# ---- guess_entry ----
guess_entry, metal 2:
Scale: 3 px per µm.
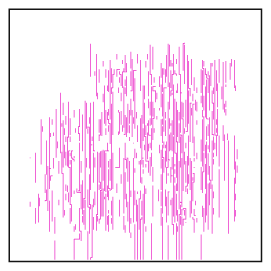

--- src/rtl/guess_entry_pkg.sv ---
// Shared constants and types for the two-digit guess entry block.
// Scan codes are {extend bit, 8-bit PS/2 code}.
package guess_entry_pkg;

    localparam logic [3:0] BLANK      = 4'hF;
    localparam logic [7:0] DISP_BLANK = {BLANK, BLANK};

    localparam logic [8:0] KEY_0     = 9'h070;
    localparam logic [8:0] KEY_1     = 9'h069;
    localparam logic [8:0] KEY_2     = 9'h072;
    localparam logic [8:0] KEY_3     = 9'h07A;
    localparam logic [8:0] KEY_4     = 9'h06B;
    localparam logic [8:0] KEY_5     = 9'h073;
    localparam logic [8:0] KEY_6     = 9'h074;
    localparam logic [8:0] KEY_7     = 9'h06C;
    localparam logic [8:0] KEY_8     = 9'h075;
    localparam logic [8:0] KEY_9     = 9'h07D;
    localparam logic [8:0] KEY_ENTER = 9'h15A;
    localparam logic [8:0] KEY_ESC   = 9'h076;
    localparam logic [8:0] KEY_BKSP  = 9'h066;

    // Encoding doubles as the digit count.
    typedef enum logic [1:0] {
        ST_EMPTY = 2'd0,
        ST_ONE   = 2'd1,
        ST_TWO   = 2'd2
    } state_t;

endpackage

--- src/rtl/guess_entry_keypad_decode.sv ---
// Combinational classifier for keypad scan codes.
module keypad_decode
    import guess_entry_pkg::*;
(
    input  logic [8:0] key_code,
    output logic       is_digit,
    output logic [3:0] digit,
    output logic       is_enter,
    output logic       is_esc,
    output logic       is_bksp
);

    always_comb begin
        is_digit = 1'b1;
        digit    = 4'd0;
        case (key_code)
            KEY_0:   digit = 4'd0;
            KEY_1:   digit = 4'd1;
            KEY_2:   digit = 4'd2;
            KEY_3:   digit = 4'd3;
            KEY_4:   digit = 4'd4;
            KEY_5:   digit = 4'd5;
            KEY_6:   digit = 4'd6;
            KEY_7:   digit = 4'd7;
            KEY_8:   digit = 4'd8;
            KEY_9:   digit = 4'd9;
            default: is_digit = 1'b0;
        endcase
    end

    assign is_enter = (key_code == KEY_ENTER);
    assign is_esc   = (key_code == KEY_ESC);
    assign is_bksp  = (key_code == KEY_BKSP);

endmodule

--- src/rtl/guess_entry.sv ---
// Two-digit BCD guess entry from a PS/2 keypad with typematic suppression and idle timeout.
// Optional backspace support when GUESS_ENTRY_BKSP_EN is defined.
module guess_entry
    import guess_entry_pkg::*;
#(
    parameter int unsigned TIMEOUT_CYCLES = 100_000_000
) (
    input  logic       clk,
    input  logic       rst,
    input  logic       key_valid,
    input  logic [8:0] key_code,
    input  logic       key_break,
    input  logic       enable,
    output logic [7:0] guess_bcd,
    output logic       guess_valid,
    output logic [7:0] disp_bcd,
    output logic [1:0] digit_cnt,
    output logic       timeout
);

    localparam int unsigned CNT_W = (TIMEOUT_CYCLES > 2) ? $clog2(TIMEOUT_CYCLES) : 1;

    state_t           state, state_nxt;
    logic [7:0]       disp_nxt, guess_nxt;
    logic             guess_valid_nxt, timeout_nxt;
    logic [CNT_W-1:0] idle_cnt, idle_nxt;
    logic             held, held_nxt;
    logic [8:0]       held_code, held_code_nxt;

    logic       is_digit, is_enter, is_esc, is_bksp;
    logic [3:0] digit;
    logic       press, repeat_press, press_ok, bksp_ok, expire;

    keypad_decode u_decode (
        .key_code (key_code),
        .is_digit (is_digit),
        .digit    (digit),
        .is_enter (is_enter),
        .is_esc   (is_esc),
        .is_bksp  (is_bksp)
    );

`ifdef GUESS_ENTRY_BKSP_EN
    assign bksp_ok = is_bksp;
`else
    logic unused_bksp;
    assign unused_bksp = is_bksp;
    assign bksp_ok     = 1'b0;
`endif

    assign press        = key_valid && !key_break;
    assign repeat_press = held && (key_code == held_code);
    assign press_ok     = press && enable && !repeat_press
                          && (is_digit || is_enter || is_esc || bksp_ok);
    // Registered pulse lands on the cycle the counter reaches TIMEOUT_CYCLES-1.
    assign expire       = (state != ST_EMPTY) && (idle_cnt == CNT_W'(TIMEOUT_CYCLES - 2));
    assign digit_cnt    = state;

    always_ff @(posedge clk or negedge rst) begin
        if (!rst) begin
            state       <= ST_EMPTY;
            disp_bcd    <= DISP_BLANK;
            guess_bcd   <= 8'h00;
            guess_valid <= 1'b0;
            timeout     <= 1'b0;
            idle_cnt    <= '0;
            held        <= 1'b0;
            held_code   <= '0;
        end else begin
            state       <= state_nxt;
            disp_bcd    <= disp_nxt;
            guess_bcd   <= guess_nxt;
            guess_valid <= guess_valid_nxt;
            timeout     <= timeout_nxt;
            idle_cnt    <= idle_nxt;
            held        <= held_nxt;
            held_code   <= held_code_nxt;
        end
    end

    // Hold register tracks every press/release regardless of enable.
    always_comb begin
        held_nxt      = held;
        held_code_nxt = held_code;
        if (key_valid) begin
            if (!key_break) begin
                held_nxt      = 1'b1;
                held_code_nxt = key_code;
            end else if (repeat_press) begin
                held_nxt = 1'b0;
            end
        end
    end

    always_comb begin
        state_nxt       = state;
        disp_nxt        = disp_bcd;
        guess_nxt       = guess_bcd;
        guess_valid_nxt = 1'b0;
        timeout_nxt     = 1'b0;
        idle_nxt        = (state == ST_EMPTY) ? '0 : idle_cnt + CNT_W'(1);

        if (expire) begin
            state_nxt   = ST_EMPTY;
            disp_nxt    = DISP_BLANK;
            idle_nxt    = '0;
            timeout_nxt = 1'b1;
        end

        // An accepted press overrides a coinciding timeout.
        if (press_ok) begin
            state_nxt   = state;
            disp_nxt    = disp_bcd;
            idle_nxt    = '0;
            timeout_nxt = 1'b0;
            if (is_digit) begin
                if (state == ST_EMPTY) begin
                    disp_nxt  = {BLANK, digit};
                    state_nxt = ST_ONE;
                end else begin
                    disp_nxt  = {disp_bcd[3:0], digit};
                    state_nxt = ST_TWO;
                end
            end else if (is_enter) begin
                if (state != ST_EMPTY) begin
                    guess_nxt       = (state == ST_ONE) ? {4'h0, disp_bcd[3:0]} : disp_bcd;
                    guess_valid_nxt = 1'b1;
                    disp_nxt        = DISP_BLANK;
                    state_nxt       = ST_EMPTY;
                end
            end else if (is_esc) begin
                disp_nxt  = DISP_BLANK;
                state_nxt = ST_EMPTY;
            end else if (bksp_ok) begin
                if (state == ST_TWO) begin
                    disp_nxt  = {BLANK, disp_bcd[7:4]};
                    state_nxt = ST_ONE;
                end else if (state == ST_ONE) begin
                    disp_nxt  = DISP_BLANK;
                    state_nxt = ST_EMPTY;
                end
            end
        end
    end

endmodule

--- config.mk ---
export PLATFORM = sky130hd
export DESIGN_NAME = guess_entry
export DESIGN_NICKNAME = d
export VERILOG_FILES = /design/src/rtl/guess_entry_pkg.sv /design/src/rtl/guess_entry_keypad_decode.sv /design/src/rtl/guess_entry.sv
export SDC_FILE = /design/constraint.sdc
export NUM_CORES = 1
export LEC_CHECK = 0
export CORE_MARGIN = 8
export CORE_UTILIZATION = 66
export CTS_BUF_LIST = sky130_fd_sc_hd__clkbuf_4 sky130_fd_sc_hd__clkbuf_8
export DETAILED_ROUTE_END_ITERATION = 10
export DONT_BUFFER_PORTS = 1
export PLACE_DENSITY = 0.92
export SYNTH_ARGS = -nofsm -noshare
export SYNTH_HDL_FRONTEND = slang
export SYNTH_SLANG_ARGS = --single-unit
export TNS_END_PERCENT = 1
--- constraint.sdc ---
create_clock -name clk -period 2.2 [get_ports clk]
set_input_delay 0.44 -clock clk [delete_from_list [all_inputs] [get_ports clk]]
set_output_delay 0.44 -clock clk [all_outputs]
set_load 0.005 [all_outputs]
# ---- alu_driver_flat ----
File: src/rtl/alu_pkg.sv
// Shared definitions for the ALU and its command-side driver: op encoding,
// data/register geometry and the driver's FSM state encoding.
package alu_pkg;

    localparam int DATA_W = 16;
    localparam int REG_N  = 4;

    localparam logic [2:0] OP_NOT  = 3'b000;
    localparam logic [2:0] OP_AND  = 3'b001;
    localparam logic [2:0] OP_OR   = 3'b010;
    localparam logic [2:0] OP_SHL  = 3'b011;
    localparam logic [2:0] OP_SHR  = 3'b100;
    localparam logic [2:0] OP_ADD  = 3'b101;
    localparam logic [2:0] OP_SUB  = 3'b110;
    localparam logic [2:0] OP_LOAD = 3'b111;

    typedef enum logic [1:0] {
        ST_IDLE  = 2'd0,
        ST_ISSUE = 2'd1,
        ST_RESP  = 2'd2
    } state_t;

endpackage

File: src/rtl/alu_driver_if.sv
// Bus bundle between host, ALU and alu_driver.
// Handshakes: a transfer happens on a rising clk edge where valid && ready;
// valid must not depend on ready, and payload is held stable while valid
// is high and ready is low.
interface alu_driver_if;
    import alu_pkg::*;

    // command channel (host -> driver)
    logic        cmd_valid;
    logic        cmd_ready;
    logic [2:0]  cmd_op;
    logic [1:0]  cmd_rd;
    logic [1:0]  cmd_rs1;
    logic [1:0]  cmd_rs2;
    logic        cmd_use_imm;
    logic [15:0] cmd_imm;

    // ALU side (driver -> ALU, ALU -> driver)
    logic        alu_en;
    logic [2:0]  alu_select;
    logic [15:0] alu_src1;
    logic [15:0] alu_src2;
    logic [15:0] alu_ans;

    // response channel (driver -> host)
    logic        rsp_valid;
    logic        rsp_ready;
    logic [15:0] rsp_data;

    // status / observability
    logic [15:0] op_count;
    state_t      dbg_state;

    // driver view
    modport slave (
        input  cmd_valid, cmd_op, cmd_rd, cmd_rs1, cmd_rs2, cmd_use_imm, cmd_imm,
        input  alu_ans, rsp_ready,
        output cmd_ready, alu_en, alu_select, alu_src1, alu_src2,
        output rsp_valid, rsp_data, op_count, dbg_state
    );

    // host + ALU view
    modport master (
        output cmd_valid, cmd_op, cmd_rd, cmd_rs1, cmd_rs2, cmd_use_imm, cmd_imm,
        output alu_ans, rsp_ready,
        input  cmd_ready, alu_en, alu_select, alu_src1, alu_src2,
        input  rsp_valid, rsp_data, op_count, dbg_state
    );

endinterface

File: src/rtl/regfile4x16.sv
// 4x16 register file: two asynchronous read ports, one synchronous write
// port, asynchronous clear to zero. All four registers are writable.
module regfile4x16
    import alu_pkg::*;
(
    input  logic              clk,
    input  logic              rst,
    input  logic              i_we,
    input  logic [1:0]        i_waddr,
    input  logic [DATA_W-1:0] i_wdata,
    input  logic [1:0]        i_raddr1,
    input  logic [1:0]        i_raddr2,
    output logic [DATA_W-1:0] o_rdata1,
    output logic [DATA_W-1:0] o_rdata2
);

    logic [DATA_W-1:0] r_regs [REG_N];

    // write port with asynchronous clear
    always_ff @(posedge clk or posedge rst) begin
        if (rst) begin
            for (int i = 0; i < REG_N; i++) begin
                r_regs[i] <= '0;
            end
        end else if (i_we) begin
            r_regs[i_waddr] <= i_wdata;
        end
    end

    assign o_rdata1 = r_regs[i_raddr1];
    assign o_rdata2 = r_regs[i_raddr2];

endmodule

File: src/rtl/alu_driver.sv
// Command-side initiator for the 16-bit combinational ALU. Accepts one
// micro-op at a time, reads operands from the register file, drives the ALU
// for a single cycle, writes the answer back and returns it to the host.
module alu_driver
    import alu_pkg::*;
(
    input  logic        clk,
    input  logic        rst,
    alu_driver_if.slave bus
);

    state_t            r_state;
    state_t            w_next;

    logic [2:0]        r_op;
    logic [1:0]        r_rd;
    logic [DATA_W-1:0] r_src1;
    logic [DATA_W-1:0] r_src2;
    logic [DATA_W-1:0] r_imm;
    logic [DATA_W-1:0] r_rsp_data;
    logic [DATA_W-1:0] r_op_count;

    logic              w_cmd_ready;
    logic              w_rsp_valid;
    logic              w_cmd_fire;
    logic              w_rsp_fire;
    logic              w_we;
    logic              w_alu_en;
    logic [2:0]        w_alu_select;
    logic [DATA_W-1:0] w_alu_src1;
    logic [DATA_W-1:0] w_alu_src2;
    logic [DATA_W-1:0] w_wdata;
    logic [DATA_W-1:0] w_rdata1;
    logic [DATA_W-1:0] w_rdata2;

    // operand source; writes land before the next command can be accepted,
    // so back-to-back commands always see the updated value
    regfile4x16 u_regfile (
        .clk      (clk),
        .rst      (rst),
        .i_we     (w_we),
        .i_waddr  (r_rd),
        .i_wdata  (w_wdata),
        .i_raddr1 (bus.cmd_rs1),
        .i_raddr2 (bus.cmd_rs2),
        .o_rdata1 (w_rdata1),
        .o_rdata2 (w_rdata2)
    );

    // FSM state register
    always_ff @(posedge clk or posedge rst) begin
        if (rst) begin
            r_state <= ST_IDLE;
        end else begin
            r_state <= w_next;
        end
    end

    // next-state and outputs; ALU pins are zero unless an ALU op is issuing
    always_comb begin
        w_next       = r_state;
        w_cmd_ready  = 1'b0;
        w_rsp_valid  = 1'b0;
        w_cmd_fire   = 1'b0;
        w_rsp_fire   = 1'b0;
        w_we         = 1'b0;
        w_alu_en     = 1'b0;
        w_alu_select = 3'b000;
        w_alu_src1   = '0;
        w_alu_src2   = '0;
        case (r_state)
            ST_IDLE: begin
                w_cmd_ready = 1'b1;
                if (bus.cmd_valid) begin
                    w_cmd_fire = 1'b1;
                    w_next     = ST_ISSUE;
                end
            end
            ST_ISSUE: begin
                w_we   = 1'b1;
                w_next = ST_RESP;
                if (r_op != OP_LOAD) begin
                    w_alu_en     = 1'b1;
                    w_alu_select = r_op;
                    w_alu_src1   = r_src1;
                    w_alu_src2   = r_src2;
                end
            end
            ST_RESP: begin
                w_rsp_valid = 1'b1;
                if (bus.rsp_ready) begin
                    w_rsp_fire = 1'b1;
                    w_next     = ST_IDLE;
                end
            end
            default: begin
                w_next = ST_IDLE;
            end
        endcase
    end

    // LOAD bypasses the ALU; otherwise take the ALU answer during ISSUE
    assign w_wdata = (r_op == OP_LOAD) ? r_imm : bus.alu_ans;

    // command latches, captured on the command handshake
    always_ff @(posedge clk or posedge rst) begin
        if (rst) begin
            r_op   <= OP_NOT;
            r_rd   <= 2'd0;
            r_src1 <= '0;
            r_src2 <= '0;
            r_imm  <= '0;
        end else if (w_cmd_fire) begin
            r_op   <= bus.cmd_op;
            r_rd   <= bus.cmd_rd;
            r_src1 <= w_rdata1;
            r_src2 <= bus.cmd_use_imm ? bus.cmd_imm : w_rdata2;
            r_imm  <= bus.cmd_imm;
        end
    end

    // response register, loaded alongside the register-file write
    always_ff @(posedge clk or posedge rst) begin
        if (rst) begin
            r_rsp_data <= '0;
        end else if (w_we) begin
            r_rsp_data <= w_wdata;
        end
    end

    // completed-op counter, free-running wrap at 16 bits
    always_ff @(posedge clk or posedge rst) begin
        if (rst) begin
            r_op_count <= '0;
        end else if (w_rsp_fire) begin
            r_op_count <= r_op_count + 16'd1;
        end
    end

    assign bus.cmd_ready  = w_cmd_ready;
    assign bus.rsp_valid  = w_rsp_valid;
    assign bus.rsp_data   = r_rsp_data;
    assign bus.op_count   = r_op_count;
    assign bus.alu_en     = w_alu_en;
    assign bus.alu_select = w_alu_select;
    assign bus.alu_src1   = w_alu_src1;
    assign bus.alu_src2   = w_alu_src2;
    assign bus.dbg_state  = r_state;

endmodule

File: src/flat_wrapper.sv
// flat-port wrapper written by rule: the top's interface ports become plain ports
module alu_driver_flat import alu_pkg::*;
  (clk, rst, bus_cmd_valid, bus_cmd_op, bus_cmd_rd, bus_cmd_rs1, bus_cmd_rs2, bus_cmd_use_imm, bus_cmd_imm, bus_alu_ans, bus_rsp_ready, bus_cmd_ready, bus_alu_en, bus_alu_select, bus_alu_src1, bus_alu_src2, bus_rsp_valid, bus_rsp_data, bus_op_count, bus_dbg_state);
  alu_driver_if bus_i ();
  input  logic clk;
  input  logic rst;
  input wire logic [$bits(bus_i.cmd_valid)-1:0] bus_cmd_valid;
  input wire logic [$bits(bus_i.cmd_op)-1:0] bus_cmd_op;
  input wire logic [$bits(bus_i.cmd_rd)-1:0] bus_cmd_rd;
  input wire logic [$bits(bus_i.cmd_rs1)-1:0] bus_cmd_rs1;
  input wire logic [$bits(bus_i.cmd_rs2)-1:0] bus_cmd_rs2;
  input wire logic [$bits(bus_i.cmd_use_imm)-1:0] bus_cmd_use_imm;
  input wire logic [$bits(bus_i.cmd_imm)-1:0] bus_cmd_imm;
  input wire logic [$bits(bus_i.alu_ans)-1:0] bus_alu_ans;
  input wire logic [$bits(bus_i.rsp_ready)-1:0] bus_rsp_ready;
  output wire logic [$bits(bus_i.cmd_ready)-1:0] bus_cmd_ready;
  output wire logic [$bits(bus_i.alu_en)-1:0] bus_alu_en;
  output wire logic [$bits(bus_i.alu_select)-1:0] bus_alu_select;
  output wire logic [$bits(bus_i.alu_src1)-1:0] bus_alu_src1;
  output wire logic [$bits(bus_i.alu_src2)-1:0] bus_alu_src2;
  output wire logic [$bits(bus_i.rsp_valid)-1:0] bus_rsp_valid;
  output wire logic [$bits(bus_i.rsp_data)-1:0] bus_rsp_data;
  output wire logic [$bits(bus_i.op_count)-1:0] bus_op_count;
  output wire logic [$bits(bus_i.dbg_state)-1:0] bus_dbg_state;
  assign bus_i.cmd_valid = bus_cmd_valid;
  assign bus_i.cmd_op = bus_cmd_op;
  assign bus_i.cmd_rd = bus_cmd_rd;
  assign bus_i.cmd_rs1 = bus_cmd_rs1;
  assign bus_i.cmd_rs2 = bus_cmd_rs2;
  assign bus_i.cmd_use_imm = bus_cmd_use_imm;
  assign bus_i.cmd_imm = bus_cmd_imm;
  assign bus_i.alu_ans = bus_alu_ans;
  assign bus_i.rsp_ready = bus_rsp_ready;
  assign bus_cmd_ready = bus_i.cmd_ready;
  assign bus_alu_en = bus_i.alu_en;
  assign bus_alu_select = bus_i.alu_select;
  assign bus_alu_src1 = bus_i.alu_src1;
  assign bus_alu_src2 = bus_i.alu_src2;
  assign bus_rsp_valid = bus_i.rsp_valid;
  assign bus_rsp_data = bus_i.rsp_data;
  assign bus_op_count = bus_i.op_count;
  assign bus_dbg_state = bus_i.dbg_state;
  alu_driver u_core (.clk(clk), .rst(rst), .bus(bus_i));
endmodule
File: config.mk
export PLATFORM = sky130hd
export DESIGN_NAME = alu_driver_flat
export DESIGN_NICKNAME = d
export VERILOG_FILES = /design/src/rtl/alu_pkg.sv /design/src/rtl/alu_driver_if.sv /design/src/rtl/regfile4x16.sv /design/src/rtl/alu_driver.sv /design/src/flat_wrapper.sv
export SDC_FILE = /design/constraint.sdc
export NUM_CORES = 1
export LEC_CHECK = 0
export CORE_MARGIN = 10
export CORE_UTILIZATION = 26
export DETAILED_ROUTE_END_ITERATION = 6
export DONT_BUFFER_PORTS = 1
export SLEW_MARGIN = 20
export SYNTH_ARGS = -nofsm -noshare
export SYNTH_HDL_FRONTEND = slang
export SYNTH_SLANG_ARGS = --single-unit
File: constraint.sdc
create_clock -name clk -period 5.18 [get_ports clk]
set_clock_uncertainty 0.05 [all_clocks]
set_input_delay 1.295 -clock clk [delete_from_list [all_inputs] [get_ports clk]]
set_output_delay 1.295 -clock clk [all_outputs]
set_load 0.01 [all_outputs]

==> gallery <==
Signal wires by layer.
shot_01.png
Scale: 2 px per µm.
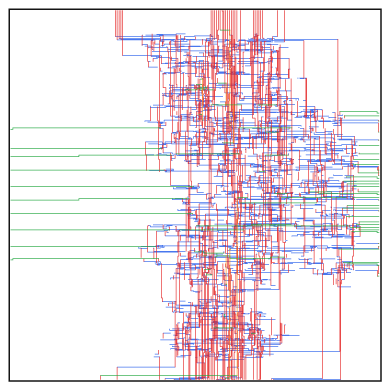
shot_02.png
Scale: 4 px per µm.
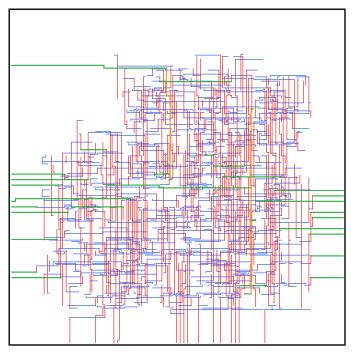
- shot_02.png = guess_entry
- shot_01.png = alu_driver_flat
Of these, largest die: shot_01.png
Of these, most wire: shot_01.png

guess_entry, the metal 3 layer:
Scale: 3 px per µm. Cells faint in the background.
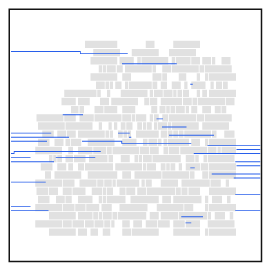
The layer holds 6.2% of the routed length. The wires run mostly horizontal. The longest straight run is 28.7 µm. The layer carries 379 µm of wire.

About 'metal 2' of guess_entry:
The layer holds 52% of the routed length. 258 nets have wire on it. The layer carries 3200 µm of wire. The longest straight run is 32.5 µm.

==> impl_metrics.yaml, guess_entry <==
# yosys + openroad results
outcome:
  status: "finished clean"
worst_setup_path:
  worstSetupEndpointType: "flip-flop"
  cp_num_cells: 6
  worstPathArrival_ns: 2.22
  r2r-start: "idle_cnt[4]"
  r2r-end: "idle_cnt[24]"
  start_kind: "flip-flop"
  worstSetupEndpoint: "idle_cnt[24]"
final_timing:
  fmax_ghz: 0.498
  worst_slew_pin_slew_ns: 0.707
  setup_viol: 0
grt:
  grt_pass1_wl_um: 10100
  antenna_found_initial: 0
finish:
  largest_reg_flops: 27
  final-clk-cell-share_pct: 6.94
  n_antenna_cell: 0
  seq_area_share_pct: 43.1
  final_cells: 339
  layout.nonclk_buf_share_pct: 1.80
  regArea_mm2: 0.00144
routing:
  dr_total_vias: 2075
  drt_iter0_drc: 118
  wl_met3_um: 378
synthesis:
  simple_gate_share_pct: 23.2
  yosys_warnings: 0
  top_cell: "dfrtp_1"
  synth_flops: 57
  ff_type: "dfrtp_1"
  synth_top_cell_by_area: "dfrtp_1"
  synth_cell_types: 55
  top_cells_by_area: "dfrtp_1 (41%), dfstp_2 (7.0%), xnor2_1 (5.2%)"
  ys_sh_xor_pct: 10.5
  syn_inst: 274
power:
  irDropWorstVdd_mv: 0.668
  powerDensity_mw_per_mm2: 735
  power_leader: "registers"
  combinationalPower_mw: 0.194
  leakage_nw: 1.41
  switchingPower_mw: 0.542
floorplan:
  placementRows: 24
clock_tree:
  clock_latency_ns: 0.33
flow_run:
  warnings: 27
worst_hold_path:
  hold_depth: 1
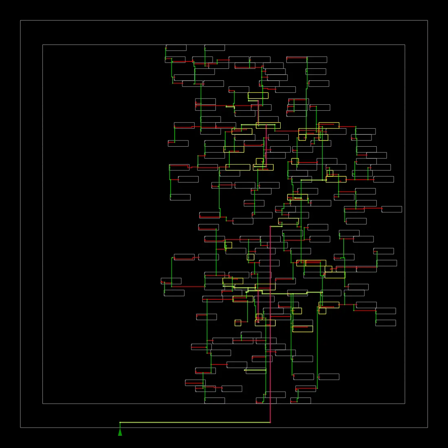
alu_driver_flat: the clock network
Num CTS Buffers: 17
Power Clock: 1.27 mW

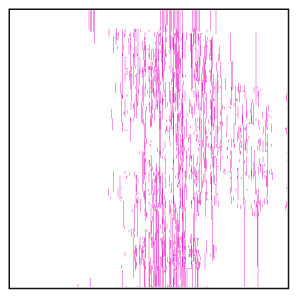
alu_driver_flat: metal 2
Scale: 1.5 px per µm.
489 nets have wire on it. The longest straight run is 90.8 µm. The wires run mostly vertical.

==> impl_metrics.yaml, alu_driver_flat <==
# yosys + openroad results
outcome:
  status: "finished clean"
routing:
  route.antenna.remaining_nets: 0
  routedWlPerCell_um: 19.9
  met1_length_um: 7640
  first_pass_iters: 5
finish:
  n_antenna_cell: 0
  fillers: 2713
  layout_top_cell: "dfrtp_1"
  largest_reg_flops: 64
  final_cell_area_mm2: 0.00794
synthesis:
  synth-edff-count: 0
  ys_seq_share_pct: 53.3
  synth_top_cell_by_area: "dfrtp_1"
  fp_nets: 627
  top_cell: "dfrtp_1"
floorplan:
  die-area_mm2: 0.0343
  io_pins: 118
final_timing:
  fin_crit_ns: 3.29
  setup_viol: 0
  slew_headroom_pct: 42.9
flow_run:
  warnings: 28
worst_setup_path:
  ff2ff_setup_slack_ns: 2.70
  worstSetupEndpoint: "bus_alu_src1[4]"
grt:
  grt_pass1_wl_um: 28500
  grt_busiest_layer: "met2"
  grt_max_degree: 152
power:
  switchingPower_mw: 1.70
  powerDensity_mw_per_mm2: 604
clock_tree:
  cts_tree: "done"

# ---- word_demux4 ----
word_demux4, the metal 3 layer:
Scale: 2 px per µm. Cells faint in the background.
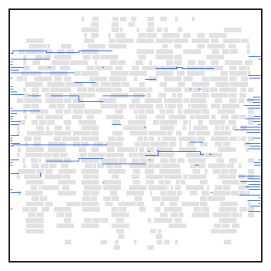

`src/rtl/word_demux4.sv`:
```
// rtl/word_demux4.sv - registered 1-to-4 word demultiplexer with 2-entry buffer per channel
module word_demux4 #(
    parameter int WORD_WIDTH = 16
) (
    input  logic                  clk,
    input  logic                  nrst,
    input  logic                  in_valid,
    output logic                  in_ready,
    input  logic [1:0]            in_select,
    input  logic [WORD_WIDTH-1:0] in_data,
    output logic [3:0]            out_valid,
    input  logic [3:0]            out_ready,
    output logic [WORD_WIDTH-1:0] out_data0,
    output logic [WORD_WIDTH-1:0] out_data1,
    output logic [WORD_WIDTH-1:0] out_data2,
    output logic [WORD_WIDTH-1:0] out_data3,
    output logic [3:0]            ch_full
);

    logic [WORD_WIDTH-1:0] mem_q    [4][2];
    logic [WORD_WIDTH-1:0] mem_d    [4][2];
    logic                  wr_ptr_q [4];
    logic                  wr_ptr_d [4];
    logic                  rd_ptr_q [4];
    logic                  rd_ptr_d [4];
    logic [1:0]            count_q  [4];
    logic [1:0]            count_d  [4];
    logic                  push;

    // Ready depends only on the selected channel's registered count, never on out_ready
    assign in_ready = (count_q[in_select] != 2'd2);
    assign push     = in_valid & in_ready;

    // Per-channel status and head word, all taken straight from registers
    always_comb begin
        for (int k = 0; k < 4; k++) begin
            out_valid[k] = (count_q[k] != 2'd0);
            ch_full[k]   = (count_q[k] == 2'd2);
        end
    end

    assign out_data0 = mem_q[0][rd_ptr_q[0]];
    assign out_data1 = mem_q[1][rd_ptr_q[1]];
    assign out_data2 = mem_q[2][rd_ptr_q[2]];
    assign out_data3 = mem_q[3][rd_ptr_q[3]];

    // Next state: steer the push to the selected FIFO, pop every channel independently
    always_comb begin
        mem_d    = mem_q;
        wr_ptr_d = wr_ptr_q;
        rd_ptr_d = rd_ptr_q;
        count_d  = count_q;
        for (int k = 0; k < 4; k++) begin
            logic push_k;
            logic pop_k;
            push_k = push && (in_select == 2'(k));
            pop_k  = out_valid[k] & out_ready[k];
            if (push_k) begin
                mem_d[k][wr_ptr_q[k]] = in_data;
                wr_ptr_d[k]           = ~wr_ptr_q[k];
            end
            if (pop_k) begin
                rd_ptr_d[k] = ~rd_ptr_q[k];
            end
            count_d[k] = count_q[k] + 2'(push_k) - 2'(pop_k);
        end
    end

    // State registers; reset clears storage so empty channels read zero
    always_ff @(posedge clk or negedge nrst) begin
        if (!nrst) begin
            for (int k = 0; k < 4; k++) begin
                mem_q[k][0] <= '0;
                mem_q[k][1] <= '0;
                wr_ptr_q[k] <= 1'b0;
                rd_ptr_q[k] <= 1'b0;
                count_q[k]  <= 2'd0;
            end
        end else begin
            mem_q    <= mem_d;
            wr_ptr_q <= wr_ptr_d;
            rd_ptr_q <= rd_ptr_d;
            count_q  <= count_d;
        end
    end

endmodule

```
`config.mk`:
```
export PLATFORM = sky130hd
export DESIGN_NAME = word_demux4
export DESIGN_NICKNAME = d
export VERILOG_FILES = /design/src/rtl/word_demux4.sv
export SDC_FILE = /design/constraint.sdc
export NUM_CORES = 1
export LEC_CHECK = 0
export CAP_MARGIN = 20
export CORE_MARGIN = 3
export CORE_UTILIZATION = 45
export DETAILED_ROUTE_END_ITERATION = 7
export PLACE_DENSITY = 0.71
export SETUP_SLACK_MARGIN = 0.02
export SLEW_MARGIN = 20
export SYNTH_ARGS = -nofsm -noshare
export SYNTH_HDL_FRONTEND = slang
export SYNTH_SLANG_ARGS = --single-unit
```
`constraint.sdc`:
```
create_clock -name clk -period 2.1 [get_ports clk]
set_input_delay 0.42 -clock clk [delete_from_list [all_inputs] [get_ports clk]]
set_output_delay 0.42 -clock clk [all_outputs]
set_load 0.02 [all_outputs]
```
# ---- rcu_multi_port_flat ----
`config.mk`:
```
export PLATFORM = sky130hd
export DESIGN_NAME = rcu_multi_port_flat
export DESIGN_NICKNAME = d
export VERILOG_FILES = /design/src/rtl/rcu_pkg.sv /design/src/rtl/rcu_multi_port_if.sv /design/src/rtl/rcu_route_calc.sv /design/src/rtl/rcu_multi_port.sv /design/src/flat_wrapper.sv
export SDC_FILE = /design/constraint.sdc
export NUM_CORES = 1
export LEC_CHECK = 0
export CAP_MARGIN = 20
export CORE_MARGIN = 10
export CORE_UTILIZATION = 30
export CTS_CLUSTER_DIAMETER = 60
export DETAILED_ROUTE_END_ITERATION = 8
export DONT_BUFFER_PORTS = 1
export PLACE_DENSITY = 0.41
export REMOVE_ABC_BUFFERS = 1
export SYNTH_ARGS = -nofsm -noshare
export SYNTH_HDL_FRONTEND = slang
export SYNTH_SLANG_ARGS = --single-unit
```
`constraint.sdc`:
```
create_clock -name clk -period 1.95 [get_ports clk]
set_clock_uncertainty 0.1 [all_clocks]
set_input_delay 0.39 -clock clk [delete_from_list [all_inputs] [get_ports clk]]
set_output_delay 0.39 -clock clk [all_outputs]
set_load 0.005 [all_outputs]
```
`src/rtl/rcu_pkg.sv`:
```
// rcu_pkg: mesh geometry, port/direction/state enums and hop-sign helper for rcu_multi_port
package rcu_pkg;
  localparam int MESH_WIDTH = 4;
  localparam int MESH_HEIGHT = 4;
  localparam int MESH_DEPTH = 4;
  localparam int CW = 2;
  typedef logic [CW-1:0] coord_t;
  typedef struct packed {
    coord_t x;
    coord_t y;
    coord_t z;
  } position_t;
  typedef enum logic [2:0] {LOCAL, EAST, WEST, NORTH, SOUTH, UP, DOWN, DROP} port_t;
  typedef enum logic [1:0] {ZERO, POS, NEG} direction_t;
  typedef enum logic {IDLE, ACTIVE} rcu_state_t;
  localparam logic [15:0] LFSR_TAPS = 16'hB400;
  localparam coord_t X_MAX = coord_t'(MESH_WIDTH - 1);
  function automatic direction_t hop_dir(coord_t dst, coord_t here);
    logic [CW:0] d;
    d = {1'b0, dst} - {1'b0, here};
    return d == '0 ? ZERO : d[CW] ? NEG : POS;
  endfunction
endpackage

```
`src/rtl/rcu_multi_port_if.sv`:
```
// rcu_multi_port_if: flit/route bundle between input buffers, RCU and allocator; RCU_DROP_CNT_EN adds drop_cnt
interface rcu_multi_port_if import rcu_pkg::*; #(
  parameter int NUM_PORTS = 7
);
  logic [NUM_PORTS-1:0] flit_valid;
  logic [NUM_PORTS-1:0] flit_head;
  logic [NUM_PORTS-1:0] flit_tail;
  logic [NUM_PORTS-1:0] flit_ready;
  position_t [NUM_PORTS-1:0] flit_dest;
  logic up_faulty;
  logic down_faulty;
  logic [NUM_PORTS-1:0] route_valid;
  port_t [NUM_PORTS-1:0] route;
  logic [NUM_PORTS-1:0] proto_err;
`ifdef RCU_DROP_CNT_EN
  logic [15:0] drop_cnt;
`endif
  modport master (
    output flit_valid, flit_head, flit_tail, flit_ready, flit_dest, up_faulty, down_faulty,
    input route_valid, route, proto_err
`ifdef RCU_DROP_CNT_EN
    , input drop_cnt
`endif
  );
  modport slave (
    input flit_valid, flit_head, flit_tail, flit_ready, flit_dest, up_faulty, down_faulty,
    output route_valid, route, proto_err
`ifdef RCU_DROP_CNT_EN
    , output drop_cnt
`endif
  );
endinterface

```
`src/rtl/rcu_route_calc.sv`:
```
// rcu_route_calc: combinational Z-then-X-then-Y route with X detour around a faulty vertical link
module rcu_route_calc import rcu_pkg::*; #(
  parameter position_t THIS_POS = '0
) (
  input  port_t     inport,
  input  position_t dest,
  input  logic      up_faulty,
  input  logic      down_faulty,
  input  logic      rand_bit,
  output port_t     route
);
  direction_t dx, dy, dz;
  port_t detour;
  logic east_ok, west_ok, z_ok;
  always_comb begin
    dx = hop_dir(dest.x, THIS_POS.x);
    dy = hop_dir(dest.y, THIS_POS.y);
    dz = hop_dir(dest.z, THIS_POS.z);
    east_ok = THIS_POS.x != X_MAX && inport != EAST;
    west_ok = THIS_POS.x != '0 && inport != WEST;
    z_ok = dz == POS ? !up_faulty : !down_faulty;
    detour = east_ok && west_ok ? (rand_bit ? EAST : WEST) : east_ok ? EAST : west_ok ? WEST : DROP;
    route = dz != ZERO ? (z_ok ? (dz == POS ? UP : DOWN) : detour) :
            dx != ZERO ? (dx == POS ? EAST : WEST) :
            dy != ZERO ? (dy == POS ? NORTH : SOUTH) : LOCAL;
  end
endmodule

```
`src/rtl/rcu_multi_port.sv`:
```
// rcu_multi_port: per-port wormhole route holding, LFSR tie-break; RCU_DROP_CNT_EN adds a saturating drop counter
module rcu_multi_port import rcu_pkg::*; #(
  parameter position_t   THIS_POS  = '0,
  parameter int          NUM_PORTS = 7,
  parameter logic [15:0] LFSR_SEED = 16'hACE1
) (
  input logic clk,
  input logic rst_n,
  rcu_multi_port_if.slave bus
);
  rcu_state_t [NUM_PORTS-1:0] state_q, state_d;
  port_t [NUM_PORTS-1:0] route_q, route_d, calc;
  logic [NUM_PORTS-1:0] proto_err_q, proto_err_d, head_acc;
  logic [15:0] lfsr_q, lfsr_d;
  for (genvar g = 0; g < NUM_PORTS; g++) begin : g_calc
    rcu_route_calc #(.THIS_POS(THIS_POS)) u_calc (
      .inport(port_t'(g)),
      .dest(bus.flit_dest[g]),
      .up_faulty(bus.up_faulty),
      .down_faulty(bus.down_faulty),
      .rand_bit(lfsr_q[g % 16]),
      .route(calc[g])
    );
  end
  always_ff @(posedge clk or negedge rst_n) begin
    if (!rst_n) begin
      for (int i = 0; i < NUM_PORTS; i++) begin
        state_q[i] <= IDLE;
        route_q[i] <= LOCAL;
      end
      proto_err_q <= '0;
      lfsr_q <= LFSR_SEED;
    end else begin
      state_q <= state_d;
      route_q <= route_d;
      proto_err_q <= proto_err_d;
      lfsr_q <= lfsr_d;
    end
  end
  always_comb begin
    lfsr_d = {1'b0, lfsr_q[15:1]} ^ (lfsr_q[0] ? LFSR_TAPS : 16'h0);
    for (int i = 0; i < NUM_PORTS; i++) begin
      head_acc[i] = state_q[i] == IDLE && bus.flit_valid[i] && bus.flit_head[i];
      proto_err_d[i] = state_q[i] == IDLE && bus.flit_valid[i] && !bus.flit_head[i];
      state_d[i] = head_acc[i] ? ACTIVE :
                   (state_q[i] == ACTIVE && bus.flit_valid[i] && bus.flit_ready[i] && bus.flit_tail[i]) ? IDLE :
                   state_q[i];
      route_d[i] = head_acc[i] ? calc[i] : route_q[i];
    end
  end
  always_comb begin
    for (int i = 0; i < NUM_PORTS; i++) bus.route_valid[i] = state_q[i] == ACTIVE;
  end
  assign bus.route = route_q;
  assign bus.proto_err = proto_err_q;
`ifdef RCU_DROP_CNT_EN
  logic [3:0] drops;
  logic [16:0] drop_sum;
  logic [15:0] drop_cnt_q, drop_cnt_d;
  always_comb begin
    drops = '0;
    for (int i = 0; i < NUM_PORTS; i++) drops = drops + {3'b0, head_acc[i] && calc[i] == DROP};
    drop_sum = {1'b0, drop_cnt_q} + {13'b0, drops};
    drop_cnt_d = drop_sum[16] ? 16'hFFFF : drop_sum[15:0];
  end
  always_ff @(posedge clk or negedge rst_n) begin
    if (!rst_n) drop_cnt_q <= '0;
    else drop_cnt_q <= drop_cnt_d;
  end
  assign bus.drop_cnt = drop_cnt_q;
`endif
endmodule
```
`src/flat_wrapper.sv`:
```
// flat-port wrapper written by rule: the top's interface ports become plain ports
module rcu_multi_port_flat import rcu_pkg::*;
#(
  parameter position_t   THIS_POS  = '0,
  parameter int          NUM_PORTS = 7,
  parameter logic [15:0] LFSR_SEED = 16'hACE1
)
  (clk, rst_n, bus_flit_valid, bus_flit_head, bus_flit_tail, bus_flit_ready, bus_flit_dest, bus_up_faulty, bus_down_faulty, bus_route_valid, bus_route, bus_proto_err);
  rcu_multi_port_if #(.NUM_PORTS(NUM_PORTS)) bus_i ();
  input logic clk;
  input logic rst_n;
  input wire logic [$bits(bus_i.flit_valid)-1:0] bus_flit_valid;
  input wire logic [$bits(bus_i.flit_head)-1:0] bus_flit_head;
  input wire logic [$bits(bus_i.flit_tail)-1:0] bus_flit_tail;
  input wire logic [$bits(bus_i.flit_ready)-1:0] bus_flit_ready;
  input wire logic [$bits(bus_i.flit_dest)-1:0] bus_flit_dest;
  input wire logic [$bits(bus_i.up_faulty)-1:0] bus_up_faulty;
  input wire logic [$bits(bus_i.down_faulty)-1:0] bus_down_faulty;
  output wire logic [$bits(bus_i.route_valid)-1:0] bus_route_valid;
  output wire logic [$bits(bus_i.route)-1:0] bus_route;
  output wire logic [$bits(bus_i.proto_err)-1:0] bus_proto_err;
  assign bus_i.flit_valid = bus_flit_valid;
  assign bus_i.flit_head = bus_flit_head;
  assign bus_i.flit_tail = bus_flit_tail;
  assign bus_i.flit_ready = bus_flit_ready;
  assign bus_i.flit_dest = bus_flit_dest;
  assign bus_i.up_faulty = bus_up_faulty;
  assign bus_i.down_faulty = bus_down_faulty;
  assign bus_route_valid = bus_i.route_valid;
  assign bus_route = bus_i.route;
  assign bus_proto_err = bus_i.proto_err;
  rcu_multi_port #(.THIS_POS(THIS_POS), .NUM_PORTS(NUM_PORTS), .LFSR_SEED(LFSR_SEED)) u_core (.clk(clk), .rst_n(rst_n), .bus(bus_i));
endmodule
```
# ---- i2c_xfer_sched ----
`src/rtl/i2c_xfer_sched.sv`:
```
// Round-robin transfer scheduler that shares one byte-command I2C master core
// between NUM_REQ requesters: START, address byte, data bytes, STOP.
module i2c_xfer_sched #(
  parameter int NUM_REQ        = 4,
  parameter int I2C_ADDR_WIDTH = 7,
  parameter int I2C_DATA_WIDTH = 8,
  parameter int LEN_WIDTH      = 8
) (
  input  logic                          clk_i,
  input  logic                          rst_i,
  input  logic [NUM_REQ-1:0]            req_i,
  input  logic [NUM_REQ*I2C_ADDR_WIDTH-1:0] req_addr_i,
  input  logic [NUM_REQ-1:0]            req_rd_i,
  input  logic [NUM_REQ*LEN_WIDTH-1:0]  req_len_i,
  output logic [NUM_REQ-1:0]            gnt_o,
  input  logic [I2C_DATA_WIDTH-1:0]     wr_data_i,
  output logic                          wr_pop_o,
  output logic [I2C_DATA_WIDTH-1:0]     rd_data_o,
  output logic                          rd_valid_o,
  output logic                          xfer_done_o,
  output logic                          xfer_err_o,
  output logic                          busy_o,
  output logic [2:0]                    cmd_o,
  output logic [I2C_DATA_WIDTH-1:0]     cmd_data_o,
  output logic                          cmd_valid_o,
  input  logic                          cmd_done_i,
  input  logic                          cmd_nak_i,
  input  logic [I2C_DATA_WIDTH-1:0]     cmd_rdata_i
);

  localparam int PTR_W = (NUM_REQ > 1) ? $clog2(NUM_REQ) : 1;

  localparam logic [2:0] CMD_START  = 3'b100;
  localparam logic [2:0] CMD_STOP   = 3'b101;
  localparam logic [2:0] CMD_WRITE  = 3'b001;
  localparam logic [2:0] CMD_RD_ACK = 3'b010;
  localparam logic [2:0] CMD_RD_NAK = 3'b011;

  typedef enum logic [2:0] {
    S_IDLE, S_START, S_ADDR, S_WDATA, S_RDATA, S_STOP, S_DONE
  } state_t;

  state_t state_reg, state_next;

  logic [I2C_ADDR_WIDTH-1:0] req_addr [NUM_REQ];
  logic [LEN_WIDTH-1:0]      req_len  [NUM_REQ];

  genvar gi;
  generate
    for (gi = 0; gi < NUM_REQ; gi++) begin : g_unpack
      assign req_addr[gi] = req_addr_i[gi*I2C_ADDR_WIDTH +: I2C_ADDR_WIDTH];
      assign req_len[gi]  = req_len_i[gi*LEN_WIDTH +: LEN_WIDTH];
    end
  endgenerate

  logic [NUM_REQ-1:0]        gnt_reg;
  logic [PTR_W-1:0]          rr_ptr_reg;
  logic [I2C_ADDR_WIDTH-1:0] addr_reg;
  logic                      rd_reg;
  logic [LEN_WIDTH-1:0]      cnt_reg;
  logic                      err_reg;
  logic                      gap_reg;
  logic [I2C_DATA_WIDTH-1:0] rd_data_reg;
  logic                      rd_valid_reg;

  logic [PTR_W-1:0] win_idx;
  logic             win_found;
  logic             in_cmd_state;
  logic             cmd_act;
  logic             cmd_fire;

  // Search starts at the round-robin pointer and wraps past the top requester.
  always_comb begin
    int idx;
    idx       = 0;
    win_idx   = '0;
    win_found = 1'b0;
    for (int i = 0; i < NUM_REQ; i++) begin
      idx = int'(rr_ptr_reg) + i;
      if (idx >= NUM_REQ) idx = idx - NUM_REQ;
      if (!win_found && req_i[PTR_W'(idx)]) begin
        win_found = 1'b1;
        win_idx   = PTR_W'(idx);
      end
    end
  end

  assign in_cmd_state = (state_reg == S_START) || (state_reg == S_ADDR) ||
                        (state_reg == S_WDATA) || (state_reg == S_RDATA) ||
                        (state_reg == S_STOP);
  // gap_reg forces one idle cycle on cmd_valid_o after every accepted command.
  assign cmd_act  = in_cmd_state && !gap_reg;
  assign cmd_fire = cmd_act && cmd_done_i;

  always_ff @(posedge clk_i) begin
    if (rst_i) state_reg <= S_IDLE;
    else       state_reg <= state_next;
  end

  always_comb begin
    state_next = state_reg;
    case (state_reg)
      S_IDLE:  if (win_found) state_next = S_START;
      S_START: if (cmd_fire) state_next = S_ADDR;
      S_ADDR: begin
        if (cmd_fire) begin
          if (cmd_nak_i || (cnt_reg == '0)) state_next = S_STOP;
          else if (rd_reg)                  state_next = S_RDATA;
          else                              state_next = S_WDATA;
        end
      end
      S_WDATA: if (cmd_fire && (cmd_nak_i || (cnt_reg == LEN_WIDTH'(1)))) state_next = S_STOP;
      S_RDATA: if (cmd_fire && (cnt_reg == LEN_WIDTH'(1))) state_next = S_STOP;
      S_STOP:  if (cmd_fire) state_next = S_DONE;
      S_DONE:  state_next = S_IDLE;
      default: state_next = S_IDLE;
    endcase
  end

  always_ff @(posedge clk_i) begin
    if (rst_i) begin
      gnt_reg      <= '0;
      rr_ptr_reg   <= '0;
      addr_reg     <= '0;
      rd_reg       <= 1'b0;
      cnt_reg      <= '0;
      err_reg      <= 1'b0;
      gap_reg      <= 1'b0;
      rd_data_reg  <= '0;
      rd_valid_reg <= 1'b0;
    end else begin
      gap_reg      <= cmd_fire;
      rd_valid_reg <= 1'b0;
      if ((state_reg == S_IDLE) && win_found) begin
        gnt_reg    <= NUM_REQ'(1) << win_idx;
        addr_reg   <= req_addr[win_idx];
        rd_reg     <= req_rd_i[win_idx];
        cnt_reg    <= req_len[win_idx];
        err_reg    <= 1'b0;
        rr_ptr_reg <= (win_idx == PTR_W'(NUM_REQ - 1)) ? '0 : win_idx + 1'b1;
      end
      if (cmd_fire && ((state_reg == S_WDATA) || (state_reg == S_RDATA)) && (cnt_reg != '0))
        cnt_reg <= cnt_reg - 1'b1;
      if (cmd_fire && cmd_nak_i && ((state_reg == S_ADDR) || (state_reg == S_WDATA)))
        err_reg <= 1'b1;
      if (cmd_fire && (state_reg == S_RDATA)) begin
        rd_valid_reg <= 1'b1;
        rd_data_reg  <= cmd_rdata_i;
      end
      if (state_reg == S_DONE) begin
        gnt_reg <= '0;
        err_reg <= 1'b0;
      end
    end
  end

  always_comb begin
    cmd_o       = '0;
    cmd_data_o  = '0;
    cmd_valid_o = cmd_act;
    wr_pop_o    = 1'b0;
    busy_o      = in_cmd_state;
    gnt_o       = in_cmd_state ? gnt_reg : '0;
    xfer_done_o = 1'b0;
    xfer_err_o  = 1'b0;
    case (state_reg)
      S_START: cmd_o = CMD_START;
      S_ADDR: begin
        cmd_o      = CMD_WRITE;
        cmd_data_o = I2C_DATA_WIDTH'({addr_reg, rd_reg});
      end
      S_WDATA: begin
        cmd_o      = CMD_WRITE;
        cmd_data_o = wr_data_i;
        wr_pop_o   = cmd_fire;
      end
      S_RDATA: cmd_o = (cnt_reg > LEN_WIDTH'(1)) ? CMD_RD_ACK : CMD_RD_NAK;
      S_STOP:  cmd_o = CMD_STOP;
      S_DONE: begin
        xfer_done_o = 1'b1;
        xfer_err_o  = err_reg;
      end
      default: ;
    endcase
  end

  assign rd_data_o  = rd_data_reg;
  assign rd_valid_o = rd_valid_reg;

endmodule

```
`config.mk`:
```
export PLATFORM = sky130hd
export DESIGN_NAME = i2c_xfer_sched
export DESIGN_NICKNAME = d
export VERILOG_FILES = /design/src/rtl/i2c_xfer_sched.sv
export SDC_FILE = /design/constraint.sdc
export NUM_CORES = 1
export LEC_CHECK = 0
export CORE_ASPECT_RATIO = 2
export CORE_MARGIN = 1
export CORE_UTILIZATION = 43
export CTS_BUF_LIST = sky130_fd_sc_hd__clkbuf_2 sky130_fd_sc_hd__clkbuf_4 sky130_fd_sc_hd__clkbuf_8
export DETAILED_ROUTE_END_ITERATION = 10
export MAX_ROUTING_LAYER = met4
export PLACE_DENSITY = 0.89
export SLEW_MARGIN = 30
export SYNTH_ARGS = -nofsm -noshare
export SYNTH_HDL_FRONTEND = slang
export SYNTH_SLANG_ARGS = --single-unit
export TNS_END_PERCENT = 1
```
`constraint.sdc`:
```
create_clock -name clk_i -period 2.7 [get_ports clk_i]
set_input_delay 0.54 -clock clk_i [delete_from_list [all_inputs] [get_ports clk_i]]
set_output_delay 0.54 -clock clk_i [all_outputs]
set_load 0.01 [all_outputs]
```

==> screenshots <==
Signal wires by layer.
Plate I
Scale: 4 px per µm.
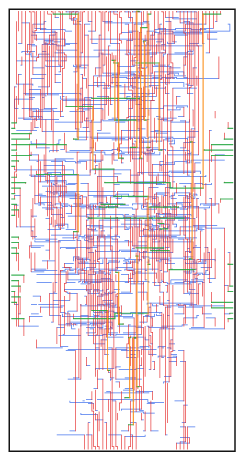
Plate II
Scale: 4 px per µm.
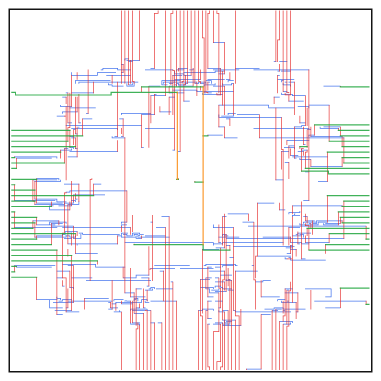
Plate III
Scale: 3 px per µm.
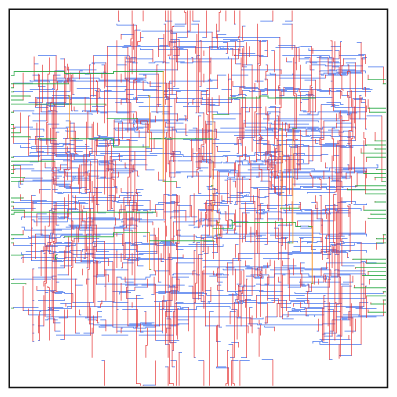
Plate III: word_demux4
Plate I: i2c_xfer_sched
Plate II: rcu_multi_port_flat
- smallest die: Plate I
- largest die: Plate III

i2c_xfer_sched, the metal 3 layer:
Scale: 3 px per µm. Cells faint in the background.
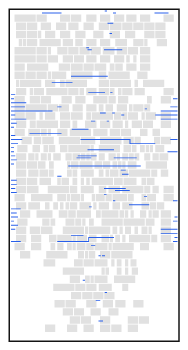
The longest straight run is 23.9 µm. 69 nets have wire on it. The wires run mostly horizontal. The layer carries 301 µm of wire.

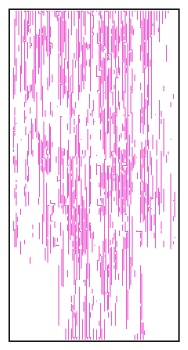
i2c_xfer_sched: metal 2
Scale: 3 px per µm.
The longest straight run is 43.7 µm. The layer carries 4170 µm of wire.

==> impl_metrics.yaml, i2c_xfer_sched <==
# yosys + openroad results
finish:
  final_cell_area_mm2: 0.00389
  signal_buffers: 133
  clock_buffers: 7
  drive_gt1_share_pct: 12.3
  areaGrowthSynthToFinish_pct: 54.7
  fillers: 474
routing:
  drt-total-wl_um: 7590
  drc: 0
  viasPerCell: 5.63
synthesis:
  yosys_warnings: 0
  fp_nets: 386
  ys_seq_share_pct: 28.7
  ff_type: "dfxtp_1"
  adder_share_pct: 3.48
  synth_area_mm2: 0.00251
  logic_family: "multiplexers"
  compound_area_share_pct: 15.4
worst_setup_path:
  required_ns: 2.16
  crit_chain: "or3_1, and3_1, and3_1, clkdlybuf4s50_1"
  cp_num_cells: 4
  crit_path_start: "state_reg[1]"
  worstSetupEndpointType: "output port"
  start_kind: "flip-flop"
placed_design:
  dp.final_hpwl_um: 6050
  placed_area_mm2: 0.00379
grt:
  grt_busiest_layer: "met2"
  grt_overflow: 0
  antenna_found_initial: 0
  track_usage_pct: 24.9
  grt_max_degree: 21
clock_tree:
  htree_levels: 2
  clk_pin_slew_ns: 0.07
  clock_latency_ns: 0.29
  numCtsBuffers: 5
worst_hold_path:
  hp-start: "gnt_reg[3]"
flow_run:
  maxCapViolCount: 0
final_timing:
  tns_ns: 0
  final.setup.worst_slack_ns: 0.103
  fmax_ghz: 0.385
  rsz0062_at_grt: "no"
  worst_slew_pin_slew_ns: 0.588
  finalHoldViolations: 0
power:
  powerDensity_mw_per_mm2: 863
  leakage_nw: 1.52
floorplan:
  fp_util_pct: 44.4
outcome:
  status: "finished clean"
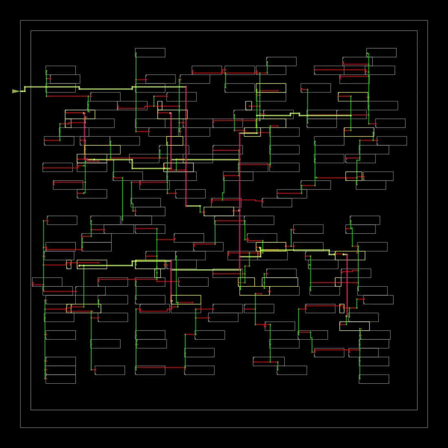
word_demux4: the clock network
worst skew pair latency: 0.42 ns
clk_skew: 0.00885 ns

## Picture notes: 'the metal 3 layer' of word_demux4
The wires run mostly horizontal. The layer holds 4.5% of the routed length. 73 nets have wire on it. The layer carries 626 µm of wire.

==> impl_metrics.yaml, word_demux4 <==
# yosys + openroad results
outcome:
  status: "finished clean"
routing:
  wl_met2_um: 6800
  first_pass_iters: 4
  viasPerCell: 5.15
grt:
  met1_usage_pct: 24.0
  gr-usage-met3_pct: 5.30
  antenna_found_initial: 0
finish:
  reg.largest.list: "mem_q x128, count_q x8"
  drive_gt1_share_pct: 55.5
  logic_area_mm2: 0.00272
  combAreaFraction_pct: 32.6
  regArea_mm2: 0.00360
worst_hold_path:
  hold_depth: 1
  whs_endpoint: "wr_ptr_q[1]"
power:
  switchingPower_mw: 5.00
  powerDensity_mw_per_mm2: 1750
  powerSeq_mw: 4.92
  leakage_nw: 3.79
final_timing:
  rsz0062_at_grt: "yes"
  slew_viol_final: 0
  fmax_ghz: 0.487
  worst_slew_pin_slew_ns: 0.507
  slew_headroom_pct: 66.2
  tns_ns: 0
floorplan:
  die_w_um: 126
  core-area_mm2: 0.0139
  die-area_mm2: 0.0158
  fp_util_pct: 46.2
worst_setup_path:
  cp_top_family: "buffers and inverters"
  slowest_delay_ns: 0.41
  r2r-end: "count_q[3]"
clock_tree:
  cts_setup_buffers: 7
  clock-root-buffer: "clkbuf_16"
  cts_resized: 150
  clock_sinks: 144
  clock_path_buffers: 2
synthesis:
  ys_seq_share_pct: 56.0
  yosys_warnings: 0
  ff_type: "dfrtp_1"
  synth_top_cell_by_area: "dfrtp_1"
  common_cells: "mux2_2 (182), dfrtp_1 (144), xnor2_1 (12)"
  synth_flops: 144
  synth-async-reset-ratio_pct: 100
  synth_cell_types: 27
  adder_share_pct: 1.56
  syn_avg_cell_area_um2: 15.4
  logic_family: "multiplexers"
  simple_gate_share_pct: 3.40
placed_design:
  port_buffers: 97
  pre_cts_slack_ns: -0.387
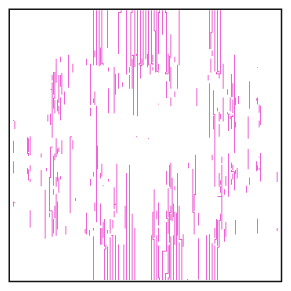
rcu_multi_port_flat: metal 2
Scale: 3 px per µm.
The layer carries 2150 µm of wire. The layer holds 51% of the routed length. 196 nets have wire on it. The wires run mostly vertical.

==> impl_metrics.yaml, rcu_multi_port_flat <==
# yosys + openroad results
finish:
  final_cells: 217
  seq_area_share_pct: 51.8
  largest_reg_flops: 21
  final-clk-cell-share_pct: 5.92
  regArea_um2: 876
  inv_count: 0
routing:
  routedWlPerCell_um: 19.3
  drt-total-wl_um: 4190
  drc: 0
  highest_layer: "met4"
  dr_total_vias: 1111
  first_pass_iters: 4
  wl_met2_um: 2150
power:
  power_clock_mw: 0.573
  combinationalPower_mw: 0.239
  power.share.clock_pct: 30.3
worst_setup_path:
  start_kind: "flip-flop"
  cp_num_buf_inv: 0
  ff2ff_setup_slack_ns: 0.74
final_timing:
  final.setup.worst_slack_ns: 0.738
  slew_headroom_pct: 77.7
  fin_crit_ns: 1.21
  fmax_ghz: 0.825
synthesis:
  top_cell: "dfrtp_1"
  simple_gate_share_pct: 26.0
  yosys_cells: 141
  ys_seq_share_pct: 59.1
  logic_family: "simple AND/OR/NAND/NOR gates"
  ys_sh_xor_pct: 0
  yosys_warnings: 0
  syn_inst: 141
grt:
  met1_usage_pct: 9.83
  gr-usage-met3_pct: 6.82
placed_design:
  port_buffers: 0
floorplan:
  die_w_um: 90.3
outcome:
  status: "finished clean"

# ---- pattern_det_ctrl ----
$ cat config.mk
export PLATFORM = sky130hd
export DESIGN_NAME = pattern_det_ctrl
export DESIGN_NICKNAME = d
export VERILOG_FILES = /design/src/rtl/pattern_det_ctrl.sv
export SDC_FILE = /design/constraint.sdc
export NUM_CORES = 1
export LEC_CHECK = 0
export CORE_MARGIN = 5
export CORE_UTILIZATION = 50
export CTS_CLUSTER_SIZE = 40
export DETAILED_ROUTE_END_ITERATION = 10
export GPL_ROUTABILITY_DRIVEN = 0
export PLACE_DENSITY = 0.84
export SETUP_SLACK_MARGIN = 0.05
export SLEW_MARGIN = 20
export SYNTH_ARGS = -nofsm -noshare
export SYNTH_HDL_FRONTEND = slang
export SYNTH_SLANG_ARGS = --single-unit
$ cat constraint.sdc
create_clock -name clk -period 5 [get_ports clk]
set_clock_uncertainty 0.15 [all_clocks]
set_input_delay 1 -clock clk [delete_from_list [all_inputs] [get_ports clk]]
set_output_delay 1 -clock clk [all_outputs]
set_load 0.01 [all_outputs]
$ cat src/rtl/pattern_det_ctrl.sv
// Serial 4-bit pattern detector with run/stop/done control and match counting.
// Define PATDET_OVERLAP_EN to let consecutive matches share history bits.
module pattern_det_ctrl (
   input  logic       clk,
   input  logic       rst,
   input  logic       cfg_valid,
   output logic       cfg_ready,
   input  logic [3:0] cfg_pattern,
   input  logic [7:0] cfg_count,
   input  logic       start,
   input  logic       stop,
   input  logic       x,
   input  logic       x_valid,
   output logic       z,
   output logic       busy,
   output logic       done,
   output logic [7:0] match_cnt
);

   typedef enum logic [1:0] {S_IDLE, S_RUN, S_DONE} state_t;

   state_t     state_q, state_d;
   logic [3:0] pat_q, pat_d;
   logic [7:0] req_q, req_d;
   logic [3:0] hist_q, hist_d;
   logic [2:0] fill_q, fill_d;
   logic [7:0] cnt_q, cnt_d;
   logic       z_q, z_d;

   logic [3:0] hist_shift;
   logic [2:0] fill_inc;
   logic [7:0] cnt_inc;
   logic       hit;

   always_comb begin
      state_d    = state_q;
      pat_d      = pat_q;
      req_d      = req_q;
      hist_d     = hist_q;
      fill_d     = fill_q;
      cnt_d      = cnt_q;
      z_d        = 1'b0;
      hist_shift = {hist_q[2:0], x};
      fill_inc   = (fill_q == 3'd4) ? 3'd4 : fill_q + 3'd1;
      cnt_inc    = cnt_q + 8'd1;
      hit        = (fill_inc == 3'd4) && (hist_shift == pat_q);

      case (state_q)
         S_RUN: begin
            // stop takes priority over both start and any completing sample
            if (stop) begin
               state_d = S_IDLE;
            end else if (x_valid) begin
               hist_d = hist_shift;
               fill_d = fill_inc;
               if (hit) begin
                  z_d   = 1'b1;
                  cnt_d = cnt_inc;
`ifdef PATDET_OVERLAP_EN
                  fill_d = fill_inc;
`else
                  fill_d = '0;
`endif
                  if ((req_q != '0) && (cnt_inc == req_q)) begin
                     state_d = S_DONE;
                  end
               end
            end
         end
         default: begin
            if (cfg_valid) begin
               pat_d = cfg_pattern;
               req_d = cfg_count;
            end
            if (start) begin
               state_d = S_RUN;
               hist_d  = '0;
               fill_d  = '0;
               cnt_d   = '0;
            end
         end
      endcase
   end

   always_ff @(posedge clk) begin
      if (rst) begin
         state_q <= S_IDLE;
         pat_q   <= 4'b1011;
         req_q   <= 8'd1;
         hist_q  <= '0;
         fill_q  <= '0;
         cnt_q   <= '0;
         z_q     <= 1'b0;
      end else begin
         state_q <= state_d;
         pat_q   <= pat_d;
         req_q   <= req_d;
         hist_q  <= hist_d;
         fill_q  <= fill_d;
         cnt_q   <= cnt_d;
         z_q     <= z_d;
      end
   end

   assign z         = z_q;
   assign busy      = (state_q == S_RUN);
   assign done      = (state_q == S_DONE);
   assign cfg_ready = (state_q != S_RUN);
   assign match_cnt = cnt_q;

endmodule

# ---- pipe_hazard_ctrl ----
### src/rtl/pipe_ctrl_pkg.sv
// Shared types and constants for the pipeline stall/flush controller.
package pipe_ctrl_pkg;

  typedef enum logic [1:0] {
    RUN      = 2'd0,
    MEM_WAIT = 2'd1,
    FAULT    = 2'd2
  } ctrl_state_t;

  localparam logic [4:0] REG_X0 = 5'd0;

endpackage

### src/rtl/load_use_detect.sv
// Combinational load-use hazard detector: a load in EX feeds a source read by the ID instruction.
module load_use_detect
  import pipe_ctrl_pkg::*;
(
  input  logic [4:0] id_rs1_addr,
  input  logic [4:0] id_rs2_addr,
  input  logic       id_uses_rs1,
  input  logic       id_uses_rs2,
  input  logic [4:0] ex_rd_addr,
  input  logic       ex_writeback_en,
  input  logic       ex_writeback_from_mem,
  output logic       load_use
);

  logic ex_is_load;
  logic rs1_match;
  logic rs2_match;

  // x0 is never a real destination, so reset-state bubbles cannot stall.
  assign ex_is_load = ex_writeback_en && ex_writeback_from_mem && (ex_rd_addr != REG_X0);
  assign rs1_match  = id_uses_rs1 && (id_rs1_addr == ex_rd_addr);
  assign rs2_match  = id_uses_rs2 && (id_rs2_addr == ex_rd_addr);
  assign load_use   = ex_is_load && (rs1_match || rs2_match);

endmodule

### src/rtl/pipe_hazard_ctrl.sv
// Central stall/flush controller: memory-wait freeze with watchdog, branch squash, load-use bubble.
module pipe_hazard_ctrl
  import pipe_ctrl_pkg::*;
#(
  parameter int MEM_TIMEOUT = 64,
  parameter int CNT_W       = 32
) (
  input  logic             clk,
  input  logic             rst,
  input  logic [4:0]       id_rs1_addr,
  input  logic [4:0]       id_rs2_addr,
  input  logic             id_uses_rs1,
  input  logic             id_uses_rs2,
  input  logic [4:0]       ex_rd_addr,
  input  logic             ex_writeback_en,
  input  logic             ex_writeback_from_mem,
  input  logic             ex_branch_taken,
  input  logic             mem_req,
  input  logic             mem_ready,
  output logic             skip_pc,
  output logic             skip_if_id,
  output logic             skip_id_ex,
  output logic             skip_ex_m,
  output logic             skip_m_wb,
  output logic             flush_if_id,
  output logic             flush_id_ex,
  output logic             bus_error,
  output logic [CNT_W-1:0] stall_count
);

  localparam int                WAIT_W      = (MEM_TIMEOUT < 1) ? 1 : $clog2(MEM_TIMEOUT + 1);
  localparam logic [WAIT_W-1:0] WAIT_MAX    = '1;
  localparam logic [WAIT_W-1:0] TIMEOUT_VAL = WAIT_W'(MEM_TIMEOUT);
  localparam logic [CNT_W-1:0]  CNT_MAX     = '1;

  ctrl_state_t       state_reg, state_next;
  logic [WAIT_W-1:0] wait_cnt_reg, wait_cnt_next;
  logic              bus_error_reg;
  logic [CNT_W-1:0]  stall_count_reg;

  logic load_use;
  logic freeze;
  logic normal;
  logic any_skip;

  load_use_detect u_load_use_detect (
    .id_rs1_addr           (id_rs1_addr),
    .id_rs2_addr           (id_rs2_addr),
    .id_uses_rs1           (id_uses_rs1),
    .id_uses_rs2           (id_uses_rs2),
    .ex_rd_addr            (ex_rd_addr),
    .ex_writeback_en       (ex_writeback_en),
    .ex_writeback_from_mem (ex_writeback_from_mem),
    .load_use              (load_use)
  );

  // Next-state and watchdog counter.
  always_comb begin
    state_next    = state_reg;
    wait_cnt_next = wait_cnt_reg;
    freeze        = 1'b0;
    normal        = 1'b0;
    case (state_reg)
      RUN: begin
        if (mem_req && !mem_ready) begin
          freeze        = 1'b1;
          state_next    = MEM_WAIT;
          wait_cnt_next = WAIT_W'(1);
        end else begin
          normal = 1'b1;
        end
      end
      MEM_WAIT: begin
        if (!mem_ready) begin
          freeze = 1'b1;
          if (wait_cnt_reg != WAIT_MAX) begin
            wait_cnt_next = wait_cnt_reg + 1'b1;
          end
          if ((MEM_TIMEOUT != 0) && (wait_cnt_reg == TIMEOUT_VAL)) begin
            state_next = FAULT;
          end
        end else begin
          // Release happens in the ready cycle itself, so normal hazard rules apply now.
          normal        = 1'b1;
          state_next    = RUN;
          wait_cnt_next = '0;
        end
      end
      FAULT: begin
        freeze = 1'b1;
      end
      default: begin
        state_next    = RUN;
        wait_cnt_next = '0;
      end
    endcase
  end

  // Priority mux: freeze over branch squash over load-use bubble.
  always_comb begin
    skip_pc     = 1'b0;
    skip_if_id  = 1'b0;
    skip_id_ex  = 1'b0;
    skip_ex_m   = 1'b0;
    skip_m_wb   = 1'b0;
    flush_if_id = 1'b0;
    flush_id_ex = 1'b0;
    if (!rst) begin
      if (freeze) begin
        skip_pc    = 1'b1;
        skip_if_id = 1'b1;
        skip_id_ex = 1'b1;
        skip_ex_m  = 1'b1;
        skip_m_wb  = 1'b1;
      end else if (normal && ex_branch_taken) begin
        flush_if_id = 1'b1;
        flush_id_ex = 1'b1;
      end else if (normal && load_use) begin
        skip_pc     = 1'b1;
        skip_if_id  = 1'b1;
        flush_id_ex = 1'b1;
      end
    end
  end

  assign any_skip = skip_pc | skip_if_id | skip_id_ex | skip_ex_m | skip_m_wb;

  always_ff @(posedge clk) begin
    if (rst) begin
      state_reg       <= RUN;
      wait_cnt_reg    <= '0;
      bus_error_reg   <= 1'b0;
      stall_count_reg <= '0;
    end else begin
      state_reg     <= state_next;
      wait_cnt_reg  <= wait_cnt_next;
      bus_error_reg <= (state_next == FAULT);
      if (any_skip && (stall_count_reg != CNT_MAX)) begin
        stall_count_reg <= stall_count_reg + 1'b1;
      end
    end
  end

  assign bus_error   = bus_error_reg;
  assign stall_count = stall_count_reg;

endmodule

### config.mk
export PLATFORM = sky130hd
export DESIGN_NAME = pipe_hazard_ctrl
export DESIGN_NICKNAME = d
export VERILOG_FILES = /design/src/rtl/pipe_ctrl_pkg.sv /design/src/rtl/load_use_detect.sv /design/src/rtl/pipe_hazard_ctrl.sv
export SDC_FILE = /design/constraint.sdc
export NUM_CORES = 1
export LEC_CHECK = 0
export ABC_AREA = 1
export CAP_MARGIN = 10
export CORE_MARGIN = 2
export CORE_UTILIZATION = 51
export CTS_BUF_LIST = sky130_fd_sc_hd__clkbuf_16
export DETAILED_ROUTE_END_ITERATION = 16
export HOLD_SLACK_MARGIN = 0.06
export PLACE_DENSITY_LB_ADDON = 0.08
export RECOVER_POWER = 25
export SLEW_MARGIN = 20
export SYNTH_ARGS = -nofsm -noshare
export SYNTH_HDL_FRONTEND = slang
export SYNTH_SLANG_ARGS = --single-unit
### constraint.sdc
create_clock -name clk -period 2.4 [get_ports clk]
set_clock_uncertainty 0.15 [all_clocks]
set_input_delay 0.36 -clock clk [delete_from_list [all_inputs] [get_ports clk]]
set_output_delay 0.36 -clock clk [all_outputs]
set_load 0.05 [all_outputs]
# ---- spi_master ----
`config.mk`:
```
export PLATFORM = sky130hd
export DESIGN_NAME = spi_master
export DESIGN_NICKNAME = d
export VERILOG_FILES = /design/src/rtl/spi_master.sv
export SDC_FILE = /design/constraint.sdc
export NUM_CORES = 1
export LEC_CHECK = 0
export CORE_MARGIN = 5
export CORE_UTILIZATION = 53
export DETAILED_ROUTE_END_ITERATION = 12
export GPL_ROUTABILITY_DRIVEN = 1
export PLACE_DENSITY = 0.84
export SKIP_LAST_GASP = 1
export SYNTH_ARGS = -nofsm -noshare
export SYNTH_HDL_FRONTEND = slang
export SYNTH_SLANG_ARGS = --single-unit
```
`constraint.sdc`:
```
create_clock -name clk -period 2.3 [get_ports clk]
set_clock_uncertainty 0.1 [all_clocks]
set_input_delay 0.575 -clock clk [delete_from_list [all_inputs] [get_ports clk]]
set_output_delay 0.575 -clock clk [all_outputs]
set_load 0.02 [all_outputs]
```
`src/rtl/spi_master.sv`:
```
// Single-byte SPI mode-0 master, MSB first, with a start/busy/done host handshake.
// Optional ss hold keeps the slave selected across consecutive bytes.
module spi_master #(
  parameter int CLK_DIV = 25
) (
  input  logic       clk,
  input  logic       rst,
  input  logic       start,
  input  logic [7:0] tx_data,
  input  logic       ss_hold,
  output logic [7:0] rx_data,
  output logic       busy,
  output logic       done,
  output logic       sck,
  output logic       ss,
  output logic       mosi,
  input  logic       miso
);

  localparam int CW = (CLK_DIV > 1) ? $clog2(CLK_DIV) : 1;

  typedef enum logic [2:0] {
    IDLE,
    LOW,
    HIGH,
    TAIL,
    GAP
  } state_t;

  state_t        state, state_next;
  logic [CW-1:0] cnt;
  logic          cnt_last;
  logic [2:0]    bit_idx;
  logic [7:0]    tx_sr;
  logic [7:0]    rx_sr;
  logic          hold;

  assign cnt_last = (cnt == CW'(CLK_DIV - 1));

  // NOTE: sequential state uses non-blocking assignments so every register
  // samples the pre-edge values of its neighbours.
  always_ff @(posedge clk) begin
    if (!rst) state <= IDLE;
    else      state <= state_next;
  end

  // NOTE: state_next gets its default first so no path through the case
  // leaves it unassigned (which would infer a latch).
  always_comb begin
    state_next = state;
    unique case (state)
      IDLE: if (start)    state_next = LOW;
      LOW:  if (cnt_last) state_next = HIGH;
      HIGH: if (cnt_last) state_next = (bit_idx == 3'd0) ? TAIL : LOW;
      TAIL: if (cnt_last) state_next = hold ? IDLE : GAP;
      GAP:  if (cnt_last) state_next = IDLE;
      default:            state_next = IDLE;
    endcase
  end

  // Phase counter: restarts at every state change, parked at 0 in IDLE.
  always_ff @(posedge clk) begin
    if (!rst) begin
      cnt <= '0;
    end else if (state == IDLE || cnt_last) begin
      cnt <= '0;
    end else begin
      cnt <= cnt + CW'(1);
    end
  end

  // NOTE: the shift registers carry no reset; they are always reloaded or
  // fully overwritten before their contents become visible.
  always_ff @(posedge clk) begin
    if (start && state == IDLE) begin
      tx_sr <= tx_data;
      hold  <= ss_hold;
    end
    if (state == LOW && cnt_last) rx_sr[bit_idx] <= miso;
  end

  always_ff @(posedge clk) begin
    if (!rst) begin
      rx_data <= 8'h00;
      busy    <= 1'b0;
      done    <= 1'b0;
      sck     <= 1'b0;
      ss      <= 1'b1;
      mosi    <= 1'b0;
      bit_idx <= 3'd7;
    end else begin
      done <= 1'b0;
      unique case (state)
        IDLE: begin
          if (start) begin
            busy    <= 1'b1;
            ss      <= 1'b0;
            mosi    <= tx_data[7];
            bit_idx <= 3'd7;
          end
        end
        LOW: begin
          // miso is captured on this same edge (see shift-register block).
          if (cnt_last) sck <= 1'b1;
        end
        HIGH: begin
          if (cnt_last) begin
            sck <= 1'b0;
            if (bit_idx != 3'd0) begin
              bit_idx <= bit_idx - 3'd1;
              mosi    <= tx_sr[bit_idx - 3'd1];
            end
          end
        end
        TAIL: begin
          if (cnt_last) begin
            done    <= 1'b1;
            rx_data <= rx_sr;
            if (hold) busy <= 1'b0;
            else      ss   <= 1'b1;
          end
        end
        GAP: begin
          if (cnt_last) busy <= 1'b0;
        end
        default: ;
      endcase
    end
  end

endmodule
```
# ---- seg7_scan_ctrl ----
===== src/rtl/seg7_scan_ctrl.sv =====
// Time-multiplexed scan controller for a common-anode 7-segment display with tear-free frame commit.
// Optional leading-zero blanking is enabled by defining SEG7_LZ_BLANK_EN.
module seg7_scan_ctrl #(
    parameter int NUM_DIGITS   = 4,
    parameter int ON_CYCLES    = 50000,
    parameter int BLANK_CYCLES = 16
) (
    input  logic                          clk,
    input  logic                          rst_n,
    input  logic                          en,
    input  logic                          load,
    input  logic [4*NUM_DIGITS-1:0]       value_in,
    input  logic [NUM_DIGITS-1:0]         dp_in,
    output logic [3:0]                    bcd_out,
    output logic [NUM_DIGITS-1:0]         anode_n,
    output logic                          dp_n,
    output logic [$clog2(NUM_DIGITS)-1:0] digit_idx,
    output logic                          frame_start
);

    localparam int IDX_W   = $clog2(NUM_DIGITS);
    localparam int CNT_MAX = (ON_CYCLES > BLANK_CYCLES) ? ON_CYCLES : BLANK_CYCLES;
    localparam int CNT_W   = $clog2(CNT_MAX) + 1;

    localparam logic [CNT_W-1:0] ON_LAST    = CNT_W'(ON_CYCLES - 1);
    localparam logic [CNT_W-1:0] BLANK_LAST = CNT_W'(BLANK_CYCLES - 1);
    localparam logic [IDX_W-1:0] IDX_LAST   = IDX_W'(NUM_DIGITS - 1);

    typedef enum logic [0:0] {
        ST_BLANK = 1'b0,
        ST_ON    = 1'b1
    } state_t;

    state_t                    state_r;
    logic [CNT_W-1:0]          cnt_r;
    logic [IDX_W-1:0]          idx_r;
    logic [4*NUM_DIGITS-1:0]   pend_r;
    logic [NUM_DIGITS-1:0]     pend_dp_r;
    logic                      pend_valid_r;
    logic [4*NUM_DIGITS-1:0]   disp_r;
    logic [NUM_DIGITS-1:0]     disp_dp_r;
    logic [NUM_DIGITS-1:0]     anode_n_r;
    logic                      dp_n_r;
    logic                      frame_start_r;
    logic [NUM_DIGITS-1:0]     sel_s;
    logic [NUM_DIGITS-1:0]     shown_s;

`ifdef SEG7_LZ_BLANK_EN
    // A digit is shown if it or any higher digit is nonzero or has its point lit; digit 0 always shows.
    function automatic logic [NUM_DIGITS-1:0] shown_mask(
        input logic [4*NUM_DIGITS-1:0] val,
        input logic [NUM_DIGITS-1:0]   dp
    );
        logic [NUM_DIGITS-1:0] m;
        logic                  seen;
        seen = 1'b0;
        m    = '0;
        for (int k = NUM_DIGITS - 1; k >= 0; k--) begin
            seen = seen | (val[4*k +: 4] != 4'h0) | dp[k];
            m[k] = seen;
        end
        m[0] = 1'b1;
        return m;
    endfunction

    assign shown_s = shown_mask(disp_r, disp_dp_r);
`else
    assign shown_s = '1;
`endif

    assign sel_s = {{(NUM_DIGITS-1){1'b0}}, 1'b1} << idx_r;

    // Scan FSM, buffer commit and registered display outputs.
    always_ff @(posedge clk or negedge rst_n) begin
        if (!rst_n) begin
            state_r       <= ST_BLANK;
            cnt_r         <= '0;
            idx_r         <= '0;
            pend_r        <= '0;
            pend_dp_r     <= '0;
            pend_valid_r  <= 1'b0;
            disp_r        <= '0;
            disp_dp_r     <= '0;
            anode_n_r     <= '1;
            dp_n_r        <= 1'b1;
            frame_start_r <= 1'b0;
        end else begin
            frame_start_r <= 1'b0;
            anode_n_r     <= '1;
            dp_n_r        <= 1'b1;
            if (load) begin
                pend_r       <= value_in;
                pend_dp_r    <= dp_in;
                pend_valid_r <= 1'b1;
            end else begin
                pend_valid_r <= pend_valid_r;
            end
            if (!en) begin
                state_r <= ST_BLANK;
                cnt_r   <= '0;
            end else begin
                case (state_r)
                    ST_BLANK: begin
                        if (cnt_r == BLANK_LAST) begin
                            state_r   <= ST_ON;
                            cnt_r     <= '0;
                            anode_n_r <= ~(sel_s & shown_s);
                            dp_n_r    <= ~disp_dp_r[idx_r];
                        end else begin
                            cnt_r <= cnt_r + CNT_W'(1);
                        end
                    end
                    ST_ON: begin
                        if (cnt_r == ON_LAST) begin
                            state_r <= ST_BLANK;
                            cnt_r   <= '0;
                            if (idx_r == IDX_LAST) begin
                                idx_r         <= '0;
                                frame_start_r <= 1'b1;
                                // Same-cycle load bypasses the pending buffer so it is not lost.
                                if (load) begin
                                    disp_r       <= value_in;
                                    disp_dp_r    <= dp_in;
                                    pend_valid_r <= 1'b0;
                                end else if (pend_valid_r) begin
                                    disp_r       <= pend_r;
                                    disp_dp_r    <= pend_dp_r;
                                    pend_valid_r <= 1'b0;
                                end else begin
                                    disp_r <= disp_r;
                                end
                            end else begin
                                idx_r <= idx_r + IDX_W'(1);
                            end
                        end else begin
                            cnt_r     <= cnt_r + CNT_W'(1);
                            anode_n_r <= anode_n_r;
                            dp_n_r    <= dp_n_r;
                        end
                    end
                    default: begin
                        state_r <= ST_BLANK;
                        cnt_r   <= '0;
                    end
                endcase
            end
        end
    end

    assign bcd_out     = disp_r[{idx_r, 2'b00} +: 4];
    assign anode_n     = anode_n_r;
    assign dp_n        = dp_n_r;
    assign digit_idx   = idx_r;
    assign frame_start = frame_start_r;

endmodule


===== config.mk =====
export PLATFORM = sky130hd
export DESIGN_NAME = seg7_scan_ctrl
export DESIGN_NICKNAME = d
export VERILOG_FILES = /design/src/rtl/seg7_scan_ctrl.sv
export SDC_FILE = /design/constraint.sdc
export NUM_CORES = 1
export LEC_CHECK = 0
export ABC_AREA = 1
export CAP_MARGIN = 20
export CORE_ASPECT_RATIO = 1.4
export CORE_MARGIN = 1.5
export CORE_UTILIZATION = 25
export DETAILED_ROUTE_END_ITERATION = 7
export MAX_ROUTING_LAYER = met4
export PLACE_DENSITY_LB_ADDON = 0.05
export SETUP_SLACK_MARGIN = 0.3
export SLEW_MARGIN = 5
export SYNTH_ARGS = -nofsm -noshare
export SYNTH_HDL_FRONTEND = slang
export SYNTH_SLANG_ARGS = --single-unit
export TNS_END_PERCENT = 100

===== constraint.sdc =====
create_clock -name clk -period 1.8 [get_ports clk]
set_input_delay 0.27 -clock clk [delete_from_list [all_inputs] [get_ports clk]]
set_output_delay 0.27 -clock clk [all_outputs]
set_load 0.005 [all_outputs]

# ---- regfile_exec_ctrl ----
===== src/rtl/regfile_exec_ctrl.sv =====
// regfile_exec_ctrl
// Initiator for a 2-entry register file (s0/s1). It accepts one 8-bit
// instruction at a time over a valid/ready handshake. It reads the source
// registers, evaluates the ALU operation and writes the result back through
// the file's write port.
//
// Ports
//   clk, rst                 clock, synchronous active-high reset
//   instr_valid/instr_ready  instruction handshake (ready only while idle)
//   instr[7:0]               [7:5] opcode, [4] rd (dest/src1), [3] rs, [2:0] imm3
//   rf_rd_addr1/2            read addresses (rd, rs), held for the whole op
//   rf_rdata1/2              read data, valid READ_LAT cycles after address
//   rf_wr_addr/data/en       write port, rf_wr_en is a one-cycle strobe
//   done, illegal            retire pulse; illegal also pulses for opcode 111
//   result, carry, zero      last computed value and ALU flags
module regfile_exec_ctrl #(
    parameter int DATA_W   = 8,
    parameter int READ_LAT = 1
) (
    input  logic              clk,
    input  logic              rst,
    input  logic              instr_valid,
    output logic              instr_ready,
    input  logic [7:0]        instr,
    output logic              rf_rd_addr1,
    output logic              rf_rd_addr2,
    input  logic [DATA_W-1:0] rf_rdata1,
    input  logic [DATA_W-1:0] rf_rdata2,
    output logic              rf_wr_addr,
    output logic [DATA_W-1:0] rf_wr_data,
    output logic              rf_wr_en,
    output logic              done,
    output logic [DATA_W-1:0] result,
    output logic              carry,
    output logic              zero,
    output logic              illegal
);

    typedef enum logic [2:0] {
        OP_NOP  = 3'b000,
        OP_LDI  = 3'b001,
        OP_ADD  = 3'b010,
        OP_SUB  = 3'b011,
        OP_MOV  = 3'b100,
        OP_ADDI = 3'b101,
        OP_AND  = 3'b110,
        OP_ILL  = 3'b111
    } op_e;

    typedef enum logic [1:0] {IDLE, READ, EXEC, WB} state_e;

    state_e            state;
    logic [1:0]        cnt;
    logic [7:0]        ir;
    op_e               op;
    logic [DATA_W:0]   alu;
    logic [DATA_W-1:0] alu_res;
    logic              alu_c;
    logic              alu_z;
    logic              writes_rf;
    logic              updates_flags;

    assign op          = op_e'(ir[7:5]);
    assign instr_ready = (state == IDLE);

    assign writes_rf     = (op != OP_NOP) && (op != OP_ILL);
    assign updates_flags = (op == OP_ADD) || (op == OP_SUB) ||
                           (op == OP_ADDI) || (op == OP_AND);

    // One extra bit captures carry out of ADD/ADDI and borrow out of SUB.
    always_comb begin
        logic [DATA_W:0] a, b, imm;
        a   = {1'b0, rf_rdata1};
        b   = {1'b0, rf_rdata2};
        imm = {{(DATA_W-2){1'b0}}, ir[2:0]};
        alu = '0;
        case (op)
            OP_LDI:  alu = imm;
            OP_ADD:  alu = a + b;
            OP_SUB:  alu = a - b;
            OP_MOV:  alu = b;
            OP_ADDI: alu = a + imm;
            OP_AND:  alu = a & b;
            default: alu = '0;
        endcase
    end

    // The write strobe, done and the visible result/flags are registered on
    // the edge leaving WB, so they appear together in the cycle after WB.
    always_ff @(posedge clk) begin
        if (rst) begin
            state       <= IDLE;
            cnt         <= '0;
            ir          <= '0;
            alu_res     <= '0;
            alu_c       <= 1'b0;
            alu_z       <= 1'b0;
            rf_rd_addr1 <= 1'b0;
            rf_rd_addr2 <= 1'b0;
            rf_wr_addr  <= 1'b0;
            rf_wr_data  <= '0;
            rf_wr_en    <= 1'b0;
            done        <= 1'b0;
            result      <= '0;
            carry       <= 1'b0;
            zero        <= 1'b0;
            illegal     <= 1'b0;
        end else begin
            rf_wr_en <= 1'b0;
            done     <= 1'b0;
            illegal  <= 1'b0;
            case (state)
                IDLE: begin
                    if (instr_valid) begin
                        ir          <= instr;
                        rf_rd_addr1 <= instr[4];
                        rf_rd_addr2 <= instr[3];
                        cnt         <= 2'(READ_LAT);
                        state       <= READ;
                    end
                end
                READ: begin
                    cnt <= cnt - 2'd1;
                    if (cnt == 2'd1) state <= EXEC;
                end
                EXEC: begin
                    alu_res <= alu[DATA_W-1:0];
                    alu_c   <= alu[DATA_W];
                    alu_z   <= (alu[DATA_W-1:0] == '0);
                    state   <= WB;
                end
                WB: begin
                    done    <= 1'b1;
                    illegal <= (op == OP_ILL);
                    if (writes_rf) begin
                        rf_wr_en   <= 1'b1;
                        rf_wr_addr <= ir[4];
                        rf_wr_data <= alu_res;
                        result     <= alu_res;
                    end
                    if (updates_flags) begin
                        carry <= alu_c;
                        zero  <= alu_z;
                    end
                    state <= IDLE;
                end
                default: state <= IDLE;
            endcase
        end
    end

endmodule


===== config.mk =====
export PLATFORM = sky130hd
export DESIGN_NAME = regfile_exec_ctrl
export DESIGN_NICKNAME = d
export VERILOG_FILES = /design/src/rtl/regfile_exec_ctrl.sv
export SDC_FILE = /design/constraint.sdc
export NUM_CORES = 1
export LEC_CHECK = 0
export ABC_CLOCK_PERIOD_IN_PS = 2900
export CAP_MARGIN = 20
export CORE_MARGIN = 2
export CORE_UTILIZATION = 45
export DETAILED_ROUTE_END_ITERATION = 7
export PLACE_DENSITY = 0.82
export SLEW_MARGIN = 10
export SYNTH_ARGS = -nofsm -noshare
export SYNTH_HDL_FRONTEND = slang
export SYNTH_SLANG_ARGS = --single-unit

===== constraint.sdc =====
create_clock -name clk -period 2.9 [get_ports clk]
set_input_delay 0.725 -clock clk [delete_from_list [all_inputs] [get_ports clk]]
set_output_delay 0.725 -clock clk [all_outputs]
set_load 0.02 [all_outputs]

pipe_hazard_ctrl, the metal 3 layer:
Scale: 4 px per µm. Cells faint in the background.
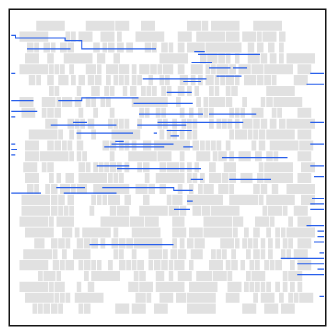
The layer holds 6.2% of the routed length. The wires run mostly horizontal. The layer carries 493 µm of wire. 57 nets have wire on it. The longest straight run is 21.2 µm.

==> impl_metrics.yaml, pipe_hazard_ctrl <==
# yosys + openroad results
worst_setup_path:
  start_kind: "input port"
  slowest_delay_ns: 0.47
  r2r-end: "stall_count[24]"
  cp_max_fo: 3
routing:
  drc: 0
  wl_met2_um: 3730
  viasPerCell: 5.27
  wl_met3_um: 493
  dr_total_vias: 3217
  drt-total-wl_um: 8000
finish:
  areaGrowthSynthToFinish_pct: 33.7
  layout.nonclk_buf_share_pct: 21.5
  regArea_um2: 841
  final-clk-cell-share_pct: 3.71
  flop-count: 42
  fillers: 493
  logic_area_mm2: 0.00174
  logic_gate_count: 366
final_timing:
  fin_crit_ns: 2.26
  fmax_ghz: 0.442
  rsz0062_at_grt: "no"
synthesis:
  yosysChipArea_mm2: 0.00285
  mux_area_share_pct: 0
  yosys_warnings: 0
  synth_area_mm2: 0.00285
  fp_nets: 499
  synth_flops: 42
  ys_seq_share_pct: 29.5
  synth_cell_types: 28
  adder_share_pct: 1.32
  synth-edff-count: 0
  logic_family: "simple AND/OR/NAND/NOR gates"
  synth-async-reset-ratio_pct: 0
  top_cell: "nand2_1"
  yosys_cells: 472
power:
  power_clock_mw: 0.661
  irDropWorstVdd_mv: 0.296
  switchingPower_mw: 0.400
  total_power_mw: 1.58
  leakage_nw: 1.51
outcome:
  status: "finished clean"
flow_run:
  maxCapViolCount: 0
grt:
  met1_usage_pct: 36.3
  grt_busiest_layer: "met2"
clock_tree:
  cts_resized: 0
  clk_pin_slew_ns: 0.06
floorplan:
  die_w_um: 78.7
placed_design:
  place_inst: 601
  port_buffers: 63
  pre_cts_slack_ns: -0.0471
worst_hold_path:
  whs_endpoint: "stall_count[31]"
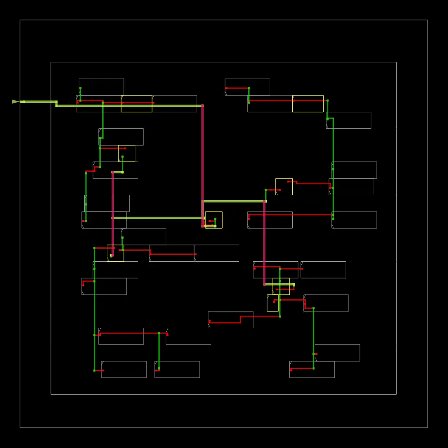
pattern_det_ctrl: the clock network
flop count: 29
Power Clock: 0.160 mW
clock buffers: 7

==> impl_metrics.yaml, pattern_det_ctrl <==
# yosys + openroad results
outcome:
  status: "finished clean"
synthesis:
  syn_inst: 196
  mux_area_share_pct: 0.622
  synth-async-reset-ratio_pct: 0
  syn_avg_cell_area_um2: 8.22
  top_cells_by_area: "dfxtp_1 (36%), nand2_1 (7.7%), a21oi_1 (5.0%)"
  synth_top_cell_by_area: "dfxtp_1"
  logic_family: "simple AND/OR/NAND/NOR gates"
  top_area_share_pct: 36.1
grt:
  gr-usage-met3_pct: 4.38
  grt_busiest_layer: "met2"
  met1_usage_pct: 21.7
  grt_pass1_wl_um: 6230
  track_usage_pct: 18.3
  antenna_found_initial: 0
power:
  power_leader: "registers"
  leakage_nw: 0.712
  total_power_mw: 0.473
  combinationalPower_mw: 0.0668
  p_int_mw: 0.353
worst_hold_path:
  whs_endpoint: "pat_q[2]"
  hold_depth: 2
  min-delay-path-class: "flip-flop to flip-flop"
worst_setup_path:
  worstSetupEndpoint: "cfg_ready"
  crit_path_start: "state_q[0]"
  cp_num_cells: 3
  crit_type: "flip-flop to output port"
final_timing:
  tns_ns: 0
  worst_slew_pin_slew_ns: 0.950
  slew_viol_final: 0
floorplan:
  fp_util_pct: 52.3
  die_w_um: 66.8
finish:
  nets: 244
  final-clk-cell-share_pct: 3.52
  logic_gate_count: 149
  fin_util_pct: 64.6
placed_design:
  dp.final_hpwl_um: 2710
  placed_area_mm2: 0.00192
routing:
  first_pass_iters: 4
  drc: 0
  route.antenna.remaining_nets: 0
clock_tree:
  hold_buffers: 0
flow_run:
  warnings: 27
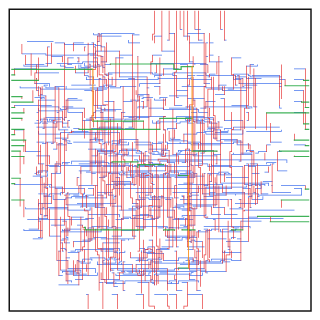
regfile_exec_ctrl: signal wires by layer
Scale: 4 px per µm.
Key: orange = M4 [wire length 57.1 µm]; red = M2 [wire length 2730 µm]; blue = M1 [wire length 2490 µm]; green = M3 [wire length 243 µm]

==> impl_metrics.yaml, regfile_exec_ctrl <==
# yosys + openroad results
power:
  switchingPower_mw: 0.648
flow_run:
  maxCapViolCount: 0
finish:
  layout_top_cell: "clkdlybuf4s50_1"
  lay_top_cells: "clkdlybuf4s50_1 (46), dfxtp_1 (35), buf_4 (33), nor2_1 (31), nand2_1 (23)"
  final_cells: 411
  reg.largest.list: "alu_res x8, ir x8, result x8"
  layout.nonclk_buf_share_pct: 24.1
  drive_gt1_share_pct: 20.3
  fillers: 400
worst_hold_path:
  whs_endpoint: "ir[3]"
  hold_depth: 2
routing:
  routedWlPerCell_um: 13.4
  highest_layer: "met4"
  route.antenna.remaining_nets: 0
  drt_iter0_drc: 107
final_timing:
  fmax_ghz: 0.357
  final.setup.worst_slack_ns: 0.0972
  skew_ns: 0.00487
grt:
  antenna_found_initial: 0
synthesis:
  synth-async-reset-ratio_pct: 0
  yosys_warnings: 0
  ys_sh_xor_pct: 1.16
  common_cells: "dfxtp_1 (36), nor2_1 (31), nand2_1 (23)"
clock_tree:
  clock_path_buffers: 2
  cts_setup_buffers: 1
  clock-root-buffer: "clkbuf_8"
floorplan:
  io_pins: 52
  core-area_mm2: 0.00479
  die_w_um: 75.0
worst_setup_path:
  slowest_delay_ns: 0.42
  required_ns: 3.08
  worstSetupEndpointType: "flip-flop"
placed_design:
  dp.final_hpwl_um: 4140
outcome:
  status: "finished clean"
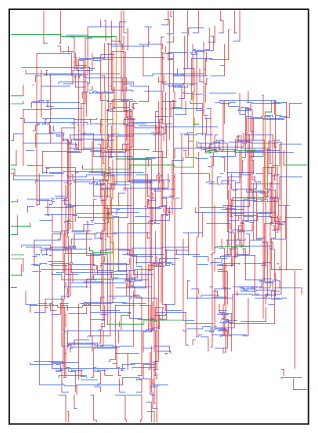
seg7_scan_ctrl: signal wires by layer
Scale: 3 px per µm.
Key: blue = M1 [wire length 3550 µm]; orange = M4 [wire length 171 µm]; green = M3 [wire length 224 µm]; red = M2 [wire length 4910 µm]

==> impl_metrics.yaml, seg7_scan_ctrl <==
# yosys + openroad results
outcome:
  status: "finished clean"
synthesis:
  ys_sh_xor_pct: 2.43
  synth_flops: 67
  compound_area_share_pct: 4.21
  top_area_share_pct: 47.9
  yosysChipArea_mm2: 0.00324
floorplan:
  die-area_mm2: 0.0137
  core-area_mm2: 0.0128
worst_setup_path:
  crit_chain: "buf_4, inv_8, nor2_1, o22ai_1, buf_2"
  cp_top_family: "flip-flops"
  slowest_delay_ns: 0.38
finish:
  layout.nonclk_buf_share_pct: 15.8
  nets: 475
  final_cells: 604
  dominant_cells: "flip-flops and latches"
  largest_reg_flops: 17
  n_antenna_cell: 0
  inv_count: 24
clock_tree:
  clock_latency_ns: 0.34
routing:
  met1_length_um: 3550
power:
  powerSeq_mw: 1.57
grt:
  grt_pass1_wl_um: 14500
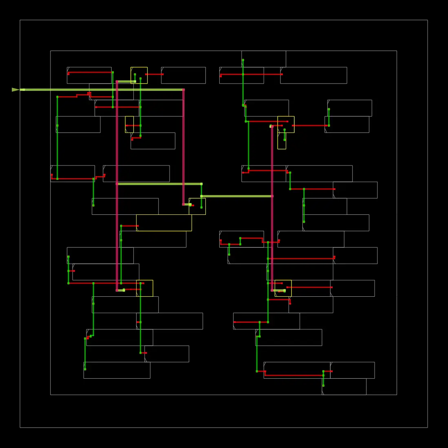
spi_master: the clock network
clk sink count: 41
flop count: 41
worst skew pair latency: 0.35 ns
Num CTS Buffers: 5

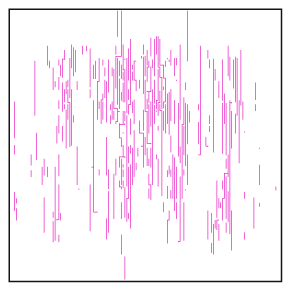
spi_master: metal 2
Scale: 4 px per µm.
The layer holds 51% of the routed length. The layer carries 1610 µm of wire. 178 nets have wire on it. The wires run mostly vertical.

==> impl_metrics.yaml, spi_master <==
# yosys + openroad results
worst_setup_path:
  slowest_delay_ns: 0.64
  cp_max_fo: 4
  cp_top_family: "buffers and inverters"
  crit_chain: "clkdlybuf4s50_1"
  cp_num_buf_inv: 1
  start_kind: "flip-flop"
  worstSetupEndpoint: "busy"
finish:
  layout.nonclk_buf_share_pct: 12.9
  fin_util_pct: 64.2
  fillers: 283
  areaGrowthSynthToFinish_pct: 19.5
final_timing:
  setup_viol: 0
  worst_slew_pin_slew_ns: 0.491
  fin_crit_ns: 2.05
  finalHoldViolations: 0
synthesis:
  synth_cell_types: 40
  syn_inst: 160
  yosys_cells: 160
  logic_family: "simple AND/OR/NAND/NOR gates"
  adder_share_pct: 2.84
  top_area_share_pct: 29.0
  ff_type: "dfxtp_1"
  ys_sh_xor_pct: 1.99
  simple_gate_share_pct: 18.6
  synth-async-reset-ratio_pct: 0
power:
  powerDensity_mw_per_mm2: 602
  power_leader: "registers"
  combinationalPower_mw: 0.0819
  total_power_mw: 1.27
  irDropWorstVdd_mv: 0.363
  powerSeq_mw: 0.784
outcome:
  status: "finished clean"
routing:
  wl_met2_um: 1610
  routedWlPerCell_um: 13.5
  drt_iter0_drc: 74
  highest_layer: "met4"
floorplan:
  die-area_mm2: 0.00458
worst_hold_path:
  hp-start: "cnt[0]"
  min-delay-path-class: "flip-flop to flip-flop"
grt:
  grt_overflow: 0
  grt_pass1_vias: 1283
  track_usage_pct: 16.7
placed_design:
  placed_area_mm2: 0.00204
  dp.final_hpwl_um: 2400
  routabilityCongestion: 0.842
  port_buffers: 25

# ---- memory_4x8 ----
--- src/rtl/memory_4x8.sv ---
// Small synchronous single-port register-file memory with registered, held read data.
// Reset is asynchronous and active-low and clears every word and both outputs.
module memory_4x8 #(
  parameter int DATA_W = 8,
  parameter int ADDR_W = 2
) (
  input  logic              clk,
  input  logic              reset,
  input  logic [ADDR_W-1:0] addr,
  input  logic              wr_en,
  input  logic              rd_en,
  input  logic [DATA_W-1:0] wdata,
  output logic [DATA_W-1:0] rdata,
  output logic              rvalid
);

  localparam int DEPTH = 1 << ADDR_W;

  logic [DATA_W-1:0] mem_r [DEPTH];
  logic              wr_acc_s;
  logic              rd_acc_s;

  // Strobe qualification: only a clean 1 is accepted; 0, X or Z leave state untouched.
  always_comb begin
    wr_acc_s = 1'b0;
    rd_acc_s = 1'b0;
    if (wr_en == 1'b1) begin
      wr_acc_s = 1'b1;
    end else begin
      wr_acc_s = 1'b0;
    end
    if (rd_en == 1'b1) begin
      rd_acc_s = 1'b1;
    end else begin
      rd_acc_s = 1'b0;
    end
  end

  // Storage array: cleared on reset, written on an accepted write strobe.
  always_ff @(posedge clk or negedge reset) begin
    if (!reset) begin
      for (int i = 0; i < DEPTH; i++) begin
        mem_r[i] <= {DATA_W{1'b0}};
      end
    end else if (wr_acc_s) begin
      mem_r[addr] <= wdata;
    end
  end

  // Read port: one-cycle latency, write-first bypass since read and write share addr.
  always_ff @(posedge clk or negedge reset) begin
    if (!reset) begin
      rdata  <= {DATA_W{1'b0}};
      rvalid <= 1'b0;
    end else begin
      rvalid <= rd_acc_s;
      if (rd_acc_s) begin
        if (wr_acc_s) begin
          rdata <= wdata;
        end else begin
          rdata <= mem_r[addr];
        end
      end
    end
  end

endmodule

--- config.mk ---
export PLATFORM = sky130hd
export DESIGN_NAME = memory_4x8
export DESIGN_NICKNAME = d
export VERILOG_FILES = /design/src/rtl/memory_4x8.sv
export SDC_FILE = /design/constraint.sdc
export NUM_CORES = 1
export LEC_CHECK = 0
export CORE_ASPECT_RATIO = 2
export CORE_MARGIN = 5
export CORE_UTILIZATION = 35
export DETAILED_ROUTE_END_ITERATION = 6
export HOLD_SLACK_MARGIN = 0.12
export PLACE_DENSITY = 0.62
export SYNTH_ARGS = -nofsm -noshare
export SYNTH_HDL_FRONTEND = slang
export SYNTH_SLANG_ARGS = --single-unit
--- constraint.sdc ---
create_clock -name clk -period 2.1 [get_ports clk]
set_input_delay 0.315 -clock clk [delete_from_list [all_inputs] [get_ports clk]]
set_output_delay 0.315 -clock clk [all_outputs]
set_load 0.02 [all_outputs]
# ---- regfile_2r1w ----
--- config.mk ---
export PLATFORM = sky130hd
export DESIGN_NAME = regfile_2r1w
export DESIGN_NICKNAME = d
export VERILOG_FILES = /design/src/rtl/regfile_2r1w.sv
export SDC_FILE = /design/constraint.sdc
export NUM_CORES = 1
export LEC_CHECK = 0
export CELL_PAD_IN_SITES_DETAIL_PLACEMENT = 0
export CELL_PAD_IN_SITES_GLOBAL_PLACEMENT = 1
export CORE_UTILIZATION = 49
export CTS_CLUSTER_DIAMETER = 60
export DETAILED_ROUTE_END_ITERATION = 12
export PLACE_DENSITY_LB_ADDON = 0.15
export SYNTH_ARGS = -nofsm -noshare
export SYNTH_HDL_FRONTEND = slang
export SYNTH_SLANG_ARGS = --single-unit
--- constraint.sdc ---
create_clock -name clk -period 2.8 [get_ports clk]
set_input_delay 0.56 -clock clk [delete_from_list [all_inputs] [get_ports clk]]
set_output_delay 0.56 -clock clk [all_outputs]
set_load 0.005 [all_outputs]
--- src/rtl/regfile_2r1w.sv ---
// Two-read, one-write register file with byte-enabled writes, optional write-to-read
// bypass, optional hardwired zero entry and a self-sequenced clear engine.
module regfile_2r1w #(
    parameter int DATA_WIDTH = 32,
    parameter int ADDR_WIDTH = 5,
    parameter int ZERO_REG   = 1,
    parameter int BYPASS     = 1
) (
    input  logic                    clk,
    input  logic                    rst_n,
    input  logic                    i_clear,
    output logic                    o_busy,
    input  logic                    i_wr_en,
    input  logic [ADDR_WIDTH-1:0]   i_wr_addr,
    input  logic [DATA_WIDTH-1:0]   i_wr_data,
    input  logic [DATA_WIDTH/8-1:0] i_wr_be,
    input  logic [ADDR_WIDTH-1:0]   i_rd0_addr,
    output logic [DATA_WIDTH-1:0]   o_rd0_data,
    input  logic [ADDR_WIDTH-1:0]   i_rd1_addr,
    output logic [DATA_WIDTH-1:0]   o_rd1_data
);

    localparam int DEPTH = 2 ** ADDR_WIDTH;
    localparam int NB    = DATA_WIDTH / 8;

    typedef enum logic {
        IDLE  = 1'b0,
        CLEAR = 1'b1
    } state_t;

    state_t                  state;
    state_t                  state_next;
    logic [ADDR_WIDTH-1:0]   clr_cnt;
    logic [ADDR_WIDTH-1:0]   clr_cnt_next;
    logic [DATA_WIDTH-1:0]   mem [DEPTH];
    logic                    busy;
    logic                    wr_fire;
    logic [DATA_WIDTH-1:0]   rd0_next;
    logic [DATA_WIDTH-1:0]   rd1_next;

    assign busy    = (state == CLEAR);
    assign o_busy  = busy;
    assign wr_fire = !busy && i_wr_en && !((ZERO_REG != 0) && (i_wr_addr == '0));

    function automatic logic [DATA_WIDTH-1:0] merge_bytes(
        input logic [DATA_WIDTH-1:0] old_val,
        input logic [DATA_WIDTH-1:0] new_val,
        input logic [NB-1:0]         be
    );
        logic [DATA_WIDTH-1:0] res;
        res = old_val;
        for (int k = 0; k < NB; k++) begin
            if (be[k]) res[8*k +: 8] = new_val[8*k +: 8];
        end
        return res;
    endfunction

    always_ff @(posedge clk) begin
        if (!rst_n) begin
            state   <= CLEAR;
            clr_cnt <= '0;
        end else begin
            state   <= state_next;
            clr_cnt <= clr_cnt_next;
        end
    end

    // Clear walks every entry once; the last entry is reached when the counter is all ones.
    always_comb begin
        state_next   = state;
        clr_cnt_next = clr_cnt;
        case (state)
            IDLE: begin
                if (i_clear) begin
                    state_next   = CLEAR;
                    clr_cnt_next = '0;
                end
            end
            CLEAR: begin
                clr_cnt_next = clr_cnt + 1'b1;
                if (&clr_cnt) state_next = IDLE;
            end
            default: state_next = CLEAR;
        endcase
    end

    always_ff @(posedge clk) begin
        if (rst_n) begin
            if (busy) begin
                mem[clr_cnt] <= '0;
            end else if (wr_fire) begin
                for (int k = 0; k < NB; k++) begin
                    if (i_wr_be[k]) mem[i_wr_addr][8*k +: 8] <= i_wr_data[8*k +: 8];
                end
            end
        end
    end

    // Both ports share one selection rule; the bypass presents the post-write value.
    always_comb begin
        rd0_next = mem[i_rd0_addr];
        rd1_next = mem[i_rd1_addr];
        if ((BYPASS != 0) && i_wr_en && (i_wr_addr == i_rd0_addr))
            rd0_next = merge_bytes(mem[i_rd0_addr], i_wr_data, i_wr_be);
        if ((BYPASS != 0) && i_wr_en && (i_wr_addr == i_rd1_addr))
            rd1_next = merge_bytes(mem[i_rd1_addr], i_wr_data, i_wr_be);
        if ((ZERO_REG != 0) && (i_rd0_addr == '0)) rd0_next = '0;
        if ((ZERO_REG != 0) && (i_rd1_addr == '0)) rd1_next = '0;
        if (busy) begin
            rd0_next = '0;
            rd1_next = '0;
        end
    end

    always_ff @(posedge clk) begin
        if (!rst_n) begin
            o_rd0_data <= '0;
            o_rd1_data <= '0;
        end else begin
            o_rd0_data <= rd0_next;
            o_rd1_data <= rd1_next;
        end
    end

endmodule

# ---- eu_sequencer ----
===== src/rtl/eu_sequencer.sv =====
// eu_sequencer: runs one ALU instruction at a time as read A, read B,
// execute, optional write-back, then a completion pulse. The register
// memory and the ALU sit outside this block and are both combinational.
module eu_sequencer #(
    parameter int         DATA_W      = 8,
    parameter int         ADDR_W      = 5,
    parameter logic [3:0] NOWB_OPCODE = 4'hF
) (
    input  logic              clk,
    input  logic              rst,
    input  logic              start,
    input  logic [3:0]        opcode,
    input  logic [ADDR_W-1:0] addr1,
    input  logic [ADDR_W-1:0] addr2,
    input  logic [ADDR_W-1:0] addr3,
    output logic              busy,
    output logic              done,
    output logic              mem_rw,
    output logic [ADDR_W-1:0] mem_addr,
    input  logic [DATA_W-1:0] mem_rdata,
    output logic [DATA_W-1:0] mem_wdata,
    output logic [3:0]        alu_opcode,
    output logic [DATA_W-1:0] alu_a,
    output logic [DATA_W-1:0] alu_b,
    input  logic [DATA_W-1:0] alu_out,
    input  logic [3:0]        alu_flag,
    output logic [3:0]        flag_out,
    output logic [DATA_W-1:0] result
);

    typedef enum logic [2:0] {
        IDLE = 3'd0,
        RD_A = 3'd1,
        RD_B = 3'd2,
        EXEC = 3'd3,
        WB   = 3'd4,
        DONE = 3'd5
    } state_t;

    state_t            state;
    state_t            state_next;

    logic [3:0]        op_q;
    logic [ADDR_W-1:0] a1_q;
    logic [ADDR_W-1:0] a2_q;
    logic [ADDR_W-1:0] a3_q;
    logic [DATA_W-1:0] opa;
    logic [DATA_W-1:0] opb;
    logic [DATA_W-1:0] alu_a_q;
    logic [DATA_W-1:0] alu_b_q;
    logic [3:0]        alu_op_q;

    // State register; reset wins over any start seen in the same cycle.
    always_ff @(posedge clk) begin
        if (rst) begin
            state <= IDLE;
        end else begin
            state <= state_next;
        end
    end

    // Instruction latch, operand capture and result/flag capture. The
    // alu_*_q copies remember what was shown to the ALU so the ALU inputs
    // keep their last values once EXEC is over.
    always_ff @(posedge clk) begin
        if (rst) begin
            op_q     <= '0;
            a1_q     <= '0;
            a2_q     <= '0;
            a3_q     <= '0;
            opa      <= '0;
            opb      <= '0;
            alu_a_q  <= '0;
            alu_b_q  <= '0;
            alu_op_q <= '0;
            result   <= '0;
            flag_out <= '0;
        end else begin
            case (state)
                IDLE: begin
                    if (start) begin
                        op_q <= opcode;
                        a1_q <= addr1;
                        a2_q <= addr2;
                        a3_q <= addr3;
                    end
                end
                RD_A: opa <= mem_rdata;
                RD_B: opb <= mem_rdata;
                EXEC: begin
                    result   <= alu_out;
                    flag_out <= alu_flag;
                    alu_a_q  <= opa;
                    alu_b_q  <= opb;
                    alu_op_q <= op_q;
                end
                default: begin
                end
            endcase
        end
    end

    // Next-state decode plus every state-dependent output; memory defaults
    // to reading the first source address.
    always_comb begin
        state_next = state;
        busy       = 1'b1;
        done       = 1'b0;
        mem_rw     = 1'b0;
        mem_addr   = a1_q;
        alu_a      = alu_a_q;
        alu_b      = alu_b_q;
        alu_opcode = alu_op_q;
        case (state)
            IDLE: begin
                busy = 1'b0;
                if (start) begin
                    state_next = RD_A;
                end
            end
            RD_A: begin
                state_next = RD_B;
            end
            RD_B: begin
                mem_addr   = a2_q;
                state_next = EXEC;
            end
            EXEC: begin
                alu_a      = opa;
                alu_b      = opb;
                alu_opcode = op_q;
                state_next = (op_q == NOWB_OPCODE) ? DONE : WB;
            end
            WB: begin
                mem_rw     = 1'b1;
                mem_addr   = a3_q;
                state_next = DONE;
            end
            DONE: begin
                done       = 1'b1;
                state_next = IDLE;
            end
            default: begin
                busy       = 1'b0;
                state_next = IDLE;
            end
        endcase
    end

    // Write data is simply the last registered result.
    assign mem_wdata = result;

endmodule


===== config.mk =====
export PLATFORM = sky130hd
export DESIGN_NAME = eu_sequencer
export DESIGN_NICKNAME = d
export VERILOG_FILES = /design/src/rtl/eu_sequencer.sv
export SDC_FILE = /design/constraint.sdc
export NUM_CORES = 1
export LEC_CHECK = 0
export CAP_MARGIN = 40
export CELL_PAD_IN_SITES_DETAIL_PLACEMENT = 1
export CELL_PAD_IN_SITES_GLOBAL_PLACEMENT = 1
export CORE_MARGIN = 2
export CORE_UTILIZATION = 36
export CTS_CLUSTER_DIAMETER = 200
export DETAILED_ROUTE_END_ITERATION = 16
export PLACE_DENSITY = 0.95
export SYNTH_ARGS = -nofsm -noshare
export SYNTH_HDL_FRONTEND = slang
export SYNTH_SLANG_ARGS = --single-unit

===== constraint.sdc =====
create_clock -name clk -period 2.5 [get_ports clk]
set_input_delay 0.5 -clock clk [delete_from_list [all_inputs] [get_ports clk]]
set_output_delay 0.5 -clock clk [all_outputs]
set_load 0.01 [all_outputs]

# ---- ref_mem_loader_flat ----
===== src/rtl/ref_mem_loader_pkg.sv =====
// ----------------------------------------------------------------------------
// ref_mem_pkg
// Shared constants and types for the reference-memory write loader.
//   PIXEL     : bits per pixel
//   BANKS     : banks in the reference memory (ROW_GROUP row slots x COL_SLOTS)
//   DEPTH     : entries per bank, one entry = 8 pixels of one row
//   AW        : bank address width
//   ROW_GROUP : rows sharing one bank entry (row slots)
//   COL_SLOTS : banks covered by one row (8 pixels each)
//   state_t   : loader FSM states
// ----------------------------------------------------------------------------
package ref_mem_pkg;

    localparam int PIXEL     = 8;
    localparam int BANKS     = 32;
    localparam int DEPTH     = 96;
    localparam int AW        = 7;
    localparam int ROW_GROUP = 8;
    localparam int COL_SLOTS = 4;

    localparam int ROW_W  = BANKS * PIXEL;        // one full row of pixels
    localparam int SLOT_W = $clog2(ROW_GROUP);    // row-slot index width
    localparam int CNT_W  = 10;                   // row count, up to 8*DEPTH

    typedef enum logic [1:0] {
        IDLE = 2'd0,
        LOAD = 2'd1,
        DONE = 2'd2
    } state_t;

endpackage : ref_mem_pkg


===== src/rtl/ref_mem_loader_if.sv =====
// ----------------------------------------------------------------------------
// ref_mem_loader_if
// Valid/ready pixel-row stream feeding the reference-memory loader.
//   pix_in    : one row of BANKS*PIXEL bits, pixel 0 in the LSBs
//   pix_valid : pix_in valid (driven by the row producer)
//   pix_ready : loader can accept pix_in (driven by the loader)
// Modports: master = row producer, slave = loader.
// ----------------------------------------------------------------------------
interface ref_mem_loader_if;
    import ref_mem_pkg::*;

    logic [ROW_W-1:0] pix_in;
    logic             pix_valid;
    logic             pix_ready;

    modport master (
        output pix_in,
        output pix_valid,
        input  pix_ready
    );

    modport slave (
        input  pix_in,
        input  pix_valid,
        output pix_ready
    );

endinterface : ref_mem_loader_if


===== src/rtl/ref_mem_loader_bank_mask.sv =====
// ----------------------------------------------------------------------------
// bank_mask_dec
// Turns a row slot (row index mod ROW_GROUP) into the bank write mask:
// COL_SLOTS contiguous bits starting at bank slot*COL_SLOTS. Combinational.
//   slot : row slot 0..ROW_GROUP-1
//   mask : active-high bank mask, BANKS bits
// ----------------------------------------------------------------------------
module bank_mask_dec
    import ref_mem_pkg::*;
(
    input  logic [SLOT_W-1:0] slot,
    output logic [BANKS-1:0]  mask
);

    always_comb begin
        mask = '0;
        for (int j = 0; j < ROW_GROUP; j++) begin
            if (slot == SLOT_W'(j)) begin
                mask[j*COL_SLOTS +: COL_SLOTS] = '1;
            end
        end
    end

endmodule : bank_mask_dec


===== src/rtl/ref_mem_loader.sv =====
// ----------------------------------------------------------------------------
// ref_mem_loader
// Write-side sequencer for the 32-bank reference memory. Accepts rows of
// 32 pixels on a valid/ready stream and turns each into one registered
// memory write: row r goes to banks 4*(r mod 8)..+3 at entry
// (start_entry + r/8) mod DEPTH. The entry pointer wraps at DEPTH so
// repeated loads recycle the oldest 8-row groups of a sliding window.
// Ports:
//   clk, rst_n        : clock, asynchronous active-low reset
//   start             : one-cycle load request, honoured only in IDLE
//   num_rows          : rows to load (sampled on start), 0..8*DEPTH
//   start_entry       : first bank entry (sampled on start), 0..DEPTH-1
//   pix               : row stream (slave side)
//   ref_input         : write data to the reference memory
//   Bank_sel          : per-bank write enable, one-cycle pulse per row
//   write_address_all : AW-bit write address per bank, all equal
//   busy              : load in progress (LOAD or DONE)
//   load_done         : one-cycle pulse, coincides with the last write
// ----------------------------------------------------------------------------
module ref_mem_loader
    import ref_mem_pkg::*;
(
    input  logic                  clk,
    input  logic                  rst_n,
    input  logic                  start,
    input  logic [CNT_W-1:0]      num_rows,
    input  logic [AW-1:0]         start_entry,
    ref_mem_loader_if.slave       pix,
    output logic [ROW_W-1:0]      ref_input,
    output logic [BANKS-1:0]      Bank_sel,
    output logic [AW*BANKS-1:0]   write_address_all,
    output logic                  busy,
    output logic                  load_done
);

    state_t             state;
    state_t             state_nxt;
    logic [CNT_W-1:0]   rows_total;
    logic [CNT_W-1:0]   row_cnt;
    logic [AW-1:0]      entry_ptr;
    logic               hs_p0;
    logic               last_row_p0;
    logic [BANKS-1:0]   mask_p0;

    // Entry pointer wraps at DEPTH, not at 2^AW.
    function automatic logic [AW-1:0] next_entry(input logic [AW-1:0] e);
        if (e == AW'(DEPTH - 1)) begin
            return '0;
        end
        return e + AW'(1);
    endfunction

    assign hs_p0       = pix.pix_valid & pix.pix_ready;
    // rows_total >= 1 whenever this matters (LOAD is never entered with 0).
    assign last_row_p0 = ((row_cnt + CNT_W'(1)) == rows_total);

    bank_mask_dec u_mask_dec (
        .slot (row_cnt[SLOT_W-1:0]),
        .mask (mask_p0)
    );

    // FSM state register
    always_ff @(posedge clk or negedge rst_n) begin
        if (!rst_n) begin
            state <= IDLE;
        end else begin
            state <= state_nxt;
        end
    end

    // FSM next state
    always_comb begin
        state_nxt = state;
        case (state)
            IDLE: begin
                if (start) begin
                    state_nxt = (num_rows == '0) ? DONE : LOAD;
                end
            end
            LOAD: begin
                if (hs_p0 && last_row_p0) begin
                    state_nxt = DONE;
                end
            end
            DONE:    state_nxt = IDLE;
            default: state_nxt = IDLE;
        endcase
    end

    // FSM outputs
    always_comb begin
        pix.pix_ready = (state == LOAD);
        busy          = (state != IDLE);
        load_done     = (state == DONE);
    end

    // Stage p0: load parameters, row counter and entry pointer
    always_ff @(posedge clk or negedge rst_n) begin
        if (!rst_n) begin
            rows_total <= '0;
            row_cnt    <= '0;
            entry_ptr  <= '0;
        end else if ((state == IDLE) && start) begin
            rows_total <= num_rows;
            row_cnt    <= '0;
            entry_ptr  <= start_entry;
        end else if (hs_p0) begin
            row_cnt <= row_cnt + CNT_W'(1);
            // Advance after the last row slot so the next row lands in the
            // next entry without a bubble.
            if (row_cnt[SLOT_W-1:0] == SLOT_W'(ROW_GROUP - 1)) begin
                entry_ptr <= next_entry(entry_ptr);
            end
        end
    end

    // Stage p1: registered memory write, Bank_sel pulses for one cycle
    always_ff @(posedge clk or negedge rst_n) begin
        if (!rst_n) begin
            ref_input         <= '0;
            Bank_sel          <= '0;
            write_address_all <= '0;
        end else if (hs_p0) begin
            ref_input         <= pix.pix_in;
            Bank_sel          <= mask_p0;
            write_address_all <= {BANKS{entry_ptr}};
        end else begin
            Bank_sel <= '0;
        end
    end

endmodule : ref_mem_loader


===== src/flat_wrapper.sv =====
// flat-port wrapper written by rule: the top's interface ports become plain ports
module ref_mem_loader_flat import ref_mem_pkg::*;
  (clk, rst_n, start, num_rows, start_entry, ref_input, Bank_sel, write_address_all, busy, load_done, pix_pix_in, pix_pix_valid, pix_pix_ready);
  ref_mem_loader_if pix_i ();
  input  logic clk;
  input  logic rst_n;
  input  logic start;
  input  logic [CNT_W-1:0] num_rows;
  input  logic [AW-1:0] start_entry;
  output logic [ROW_W-1:0] ref_input;
  output logic [BANKS-1:0] Bank_sel;
  output logic [AW*BANKS-1:0] write_address_all;
  output logic busy;
  output logic load_done;
  input wire logic [$bits(pix_i.pix_in)-1:0] pix_pix_in;
  input wire logic [$bits(pix_i.pix_valid)-1:0] pix_pix_valid;
  output wire logic [$bits(pix_i.pix_ready)-1:0] pix_pix_ready;
  assign pix_i.pix_in = pix_pix_in;
  assign pix_i.pix_valid = pix_pix_valid;
  assign pix_pix_ready = pix_i.pix_ready;
  ref_mem_loader u_core (.clk(clk), .rst_n(rst_n), .start(start), .num_rows(num_rows), .start_entry(start_entry), .pix(pix_i), .ref_input(ref_input), .Bank_sel(Bank_sel), .write_address_all(write_address_all), .busy(busy), .load_done(load_done));
endmodule

===== config.mk =====
export PLATFORM = sky130hd
export DESIGN_NAME = ref_mem_loader_flat
export DESIGN_NICKNAME = d
export VERILOG_FILES = /design/src/rtl/ref_mem_loader_pkg.sv /design/src/rtl/ref_mem_loader_if.sv /design/src/rtl/ref_mem_loader_bank_mask.sv /design/src/rtl/ref_mem_loader.sv /design/src/flat_wrapper.sv
export SDC_FILE = /design/constraint.sdc
export NUM_CORES = 1
export LEC_CHECK = 0
export ABC_AREA = 1
export ABC_CLOCK_PERIOD_IN_PS = 3000
export CORE_AREA = 2 2 307 309
export CTS_BUF_LIST = sky130_fd_sc_hd__clkbuf_2
export DETAILED_ROUTE_END_ITERATION = 10
export DIE_AREA = 0 0 309 311
export GPL_TIMING_DRIVEN = 0
export PLACE_DENSITY = 0.47
export SYNTH_ARGS = -nofsm -noshare
export SYNTH_HDL_FRONTEND = slang
export SYNTH_SLANG_ARGS = --single-unit

===== constraint.sdc =====
create_clock -name clk -period 3 [get_ports clk]
set_input_delay 0.3 -clock clk [delete_from_list [all_inputs] [get_ports clk]]
set_output_delay 0.3 -clock clk [all_outputs]
set_load 0.02 [all_outputs]

eu_sequencer, the clock network:
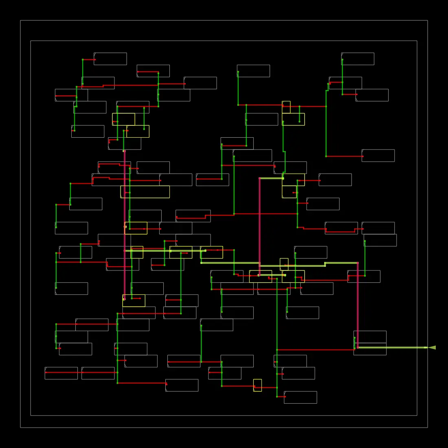
flop count: 70
clk_skew: 0.00826 ns
Num CTS Buffers: 9

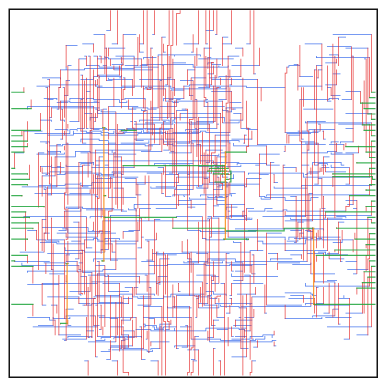
eu_sequencer: signal wires by layer
Scale: 4 px per µm.
Key: red = M2 [wire length 3870 µm]; blue = M1 [wire length 3360 µm]; orange = M4 [wire length 89.1 µm]; green = M3 [wire length 365 µm]

==> impl_metrics.yaml, eu_sequencer <==
# yosys + openroad results
synthesis:
  syn_avg_cell_area_um2: 9.12
  synth_flops: 70
final_timing:
  fin_crit_ns: 2.38
finish:
  areaGrowthSynthToFinish_pct: 46.4
  final_cells: 492
  seq_area_share_pct: 34.8
  inv_count: 0
  clock_buffers: 10
worst_setup_path:
  worstSetupEndpointType: "output port"
  r2r-end: "a2_q[3]"
  cp_max_fo: 7
  cp_top_family: "buffers and inverters"
worst_hold_path:
  whs_endpoint: "opb[3]"
  hp-start: "opb[3]"
flow_run:
  warnings: 26
clock_tree:
  hold_buffers: 0
outcome:
  status: "finished clean"
routing:
  first_pass_iters: 4
  route.antenna.remaining_nets: 0
  routedWlPerCell_um: 15.6
grt:
  met1_usage_pct: 21.2
floorplan:
  core-area_mm2: 0.00733
placed_design:
  dp.final_hpwl_um: 5140
power:
  power_frac_seq_pct: 48.0
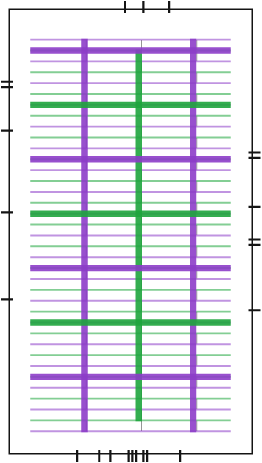
memory_4x8: supply network
Scale: 4 px per µm. Pins as bars on the die edge. Tap cells in grey.
Key: purple = VSS; green = VDD
3 straps on met4. 7 straps on met5. The core has 36 rows. 57 tap cells. 37 met1 rails follow the rows.

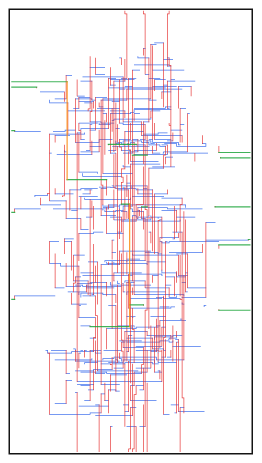
memory_4x8: signal wires by layer
Scale: 4 px per µm.
Key: red = M2 [wire length 2110 µm]; orange = M4 [wire length 55.1 µm]; green = M3 [wire length 99.1 µm]; blue = M1 [wire length 1490 µm]

==> impl_metrics.yaml, memory_4x8 <==
# yosys + openroad results
outcome:
  status: "finished clean"
clock_tree:
  cts_resized: 0
  cts_setup_buffers: 0
  numCtsBuffers: 5
  htree_levels: 2
power:
  powerDensity_mw_per_mm2: 907
  power_clock_mw: 0.647
  irDropWorstVdd_mv: 0.464
  switchingPower_mw: 0.482
  powerSeq_mw: 1.00
  p_int_mw: 1.57
  power.share.clock_pct: 31.6
worst_setup_path:
  crit_chain: "clkdlybuf4s50_1, buf_12, mux4_1, a221o_1"
  worstPathArrival_ns: 1.87
  worstSetupEndpointType: "flip-flop"
  r2r-end: "rdata[1]"
  r2r-start: "mem_r[17]"
routing:
  first_pass_iters: 4
  wl_met3_um: 99
  drt-total-wl_um: 3750
  wl_met2_um: 2110
  drt_iter0_drc: 27
synthesis:
  yosys_cells: 107
  synth_area_mm2: 0.00178
  common_cells: "dfrtp_1 (41), mux2_2 (32), a221o_1 (8), and3_1 (8), mux4_2 (6)"
  ys_sh_xor_pct: 0
  ys_seq_share_pct: 57.7
  top_cells_by_area: "dfrtp_1 (58%), mux2_2 (20%), mux4_2 (7.6%)"
  adder_share_pct: 0
  yosys_warnings: 0
  logic_family: "multiplexers"
  fp_nets: 121
  yosysChipArea_mm2: 0.00178
  simple_gate_share_pct: 5.35
  compound_area_share_pct: 4.51
  syn_avg_cell_area_um2: 16.6
floorplan:
  io_pins: 23
  die_w_um: 60.4
  fp_util_pct: 36.2
  core-area_mm2: 0.00491
finish:
  flop-count: 41
  fin_util_pct: 46.0
  drive_gt1_share_pct: 40.7
  layout_top_cell: "dfrtp_1"
  inv_count: 1
  largest_reg_flops: 32
  regArea_mm2: 0.00103
  clock_buffers: 7
  final_cells: 202
  dominant_cells: "flip-flops and latches"
  logic_area_um2: 723
  fillers: 445
final_timing:
  rsz0062_at_grt: "no"
  finalHoldViolations: 0
  finalCritPeriodShare_pct: 81.1
  slew_viol_final: 0
  final.setup.worst_slack_ns: 0.396
grt:
  track_usage_pct: 12.6
  grt_busiest_layer: "met2"
  grt_max_degree: 42
  grtUsageMet2_pct: 21.2
  gr-usage-met3_pct: 2.45
flow_run:
  warnings: 26
worst_hold_path:
  min-delay-path-class: "input port to asynchronous set/reset pin"
placed_design:
  dp.final_hpwl_um: 2740
  placed_area_mm2: 0.00214
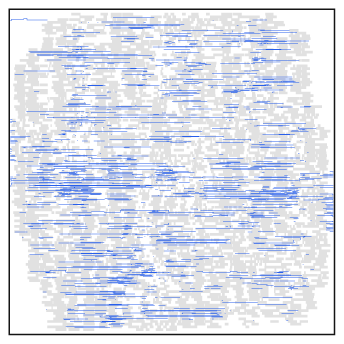
regfile_2r1w: the metal 3 layer
Scale: 1 px per µm. Cells faint in the background.
The layer holds 10% of the routed length. The longest straight run is 146 µm. The wires run mostly horizontal. 583 nets have wire on it.

==> impl_metrics.yaml, regfile_2r1w <==
# yosys + openroad results
final_timing:
  final.setup.worst_slack_ns: 0.0172
  slew_headroom_pct: 11.0
  slew_viol_final: 0
synthesis:
  fp_nets: 3045
  logic_family: "multiplexers"
  synth_area_mm2: 0.0507
  syn_avg_cell_area_um2: 17.0
  synth-async-reset-ratio_pct: 0
  top_cells_by_area: "edfxtp_1 (61%), mux4_2 (17%), mux2i_1 (5.0%)"
  synth_top_cell_by_area: "edfxtp_1"
power:
  p_int_mw: 28.5
  irDropWorstVdd_mv: 0.471
  combinationalPower_mw: 2.67
grt:
  met1_usage_pct: 44.3
  track_usage_pct: 31.3
worst_setup_path:
  cp_num_cells: 11
  required_ns: 3.21
  r2r-end: "mem[1][22]"
  cp_num_buf_inv: 6
  crit_chain: "clkdlybuf4s50_1, nor4_1, buf_4, a2111oi_4, buf_12, mux2i_1, buf_4, nand2_1, buf_4, nor2_2, buf_12"
  r2r-start: "o_busy"
finish:
  reg.largest.list: "mem x1024, o_rd0_data x32, o_rd1_data x32"
  inv_count: 18
  n_antenna_cell: 1
  flop-count: 1094
  final_cell_area_mm2: 0.0628
  layout_top_cell: "edfxtp_1"
flow_run:
  maxCapViolCount: 0
routing:
  met1_length_um: 64500
  wl_met3_um: 16500
placed_design:
  dp.final_hpwl_um: 116000
  port_buffers: 119
clock_tree:
  clock-root-buffer: "clkbuf_16"
  numCtsBuffers: 119
floorplan:
  placementRows: 117
  core-area_mm2: 0.102
  tapCellCount: 1368
worst_hold_path:
  hp-start: "i_wr_data[28]"
outcome:
  status: "finished clean"
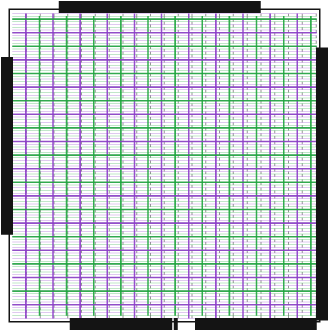
ref_mem_loader_flat: supply network
Scale: 1 px per µm. Pins as bars on the die edge. Tap cells in grey.
Key: purple = VSS; green = VDD
1254 tap cells. 22 straps on met4.

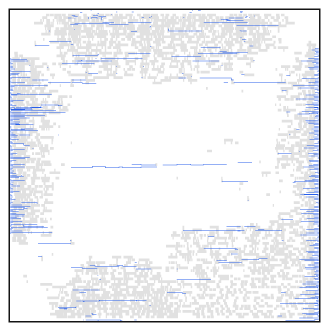
ref_mem_loader_flat: the metal 3 layer
Scale: 1 px per µm. Cells faint in the background.
The layer carries 4440 µm of wire. The wires run mostly horizontal. 399 nets have wire on it.

==> impl_metrics.yaml, ref_mem_loader_flat <==
# yosys + openroad results
outcome:
  status: "finished clean"
final_timing:
  finalHoldViolations: 0
  hold_slack_ns: 0.267
  finalCritPeriodShare_pct: 89.7
clock_tree:
  clk_pin_slew_ns: 0.10
  hold_buffers: 493
finish:
  fillers: 9870
  flop-count: 300
  logic_area_mm2: 0.00389
  dominant_cells: "buffers"
synthesis:
  synth_top_cell_by_area: "dfrtp_1"
  simple_gate_share_pct: 25.7
  top_cell: "nand2_1"
  ys_sh_xor_pct: 0.357
  ys_seq_share_pct: 54.9
  top_cells_by_area: "dfrtp_1 (55%), nand2_1 (23%), buf_4 (14%)"
routing:
  wl_met2_um: 32600
  drt_iter0_drc: 588
flow_run:
  maxCapViolCount: 0
placed_design:
  place_inst: 3656
power:
  p_comb_share_pct: 62.3
  powerSeq_mw: 7.09
  irDropWorstVdd_mv: 0.492
  combinationalPower_mw: 17.3
  switchingPower_mw: 12.5
worst_setup_path:
  required_ns: 2.70
  cp_top_family: "buffers and inverters"
  slowest_delay_ns: 0.62
  r2r-start: "u_core.row_cnt[0]"
  worst_path_max_delay_cell: "clkdlybuf4s50_1"
  worstPathArrival_ns: 2.39
  crit_type: "flip-flop to output port"
  worstSetupEndpoint: "write_address_all[6]"
floorplan:
  core-area_mm2: 0.0928
grt:
  antenna_found_initial: 10
  track_usage_pct: 13.4
  grtUsageMet2_pct: 23.3

==> screenshots <==
Metal 2.
picture 1
Scale: 1 px per µm.
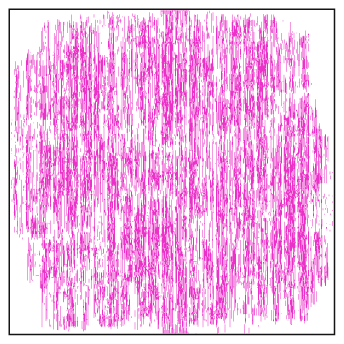
picture 2
Scale: 3 px per µm.
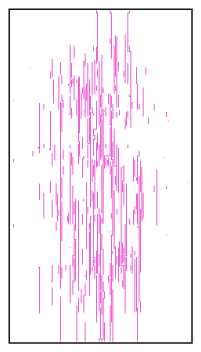
picture 3
Scale: 1 px per µm.
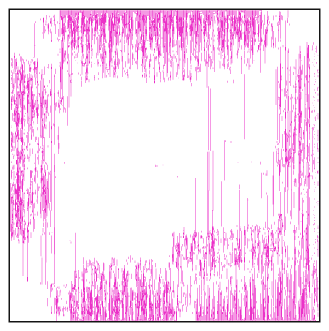
picture 4
Scale: 3 px per µm.
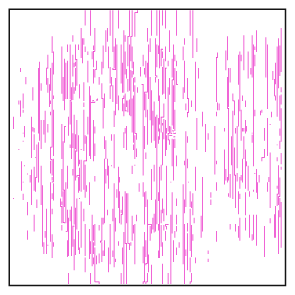
- smallest die: picture 2
picture 2: memory_4x8
picture 3: ref_mem_loader_flat
picture 1: regfile_2r1w
picture 4: eu_sequencer


# ---- mem_port_arbiter_flat ----
mem_port_arbiter_flat, the metal 3 layer:
Scale: 2 px per µm. Cells faint in the background.
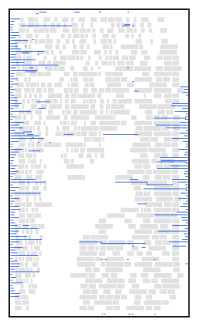

[config.mk]
export PLATFORM = sky130hd
export DESIGN_NAME = mem_port_arbiter_flat
export DESIGN_NICKNAME = d
export VERILOG_FILES = /design/src/rtl/mem_port_arbiter_if.sv /design/src/rtl/mem_port_arbiter.sv /design/src/flat_wrapper.sv
export SDC_FILE = /design/constraint.sdc
export NUM_CORES = 1
export LEC_CHECK = 0
export ABC_AREA = 0
export CORE_ASPECT_RATIO = 1.75
export CORE_MARGIN = 2
export CORE_UTILIZATION = 30
export DETAILED_ROUTE_END_ITERATION = 10
export PLACE_DENSITY = 0.74
export SLEW_MARGIN = 25
export SYNTH_ARGS = -nofsm -noshare
export SYNTH_HDL_FRONTEND = slang
export SYNTH_SLANG_ARGS = --single-unit
export TNS_END_PERCENT = 1
[constraint.sdc]
create_clock -name i_clk -period 2.1 [get_ports i_clk]
set_clock_uncertainty 0.1 [all_clocks]
set_input_delay 0.21 -clock i_clk [delete_from_list [all_inputs] [get_ports i_clk]]
set_output_delay 0.21 -clock i_clk [all_outputs]
set_load 0.01 [all_outputs]
[src/rtl/mem_port_arbiter_if.sv]
// Bus bundle between the fetch/data requesters, the shared memory and the arbiter.
interface mem_port_arbiter_if #(
    parameter int unsigned ADDR_W = 32,
    parameter int unsigned DATA_W = 32
);
    // Fetch requester
    logic              i_if_req;
    logic [ADDR_W-1:0] i_if_addr;
    logic              o_if_gnt;
    logic              o_if_rvalid;
    logic [DATA_W-1:0] o_if_rdata;
    // Data requester
    logic              i_dm_req;
    logic              i_dm_we;
    logic [ADDR_W-1:0] i_dm_addr;
    logic [DATA_W-1:0] i_dm_wdata;
    logic [3:0]        i_dm_be;
    logic              o_dm_gnt;
    logic              o_dm_rvalid;
    logic [DATA_W-1:0] o_dm_rdata;
    // Memory side
    logic              o_mem_en;
    logic              o_mem_we;
    logic [ADDR_W-1:0] o_mem_addr;
    logic [DATA_W-1:0] o_mem_wdata;
    logic [3:0]        o_mem_be;
    logic [DATA_W-1:0] i_mem_rdata;
    // Status
    logic              o_busy;

    // Arbiter side
    modport slave (
        input  i_if_req, i_if_addr,
        output o_if_gnt, o_if_rvalid, o_if_rdata,
        input  i_dm_req, i_dm_we, i_dm_addr, i_dm_wdata, i_dm_be,
        output o_dm_gnt, o_dm_rvalid, o_dm_rdata,
        output o_mem_en, o_mem_we, o_mem_addr, o_mem_wdata, o_mem_be,
        input  i_mem_rdata,
        output o_busy
    );

    // Requester / memory side
    modport master (
        output i_if_req, i_if_addr,
        input  o_if_gnt, o_if_rvalid, o_if_rdata,
        output i_dm_req, i_dm_we, i_dm_addr, i_dm_wdata, i_dm_be,
        input  o_dm_gnt, o_dm_rvalid, o_dm_rdata,
        input  o_mem_en, o_mem_we, o_mem_addr, o_mem_wdata, o_mem_be,
        output i_mem_rdata,
        input  o_busy
    );
endinterface

[src/rtl/mem_port_arbiter.sv]
// Shares one single-port memory between a fetch port and a data port.
// Data wins by default; fetch wins after STARVE_MAX consecutive losses.
module mem_port_arbiter #(
    parameter int unsigned ADDR_W     = 32,
    parameter int unsigned DATA_W     = 32,
    parameter int unsigned RD_LAT     = 1,
    parameter int unsigned STARVE_MAX = 4
) (
    input  logic                 i_clk,
    input  logic                 i_reset,
    mem_port_arbiter_if.slave    bus
);
    localparam int unsigned LAT_W    = 3;
    localparam int unsigned STARVE_W = 4;

    typedef enum logic [1:0] {
        IDLE    = 2'd0,
        RD_WAIT = 2'd1,
        RESP    = 2'd2
    } state_e;

    state_e                state_q, state_d;
    logic [LAT_W-1:0]      lat_cnt_q, lat_cnt_d;
    logic                  owner_dm_q, owner_dm_d;
    logic [STARVE_W-1:0]   starve_cnt_q, starve_cnt_d;
    logic [DATA_W-1:0]     if_rdata_q, if_rdata_d;
    logic [DATA_W-1:0]     dm_rdata_q, dm_rdata_d;

    logic grant_ok;
    logic starved;
    logic dm_win;
    logic if_win;
    logic rd_grant;

    // Arbitration, memory command, next state and status outputs
    always_comb begin
        state_d      = state_q;
        lat_cnt_d    = lat_cnt_q;
        owner_dm_d   = owner_dm_q;
        starve_cnt_d = starve_cnt_q;
        if_rdata_d   = if_rdata_q;
        dm_rdata_d   = dm_rdata_q;

        bus.o_mem_en    = 1'b0;
        bus.o_mem_we    = 1'b0;
        bus.o_mem_addr  = '0;
        bus.o_mem_wdata = '0;
        bus.o_mem_be    = 4'h0;

        grant_ok = ((state_q == IDLE) || (state_q == RESP)) && !i_reset;
        starved  = (starve_cnt_q == STARVE_W'(STARVE_MAX));
        dm_win   = grant_ok && bus.i_dm_req && !(bus.i_if_req && starved);
        if_win   = grant_ok && bus.i_if_req && !dm_win;
        rd_grant = if_win || (dm_win && !bus.i_dm_we);

        bus.o_if_gnt = if_win;
        bus.o_dm_gnt = dm_win;

        // Drive the winner's command straight onto the memory port
        if (dm_win) begin
            bus.o_mem_en    = 1'b1;
            bus.o_mem_we    = bus.i_dm_we;
            bus.o_mem_addr  = bus.i_dm_addr;
            bus.o_mem_wdata = bus.i_dm_we ? bus.i_dm_wdata : '0;
            bus.o_mem_be    = bus.i_dm_we ? bus.i_dm_be : 4'hF;
        end else if (if_win) begin
            bus.o_mem_en    = 1'b1;
            bus.o_mem_addr  = bus.i_if_addr;
            bus.o_mem_be    = 4'hF;
        end

        // Fetch loss counter: counts only data grants that beat a waiting fetch
        if (!bus.i_if_req || if_win) begin
            starve_cnt_d = '0;
        end else if (dm_win && !starved) begin
            starve_cnt_d = starve_cnt_q + STARVE_W'(1);
        end

        case (state_q)
            IDLE, RESP: begin
                if (rd_grant) begin
                    state_d    = RD_WAIT;
                    lat_cnt_d  = LAT_W'(RD_LAT - 1);
                    owner_dm_d = dm_win;
                end else begin
                    state_d = IDLE;
                end
            end
            RD_WAIT: begin
                if (lat_cnt_q == '0) begin
                    state_d = RESP;
                    if (owner_dm_q) begin
                        dm_rdata_d = bus.i_mem_rdata;
                    end else begin
                        if_rdata_d = bus.i_mem_rdata;
                    end
                end else begin
                    lat_cnt_d = lat_cnt_q - LAT_W'(1);
                end
            end
            default: state_d = IDLE;
        endcase

        bus.o_if_rvalid = (state_q == RESP) && !owner_dm_q;
        bus.o_dm_rvalid = (state_q == RESP) && owner_dm_q;
        bus.o_busy      = (state_q == RD_WAIT) || ((state_q == RESP) && !rd_grant);
        bus.o_if_rdata  = if_rdata_q;
        bus.o_dm_rdata  = dm_rdata_q;
    end

    // State, latency counter, starvation counter and read data registers
    always_ff @(posedge i_clk or posedge i_reset) begin
        if (i_reset) begin
            state_q      <= IDLE;
            lat_cnt_q    <= '0;
            owner_dm_q   <= 1'b0;
            starve_cnt_q <= '0;
            if_rdata_q   <= '0;
            dm_rdata_q   <= '0;
        end else begin
            state_q      <= state_d;
            lat_cnt_q    <= lat_cnt_d;
            owner_dm_q   <= owner_dm_d;
            starve_cnt_q <= starve_cnt_d;
            if_rdata_q   <= if_rdata_d;
            dm_rdata_q   <= dm_rdata_d;
        end
    end
endmodule
[src/flat_wrapper.sv]
// flat-port wrapper written by rule: the top's interface ports become plain ports
module mem_port_arbiter_flat 
#(
    parameter int unsigned ADDR_W     = 32,
    parameter int unsigned DATA_W     = 32,
    parameter int unsigned RD_LAT     = 1,
    parameter int unsigned STARVE_MAX = 4
)
  (i_clk, i_reset, bus_i_if_req, bus_i_if_addr, bus_o_if_gnt, bus_o_if_rvalid, bus_o_if_rdata, bus_i_dm_req, bus_i_dm_we, bus_i_dm_addr, bus_i_dm_wdata, bus_i_dm_be, bus_o_dm_gnt, bus_o_dm_rvalid, bus_o_dm_rdata, bus_o_mem_en, bus_o_mem_we, bus_o_mem_addr, bus_o_mem_wdata, bus_o_mem_be, bus_i_mem_rdata, bus_o_busy);
  mem_port_arbiter_if #(.ADDR_W(ADDR_W), .DATA_W(DATA_W)) bus_i ();
  input  logic i_clk;
  input  logic i_reset;
  input wire logic [$bits(bus_i.i_if_req)-1:0] bus_i_if_req;
  input wire logic [$bits(bus_i.i_if_addr)-1:0] bus_i_if_addr;
  output wire logic [$bits(bus_i.o_if_gnt)-1:0] bus_o_if_gnt;
  output wire logic [$bits(bus_i.o_if_rvalid)-1:0] bus_o_if_rvalid;
  output wire logic [$bits(bus_i.o_if_rdata)-1:0] bus_o_if_rdata;
  input wire logic [$bits(bus_i.i_dm_req)-1:0] bus_i_dm_req;
  input wire logic [$bits(bus_i.i_dm_we)-1:0] bus_i_dm_we;
  input wire logic [$bits(bus_i.i_dm_addr)-1:0] bus_i_dm_addr;
  input wire logic [$bits(bus_i.i_dm_wdata)-1:0] bus_i_dm_wdata;
  input wire logic [$bits(bus_i.i_dm_be)-1:0] bus_i_dm_be;
  output wire logic [$bits(bus_i.o_dm_gnt)-1:0] bus_o_dm_gnt;
  output wire logic [$bits(bus_i.o_dm_rvalid)-1:0] bus_o_dm_rvalid;
  output wire logic [$bits(bus_i.o_dm_rdata)-1:0] bus_o_dm_rdata;
  output wire logic [$bits(bus_i.o_mem_en)-1:0] bus_o_mem_en;
  output wire logic [$bits(bus_i.o_mem_we)-1:0] bus_o_mem_we;
  output wire logic [$bits(bus_i.o_mem_addr)-1:0] bus_o_mem_addr;
  output wire logic [$bits(bus_i.o_mem_wdata)-1:0] bus_o_mem_wdata;
  output wire logic [$bits(bus_i.o_mem_be)-1:0] bus_o_mem_be;
  input wire logic [$bits(bus_i.i_mem_rdata)-1:0] bus_i_mem_rdata;
  output wire logic [$bits(bus_i.o_busy)-1:0] bus_o_busy;
  assign bus_i.i_if_req = bus_i_if_req;
  assign bus_i.i_if_addr = bus_i_if_addr;
  assign bus_o_if_gnt = bus_i.o_if_gnt;
  assign bus_o_if_rvalid = bus_i.o_if_rvalid;
  assign bus_o_if_rdata = bus_i.o_if_rdata;
  assign bus_i.i_dm_req = bus_i_dm_req;
  assign bus_i.i_dm_we = bus_i_dm_we;
  assign bus_i.i_dm_addr = bus_i_dm_addr;
  assign bus_i.i_dm_wdata = bus_i_dm_wdata;
  assign bus_i.i_dm_be = bus_i_dm_be;
  assign bus_o_dm_gnt = bus_i.o_dm_gnt;
  assign bus_o_dm_rvalid = bus_i.o_dm_rvalid;
  assign bus_o_dm_rdata = bus_i.o_dm_rdata;
  assign bus_o_mem_en = bus_i.o_mem_en;
  assign bus_o_mem_we = bus_i.o_mem_we;
  assign bus_o_mem_addr = bus_i.o_mem_addr;
  assign bus_o_mem_wdata = bus_i.o_mem_wdata;
  assign bus_o_mem_be = bus_i.o_mem_be;
  assign bus_i.i_mem_rdata = bus_i_mem_rdata;
  assign bus_o_busy = bus_i.o_busy;
  mem_port_arbiter #(.ADDR_W(ADDR_W), .DATA_W(DATA_W), .RD_LAT(RD_LAT), .STARVE_MAX(STARVE_MAX)) u_core (.i_clk(i_clk), .i_reset(i_reset), .bus(bus_i));
endmodule
# ---- sr_pulse_gen ----
$ cat src/rtl/sr_pulse_gen.sv
// sr_pulse_gen: per-channel debounced edge detector that drives SR flip-flop
// set/reset inputs. Each channel synchronizes its raw input with two flops,
// then a small FSM requires DEB consecutive stable cycles before it accepts
// a level change. A rise that is accepted emits a one-cycle s pulse, and a
// fall that is accepted emits a one-cycle r pulse. All outputs are registered.
module sr_pulse_gen #(
    parameter int W   = 1,
    parameter int DEB = 4
) (
    input  logic         clk,
    input  logic         clr,
    input  logic         en,
    input  logic [W-1:0] in,
    output logic [W-1:0] s,
    output logic [W-1:0] r,
    output logic [W-1:0] lvl,
    output logic [W-1:0] busy
);

    // Counter is sized to hold DEB so the width stays valid for DEB=1.
    localparam int CW = $clog2(DEB + 1);

    // Terminal count: a check that reaches this value with the input still
    // stable is accepted on the next edge.
    localparam logic [CW-1:0] CNT_LAST = CW'(DEB - 1);

    typedef enum logic [1:0] {
        ST_LOW      = 2'd0,
        ST_RISE_CHK = 2'd1,
        ST_HIGH     = 2'd2,
        ST_FALL_CHK = 2'd3
    } state_t;

    logic [W-1:0] sy1;
    logic [W-1:0] sy2;

    // Two-flop synchronizer. It keeps sampling while en is low, so the FSM
    // sees a current value as soon as filtering is re-enabled.
    always_ff @(posedge clk) begin
        if (clr) begin
            sy1 <= '0;
            sy2 <= '0;
        end else begin
            sy1 <= in;
            sy2 <= sy1;
        end
    end

    for (genvar i = 0; i < W; i++) begin : g_ch

        state_t        state;
        state_t        state_nxt;
        logic [CW-1:0] cnt;
        logic [CW-1:0] cnt_nxt;
        logic          s_nxt;
        logic          r_nxt;
        logic          s_q;
        logic          r_q;
        logic          lvl_q;
        logic          busy_q;

        // Next-state logic. Disabling the filter aborts any check in
        // progress and suppresses pulses. The counter restarts from zero
        // whenever a check is entered or abandoned, and it is never
        // incremented past CNT_LAST.
        always_comb begin
            state_nxt = state;
            cnt_nxt   = cnt;
            s_nxt     = 1'b0;
            r_nxt     = 1'b0;
            unique case (state)
                ST_LOW: begin
                    if (en && sy2[i]) begin
                        state_nxt = ST_RISE_CHK;
                        cnt_nxt   = '0;
                    end
                end
                ST_RISE_CHK: begin
                    if (!en || !sy2[i]) begin
                        state_nxt = ST_LOW;
                        cnt_nxt   = '0;
                    end else if (cnt == CNT_LAST) begin
                        state_nxt = ST_HIGH;
                        cnt_nxt   = '0;
                        s_nxt     = 1'b1;
                    end else begin
                        cnt_nxt = cnt + 1'b1;
                    end
                end
                ST_HIGH: begin
                    if (en && !sy2[i]) begin
                        state_nxt = ST_FALL_CHK;
                        cnt_nxt   = '0;
                    end
                end
                ST_FALL_CHK: begin
                    if (!en || sy2[i]) begin
                        state_nxt = ST_HIGH;
                        cnt_nxt   = '0;
                    end else if (cnt == CNT_LAST) begin
                        state_nxt = ST_LOW;
                        cnt_nxt   = '0;
                        r_nxt     = 1'b1;
                    end else begin
                        cnt_nxt = cnt + 1'b1;
                    end
                end
            endcase
        end

        // State, counter and registered outputs. The outputs are computed
        // from the next state, so lvl and busy follow the state register
        // and the pulses last exactly one cycle.
        always_ff @(posedge clk) begin
            if (clr) begin
                state  <= ST_LOW;
                cnt    <= '0;
                s_q    <= 1'b0;
                r_q    <= 1'b0;
                lvl_q  <= 1'b0;
                busy_q <= 1'b0;
            end else begin
                state  <= state_nxt;
                cnt    <= cnt_nxt;
                s_q    <= s_nxt;
                r_q    <= r_nxt;
                lvl_q  <= (state_nxt == ST_HIGH) || (state_nxt == ST_FALL_CHK);
                busy_q <= (state_nxt == ST_RISE_CHK) || (state_nxt == ST_FALL_CHK);
            end
        end

        assign s[i]    = s_q;
        assign r[i]    = r_q;
        assign lvl[i]  = lvl_q;
        assign busy[i] = busy_q;

    end

endmodule

$ cat config.mk
export PLATFORM = sky130hd
export DESIGN_NAME = sr_pulse_gen
export DESIGN_NICKNAME = d
export VERILOG_FILES = /design/src/rtl/sr_pulse_gen.sv
export SDC_FILE = /design/constraint.sdc
export NUM_CORES = 1
export LEC_CHECK = 0
export CAP_MARGIN = 20
export CORE_AREA = 3 3 40 42
export CTS_BUF_LIST = sky130_fd_sc_hd__clkbuf_2
export DETAILED_ROUTE_END_ITERATION = 10
export DIE_AREA = 0 0 43 45
export PLACE_DENSITY_LB_ADDON = 0.3
export REMOVE_ABC_BUFFERS = 1
export SYNTH_ARGS = -nofsm -noshare
export SYNTH_HDL_FRONTEND = slang
export SYNTH_SLANG_ARGS = --single-unit
$ cat constraint.sdc
create_clock -name clk -period 1.2 [get_ports clk]
set_input_delay 0.24 -clock clk [delete_from_list [all_inputs] [get_ports clk]]
set_output_delay 0.24 -clock clk [all_outputs]
set_load 0.02 [all_outputs]

## Gallery

Supply network.
image #1
Scale: 8 px per µm. Pins as bars on the die edge. Tap cells in grey.
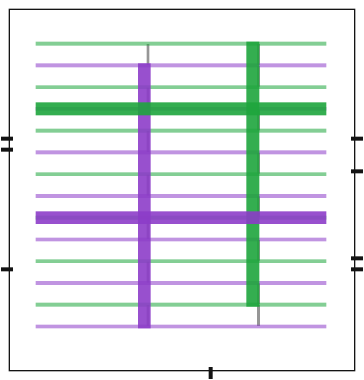
image #2
Scale: 3 px per µm. Pins as bars on the die edge. Tap cells in grey.
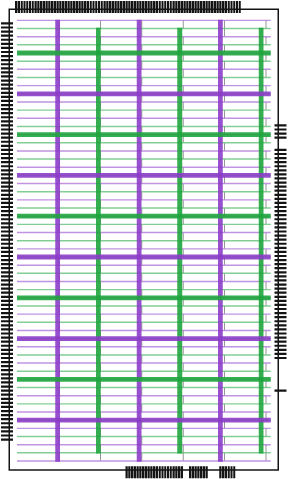
image #1 -> sr_pulse_gen
image #2 -> mem_port_arbiter_flat
The one with the largest die is image #2.
The one with the most pins is image #2.

mem_port_arbiter_flat, signal wires by layer:
Scale: 3 px per µm.
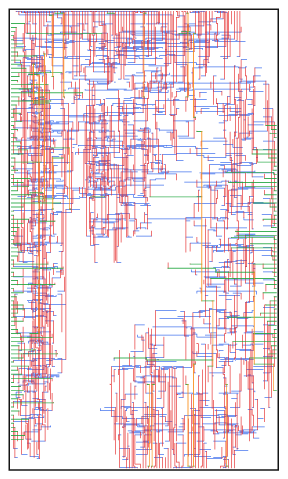
Key: red = M2 [wire length 7600 µm]; orange = M4 [wire length 578 µm]; green = M3 [wire length 930 µm]; blue = M1 [wire length 4650 µm]

Notes on 'the metal 3 layer' of mem_port_arbiter_flat above:
The layer carries 930 µm of wire. 182 nets have wire on it. The wires run mostly horizontal. The longest straight run is 24.8 µm.

==> impl_metrics.yaml, mem_port_arbiter_flat <==
# yosys + openroad results
power:
  switchingPower_mw: 1.54
  p_int_mw: 4.11
  power.share.clock_pct: 26.7
  leakage_nw: 3.14
  combinationalPower_mw: 2.12
routing:
  wl_met3_um: 930
  drc: 0
final_timing:
  final.setup.worst_slack_ns: -0.0825
  setup_viol: 51
finish:
  final-clk-cell-share_pct: 4.20
  logic_area_mm2: 0.00191
grt:
  gr-usage-met3_pct: 4.43
  grt_pass1_wl_um: 20800
synthesis:
  common_cells: "dfrtp_1 (74), mux2_2 (60), nand2_1 (40)"
  compound_area_share_pct: 7.42
clock_tree:
  hold_buffers: 0
  clock_sinks: 74
outcome:
  violations: "setup timing"
  status: "complete, but fails checks"
flow_run:
  warnings: 29
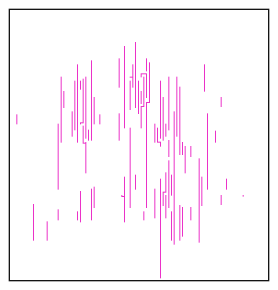
sr_pulse_gen: metal 2
Scale: 6 px per µm.
The wires run mostly vertical. The longest straight run is 22.1 µm. The layer carries 432 µm of wire.

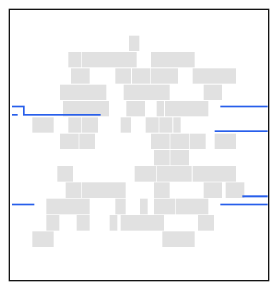
sr_pulse_gen: the metal 3 layer
Scale: 6 px per µm. Cells faint in the background.
7 nets have wire on it. The layer carries 47.6 µm of wire. The longest straight run is 12.6 µm. The layer holds 5.8% of the routed length.

==> impl_metrics.yaml, sr_pulse_gen <==
# yosys + openroad results
finish:
  fillers: 132
  regArea_um2: 204
  drive_gt1_share_pct: 40.4
  final-clk-cell-share_pct: 3.24
  layout.nonclk_buf_share_pct: 20.5
  signal_buffers: 14
  top_register: "g_ch.cnt"
  final_cells: 67
  fin_util_pct: 45.1
clock_tree:
  cts_tree: "done"
  cts_setup_buffers: 0
  hold_buffers: 0
routing:
  routedWlPerCell_um: 12.3
  wl_met2_um: 431
  route.antenna.remaining_nets: 0
  met1_length_um: 341
  drc: 0
  drt_iter0_drc: 6
  wl_met3_um: 47
power:
  combinationalPower_mw: 0.0378
  power.share.clock_pct: 33.0
  power_leader: "registers"
  irDropWorstVdd_mv: 0.526
  p_int_mw: 0.430
  swShare_pct: 23.6
  powerDensity_mw_per_mm2: 972
synthesis:
  yosysChipArea_um2: 403
  synth_flops: 10
  top_area_share_pct: 49.7
  yosys_warnings: 0
  top_cell: "dfxtp_1"
  adder_share_pct: 3.11
  syn_avg_cell_area_um2: 11.2
  top_cells_by_area: "dfxtp_1 (50%), a311oi_1 (4.3%), nor4b_1 (4.3%)"
worst_setup_path:
  worstSetupEndpointType: "flip-flop"
  slowest_delay_ns: 0.37
  worstPathArrival_ns: 1.35
  worstSetupEndpoint: "r"
  ff2ff_setup_slack_ns: 0.01
  worst_path_max_delay_cell: "dfxtp_2"
  cp_num_buf_inv: 1
  cp_top_family: "simple AND/OR/NAND/NOR gates"
  crit_type: "flip-flop to flip-flop"
  cp_num_cells: 4
  r2r-start: "g_ch[0].cnt[1]"
  crit_path_start: "g_ch[0].cnt[1]"
floorplan:
  die_h_um: 45
  die-area_mm2: 0.00194
  fp_util_pct: 31.4
final_timing:
  final.setup.worst_slack_ns: 0.0147
  slew_headroom_pct: 82.5
  slew_viol_final: 0
  finalCritPeriodShare_pct: 98.8
  fmax_ghz: 0.844
  finalHoldViolations: 0
placed_design:
  place_inst: 60
  routabilityCongestion: 0.729
  placed_area_um2: 513
worst_hold_path:
  min-delay-path-class: "flip-flop to flip-flop"
  hp-start: "sy1"
  whs_endpoint: "sy2"
grt:
  grt_max_degree: 10
outcome:
  status: "finished clean"

# ---- frame_uart_streamer ----
## src/rtl/frame_uart_streamer.sv

```systemverilog
// Debounced trigger dumps a WIDTH x HEIGHT buffer in raster order as SYNC0, SYNC1, pixels.
// Optional xor checksum byte (FRAME_STREAM_CSUM_EN); each byte waits for HOLDOFF idle UART cycles.
module frame_uart_streamer #(
  parameter int          WIDTH         = 40,
  parameter int          HEIGHT        = 30,
  parameter int          XW            = 6,
  parameter int          YW            = 5,
  parameter int          READ_LAT      = 1,
  parameter int          HOLDOFF       = 8191,
  parameter int          DEBOUNCE_BITS = 14,
  parameter logic [7:0]  SYNC0         = 8'hFF,
  parameter logic [7:0]  SYNC1         = 8'h00
) (
  input  logic          clk,
  input  logic          areset_n,
  input  logic          trigger,
  input  logic          continuous,
  output logic [XW-1:0] read_x,
  output logic [YW-1:0] read_y,
  input  logic [7:0]    read_q,
  input  logic          uart_busy,
  output logic          uart_write,
  output logic [7:0]    uart_data,
  output logic          busy,
  output logic          frame_done
);
  localparam int HW = (HOLDOFF < 1) ? 1 : $clog2(HOLDOFF + 1);

  typedef enum logic [2:0] {
    S_IDLE, S_HDR0, S_HDR1, S_FETCH, S_WAIT, S_SEND, S_TAIL, S_DONE
  } state_t;

  state_t                   state, state_nxt;
  logic                     trig_s1, trig_s2, deb_lvl, deb_lvl_d;
  logic [DEBOUNCE_BITS-1:0] deb_cnt;
  logic [HW-1:0]            hold_cnt;
  logic [1:0]               lat_cnt, lat_nxt;
  logic [7:0]               pix, pix_nxt, dat_nxt;
  logic [XW-1:0]            x_nxt;
  logic [YW-1:0]            y_nxt;
  logic                     wr_nxt, start, ready;
`ifdef FRAME_STREAM_CSUM_EN
  logic [7:0]               csum;
`endif

  // Counter only runs while the synchronised level disagrees with the debounced one.
  always_ff @(posedge clk or negedge areset_n) begin
    if (!areset_n) begin
      trig_s1   <= 1'b0;
      trig_s2   <= 1'b0;
      deb_lvl   <= 1'b0;
      deb_lvl_d <= 1'b0;
      deb_cnt   <= '0;
    end else begin
      trig_s1   <= trigger;
      trig_s2   <= trig_s1;
      deb_lvl_d <= deb_lvl;
      if (trig_s2 == deb_lvl) begin
        deb_cnt <= '0;
      end else if (&deb_cnt) begin
        deb_lvl <= trig_s2;
        deb_cnt <= '0;
      end else begin
        deb_cnt <= deb_cnt + 1'b1;
      end
    end
  end

  assign start = deb_lvl & ~deb_lvl_d;

  always_ff @(posedge clk or negedge areset_n) begin
    if (!areset_n) begin
      hold_cnt <= '0;
    end else if (uart_busy || uart_write) begin
      hold_cnt <= '0;
    end else if (hold_cnt != HW'(HOLDOFF)) begin
      hold_cnt <= hold_cnt + 1'b1;
    end
  end

  assign ready = (hold_cnt == HW'(HOLDOFF)) && !uart_busy && !uart_write;

  always_comb begin
    state_nxt = state;
    wr_nxt    = 1'b0;
    dat_nxt   = uart_data;
    x_nxt     = read_x;
    y_nxt     = read_y;
    lat_nxt   = lat_cnt;
    pix_nxt   = pix;
    case (state)
      S_IDLE: if (start) begin
        state_nxt = S_HDR0;
        x_nxt     = '0;
        y_nxt     = '0;
      end
      S_HDR0: if (ready) begin
        wr_nxt    = 1'b1;
        dat_nxt   = SYNC0;
        state_nxt = S_HDR1;
      end
      S_HDR1: if (ready) begin
        wr_nxt    = 1'b1;
        dat_nxt   = SYNC1;
        state_nxt = S_FETCH;
      end
      S_FETCH: begin
        lat_nxt   = 2'(READ_LAT);
        state_nxt = S_WAIT;
      end
      S_WAIT: begin
        lat_nxt = lat_cnt - 1'b1;
        if (lat_cnt == 2'd1) begin
          pix_nxt   = read_q;
          state_nxt = S_SEND;
        end
      end
      // Address advances together with the strobe so it is settled before the next fetch.
      S_SEND: if (ready) begin
        wr_nxt    = 1'b1;
        dat_nxt   = pix;
        state_nxt = S_FETCH;
        if (read_x == XW'(WIDTH - 1)) begin
          x_nxt = '0;
          if (read_y == YW'(HEIGHT - 1)) begin
            y_nxt     = '0;
            state_nxt = S_TAIL;
          end else begin
            y_nxt = read_y + 1'b1;
          end
        end else begin
          x_nxt = read_x + 1'b1;
        end
      end
`ifdef FRAME_STREAM_CSUM_EN
      S_TAIL: if (ready) begin
        wr_nxt    = 1'b1;
        dat_nxt   = csum;
        state_nxt = S_DONE;
      end
`else
      S_TAIL: state_nxt = S_DONE;
`endif
      S_DONE:  state_nxt = continuous ? S_HDR0 : S_IDLE;
      default: state_nxt = S_IDLE;
    endcase
  end

  always_ff @(posedge clk or negedge areset_n) begin
    if (!areset_n) begin
      state      <= S_IDLE;
      uart_write <= 1'b0;
      uart_data  <= 8'h00;
      read_x     <= '0;
      read_y     <= '0;
      lat_cnt    <= '0;
      pix        <= 8'h00;
    end else begin
      state      <= state_nxt;
      uart_write <= wr_nxt;
      uart_data  <= dat_nxt;
      read_x     <= x_nxt;
      read_y     <= y_nxt;
      lat_cnt    <= lat_nxt;
      pix        <= pix_nxt;
    end
  end

`ifdef FRAME_STREAM_CSUM_EN
  always_ff @(posedge clk or negedge areset_n) begin
    if (!areset_n) begin
      csum <= 8'h00;
    end else if (state == S_HDR0) begin
      csum <= 8'h00;
    end else if (state == S_SEND && ready) begin
      csum <= csum ^ pix;
    end
  end
`endif

  assign busy       = (state != S_IDLE);
  assign frame_done = (state == S_DONE);

endmodule

```

## config.mk

```make
export PLATFORM = sky130hd
export DESIGN_NAME = frame_uart_streamer
export DESIGN_NICKNAME = d
export VERILOG_FILES = /design/src/rtl/frame_uart_streamer.sv
export SDC_FILE = /design/constraint.sdc
export NUM_CORES = 1
export LEC_CHECK = 0
export CAP_MARGIN = 10
export CORE_UTILIZATION = 45
export CTS_CLUSTER_DIAMETER = 150
export DETAILED_ROUTE_END_ITERATION = 6
export DONT_BUFFER_PORTS = 1
export SLEW_MARGIN = 20
export SYNTH_ARGS = -nofsm -noshare
export SYNTH_HDL_FRONTEND = slang
export SYNTH_SLANG_ARGS = --single-unit
```

## constraint.sdc

```tcl
create_clock -name clk -period 4.8 [get_ports clk]
set_input_delay 0.96 -clock clk [delete_from_list [all_inputs] [get_ports clk]]
set_output_delay 0.96 -clock clk [all_outputs]
set_load 0.02 [all_outputs]
```

# ---- program_loader ----
**src/rtl/program_loader.sv**
```systemverilog
// ---------------------------------------------------------------------------
// program_loader
//
// Purpose:
//   Writer side of the instruction ROM. Consumes a little-endian program image
//   from a byte stream (4-byte word count N, then N 4-byte words, LSB first),
//   writes each word into the ROM one cycle after its last byte arrives, and
//   holds the core in reset until the whole image has been accepted.
//
// Parameters:
//   ADDR_WIDTH    ROM byte-address width; capacity 2^(ADDR_WIDTH-2) words
//   BASE_ADDRESS  byte address of the first written word (multiple of 4)
//
// Ports:
//   clk            system clock, rising edge
//   reset          asynchronous, active-high reset
//   rx_data        received byte
//   rx_valid       1-cycle strobe, rx_data valid; accepted unconditionally
//   rom_wren       ROM write enable, one pulse per word
//   rom_address    ROM byte address of the word being written (held otherwise)
//   rom_write_data word being written (held otherwise)
//   cpu_reset_n    core reset, 0 = core held in reset
//   load_done      image accepted, core released
//   load_error     image rejected, core stays in reset
//
// Build option:
//   LOADER_CHECKSUM_EN  when defined, the image is followed by a 4-byte
//                       checksum (sum of all words mod 2^32); the core is only
//                       released if it matches.
// ---------------------------------------------------------------------------
module program_loader #(
    parameter int unsigned ADDR_WIDTH   = 12,
    parameter int unsigned BASE_ADDRESS = 0
) (
    input  logic                  clk,
    input  logic                  reset,
    input  logic [7:0]            rx_data,
    input  logic                  rx_valid,
    output logic                  rom_wren,
    output logic [ADDR_WIDTH-1:0] rom_address,
    output logic [31:0]           rom_write_data,
    output logic                  cpu_reset_n,
    output logic                  load_done,
    output logic                  load_error
);

    // Remaining-word counter must hold the full capacity 2^(ADDR_WIDTH-2).
    localparam int unsigned CNT_W = ADDR_WIDTH - 1;

    // Largest acceptable word count; computed wide so that huge N values
    // from the stream compare correctly without truncation.
    localparam logic [32:0] MAX_WORDS =
        33'((64'd1 << (ADDR_WIDTH - 2)) - 64'(BASE_ADDRESS / 4));

    localparam logic [ADDR_WIDTH-1:0] BASE_PTR = ADDR_WIDTH'(BASE_ADDRESS);
    localparam logic [ADDR_WIDTH-1:0] WORD_STEP = ADDR_WIDTH'(4);

    typedef enum logic [2:0] {
        RECV_COUNT,
        RECV_WORD,
`ifdef LOADER_CHECKSUM_EN
        RECV_SUM,
`endif
        DONE,
        ERROR
    } state_t;

    state_t                state;
    logic [1:0]            byte_idx;
    logic [23:0]           byte_buf;
    logic [CNT_W-1:0]      remaining;
    logic [ADDR_WIDTH-1:0] word_ptr;
`ifdef LOADER_CHECKSUM_EN
    logic [31:0]           sum;
`endif

    logic        receiving;
    logic        word_complete;
    logic [31:0] word;

    // The 4th byte is used straight from rx_data, so only three bytes are buffered.
    always_comb begin
        receiving = (state == RECV_COUNT) || (state == RECV_WORD);
`ifdef LOADER_CHECKSUM_EN
        receiving = receiving || (state == RECV_SUM);
`endif
        word_complete = receiving && rx_valid && (byte_idx == 2'd3);
        word          = {rx_data, byte_buf};
    end

    always_ff @(posedge clk or posedge reset) begin
        if (reset) begin
            state          <= RECV_COUNT;
            byte_idx       <= '0;
            byte_buf       <= '0;
            remaining      <= '0;
            word_ptr       <= '0;
            rom_wren       <= 1'b0;
            rom_address    <= '0;
            rom_write_data <= '0;
            cpu_reset_n    <= 1'b0;
            load_done      <= 1'b0;
            load_error     <= 1'b0;
`ifdef LOADER_CHECKSUM_EN
            sum            <= '0;
`endif
        end else begin
            rom_wren <= 1'b0;

            if (receiving && rx_valid) begin
                byte_idx <= byte_idx + 2'd1;
                case (byte_idx)
                    2'd0:    byte_buf[7:0]   <= rx_data;
                    2'd1:    byte_buf[15:8]  <= rx_data;
                    2'd2:    byte_buf[23:16] <= rx_data;
                    default: ;
                endcase
            end

            case (state)
                RECV_COUNT: begin
                    if (word_complete) begin
                        if (word == 32'd0) begin
`ifdef LOADER_CHECKSUM_EN
                            state <= RECV_SUM;
                            sum   <= '0;
`else
                            state       <= DONE;
                            load_done   <= 1'b1;
                            cpu_reset_n <= 1'b1;
`endif
                        end else if ({1'b0, word} > MAX_WORDS) begin
                            state      <= ERROR;
                            load_error <= 1'b1;
                        end else begin
                            state     <= RECV_WORD;
                            remaining <= word[CNT_W-1:0];
                            word_ptr  <= BASE_PTR;
`ifdef LOADER_CHECKSUM_EN
                            sum       <= '0;
`endif
                        end
                    end
                end

                RECV_WORD: begin
                    if (word_complete) begin
                        rom_wren       <= 1'b1;
                        rom_address    <= word_ptr;
                        rom_write_data <= word;
                        // After the final word of a full ROM this wraps
                        // internally, but it is never presented again.
                        word_ptr       <= word_ptr + WORD_STEP;
                        remaining      <= remaining - 1'b1;
`ifdef LOADER_CHECKSUM_EN
                        sum            <= sum + word;
`endif
                        if (remaining == CNT_W'(1)) begin
`ifdef LOADER_CHECKSUM_EN
                            state <= RECV_SUM;
`else
                            state       <= DONE;
                            load_done   <= 1'b1;
                            cpu_reset_n <= 1'b1;
`endif
                        end
                    end
                end

`ifdef LOADER_CHECKSUM_EN
                RECV_SUM: begin
                    if (word_complete) begin
                        if (word == sum) begin
                            state       <= DONE;
                            load_done   <= 1'b1;
                            cpu_reset_n <= 1'b1;
                        end else begin
                            state      <= ERROR;
                            load_error <= 1'b1;
                        end
                    end
                end
`endif

                // Terminal states: stream ignored until reset.
                DONE:    ;
                ERROR:   ;
                default: ;
            endcase
        end
    end

endmodule

```
**config.mk**
```make
export PLATFORM = sky130hd
export DESIGN_NAME = program_loader
export DESIGN_NICKNAME = d
export VERILOG_FILES = /design/src/rtl/program_loader.sv
export SDC_FILE = /design/constraint.sdc
export NUM_CORES = 1
export LEC_CHECK = 0
export CORE_MARGIN = 4
export CORE_UTILIZATION = 50
export DETAILED_ROUTE_END_ITERATION = 10
export DONT_BUFFER_PORTS = 1
export GPL_TIMING_DRIVEN = 1
export PLACE_DENSITY_LB_ADDON = 0.2
export SYNTH_ARGS = -nofsm -noshare
export SYNTH_HDL_FRONTEND = slang
export SYNTH_SLANG_ARGS = --single-unit
```
**constraint.sdc**
```tcl
create_clock -name clk -period 4.3 [get_ports clk]
set_clock_uncertainty 0.2 [all_clocks]
set_input_delay 0.43 -clock clk [delete_from_list [all_inputs] [get_ports clk]]
set_output_delay 0.43 -clock clk [all_outputs]
set_load 0.05 [all_outputs]
```
# ---- sevenseg_scan_ctrl ----
[config.mk]
export PLATFORM = sky130hd
export DESIGN_NAME = sevenseg_scan_ctrl
export DESIGN_NICKNAME = d
export VERILOG_FILES = /design/src/rtl/sevenseg_scan_ctrl.sv
export SDC_FILE = /design/constraint.sdc
export NUM_CORES = 1
export LEC_CHECK = 0
export CAP_MARGIN = 20
export CELL_PAD_IN_SITES_DETAIL_PLACEMENT = 1
export CELL_PAD_IN_SITES_GLOBAL_PLACEMENT = 1
export CORE_ASPECT_RATIO = 0.9
export CORE_UTILIZATION = 42
export DETAILED_ROUTE_END_ITERATION = 12
export PLACE_DENSITY = 0.88
export SETUP_SLACK_MARGIN = 0.02
export SYNTH_ARGS = -nofsm -noshare
export SYNTH_HDL_FRONTEND = slang
export SYNTH_SLANG_ARGS = --single-unit
[constraint.sdc]
create_clock -name Clk -period 2.31 [get_ports Clk]
set_input_delay 0.5775 -clock Clk [delete_from_list [all_inputs] [get_ports Clk]]
set_output_delay 0.5775 -clock Clk [all_outputs]
set_load 0.005 [all_outputs]
[src/rtl/sevenseg_scan_ctrl.sv]
// sevenseg_scan_ctrl
//
// Time-multiplexed scan controller for an N-digit common-anode seven-segment
// display. It sits in front of a hex-to-segment decoder. It holds a multi-digit
// hex value and presents one nibble at a time on Nibble_out, together with the
// matching anode enable on Anode_out.
//
// Handshake: Ready is high whenever no value is pending. A cycle with Load=1
// and Ready=1 captures Value_in into the pending register, and Ready drops on
// the next cycle. Load while Ready=0 is ignored. A pending value moves into the
// display register only at a frame boundary, so a shown value never tears.
// Ready returns high on the cycle after that transfer.
//
// Ports:
//   Clk         system clock; all logic on the rising edge
//   Rst         synchronous active-high reset
//   Load        request to capture Value_in (honoured only while Ready=1)
//   Value_in    hex value; nibble k is digit k (digit 0 = least significant)
//   Blank_lz    1 = blank leading zero digits (sampled every cycle)
//   Ready       1 = no pending value; Load will be accepted
//   Nibble_out  nibble of the current digit, for the decoder data input
//   Anode_out   one-hot digit enable; active low when ANODE_ACTIVE_LOW=1
//   Blank_out   1 = current digit blanked; ignore the decoder output
//   Frame_done  one-cycle pulse after the scan wraps from the last digit to 0

module sevenseg_scan_ctrl #(
    parameter int NUM_DIGITS       = 4,
    parameter int PRESCALE         = 50000,
    parameter bit ANODE_ACTIVE_LOW = 1'b1
) (
    input  logic                    Clk,
    input  logic                    Rst,
    input  logic                    Load,
    input  logic [4*NUM_DIGITS-1:0] Value_in,
    input  logic                    Blank_lz,
    output logic                    Ready,
    output logic [3:0]              Nibble_out,
    output logic [NUM_DIGITS-1:0]   Anode_out,
    output logic                    Blank_out,
    output logic                    Frame_done
);

    localparam int CNT_W = (PRESCALE > 2) ? $clog2(PRESCALE) : 1;
    localparam int IDX_W = (NUM_DIGITS > 1) ? $clog2(NUM_DIGITS) : 1;

    localparam logic [CNT_W-1:0]      CNT_LAST      = CNT_W'(PRESCALE - 1);
    localparam logic [IDX_W-1:0]      IDX_LAST      = IDX_W'(NUM_DIGITS - 1);
    localparam logic [NUM_DIGITS-1:0] ANODE_OFF     = ANODE_ACTIVE_LOW ? '1 : '0;

    logic [CNT_W-1:0]        cnt;
    logic [IDX_W-1:0]        idx;
    logic [4*NUM_DIGITS-1:0] display;
    logic [4*NUM_DIGITS-1:0] pending;
    logic                    pend_flag;

    logic                    tick;
    logic                    frame_end;
    logic [NUM_DIGITS-1:0]   upper_zero;
    logic                    zero_run;
    logic                    blank_now;
    logic [NUM_DIGITS-1:0]   onehot;

    assign tick      = (cnt == CNT_LAST);
    assign frame_end = tick && (idx == IDX_LAST);
    assign Ready     = ~pend_flag;

    // Prescaler, digit index and the pending/display handshake.
    // A boundary with a pending value takes priority. Ready is 0 in that
    // cycle, so a simultaneous Load could not be accepted anyway. A boundary
    // without a pending value still accepts a Load. That value then waits in
    // pending for the next boundary.
    always_ff @(posedge Clk) begin
        if (Rst) begin
            cnt       <= '0;
            idx       <= '0;
            display   <= '0;
            pending   <= '0;
            pend_flag <= 1'b0;
        end else begin
            if (tick) begin
                cnt <= '0;
                idx <= (idx == IDX_LAST) ? '0 : idx + IDX_W'(1);
            end else begin
                cnt <= cnt + CNT_W'(1);
            end

            if (frame_end && pend_flag) begin
                display   <= pending;
                pend_flag <= 1'b0;
            end else if (Load && !pend_flag) begin
                pending   <= Value_in;
                pend_flag <= 1'b1;
            end
        end
    end

    // upper_zero[k] = display nibbles k..NUM_DIGITS-1 are all zero.
    always_comb begin
        zero_run   = 1'b1;
        upper_zero = '0;
        for (int k = NUM_DIGITS - 1; k >= 0; k--) begin
            zero_run      = zero_run & (display[4*k +: 4] == 4'd0);
            upper_zero[k] = zero_run;
        end
    end

    always_comb begin
        blank_now = Blank_lz && (idx != '0) && upper_zero[idx];
        onehot    = '0;
        onehot[idx] = 1'b1;
    end

    // Registered outputs: one cycle behind idx/display.
    always_ff @(posedge Clk) begin
        if (Rst) begin
            Nibble_out <= 4'd0;
            Anode_out  <= ANODE_OFF;
            Blank_out  <= 1'b1;
            Frame_done <= 1'b0;
        end else begin
            Nibble_out <= display[4*idx +: 4];
            Frame_done <= frame_end;
            if (blank_now) begin
                Anode_out <= ANODE_OFF;
                Blank_out <= 1'b1;
            end else begin
                Anode_out <= ANODE_ACTIVE_LOW ? ~onehot : onehot;
                Blank_out <= 1'b0;
            end
        end
    end

endmodule
# ---- maxpool2x2_pe ----
<file path="src/rtl/maxpool2x2_pe_pkg.sv">
// Shared defaults and helpers for the 2x2 stride-2 max-pool stage.
// Frame geometry defaults come from the build config defines when present.
`ifndef OUTPUT_BUF_DATASIZE
`define OUTPUT_BUF_DATASIZE 16
`endif
`ifndef POOL_FMAP_W
`define POOL_FMAP_W 8
`endif
`ifndef POOL_FMAP_H
`define POOL_FMAP_H 8
`endif

package maxpool2x2_pe_pkg;

  localparam int DEF_DATA_W = `OUTPUT_BUF_DATASIZE;
  localparam int DEF_FMAP_W = `POOL_FMAP_W;
  localparam int DEF_FMAP_H = `POOL_FMAP_H;

  localparam logic MODE_POOL   = 1'b1;
  localparam logic MODE_BYPASS = 1'b0;

  // Counter width that never collapses to zero bits for tiny frames.
  function automatic int cnt_w(input int n);
    return (n > 2) ? $clog2(n) : 1;
  endfunction

endpackage

</file>
<file path="src/rtl/maxpool2x2_pe_line_buf.sv">
// Half-row line buffer: holds the horizontal pair maxima of an even row until
// the matching odd row arrives. Synchronous write, asynchronous read, no reset.
module pool_line_buf #(
  parameter int DATA_W = 16,
  parameter int DEPTH  = 4,
  parameter int ADDR_W = 2
) (
  input  logic              clk,
  input  logic              wr_en,
  input  logic [ADDR_W-1:0] addr,
  input  logic [DATA_W-1:0] wr_data,
  output logic [DATA_W-1:0] rd_data
);

  logic [DATA_W-1:0] mem_q [DEPTH];
  logic [DATA_W-1:0] mem_d [DEPTH];

  always_comb begin
    mem_d = mem_q;
    if (wr_en) mem_d[addr] = wr_data;
  end

  always_ff @(posedge clk) begin
    mem_q <= mem_d;
  end

  assign rd_data = mem_q[addr];

endmodule

</file>
<file path="src/rtl/maxpool2x2_pe.sv">
// Streaming 2x2 stride-2 max-pool (or bypass) on a row-major feature map; one
// result register, 1-cycle latency, in_ready = !out_valid || out_ready.
module maxpool2x2_pe
  import maxpool2x2_pe_pkg::*;
#(
  parameter int DATA_W = DEF_DATA_W,
  parameter int FMAP_W = DEF_FMAP_W,
  parameter int FMAP_H = DEF_FMAP_H
) (
  input  logic              clk,
  input  logic              rst,
  input  logic              pool_en,
  input  logic              in_valid,
  output logic              in_ready,
  input  logic [DATA_W-1:0] in_data,
  output logic              out_valid,
  input  logic              out_ready,
  output logic [DATA_W-1:0] out_data,
  output logic              busy,
  output logic              frame_done
);

  localparam int COL_W  = cnt_w(FMAP_W);
  localparam int ROW_W  = cnt_w(FMAP_H);
  localparam int ADDR_W = cnt_w(FMAP_W / 2);
  localparam logic [COL_W-1:0] COL_LAST = COL_W'(FMAP_W - 1);
  localparam logic [ROW_W-1:0] ROW_LAST = ROW_W'(FMAP_H - 1);

  logic [COL_W-1:0]  col_q, col_d;
  logic [ROW_W-1:0]  row_q, row_d;
  logic              mode_q, mode_d;
  logic [DATA_W-1:0] pair_q, pair_d;
  logic              out_valid_q, out_valid_d;
  logic [DATA_W-1:0] out_data_q, out_data_d;
  logic              busy_q, busy_d;
  logic              frame_done_q, frame_done_d;

  logic              accept, frame_start, mode_cur, col_last, row_last;
  logic              load, lb_we;
  logic [DATA_W-1:0] result;
  logic [ADDR_W-1:0] lb_addr;
  logic [DATA_W-1:0] lb_rd;
  logic signed [DATA_W-1:0] pair_max, win_max;

  assign in_ready    = !out_valid_q || out_ready;
  assign accept      = in_valid && in_ready;
  assign frame_start = (row_q == '0) && (col_q == '0);
  // The first sample of a frame already uses the freshly sampled pool_en.
  assign mode_cur    = frame_start ? pool_en : mode_q;
  assign col_last    = (col_q == COL_LAST);
  assign row_last    = (row_q == ROW_LAST);
  assign lb_addr     = ADDR_W'(col_q >> 1);

  assign pair_max = ($signed(in_data) > $signed(pair_q)) ? in_data : pair_q;
  assign win_max  = (pair_max > $signed(lb_rd)) ? pair_max : lb_rd;

  pool_line_buf #(
    .DATA_W (DATA_W),
    .DEPTH  (FMAP_W / 2),
    .ADDR_W (ADDR_W)
  ) u_line_buf (
    .clk     (clk),
    .wr_en   (lb_we),
    .addr    (lb_addr),
    .wr_data (pair_max),
    .rd_data (lb_rd)
  );

  always_comb begin
    col_d        = col_q;
    row_d        = row_q;
    mode_d       = mode_q;
    pair_d       = pair_q;
    busy_d       = busy_q;
    frame_done_d = 1'b0;
    load         = 1'b0;
    lb_we        = 1'b0;
    result       = in_data;
    out_valid_d  = out_valid_q && !out_ready;
    out_data_d   = out_data_q;

    if (accept) begin
      if (frame_start) mode_d = pool_en;
      col_d = col_last ? '0 : col_q + COL_W'(1);
      if (col_last) row_d = row_last ? '0 : row_q + ROW_W'(1);
      busy_d       = !(col_last && row_last);
      frame_done_d = col_last && row_last;

      if (mode_cur == MODE_BYPASS) begin
        load = 1'b1;
      end else if (!col_q[0]) begin
        pair_d = in_data;
      end else if (!row_q[0]) begin
        lb_we = 1'b1;
      end else begin
        load   = 1'b1;
        result = win_max;
      end
    end

    if (load) begin
      out_valid_d = 1'b1;
      out_data_d  = result;
    end
  end

  always_ff @(posedge clk or negedge rst) begin
    if (!rst) begin
      col_q        <= '0;
      row_q        <= '0;
      mode_q       <= MODE_POOL;
      pair_q       <= '0;
      out_valid_q  <= 1'b0;
      out_data_q   <= '0;
      busy_q       <= 1'b0;
      frame_done_q <= 1'b0;
    end else begin
      col_q        <= col_d;
      row_q        <= row_d;
      mode_q       <= mode_d;
      pair_q       <= pair_d;
      out_valid_q  <= out_valid_d;
      out_data_q   <= out_data_d;
      busy_q       <= busy_d;
      frame_done_q <= frame_done_d;
    end
  end

  assign out_valid  = out_valid_q;
  assign out_data   = out_data_q;
  assign busy       = busy_q;
  assign frame_done = frame_done_q;

endmodule

</file>
<file path="config.mk">
export PLATFORM = sky130hd
export DESIGN_NAME = maxpool2x2_pe
export DESIGN_NICKNAME = d
export VERILOG_FILES = /design/src/rtl/maxpool2x2_pe_pkg.sv /design/src/rtl/maxpool2x2_pe_line_buf.sv /design/src/rtl/maxpool2x2_pe.sv
export SDC_FILE = /design/constraint.sdc
export NUM_CORES = 1
export LEC_CHECK = 0
export CAP_MARGIN = 20
export CELL_PAD_IN_SITES_DETAIL_PLACEMENT = 1
export CELL_PAD_IN_SITES_GLOBAL_PLACEMENT = 1
export CORE_MARGIN = 2
export CORE_UTILIZATION = 35
export DETAILED_ROUTE_END_ITERATION = 12
export PLACE_DENSITY = 0.69
export RECOVER_POWER = 100
export SLEW_MARGIN = 20
export SYNTH_ARGS = -nofsm -noshare
export SYNTH_HDL_FRONTEND = slang
export SYNTH_HIERARCHICAL = 1
export SYNTH_SLANG_ARGS = --single-unit
export TNS_END_PERCENT = 5
</file>
<file path="constraint.sdc">
create_clock -name clk -period 5.7 [get_ports clk]
set_clock_uncertainty 0.15 [all_clocks]
set_input_delay 1.71 -clock clk [delete_from_list [all_inputs] [get_ports clk]]
set_output_delay 1.71 -clock clk [all_outputs]
set_load 0.02 [all_outputs]
</file>
maxpool2x2_pe, the clock network:
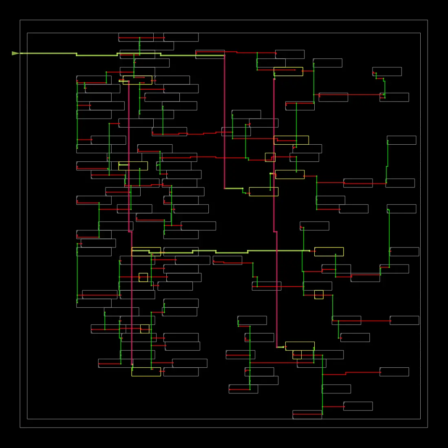
Power Clock: 0.633 mW
clk sink count: 106

==> impl_metrics.yaml, maxpool2x2_pe <==
# yosys + openroad results
synthesis:
  syn_avg_cell_area_um2: 12.4
  top_area_share_pct: 35.0
  yosysChipArea_mm2: 0.00549
  compound_area_share_pct: 12.9
  synth_flops: 106
  syn_inst: 444
  top_cell: "edfxtp_1"
  synth-edff-count: 64
  ff_type: "edfxtp_1"
  synth-async-reset-ratio_pct: 39.6
routing:
  wl_met3_um: 614
  met1_length_um: 6990
  drt_iter0_drc: 221
  routedWlPerCell_um: 20.3
floorplan:
  io_pins: 41
  tapCellCount: 211
clock_tree:
  clk_pin_slew_ns: 0.07
  numCtsBuffers: 9
finish:
  areaGrowthSynthToFinish_pct: 31.7
  drive_gt1_share_pct: 28.2
  layout_top_cell: "edfxtp_1"
  logic_area_mm2: 0.00254
  flop-count: 106
  lay_top_cells: "edfxtp_1 (64), buf_4 (58), inv_1 (52), nand2_1 (48), dfrtp_1 (41)"
  fillers: 1582
  largest_reg_flops: 64
  inv_count: 56
  final-clk-cell-share_pct: 4.07
power:
  combinationalPower_mw: 2.45
  power_frac_seq_pct: 28.7
  switchingPower_mw: 1.77
  leakage_nw: 2.95
  power_leader: "combinational logic"
flow_run:
  maxCapViolCount: 1
  warnings: 28
outcome:
  violations: "capacitance limit, slew limit"
  status: "complete, but fails checks"
grt:
  grtUsageMet2_pct: 26.7
  grt_max_degree: 43
  grt_pass1_wl_um: 22400
  grt_pass1_vias: 4045
final_timing:
  slew_viol_final: 43
  worst_slew_pin_slew_ns: 2.57
  finalCritPeriodShare_pct: 98.9
  finalHoldViolations: 0
worst_setup_path:
  worst_path_max_delay_cell: "clkdlybuf4s50_1"
  crit_chain: "clkdlybuf4s50_1, ha_1, nand4_1, nor4_2, a21oi_2, o21ai_4, buf_12, buf_12, mux2i_4, inv_2, ha_1, nand4_1, buf_4, a21oi_4, a31oi_4, a221oi_4, buf_4, nor2_4, a221oi_2"
  rr_worst_depth: 19
  cp_top_family: "buffers and inverters"
  start_kind: "input port"
placed_design:
  port_buffers: 40
  pre_cts_slack_ns: -0.637
  dp.final_hpwl_um: 10000
worst_hold_path:
  min-delay-path-class: "flip-flop to flip-flop"
  hold_depth: 2
  hp-start: "busy"
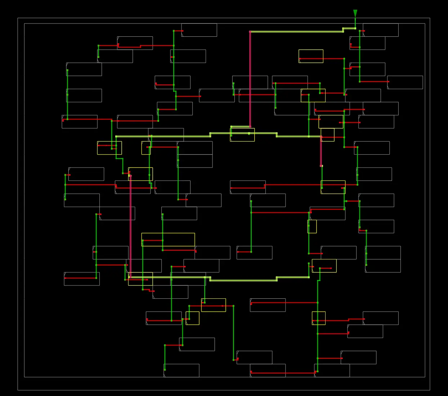
sevenseg_scan_ctrl: the clock network
Power Clock: 0.944 mW
clk sink count: 61
flop count: 61
clk_skew: 0.00669 ns
worst skew pair latency: 0.33 ns

==> impl_metrics.yaml, sevenseg_scan_ctrl <==
# yosys + openroad results
synthesis:
  simple_gate_share_pct: 27.8
  synth_top_cell_by_area: "dfxtp_1"
  top_area_share_pct: 46.1
  synth-async-reset-ratio_pct: 0
  syn_avg_cell_area_um2: 9.48
  compound_area_share_pct: 3.74
  ys_sh_xor_pct: 4.63
  synth_cell_types: 32
  fp_nets: 304
power:
  power_frac_seq_pct: 50.6
  power_leader: "registers"
final_timing:
  worst_slew_pin_slew_ns: 0.525
  slew_headroom_pct: 64.9
  fmax_ghz: 0.481
  finalCritPeriodShare_pct: 90.0
worst_setup_path:
  cp_num_cells: 4
  r2r-end: "cnt[4]"
  r2r-start: "cnt[4]"
  crit_chain: "or4b_1, or4_1, nand2b_4, nor2_1"
floorplan:
  die_w_um: 85.7
  die_h_um: 77.3
grt:
  grt_pass1_vias: 1970
  grtUsageMet2_pct: 29.4
  grt_max_degree: 37
  track_usage_pct: 18.6
finish:
  combAreaFraction_pct: 40.4
  seq_area_share_pct: 38.2
  inv_count: 6
  layout.nonclk_buf_share_pct: 11.0
  logic_area_mm2: 0.00129
  layout_top_cell: "dfxtp_1"
  regArea_mm2: 0.00122
outcome:
  status: "finished clean"
routing:
  drc: 0
  viasPerCell: 4.97
  route.antenna.remaining_nets: 0
  drt-total-wl_um: 5690
placed_design:
  routabilityCongestion: 0.893
  placed_area_mm2: 0.00299
flow_run:
  maxCapViolCount: 0
clock_tree:
  clk_pin_slew_ns: 0.07
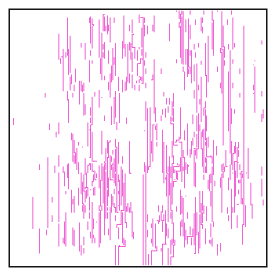
frame_uart_streamer: metal 2
Scale: 3 px per µm.
The longest straight run is 66.3 µm. 273 nets have wire on it. The layer carries 2810 µm of wire. The wires run mostly vertical. The layer holds 46% of the routed length.

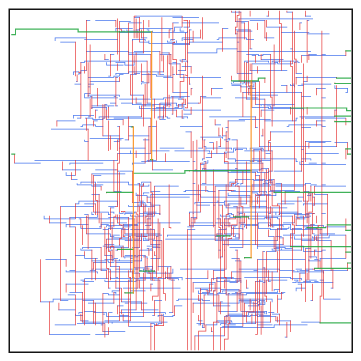
frame_uart_streamer: signal wires by layer
Scale: 4 px per µm.
Key: orange = M4 [wire length 118 µm]; green = M3 [wire length 200 µm]; red = M2 [wire length 2810 µm]; blue = M1 [wire length 2920 µm]

==> impl_metrics.yaml, frame_uart_streamer <==
# yosys + openroad results
outcome:
  status: "finished clean"
grt:
  met1_usage_pct: 25.0
finish:
  lay_top_cells: "dfrtp_1 (64), nor2_1 (39), nand2_1 (21), nand3_1 (18), o21ai_0 (14)"
  fin_util_pct: 50.8
  largest_reg_flops: 14
  final_cell_area_mm2: 0.00343
  drive_gt1_share_pct: 12.5
worst_setup_path:
  worstSetupEndpointType: "output port"
  crit_path_start: "state[1]"
  r2r-start: "hold_cnt[0]"
  r2r-end: "read_y[4]"
clock_tree:
  clock-root-buffer: "clkbuf_8"
placed_design:
  placed_area_mm2: 0.00321
synthesis:
  synth-async-reset-ratio_pct: 100
  top_cells_by_area: "dfrtp_1 (51%), nor2_1 (4.7%), xor2_1 (3.4%)"
  logic_family: "simple AND/OR/NAND/NOR gates"
final_timing:
  finalHoldViolations: 0
routing:
  routedWlPerCell_um: 15.5
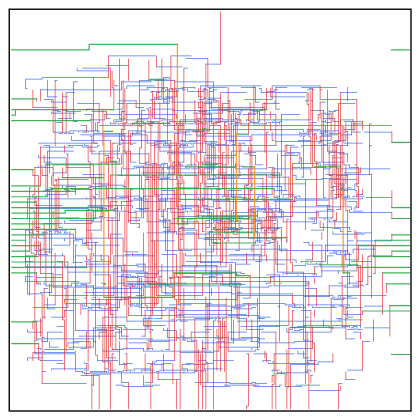
program_loader: signal wires by layer
Scale: 4 px per µm.
Key: blue = M1 [wire length 4470 µm]; orange = M4 [wire length 153 µm]; red = M2 [wire length 4630 µm]; green = M3 [wire length 804 µm]

==> impl_metrics.yaml, program_loader <==
# yosys + openroad results
power:
  total_power_mw: 3.66
  switchingPower_mw: 1.82
  irDropWorstVdd_mv: 0.456
final_timing:
  slew_headroom_pct: 28.5
  worst_slew_pin_slew_ns: 1.07
grt:
  grt_busiest_layer: "met2"
  grt_pass1_wl_um: 16400
  antenna_found_initial: 0
floorplan:
  fp_util_pct: 51.6
placed_design:
  dp.final_hpwl_um: 6990
  port_buffers: 0
clock_tree:
  htree_levels: 3
  cts_resized: 0
  cts_setup_buffers: 0
worst_setup_path:
  worst_path_max_delay_cell: "o41a_1"
  slowest_delay_ns: 0.61
finish:
  inv_count: 11
  fin_util_pct: 56.4
synthesis:
  yosysChipArea_mm2: 0.00424
  common_cells: "nand2_1 (140), dfrtp_1 (94), mux2_2 (24)"
  ff_type: "dfrtp_1"
  ys_sh_xor_pct: 0.207
outcome:
  status: "finished clean"
routing:
  met1_length_um: 4470

# ---- uartio ----
uartio, the clock network:
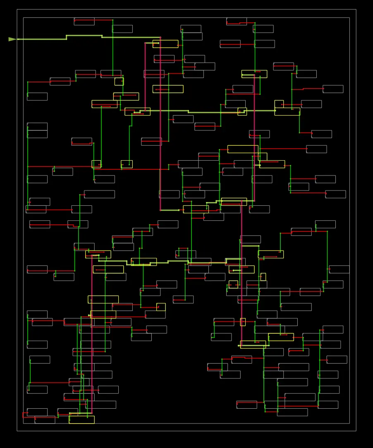

$ cat src/rtl/uartio_pkg.sv
// Shared definitions for the uartio peripheral: register offsets, STAT/CTRL
// bit positions, serial FSM state encoding and the bus access record.
package uartio_pkg;

  localparam logic [2:0] REG_DATA = 3'd0;
  localparam logic [2:0] REG_STAT = 3'd1;
  localparam logic [2:0] REG_CTRL = 3'd2;
  localparam logic [2:0] REG_DIVL = 3'd3;
  localparam logic [2:0] REG_DIVH = 3'd4;

  localparam int STAT_RXAV   = 0;
  localparam int STAT_TXSP   = 1;
  localparam int STAT_OVR    = 2;
  localparam int STAT_FERR   = 3;
  localparam int STAT_TXIDLE = 4;
  localparam int STAT_IRQ    = 7;

  localparam int CTRL_RXIE  = 0;
  localparam int CTRL_TXIE  = 1;
  localparam int CTRL_FLUSH = 7;

  typedef enum logic [1:0] {SER_IDLE, SER_START, SER_DATA, SER_STOP} ser_st_t;

  typedef struct packed {
    logic       rd;
    logic       wr;
    logic [2:0] ad;
    logic [7:0] di;
  } bus_req_t;

endpackage

$ cat src/rtl/uartio_fifo.sv
// Byte FIFO with push/pop/flush; DEPTH_AW==0 collapses to one holding register.
// A push into a full buffer is accepted only when a pop happens in the same cycle.
module uartio_fifo #(
  parameter int DEPTH_AW = 0
) (
  input  logic       clk,
  input  logic       rst,
  input  logic       push,
  input  logic       pop,
  input  logic       flush,
  input  logic [7:0] din,
  output logic [7:0] dout,
  output logic       full,
  output logic       empty
);

  generate
    if (DEPTH_AW == 0) begin : g_hold
      logic       vld;
      logic [7:0] data;
      logic       do_pop, do_push;

      assign do_pop  = pop & vld;
      assign do_push = push & (~vld | do_pop);

      always_ff @(posedge clk) begin
        if (!rst || flush) vld <= 1'b0;
        else               vld <= do_push | (vld & ~do_pop);
      end

      always_ff @(posedge clk) begin
        if (do_push) data <= din;
      end

      assign dout  = data;
      assign full  = vld;
      assign empty = ~vld;
    end else begin : g_ring
      localparam int DEPTH = 1 << DEPTH_AW;
      logic [7:0]          mem [DEPTH];
      logic [DEPTH_AW-1:0] wp, rp;
      logic [DEPTH_AW:0]   cnt;
      logic                do_pop, do_push;

      assign do_pop  = pop & (cnt != '0);
      assign do_push = push & (~cnt[DEPTH_AW] | do_pop);

      // flush outranks a same-cycle push
      always_ff @(posedge clk) begin
        if (!rst || flush) begin
          wp  <= '0;
          rp  <= '0;
          cnt <= '0;
        end else begin
          if (do_push) wp <= wp + 1'b1;
          if (do_pop)  rp <= rp + 1'b1;
          cnt <= cnt + {{DEPTH_AW{1'b0}}, do_push} - {{DEPTH_AW{1'b0}}, do_pop};
        end
      end

      always_ff @(posedge clk) begin
        if (do_push) mem[wp] <= din;
      end

      assign dout  = mem[rp];
      assign full  = cnt[DEPTH_AW];
      assign empty = (cnt == '0);
    end
  endgenerate

endmodule

$ cat src/rtl/uartio.sv
// 8N1 UART on the SuperIO bus with buffered RX/TX and maskable irq.
// Define UARTIO_FIFO_EN for 2**FIFO_AW deep buffers; otherwise each buffer holds one byte.
module uartio
  import uartio_pkg::*;
#(
  parameter logic [15:0] DEFAULT_DIV = 16'd103,
  parameter int          FIFO_AW     = 4
) (
  input  logic       clk,
  input  logic       rst,
  input  logic [2:0] AD,
  input  logic [7:0] DI,
  output logic [7:0] DO,
  input  logic       rw,
  input  logic       cs,
  output logic       irq,
  input  logic       rxd,
  output logic       txd
);

`ifdef UARTIO_FIFO_EN
  localparam int BUF_AW = FIFO_AW;
`else
  localparam int BUF_AW = 0;
`endif

  bus_req_t   req;
  logic       ctrl_wr, flush, tx_push, rx_pop;
  logic [15:0] div;
  logic       rx_ie, tx_ie, ovr, ferr, tx_idle;
  logic [7:0] rx_dout, tx_dout;
  logic       rx_full, rx_empty, tx_full, tx_empty;

  assign req     = '{rd: cs & rw, wr: cs & ~rw, ad: AD, di: DI};
  assign ctrl_wr = req.wr && (req.ad == REG_CTRL);
  assign flush   = ctrl_wr && req.di[CTRL_FLUSH];
  assign tx_push = req.wr && (req.ad == REG_DATA);
  assign rx_pop  = req.rd && (req.ad == REG_DATA) && !rx_empty;

  // ---------------- TX ----------------
  ser_st_t     tx_st, tx_st_n;
  logic [15:0] tx_tmr, tx_tmr_n, tx_div, tx_div_n;
  logic [7:0]  tx_sh, tx_sh_n;
  logic [2:0]  tx_bit, tx_bit_n;
  logic        tx_pop;

  always_ff @(posedge clk) begin
    if (!rst) begin
      tx_st  <= SER_IDLE;
      tx_tmr <= '0;
      tx_div <= '0;
      tx_sh  <= '0;
      tx_bit <= '0;
    end else begin
      tx_st  <= tx_st_n;
      tx_tmr <= tx_tmr_n;
      tx_div <= tx_div_n;
      tx_sh  <= tx_sh_n;
      tx_bit <= tx_bit_n;
    end
  end

  always_comb begin
    tx_st_n  = tx_st;
    tx_tmr_n = tx_tmr;
    tx_div_n = tx_div;
    tx_sh_n  = tx_sh;
    tx_bit_n = tx_bit;
    tx_pop   = 1'b0;
    case (tx_st)
      SER_IDLE:  tx_pop = !tx_empty;
      SER_START: if (tx_tmr == '0) begin
                   tx_st_n  = SER_DATA;
                   tx_tmr_n = tx_div;
                   tx_bit_n = '0;
                 end else tx_tmr_n = tx_tmr - 16'd1;
      SER_DATA:  if (tx_tmr == '0) begin
                   tx_tmr_n = tx_div;
                   tx_sh_n  = {1'b0, tx_sh[7:1]};
                   tx_bit_n = tx_bit + 3'd1;
                   if (tx_bit == 3'd7) tx_st_n = SER_STOP;
                 end else tx_tmr_n = tx_tmr - 16'd1;
      SER_STOP:  if (tx_tmr == '0) begin
                   tx_st_n = SER_IDLE;
                   tx_pop  = !tx_empty;
                 end else tx_tmr_n = tx_tmr - 16'd1;
      default:   tx_st_n = SER_IDLE;
    endcase
    // a queued byte chains straight into the next start bit
    if (tx_pop) begin
      tx_st_n  = SER_START;
      tx_div_n = div;
      tx_tmr_n = div;
      tx_sh_n  = tx_dout;
    end
  end

  always_comb begin
    case (tx_st)
      SER_START: txd = 1'b0;
      SER_DATA:  txd = tx_sh[0];
      default:   txd = 1'b1;
    endcase
  end

  assign tx_idle = (tx_st == SER_IDLE) && tx_empty;

  // ---------------- RX ----------------
  ser_st_t     rx_st, rx_st_n;
  logic [15:0] rx_tmr, rx_tmr_n, rx_div, rx_div_n;
  logic [7:0]  rx_sh, rx_sh_n;
  logic [2:0]  rx_bit, rx_bit_n;
  logic [2:0]  rx_sync;
  logic        rx_in, rx_fall, rx_push, rx_ovr_set, rx_ferr_set;

  assign rx_in   = rx_sync[1];
  assign rx_fall = rx_sync[2] & ~rx_sync[1];

  always_ff @(posedge clk) begin
    if (!rst) begin
      rx_sync <= 3'b111;
      rx_st   <= SER_IDLE;
      rx_tmr  <= '0;
      rx_div  <= '0;
      rx_sh   <= '0;
      rx_bit  <= '0;
    end else begin
      rx_sync <= {rx_sync[1:0], rxd};
      rx_st   <= rx_st_n;
      rx_tmr  <= rx_tmr_n;
      rx_div  <= rx_div_n;
      rx_sh   <= rx_sh_n;
      rx_bit  <= rx_bit_n;
    end
  end

  always_comb begin
    rx_st_n     = rx_st;
    rx_tmr_n    = rx_tmr;
    rx_div_n    = rx_div;
    rx_sh_n     = rx_sh;
    rx_bit_n    = rx_bit;
    rx_push     = 1'b0;
    rx_ovr_set  = 1'b0;
    rx_ferr_set = 1'b0;
    case (rx_st)
      SER_IDLE:  if (rx_fall) begin
                   rx_st_n  = SER_START;
                   rx_div_n = div;
                   rx_tmr_n = {1'b0, div[15:1]};
                 end
      SER_START: if (rx_tmr == '0) begin
                   if (!rx_in) begin
                     rx_st_n  = SER_DATA;
                     rx_tmr_n = rx_div;
                     rx_bit_n = '0;
                   end else rx_st_n = SER_IDLE;
                 end else rx_tmr_n = rx_tmr - 16'd1;
      SER_DATA:  if (rx_tmr == '0) begin
                   rx_tmr_n = rx_div;
                   rx_sh_n  = {rx_in, rx_sh[7:1]};
                   rx_bit_n = rx_bit + 3'd1;
                   if (rx_bit == 3'd7) rx_st_n = SER_STOP;
                 end else rx_tmr_n = rx_tmr - 16'd1;
      SER_STOP:  if (rx_tmr == '0) begin
                   rx_st_n     = SER_IDLE;
                   rx_ferr_set = !rx_in;
                   if (rx_full && !rx_pop) rx_ovr_set = 1'b1;
                   else                    rx_push    = 1'b1;
                 end else rx_tmr_n = rx_tmr - 16'd1;
      default:   rx_st_n = SER_IDLE;
    endcase
  end

  uartio_fifo #(.DEPTH_AW(BUF_AW)) u_rx_fifo (
    .clk(clk), .rst(rst), .push(rx_push), .pop(rx_pop), .flush(flush),
    .din(rx_sh), .dout(rx_dout), .full(rx_full), .empty(rx_empty)
  );

  uartio_fifo #(.DEPTH_AW(BUF_AW)) u_tx_fifo (
    .clk(clk), .rst(rst), .push(tx_push), .pop(tx_pop), .flush(flush),
    .din(req.di), .dout(tx_dout), .full(tx_full), .empty(tx_empty)
  );

  // ---------------- registers ----------------
  always_ff @(posedge clk) begin
    if (!rst) begin
      div   <= DEFAULT_DIV;
      rx_ie <= 1'b0;
      tx_ie <= 1'b0;
      ovr   <= 1'b0;
      ferr  <= 1'b0;
      irq   <= 1'b0;
    end else begin
      if (req.wr && req.ad == REG_DIVL) div[7:0]  <= req.di;
      if (req.wr && req.ad == REG_DIVH) div[15:8] <= req.di;
      if (ctrl_wr) begin
        rx_ie <= req.di[CTRL_RXIE];
        tx_ie <= req.di[CTRL_TXIE];
      end
      ovr  <= !flush && (ovr | rx_ovr_set);
      ferr <= !flush && (ferr | rx_ferr_set);
      irq  <= (rx_ie & ~rx_empty) | (tx_ie & tx_idle) | ovr | ferr;
    end
  end

  always_comb begin
    DO = 8'h00;
    case (req.ad)
      REG_DATA: DO = rx_empty ? 8'h00 : rx_dout;
      REG_STAT: begin
        DO[STAT_RXAV]   = ~rx_empty;
        DO[STAT_TXSP]   = ~tx_full;
        DO[STAT_OVR]    = ovr;
        DO[STAT_FERR]   = ferr;
        DO[STAT_TXIDLE] = tx_idle;
        DO[STAT_IRQ]    = irq;
      end
      REG_CTRL: begin
        DO[CTRL_RXIE] = rx_ie;
        DO[CTRL_TXIE] = tx_ie;
      end
      REG_DIVL: DO = div[7:0];
      REG_DIVH: DO = div[15:8];
      default:  DO = 8'h00;
    endcase
  end

endmodule

$ cat config.mk
export PLATFORM = sky130hd
export DESIGN_NAME = uartio
export DESIGN_NICKNAME = d
export VERILOG_FILES = /design/src/rtl/uartio_pkg.sv /design/src/rtl/uartio_fifo.sv /design/src/rtl/uartio.sv
export SDC_FILE = /design/constraint.sdc
export NUM_CORES = 1
export LEC_CHECK = 0
export CELL_PAD_IN_SITES_DETAIL_PLACEMENT = 2
export CELL_PAD_IN_SITES_GLOBAL_PLACEMENT = 2
export CORE_ASPECT_RATIO = 1.25
export CORE_MARGIN = 2
export CORE_UTILIZATION = 37
export CTS_BUF_LIST = sky130_fd_sc_hd__clkbuf_16
export CTS_CLUSTER_DIAMETER = 150
export DETAILED_ROUTE_END_ITERATION = 6
export PLACE_DENSITY_LB_ADDON = 0.1
export SYNTH_ARGS = -nofsm -noshare
export SYNTH_HDL_FRONTEND = slang
export SYNTH_SLANG_ARGS = --single-unit
$ cat constraint.sdc
create_clock -name clk -period 3.9 [get_ports clk]
set_clock_uncertainty 0.15 [all_clocks]
set_input_delay 0.78 -clock clk [delete_from_list [all_inputs] [get_ports clk]]
set_output_delay 0.78 -clock clk [all_outputs]
set_load 0.01 [all_outputs]
# ---- fork4_ctrl ----
==> src/rtl/fork4_pkg.sv <==
// Shared definitions for the four-way broadcast fork controller.
// Holds the branch count, the controller state encoding and the default token width.
package fork4_pkg;

  localparam int NOUT      = 4;
  localparam int DEF_WIDTH = 8;

  typedef enum logic {
    IDLE  = 1'b0,
    BCAST = 1'b1
  } stateE;

  // Branches still owed the token once this cycle's acceptances are applied.
  function automatic logic [NOUT-1:0] pendingAfter(input logic [NOUT-1:0] pending,
                                                   input logic [NOUT-1:0] ready);
    return pending & ~ready;
  endfunction

endpackage

==> src/rtl/fork4_wdog.sv <==
// No-progress watchdog for fork4_ctrl: saturating counter, sticky stall flag and stuck-branch mask.
// Only instantiated when FORK4_WATCHDOG_EN is defined.
module fork4_wdog
  import fork4_pkg::*;
#(
  parameter int WDOG_CYC = 255
) (
  input  logic            clk,
  input  logic            rst,
  input  logic            bcast,
  input  logic            capture,
  input  logic [NOUT-1:0] pending,
  input  logic [NOUT-1:0] outReady,
  output logic            stallErr,
  output logic [NOUT-1:0] stuckMask
);

  localparam int            CW    = (WDOG_CYC < 2) ? 1 : $clog2(WDOG_CYC + 1);
  localparam logic [CW-1:0] LIMIT = CW'(WDOG_CYC);

  logic [CW-1:0]   cntR;
  logic [CW-1:0]   cntNextS;
  logic            progressS;
  logic            hitS;
  logic            stallErrR;
  logic [NOUT-1:0] stuckMaskR;

  // Next count: any handshake or new capture restarts the no-progress window.
  always_comb begin
    cntNextS  = cntR;
    hitS      = 1'b0;
    progressS = bcast && ((pending & outReady) != {NOUT{1'b0}});
    if (capture || progressS) begin
      cntNextS = {CW{1'b0}};
    end else if (bcast && (cntR != LIMIT)) begin
      cntNextS = cntR + CW'(1);
      hitS     = (cntNextS == LIMIT);
    end else begin
      cntNextS = cntR;
    end
  end

  // Counter, sticky flag and first-stall snapshot of the pending branches.
  always_ff @(posedge clk) begin
    if (rst) begin
      cntR       <= {CW{1'b0}};
      stallErrR  <= 1'b0;
      stuckMaskR <= {NOUT{1'b0}};
    end else begin
      cntR <= cntNextS;
      if (hitS && !stallErrR) begin
        stallErrR  <= 1'b1;
        stuckMaskR <= pending;
      end
    end
  end

  assign stallErr  = stallErrR;
  assign stuckMask = stuckMaskR;

endmodule

==> src/rtl/fork4_ctrl.sv <==
// Broadcast fork: captures one upstream token and offers it to every enabled branch until each accepts.
// Optional watchdog compiled in with FORK4_WATCHDOG_EN; otherwise stall_err/stuck_mask are tied low.
module fork4_ctrl
  import fork4_pkg::*;
#(
  parameter int WIDTH    = DEF_WIDTH,
  parameter int WDOG_CYC = 255
) (
  input  logic             clk,
  input  logic             rst,
  input  logic             in_valid,
  output logic             in_ready,
  input  logic [WIDTH-1:0] in_data,
  input  logic [NOUT-1:0]  branch_en,
  output logic [NOUT-1:0]  out_valid,
  input  logic [NOUT-1:0]  out_ready,
  output logic [WIDTH-1:0] out_data,
  output logic             busy,
  output logic             stall_err,
  output logic [NOUT-1:0]  stuck_mask
);

  if (WDOG_CYC < 1) begin : gBadWdogCfg
    $error("fork4_ctrl: WDOG_CYC must be at least 1");
  end

  stateE           stateR;
  stateE           stateNextS;
  stateE           stateHoldS;
  logic [NOUT-1:0] pendingR;
  logic [NOUT-1:0] pendingNextS;
  logic [NOUT-1:0] pendingHoldS;
  logic [NOUT-1:0] remainS;
  logic [WIDTH-1:0] dataR;
  logic            readyRawS;
  logic            inReadyS;
  logic            captureS;
  logic            anyEnS;

  // Next state, pending set and upstream ready; a new token may land in the same
  // cycle the last pending branch completes, giving one token per cycle.
  always_comb begin
    stateHoldS   = stateR;
    pendingHoldS = pendingR;
    readyRawS    = 1'b0;
    inReadyS     = 1'b0;
    captureS     = 1'b0;
    anyEnS       = (branch_en != {NOUT{1'b0}});
    remainS      = pendingAfter(pendingR, out_ready);
    case (stateR)
      IDLE: begin
        readyRawS    = anyEnS;
        pendingHoldS = {NOUT{1'b0}};
        stateHoldS   = IDLE;
      end
      BCAST: begin
        readyRawS    = (remainS == {NOUT{1'b0}}) && anyEnS;
        pendingHoldS = remainS;
        stateHoldS   = (remainS == {NOUT{1'b0}}) ? IDLE : BCAST;
      end
      default: begin
        readyRawS    = 1'b0;
        pendingHoldS = {NOUT{1'b0}};
        stateHoldS   = IDLE;
      end
    endcase
    if (rst) begin
      inReadyS = 1'b0;
      captureS = 1'b0;
    end else begin
      inReadyS = readyRawS;
      captureS = in_valid && readyRawS;
    end
    stateNextS   = captureS ? BCAST : stateHoldS;
    pendingNextS = captureS ? branch_en : pendingHoldS;
  end

  // State, pending branches and the captured token.
  always_ff @(posedge clk) begin
    if (rst) begin
      stateR   <= IDLE;
      pendingR <= {NOUT{1'b0}};
      dataR    <= {WIDTH{1'b0}};
    end else begin
      stateR   <= stateNextS;
      pendingR <= pendingNextS;
      if (captureS) begin
        dataR <= in_data;
      end
    end
  end

  assign in_ready  = inReadyS;
  assign busy      = (stateR == BCAST);
  assign out_valid = (stateR == BCAST) ? pendingR : {NOUT{1'b0}};
  assign out_data  = dataR;

`ifdef FORK4_WATCHDOG_EN
  fork4_wdog #(
    .WDOG_CYC (WDOG_CYC)
  ) uWdog (
    .clk       (clk),
    .rst       (rst),
    .bcast     (stateR == BCAST),
    .capture   (captureS),
    .pending   (pendingR),
    .outReady  (out_ready),
    .stallErr  (stall_err),
    .stuckMask (stuck_mask)
  );
`else
  assign stall_err  = 1'b0;
  assign stuck_mask = {NOUT{1'b0}};
`endif

endmodule
==> config.mk <==
export PLATFORM = sky130hd
export DESIGN_NAME = fork4_ctrl
export DESIGN_NICKNAME = d
export VERILOG_FILES = /design/src/rtl/fork4_pkg.sv /design/src/rtl/fork4_wdog.sv /design/src/rtl/fork4_ctrl.sv
export SDC_FILE = /design/constraint.sdc
export NUM_CORES = 1
export LEC_CHECK = 0
export CORE_MARGIN = 2
export CORE_UTILIZATION = 39
export DETAILED_ROUTE_END_ITERATION = 8
export MAX_ROUTING_LAYER = met4
export PLACE_DENSITY_LB_ADDON = 0.05
export SKIP_CTS_REPAIR_TIMING = 1
export SKIP_LAST_GASP = 1
export SLEW_MARGIN = 40
export SYNTH_ARGS = -nofsm -noshare
export SYNTH_HDL_FRONTEND = slang
export SYNTH_SLANG_ARGS = --single-unit
==> constraint.sdc <==
create_clock -name clk -period 3.2 [get_ports clk]
set_clock_uncertainty 0.15 [all_clocks]
set_input_delay 0.64 -clock clk [delete_from_list [all_inputs] [get_ports clk]]
set_output_delay 0.64 -clock clk [all_outputs]
set_load 0.02 [all_outputs]
# ---- inst_fetch_buffer ----
`config.mk`:
```
export PLATFORM = sky130hd
export DESIGN_NAME = inst_fetch_buffer
export DESIGN_NICKNAME = d
export VERILOG_FILES = /design/src/rtl/inst_fetch_buffer_pkg.sv /design/src/rtl/fetch_fifo.sv /design/src/rtl/inst_fetch_buffer.sv
export SDC_FILE = /design/constraint.sdc
export NUM_CORES = 1
export LEC_CHECK = 0
export ABC_CLOCK_PERIOD_IN_PS = 15600
export CELL_PAD_IN_SITES_DETAIL_PLACEMENT = 1
export CELL_PAD_IN_SITES_GLOBAL_PLACEMENT = 1
export CORE_MARGIN = 2
export CORE_UTILIZATION = 53
export CTS_CLUSTER_DIAMETER = 50
export DETAILED_ROUTE_END_ITERATION = 10
export GPL_TIMING_DRIVEN = 0
export PLACE_DENSITY = 0.84
export SLEW_MARGIN = 10
export SYNTH_ARGS = -nofsm -noshare
export SYNTH_HDL_FRONTEND = slang
export SYNTH_HIERARCHICAL = 1
export SYNTH_SLANG_ARGS = --single-unit
```
`constraint.sdc`:
```
create_clock -name clk -period 15.6 [get_ports clk]
set_input_delay 3.12 -clock clk [delete_from_list [all_inputs] [get_ports clk]]
set_output_delay 3.12 -clock clk [all_outputs]
set_load 0.01 [all_outputs]
```
`src/rtl/inst_fetch_buffer_pkg.sv`:
```
// Shared types for the instruction fetch stage: FSM states, FIFO entry layout,
// default reset PC and PC alignment helper.
package inst_fetch_buffer_pkg;

    typedef enum logic [1:0] {
        S_BOOT = 2'd0,
        S_RUN  = 2'd1,
        S_FULL = 2'd2
    } fetch_state_t;

    localparam logic [31:0] DEF_RESET_PC = 32'h0000_0000;

    typedef struct packed {
        logic [31:0] pc;
        logic [31:0] inst;
    } fetch_entry_t;

    localparam int ENTRY_W = $bits(fetch_entry_t);

    function automatic logic [31:0] align_pc(input logic [31:0] pc);
        return pc & 32'hFFFF_FFFC;
    endfunction

endpackage

```
`src/rtl/fetch_fifo.sv`:
```
// Generic synchronous FIFO; flush empties it and takes priority over push.
module fetch_fifo #(
    parameter int WIDTH = 64,
    parameter int DEPTH = 4,
    parameter int CNT_W = $clog2(DEPTH + 1)
) (
    input  logic             clk,
    input  logic             rst,
    input  logic             push,
    input  logic             pop,
    input  logic             flush,
    input  logic [WIDTH-1:0] din,
    output logic [WIDTH-1:0] dout,
    output logic [CNT_W-1:0] count,
    output logic             full,
    output logic             empty
);

    localparam int PTR_W = $clog2(DEPTH);
    localparam logic [CNT_W-1:0] DEPTH_C = CNT_W'(DEPTH);

    logic [WIDTH-1:0] mem [DEPTH];
    logic [PTR_W-1:0] wr_ptr, rd_ptr;
    logic             do_push, do_pop;

    assign full    = (count == DEPTH_C);
    assign empty   = (count == '0);
    assign do_push = push && !full;
    assign do_pop  = pop && !empty;
    assign dout    = mem[rd_ptr];

    // Storage is reset so the head reads as zero out of reset.
    always_ff @(posedge clk or posedge rst) begin
        if (rst) begin
            wr_ptr <= '0;
            rd_ptr <= '0;
            count  <= '0;
            for (int i = 0; i < DEPTH; i++) mem[i] <= '0;
        end else if (flush) begin
            wr_ptr <= '0;
            rd_ptr <= '0;
            count  <= '0;
        end else begin
            if (do_push) begin
                mem[wr_ptr] <= din;
                wr_ptr      <= wr_ptr + 1'b1;
            end
            if (do_pop) rd_ptr <= rd_ptr + 1'b1;
            count <= count + CNT_W'(do_push) - CNT_W'(do_pop);
        end
    end

endmodule

```
`src/rtl/inst_fetch_buffer.sv`:
```
// Fetch stage: owns the fetch PC, issues ROM reads, buffers {pc,inst} for the decoder.
// Optional FETCH_BYPASS_EN forwards a response straight to the decoder when the FIFO is empty.
module inst_fetch_buffer
    import inst_fetch_buffer_pkg::*;
#(
    parameter int          DEPTH    = 4,
    parameter int          ADDR_W   = 11,
    parameter logic [31:0] RESET_PC = DEF_RESET_PC
) (
    input  logic                         clk,
    input  logic                         rst,
    output logic                         rom_en,
    output logic [ADDR_W-1:0]            rom_addr,
    input  logic [31:0]                  rom_inst,
    input  logic                         redirect_valid,
    input  logic [31:0]                  redirect_pc,
    output logic                         inst_valid,
    input  logic                         inst_ready,
    output logic [31:0]                  inst_out,
    output logic [31:0]                  inst_pc,
    output logic [$clog2(DEPTH+1)-1:0]   buf_count
);

    localparam int CNT_W = $clog2(DEPTH + 1);
    localparam logic [CNT_W-1:0] DEPTH_C = CNT_W'(DEPTH);

    fetch_state_t state_q, state_d;

    logic [31:0]        fetch_pc, issued_pc;
    logic               inflight;
    logic               flush, resp_vld, push, fifo_pop, byp_hit;
    logic               fifo_full, fifo_empty;
    logic [CNT_W-1:0]   count, count_next, occ, occ_next;
    logic [ENTRY_W-1:0] dout_raw;
    fetch_entry_t       din, head;

    // A redirect squashes the response arriving this cycle; S_BOOT ignores redirects.
    assign flush    = redirect_valid && (state_q != S_BOOT);
    assign resp_vld = inflight && !flush;

`ifdef FETCH_BYPASS_EN
    assign byp_hit = resp_vld && fifo_empty;
    assign push    = resp_vld && !(byp_hit && inst_ready);
`else
    assign byp_hit = 1'b0;
    assign push    = resp_vld;
`endif

    assign din      = '{pc: issued_pc, inst: rom_inst};
    assign head     = fetch_entry_t'(dout_raw);
    assign fifo_pop = !fifo_empty && inst_ready;

    assign inst_valid = !fifo_empty || byp_hit;
    assign inst_out   = byp_hit ? rom_inst  : head.inst;
    assign inst_pc    = byp_hit ? issued_pc : head.pc;
    assign buf_count  = count;
    assign rom_addr   = fetch_pc[ADDR_W+1:2];

    // Credit: buffered entries plus the outstanding read must leave a free slot.
    assign occ        = count + CNT_W'(inflight);
    assign rom_en     = (state_q == S_RUN) && !redirect_valid && (occ < DEPTH_C) && !fifo_full;
    assign count_next = flush ? '0 : count + CNT_W'(push) - CNT_W'(fifo_pop);
    assign occ_next   = count_next + CNT_W'(rom_en);

    fetch_fifo #(
        .WIDTH (ENTRY_W),
        .DEPTH (DEPTH),
        .CNT_W (CNT_W)
    ) u_fifo (
        .clk   (clk),
        .rst   (rst),
        .push  (push),
        .pop   (fifo_pop),
        .flush (flush),
        .din   (din),
        .dout  (dout_raw),
        .count (count),
        .full  (fifo_full),
        .empty (fifo_empty)
    );

    always_ff @(posedge clk or posedge rst) begin
        if (rst) state_q <= S_BOOT;
        else     state_q <= state_d;
    end

    always_comb begin
        state_d = state_q;
        case (state_q)
            S_BOOT: state_d = S_RUN;
            S_RUN: begin
                if (flush)                   state_d = S_RUN;
                else if (occ_next >= DEPTH_C) state_d = S_FULL;
            end
            S_FULL: begin
                if (flush || occ_next < DEPTH_C) state_d = S_RUN;
            end
            default: state_d = S_BOOT;
        endcase
    end

    always_ff @(posedge clk or posedge rst) begin
        if (rst) begin
            fetch_pc  <= RESET_PC;
            issued_pc <= RESET_PC;
            inflight  <= 1'b0;
        end else begin
            inflight <= rom_en;
            if (flush) begin
                fetch_pc <= align_pc(redirect_pc);
            end else if (rom_en) begin
                issued_pc <= fetch_pc;
                fetch_pc  <= fetch_pc + 32'd4;
            end
        end
    end

    assert property (@(posedge clk) disable iff (rst) !(push && fifo_full));

endmodule

```
# ---- key_ctrl ----
==> config.mk <==
export PLATFORM = sky130hd
export DESIGN_NAME = key_ctrl
export DESIGN_NICKNAME = d
export VERILOG_FILES = /design/src/rtl/key_ctrl_pkg.sv /design/src/rtl/key_debounce.sv /design/src/rtl/key_ctrl.sv
export SDC_FILE = /design/constraint.sdc
export NUM_CORES = 1
export LEC_CHECK = 0
export CORE_ASPECT_RATIO = 0.75
export CORE_MARGIN = 10
export CORE_UTILIZATION = 64
export DETAILED_ROUTE_END_ITERATION = 7
export GPL_TIMING_DRIVEN = 0
export PLACE_DENSITY = 0.85
export SLEW_MARGIN = 0
export SYNTH_ARGS = -nofsm -noshare
export SYNTH_HDL_FRONTEND = slang
export SYNTH_SLANG_ARGS = --single-unit
==> constraint.sdc <==
create_clock -name clk -period 5.33 [get_ports clk]
set_clock_uncertainty 0.05 [all_clocks]
set_input_delay 1.3325 -clock clk [delete_from_list [all_inputs] [get_ports clk]]
set_output_delay 1.3325 -clock clk [all_outputs]
set_load 0.02 [all_outputs]
==> src/rtl/key_ctrl_pkg.sv <==
// Shared constants for the key controller and the LED pattern block that consumes ctrl.
package key_ctrl_pkg;

  localparam int CTRL_W = 2;

  localparam logic [CTRL_W-1:0] MODE_FLOW     = 2'd0;
  localparam logic [CTRL_W-1:0] MODE_BLINK    = 2'd1;
  localparam logic [CTRL_W-1:0] MODE_FLOW_INV = 2'd2;
  localparam logic [CTRL_W-1:0] MODE_LAST     = 2'd2;

  function automatic int db_cycles(input int clk_freq, input int ms);
    return clk_freq / 1000 * ms;
  endfunction

  // UP walks 0->1->2->0, DOWN walks 0->2->1->0; an illegal value recovers to MODE_FLOW.
  function automatic logic [CTRL_W-1:0] mode_step(input logic [CTRL_W-1:0] cur, input logic up);
    logic [CTRL_W-1:0] nxt;
    if (up) begin
      case (cur)
        MODE_FLOW:     nxt = MODE_BLINK;
        MODE_BLINK:    nxt = MODE_FLOW_INV;
        MODE_FLOW_INV: nxt = MODE_FLOW;
        default:       nxt = MODE_FLOW;
      endcase
    end else begin
      case (cur)
        MODE_FLOW:     nxt = MODE_LAST;
        MODE_FLOW_INV: nxt = MODE_BLINK;
        MODE_BLINK:    nxt = MODE_FLOW;
        default:       nxt = MODE_FLOW;
      endcase
    end
    return nxt;
  endfunction

endpackage

==> src/rtl/key_debounce.sv <==
// One push-button: 2-flop synchronizer, debounce counter and press pulse.
// Defining KEY_CTRL_REPEAT_EN adds a hold counter for auto-repeat presses.
module key_debounce
  import key_ctrl_pkg::*;
#(
  parameter int CLK_FREQ    = 50_000_000,
  parameter int DEBOUNCE_MS = 20
) (
  input  logic clk,
  input  logic rst,
  input  logic key_raw,
  output logic state,
  output logic press
);

  localparam int DB_CNT = db_cycles(CLK_FREQ, DEBOUNCE_MS);
  localparam int CNT_W  = (DB_CNT > 1) ? $clog2(DB_CNT) : 1;
  localparam logic [CNT_W-1:0] CNT_LAST = CNT_W'(DB_CNT - 1);

  logic             sync1_r;
  logic             sync2_r;
  logic [CNT_W-1:0] cnt_r;
  logic             state_r;
  logic             press_r;
  logic             diff_s;
  logic             upd_s;
  logic             press_set_s;

  // The raw key is active-low; state_r holds the debounced level with 1 = pressed.
  always_comb begin
    diff_s = (~sync2_r) != state_r;
    upd_s  = diff_s && (cnt_r == CNT_LAST);
  end

  always_ff @(posedge clk or posedge rst) begin
    if (rst) begin
      sync1_r <= 1'b1;
      sync2_r <= 1'b1;
    end else begin
      sync1_r <= key_raw;
      sync2_r <= sync1_r;
    end
  end

  always_ff @(posedge clk or posedge rst) begin
    if (rst) begin
      cnt_r   <= '0;
      state_r <= 1'b0;
    end else if (!diff_s) begin
      cnt_r   <= '0;
    end else if (upd_s) begin
      cnt_r   <= '0;
      state_r <= ~state_r;
    end else begin
      cnt_r   <= cnt_r + CNT_W'(1);
    end
  end

`ifdef KEY_CTRL_REPEAT_EN
  localparam int HOLD_W = $clog2(CLK_FREQ);
  localparam logic [HOLD_W-1:0] HOLD_LAST   = HOLD_W'(CLK_FREQ - 1);
  localparam logic [HOLD_W-1:0] HOLD_RELOAD = HOLD_W'(CLK_FREQ / 2);

  logic [HOLD_W-1:0] hold_r;
  logic              rep_s;

  always_comb begin
    rep_s       = state_r && !upd_s && (hold_r == HOLD_LAST);
    press_set_s = (upd_s && !state_r) || rep_s;
  end

  // Reloading to half the period makes later repeats arrive every CLK_FREQ/2 cycles.
  always_ff @(posedge clk or posedge rst) begin
    if (rst) begin
      hold_r <= '0;
    end else if (!state_r || upd_s) begin
      hold_r <= '0;
    end else if (rep_s) begin
      hold_r <= HOLD_RELOAD;
    end else begin
      hold_r <= hold_r + HOLD_W'(1);
    end
  end
`else
  always_comb begin
    press_set_s = upd_s && !state_r;
  end
`endif

  always_ff @(posedge clk or posedge rst) begin
    if (rst) begin
      press_r <= 1'b0;
    end else begin
      press_r <= press_set_s;
    end
  end

  assign state = state_r;
  assign press = press_r;

endmodule

==> src/rtl/key_ctrl.sv <==
// Two debounced push-buttons (UP = key[0], DOWN = key[1]) stepping the LED mode on ctrl.
// Optional auto-repeat while a key is held is enabled by defining KEY_CTRL_REPEAT_EN.
module key_ctrl
  import key_ctrl_pkg::*;
#(
  parameter int CLK_FREQ    = 50_000_000,
  parameter int DEBOUNCE_MS = 20
) (
  input  logic              clk,
  input  logic              rst,
  input  logic [1:0]        key,
  output logic [1:0]        key_state,
  output logic [1:0]        key_press,
  output logic [CTRL_W-1:0] ctrl
);

  logic [CTRL_W-1:0] ctrl_r;
  logic              up_s;
  logic              down_s;

  key_debounce #(
    .CLK_FREQ    (CLK_FREQ),
    .DEBOUNCE_MS (DEBOUNCE_MS)
  ) u_up (
    .clk     (clk),
    .rst     (rst),
    .key_raw (key[0]),
    .state   (key_state[0]),
    .press   (key_press[0])
  );

  key_debounce #(
    .CLK_FREQ    (CLK_FREQ),
    .DEBOUNCE_MS (DEBOUNCE_MS)
  ) u_down (
    .clk     (clk),
    .rst     (rst),
    .key_raw (key[1]),
    .state   (key_state[1]),
    .press   (key_press[1])
  );

  // Simultaneous presses cancel out and leave the mode alone.
  always_comb begin
    up_s   = key_press[0] & ~key_press[1];
    down_s = key_press[1] & ~key_press[0];
  end

  always_ff @(posedge clk or posedge rst) begin
    if (rst) begin
      ctrl_r <= MODE_FLOW;
    end else if (up_s) begin
      ctrl_r <= mode_step(ctrl_r, 1'b1);
    end else if (down_s) begin
      ctrl_r <= mode_step(ctrl_r, 1'b0);
    end else begin
      ctrl_r <= ctrl_r;
    end
  end

  assign ctrl = ctrl_r;

endmodule

==> gallery <==
The metal 3 layer.
(a)
Scale: 3 px per µm. Cells faint in the background.
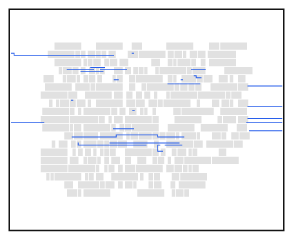
(b)
Scale: 6 px per µm. Cells faint in the background.
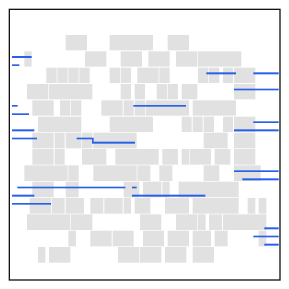
(c)
Scale: 2 px per µm. Cells faint in the background.
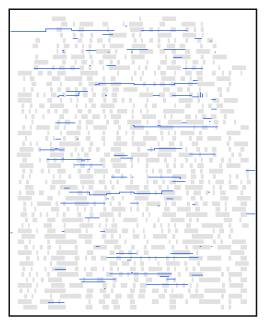
(d)
Scale: 1.5 px per µm. Cells faint in the background.
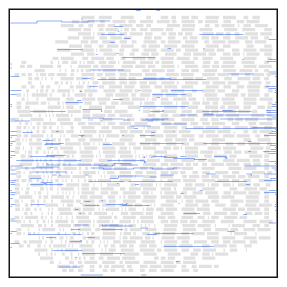
uartio -> (c)
key_ctrl -> (a)
fork4_ctrl -> (b)
inst_fetch_buffer -> (d)

uartio, metal 2:
Scale: 2 px per µm.
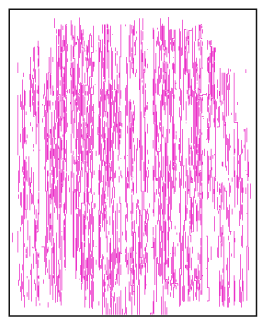
The layer holds 52% of the routed length. The longest straight run is 61.2 µm. 764 nets have wire on it. The wires run mostly vertical. The layer carries 12500 µm of wire.

Notes on 'the clock network' of uartio above:
Num CTS Buffers: 17
worst skew pair latency: 0.43 ns
clk sink count: 132

==> impl_metrics.yaml, uartio <==
# yosys + openroad results
floorplan:
  placementRows: 54
  core-area_mm2: 0.0174
  tapCellCount: 224
  fp_util_pct: 37.6
synthesis:
  compound_area_share_pct: 22.6
  ff_type: "dfxtp_1"
  top_cells_by_area: "dfxtp_1 (36%), nand2_1 (8.0%), a21oi_1 (7.3%)"
  ys_seq_share_pct: 42.9
  synth-edff-count: 16
  yosys_cells: 793
  top_cell: "nand2_1"
  synth_top_cell_by_area: "dfxtp_1"
  logic_family: "AND-OR/OR-AND gates"
  top_area_share_pct: 35.5
final_timing:
  finalHoldViolations: 0
  worst_slew_pin_slew_ns: 0.932
  hold_slack_ns: 0.275
  setup_viol: 0
  finalCritPeriodShare_pct: 94.5
  tns_ns: 0
power:
  power_leader: "combinational logic"
  p_int_mw: 3.48
  power.share.clock_pct: 29.0
worst_hold_path:
  min-delay-path-class: "flip-flop to flip-flop"
  hold_depth: 1
worst_setup_path:
  r2r-end: "tx_tmr[9]"
  worstSetupEndpoint: "DO[4]"
  crit_path_start: "AD[0]"
  start_kind: "input port"
  worst_path_max_delay_cell: "clkdlybuf4s50_1"
  slowest_delay_ns: 0.63
  r2r-start: "tx_tmr[0]"
  worstSetupEndpointType: "output port"
  required_ns: 2.97
grt:
  grt_max_degree: 34
  antenna_found_initial: 0
  grtUsageMet2_pct: 47.4
  grt_pass1_vias: 6821
  track_usage_pct: 26.9
finish:
  n_antenna_cell: 0
  lay_top_cells: "nand2_1 (140), dfxtp_1 (116), a21oi_1 (96), nor2_1 (50), o21ai_0 (49)"
  seq_area_share_pct: 36.6
  combAreaFraction_pct: 45.2
  flop-count: 132
  drive_gt1_share_pct: 9.04
  fin_util_pct: 44.0
clock_tree:
  cts_setup_buffers: 0
  cts_resized: 0
  hold_buffers: 0
  cts_tree: "done"
  clock_path_buffers: 2
  clk_pin_slew_ns: 0.06
placed_design:
  port_buffers: 25
  dp.final_hpwl_um: 16400
  placed_area_mm2: 0.00702
routing:
  routedWlPerCell_um: 23.2
  drt_iter0_drc: 290
  first_pass_iters: 5
  drt-total-wl_um: 24200
  drc: 0
flow_run:
  maxCapViolCount: 0
outcome:
  status: "finished clean"
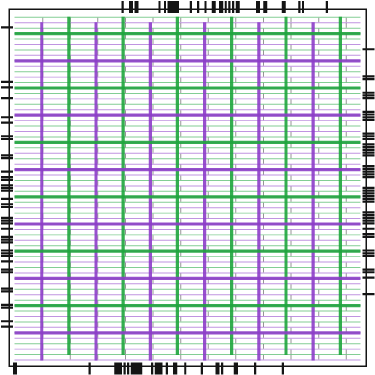
inst_fetch_buffer: supply network
Scale: 2 px per µm. Pins as bars on the die edge. Tap cells in grey.
Key: purple = VSS; green = VDD
64 met1 rails follow the rows. 12 straps on met4.

==> impl_metrics.yaml, inst_fetch_buffer <==
# yosys + openroad results
outcome:
  status: "finished clean"
worst_setup_path:
  worstPathArrival_ns: 6.31
  start_kind: "input port"
power:
  power_frac_seq_pct: 38.3
  swShare_pct: 33.1
  leakage_nw: 8.62
  powerSeq_mw: 1.42
finish:
  final_cell_area_mm2: 0.0193
  inv_count: 20
  dominant_cells: "flip-flops and latches"
  layout_top_cell: "dfrtp_1"
  n_antenna_cell: 0
grt:
  met1_usage_pct: 39.6
  grt_pass1_vias: 11300
  grt_busiest_layer: "met2"
placed_design:
  pre_cts_slack_ns: 6.27
  port_buffers: 145
synthesis:
  ff_type: "dfrtp_1"
  synth_area_mm2: 0.0160
  simple_gate_share_pct: 6.27
  yosys_warnings: 6
  syn_inst: 1049
floorplan:
  die-area_mm2: 0.0316
  core-area_mm2: 0.0296
  die_w_um: 178
clock_tree:
  cts_setup_buffers: 0
  cts_tree: "done"
final_timing:
  fin_crit_ns: 9.43
  finalHoldViolations: 0
  tns_ns: 0
routing:
  highest_layer: "met4"
worst_hold_path:
  hp-start: "u_fifo/mem[0]"
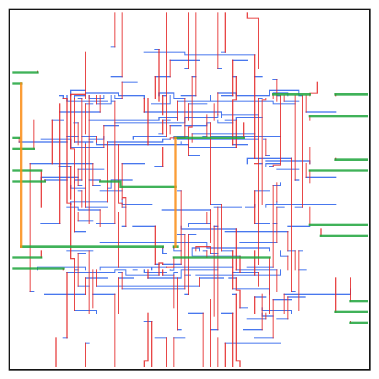
fork4_ctrl: signal wires by layer
Scale: 8 px per µm.
Key: green = M3 [wire length 120 µm]; blue = M1 [wire length 620 µm]; red = M2 [wire length 769 µm]; orange = M4 [wire length 34.0 µm]

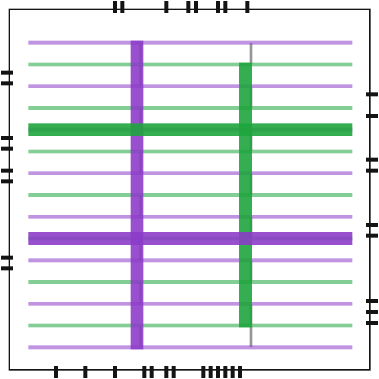
fork4_ctrl: supply network
Scale: 8 px per µm. Pins as bars on the die edge. Tap cells in grey.
Key: green = VDD; purple = VSS
2 straps on met5. 16 tap cells.

==> impl_metrics.yaml, fork4_ctrl <==
# yosys + openroad results
outcome:
  status: "finished clean"
routing:
  drt-total-wl_um: 1540
  drc: 0
  wl_met3_um: 120
final_timing:
  slew_viol_final: 0
  tns_ns: 0
clock_tree:
  clock_latency_ns: 0.28
  htree_levels: 1
power:
  total_power_mw: 0.357
  p_comb_share_pct: 22.3
  powerDensity_mw_per_mm2: 359
  power_frac_seq_pct: 48.7
  leakage_nw: 0.391
  power.share.clock_pct: 29.0
grt:
  track_usage_pct: 17.5
  met1_usage_pct: 20.6
synthesis:
  synth_cell_types: 21
  mux_area_share_pct: 0
  synth-async-reset-ratio_pct: 0
  simple_gate_share_pct: 24.2
  synth_top_cell_by_area: "dfxtp_1"
  common_cells: "dfxtp_1 (13), a21oi_1 (9), nand3_1 (8), o21ai_0 (8), buf_4 (5)"
  top_cells_by_area: "dfxtp_1 (40%), a21oi_1 (6.9%), nand3_1 (6.1%)"
finish:
  largest_reg_flops: 8
  fin_util_pct: 64.5
  n_antenna_cell: 0
  seq_area_share_pct: 26.2
  dominant_cells: "combinational gates"
worst_setup_path:
  cp_num_buf_inv: 2
  crit_chain: "clkdlybuf4s50_1, or4_4, and3_2, dlymetal6s2s_1"
  worstSetupEndpoint: "in_ready"
  worstPathArrival_ns: 2.05
  worstSetupEndpointType: "output port"
  rr_worst_depth: 4
  crit_path_start: "branch_en[0]"
  required_ns: 2.41
  ff2ff_setup_slack_ns: 1.63
worst_hold_path:
  whs_endpoint: "out_data[5]"
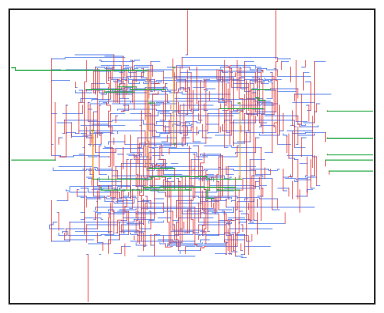
key_ctrl: signal wires by layer
Scale: 4 px per µm.
Key: blue = M1 [wire length 2340 µm]; red = M2 [wire length 2220 µm]; orange = M4 [wire length 74.8 µm]; green = M3 [wire length 253 µm]

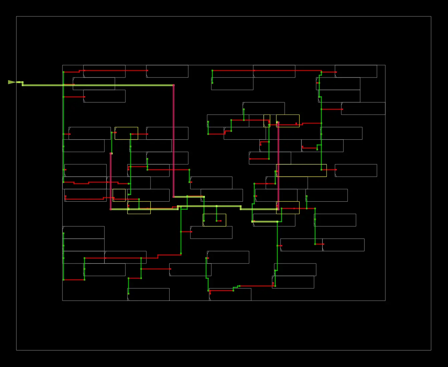
key_ctrl: the clock network
clock buffers: 6
flop count: 50
Power Clock: 0.264 mW
worst skew pair latency: 0.30 ns
clk sink count: 50

==> impl_metrics.yaml, key_ctrl <==
# yosys + openroad results
outcome:
  status: "finished clean"
worst_setup_path:
  required_ns: 3.95
  worstPathArrival_ns: 1.45
  worst_path_max_delay_cell: "clkdlybuf4s50_1"
  crit_path_start: "u_up.state"
  start_kind: "flip-flop"
  cp_num_buf_inv: 2
  slowest_delay_ns: 0.59
  cp_num_cells: 2
  cp_top_family: "buffers and inverters"
synthesis:
  top_area_share_pct: 47.6
  logic_family: "simple AND/OR/NAND/NOR gates"
  top_cell: "dfrtp_1"
  ys_sh_xor_pct: 9.77
  syn_inst: 237
  adder_share_pct: 1.55
  synth_flops: 50
  synth_cell_types: 34
power:
  swShare_pct: 21.3
  powerSeq_mw: 0.390
  combinationalPower_mw: 0.0249
  p_comb_share_pct: 3.7
final_timing:
  fmax_ghz: 0.353
  slew_headroom_pct: 49.5
  finalHoldViolations: 0
  hold_slack_ns: 0.309
clock_tree:
  numCtsBuffers: 5
  cts_setup_buffers: 0
  hold_buffers: 0
  clk_pin_slew_ns: 0.08
finish:
  final-clk-cell-share_pct: 4.07
  inv_count: 8
  drive_gt1_share_pct: 10.6
  layout.nonclk_buf_share_pct: 6.38
  regArea_mm2: 0.00126
  logic_area_mm2: 0.00107
  layout_top_cell: "dfrtp_1"
grt:
  gr-usage-met3_pct: 3.66
  met1_usage_pct: 20.7
routing:
  viasPerCell: 5.93
  routedWlPerCell_um: 15.9
  highest_layer: "met4"
placed_design:
  port_buffers: 9
  dp.final_hpwl_um: 3390
  placed_area_mm2: 0.00259
worst_hold_path:
  hold_depth: 0
  min-delay-path-class: "flip-flop to flip-flop"
  whs_endpoint: "u_up.sync2_r"
floorplan:
  fp_util_pct: 66.1
  die-area_mm2: 0.00667
  die_w_um: 91
flow_run:
  maxCapViolCount: 0
  warnings: 26


==> gallery <==
The metal 3 layer.
panel A
Scale: 3 px per µm. Cells faint in the background.
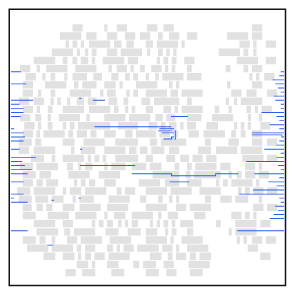
panel B
Scale: 3 px per µm. Cells faint in the background.
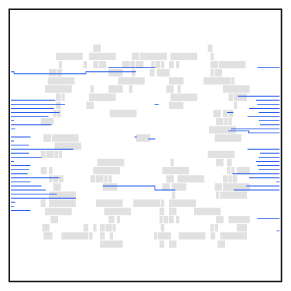
panel C
Scale: 3 px per µm. Cells faint in the background.
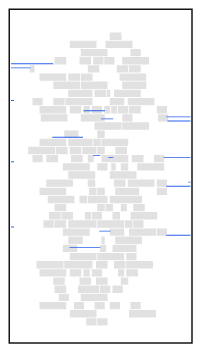
panel D
Scale: 4 px per µm. Cells faint in the background.
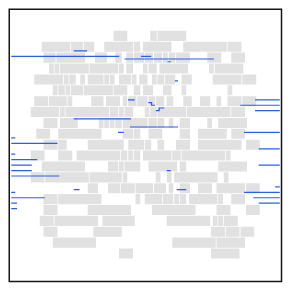
panel E
Scale: 2 px per µm. Cells faint in the background.
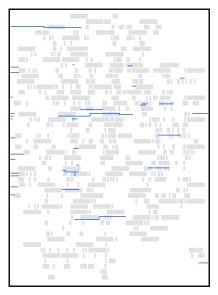
panel F
Scale: 3 px per µm. Cells faint in the background.
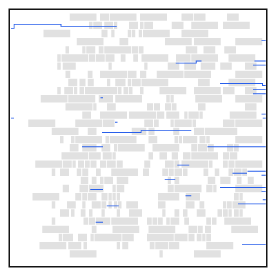
For spi_master, see panel D.
For memory_4x8, see panel C.
For seg7_scan_ctrl, see panel E.
For rcu_multi_port_flat, see panel B.
For frame_uart_streamer, see panel F.
For eu_sequencer, see panel A.
The one with the smallest die is panel D.
The one with the largest die is panel E.

Key to panel B:
The layer holds 13% of the routed length. The layer carries 545 µm of wire. The wires run mostly horizontal. 54 nets have wire on it. The longest straight run is 23.9 µm.


==> layout pictures side by side <==
Metal 2.
shot_01.png
Scale: 2 px per µm.
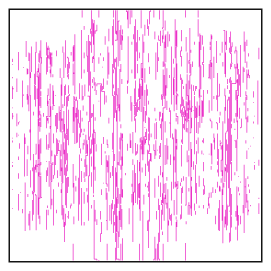
shot_02.png
Scale: 4 px per µm.
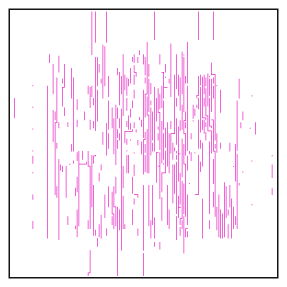
shot_03.png
Scale: 3 px per µm.
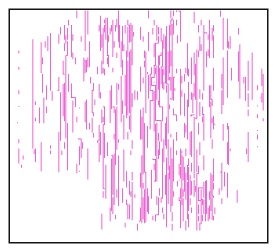
shot_04.png
Scale: 3 px per µm.
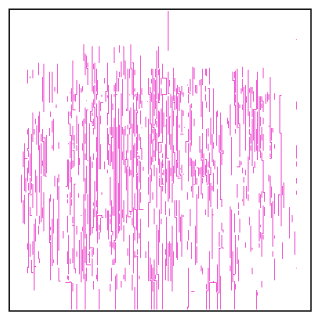
shot_05.png
Scale: 4 px per µm.
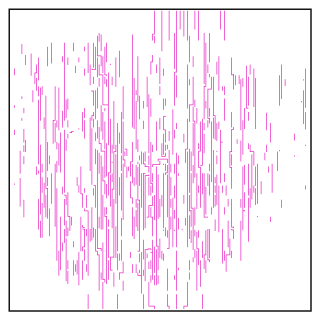
shot_06.png
Scale: 2 px per µm.
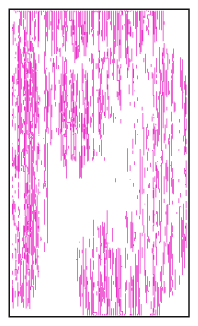
For mem_port_arbiter_flat, see shot_06.png.
For pattern_det_ctrl, see shot_02.png.
For sevenseg_scan_ctrl, see shot_03.png.
For word_demux4, see shot_01.png.
For program_loader, see shot_04.png.
For regfile_exec_ctrl, see shot_05.png.
- smallest die: shot_02.png
- largest die: shot_01.png

Key to shot_02.png:
The layer holds 47% of the routed length. The wires run mostly vertical. The longest straight run is 38.1 µm. 193 nets have wire on it. The layer carries 1710 µm of wire.

No activity file was given, so power comes from the tool's default toggle rates.
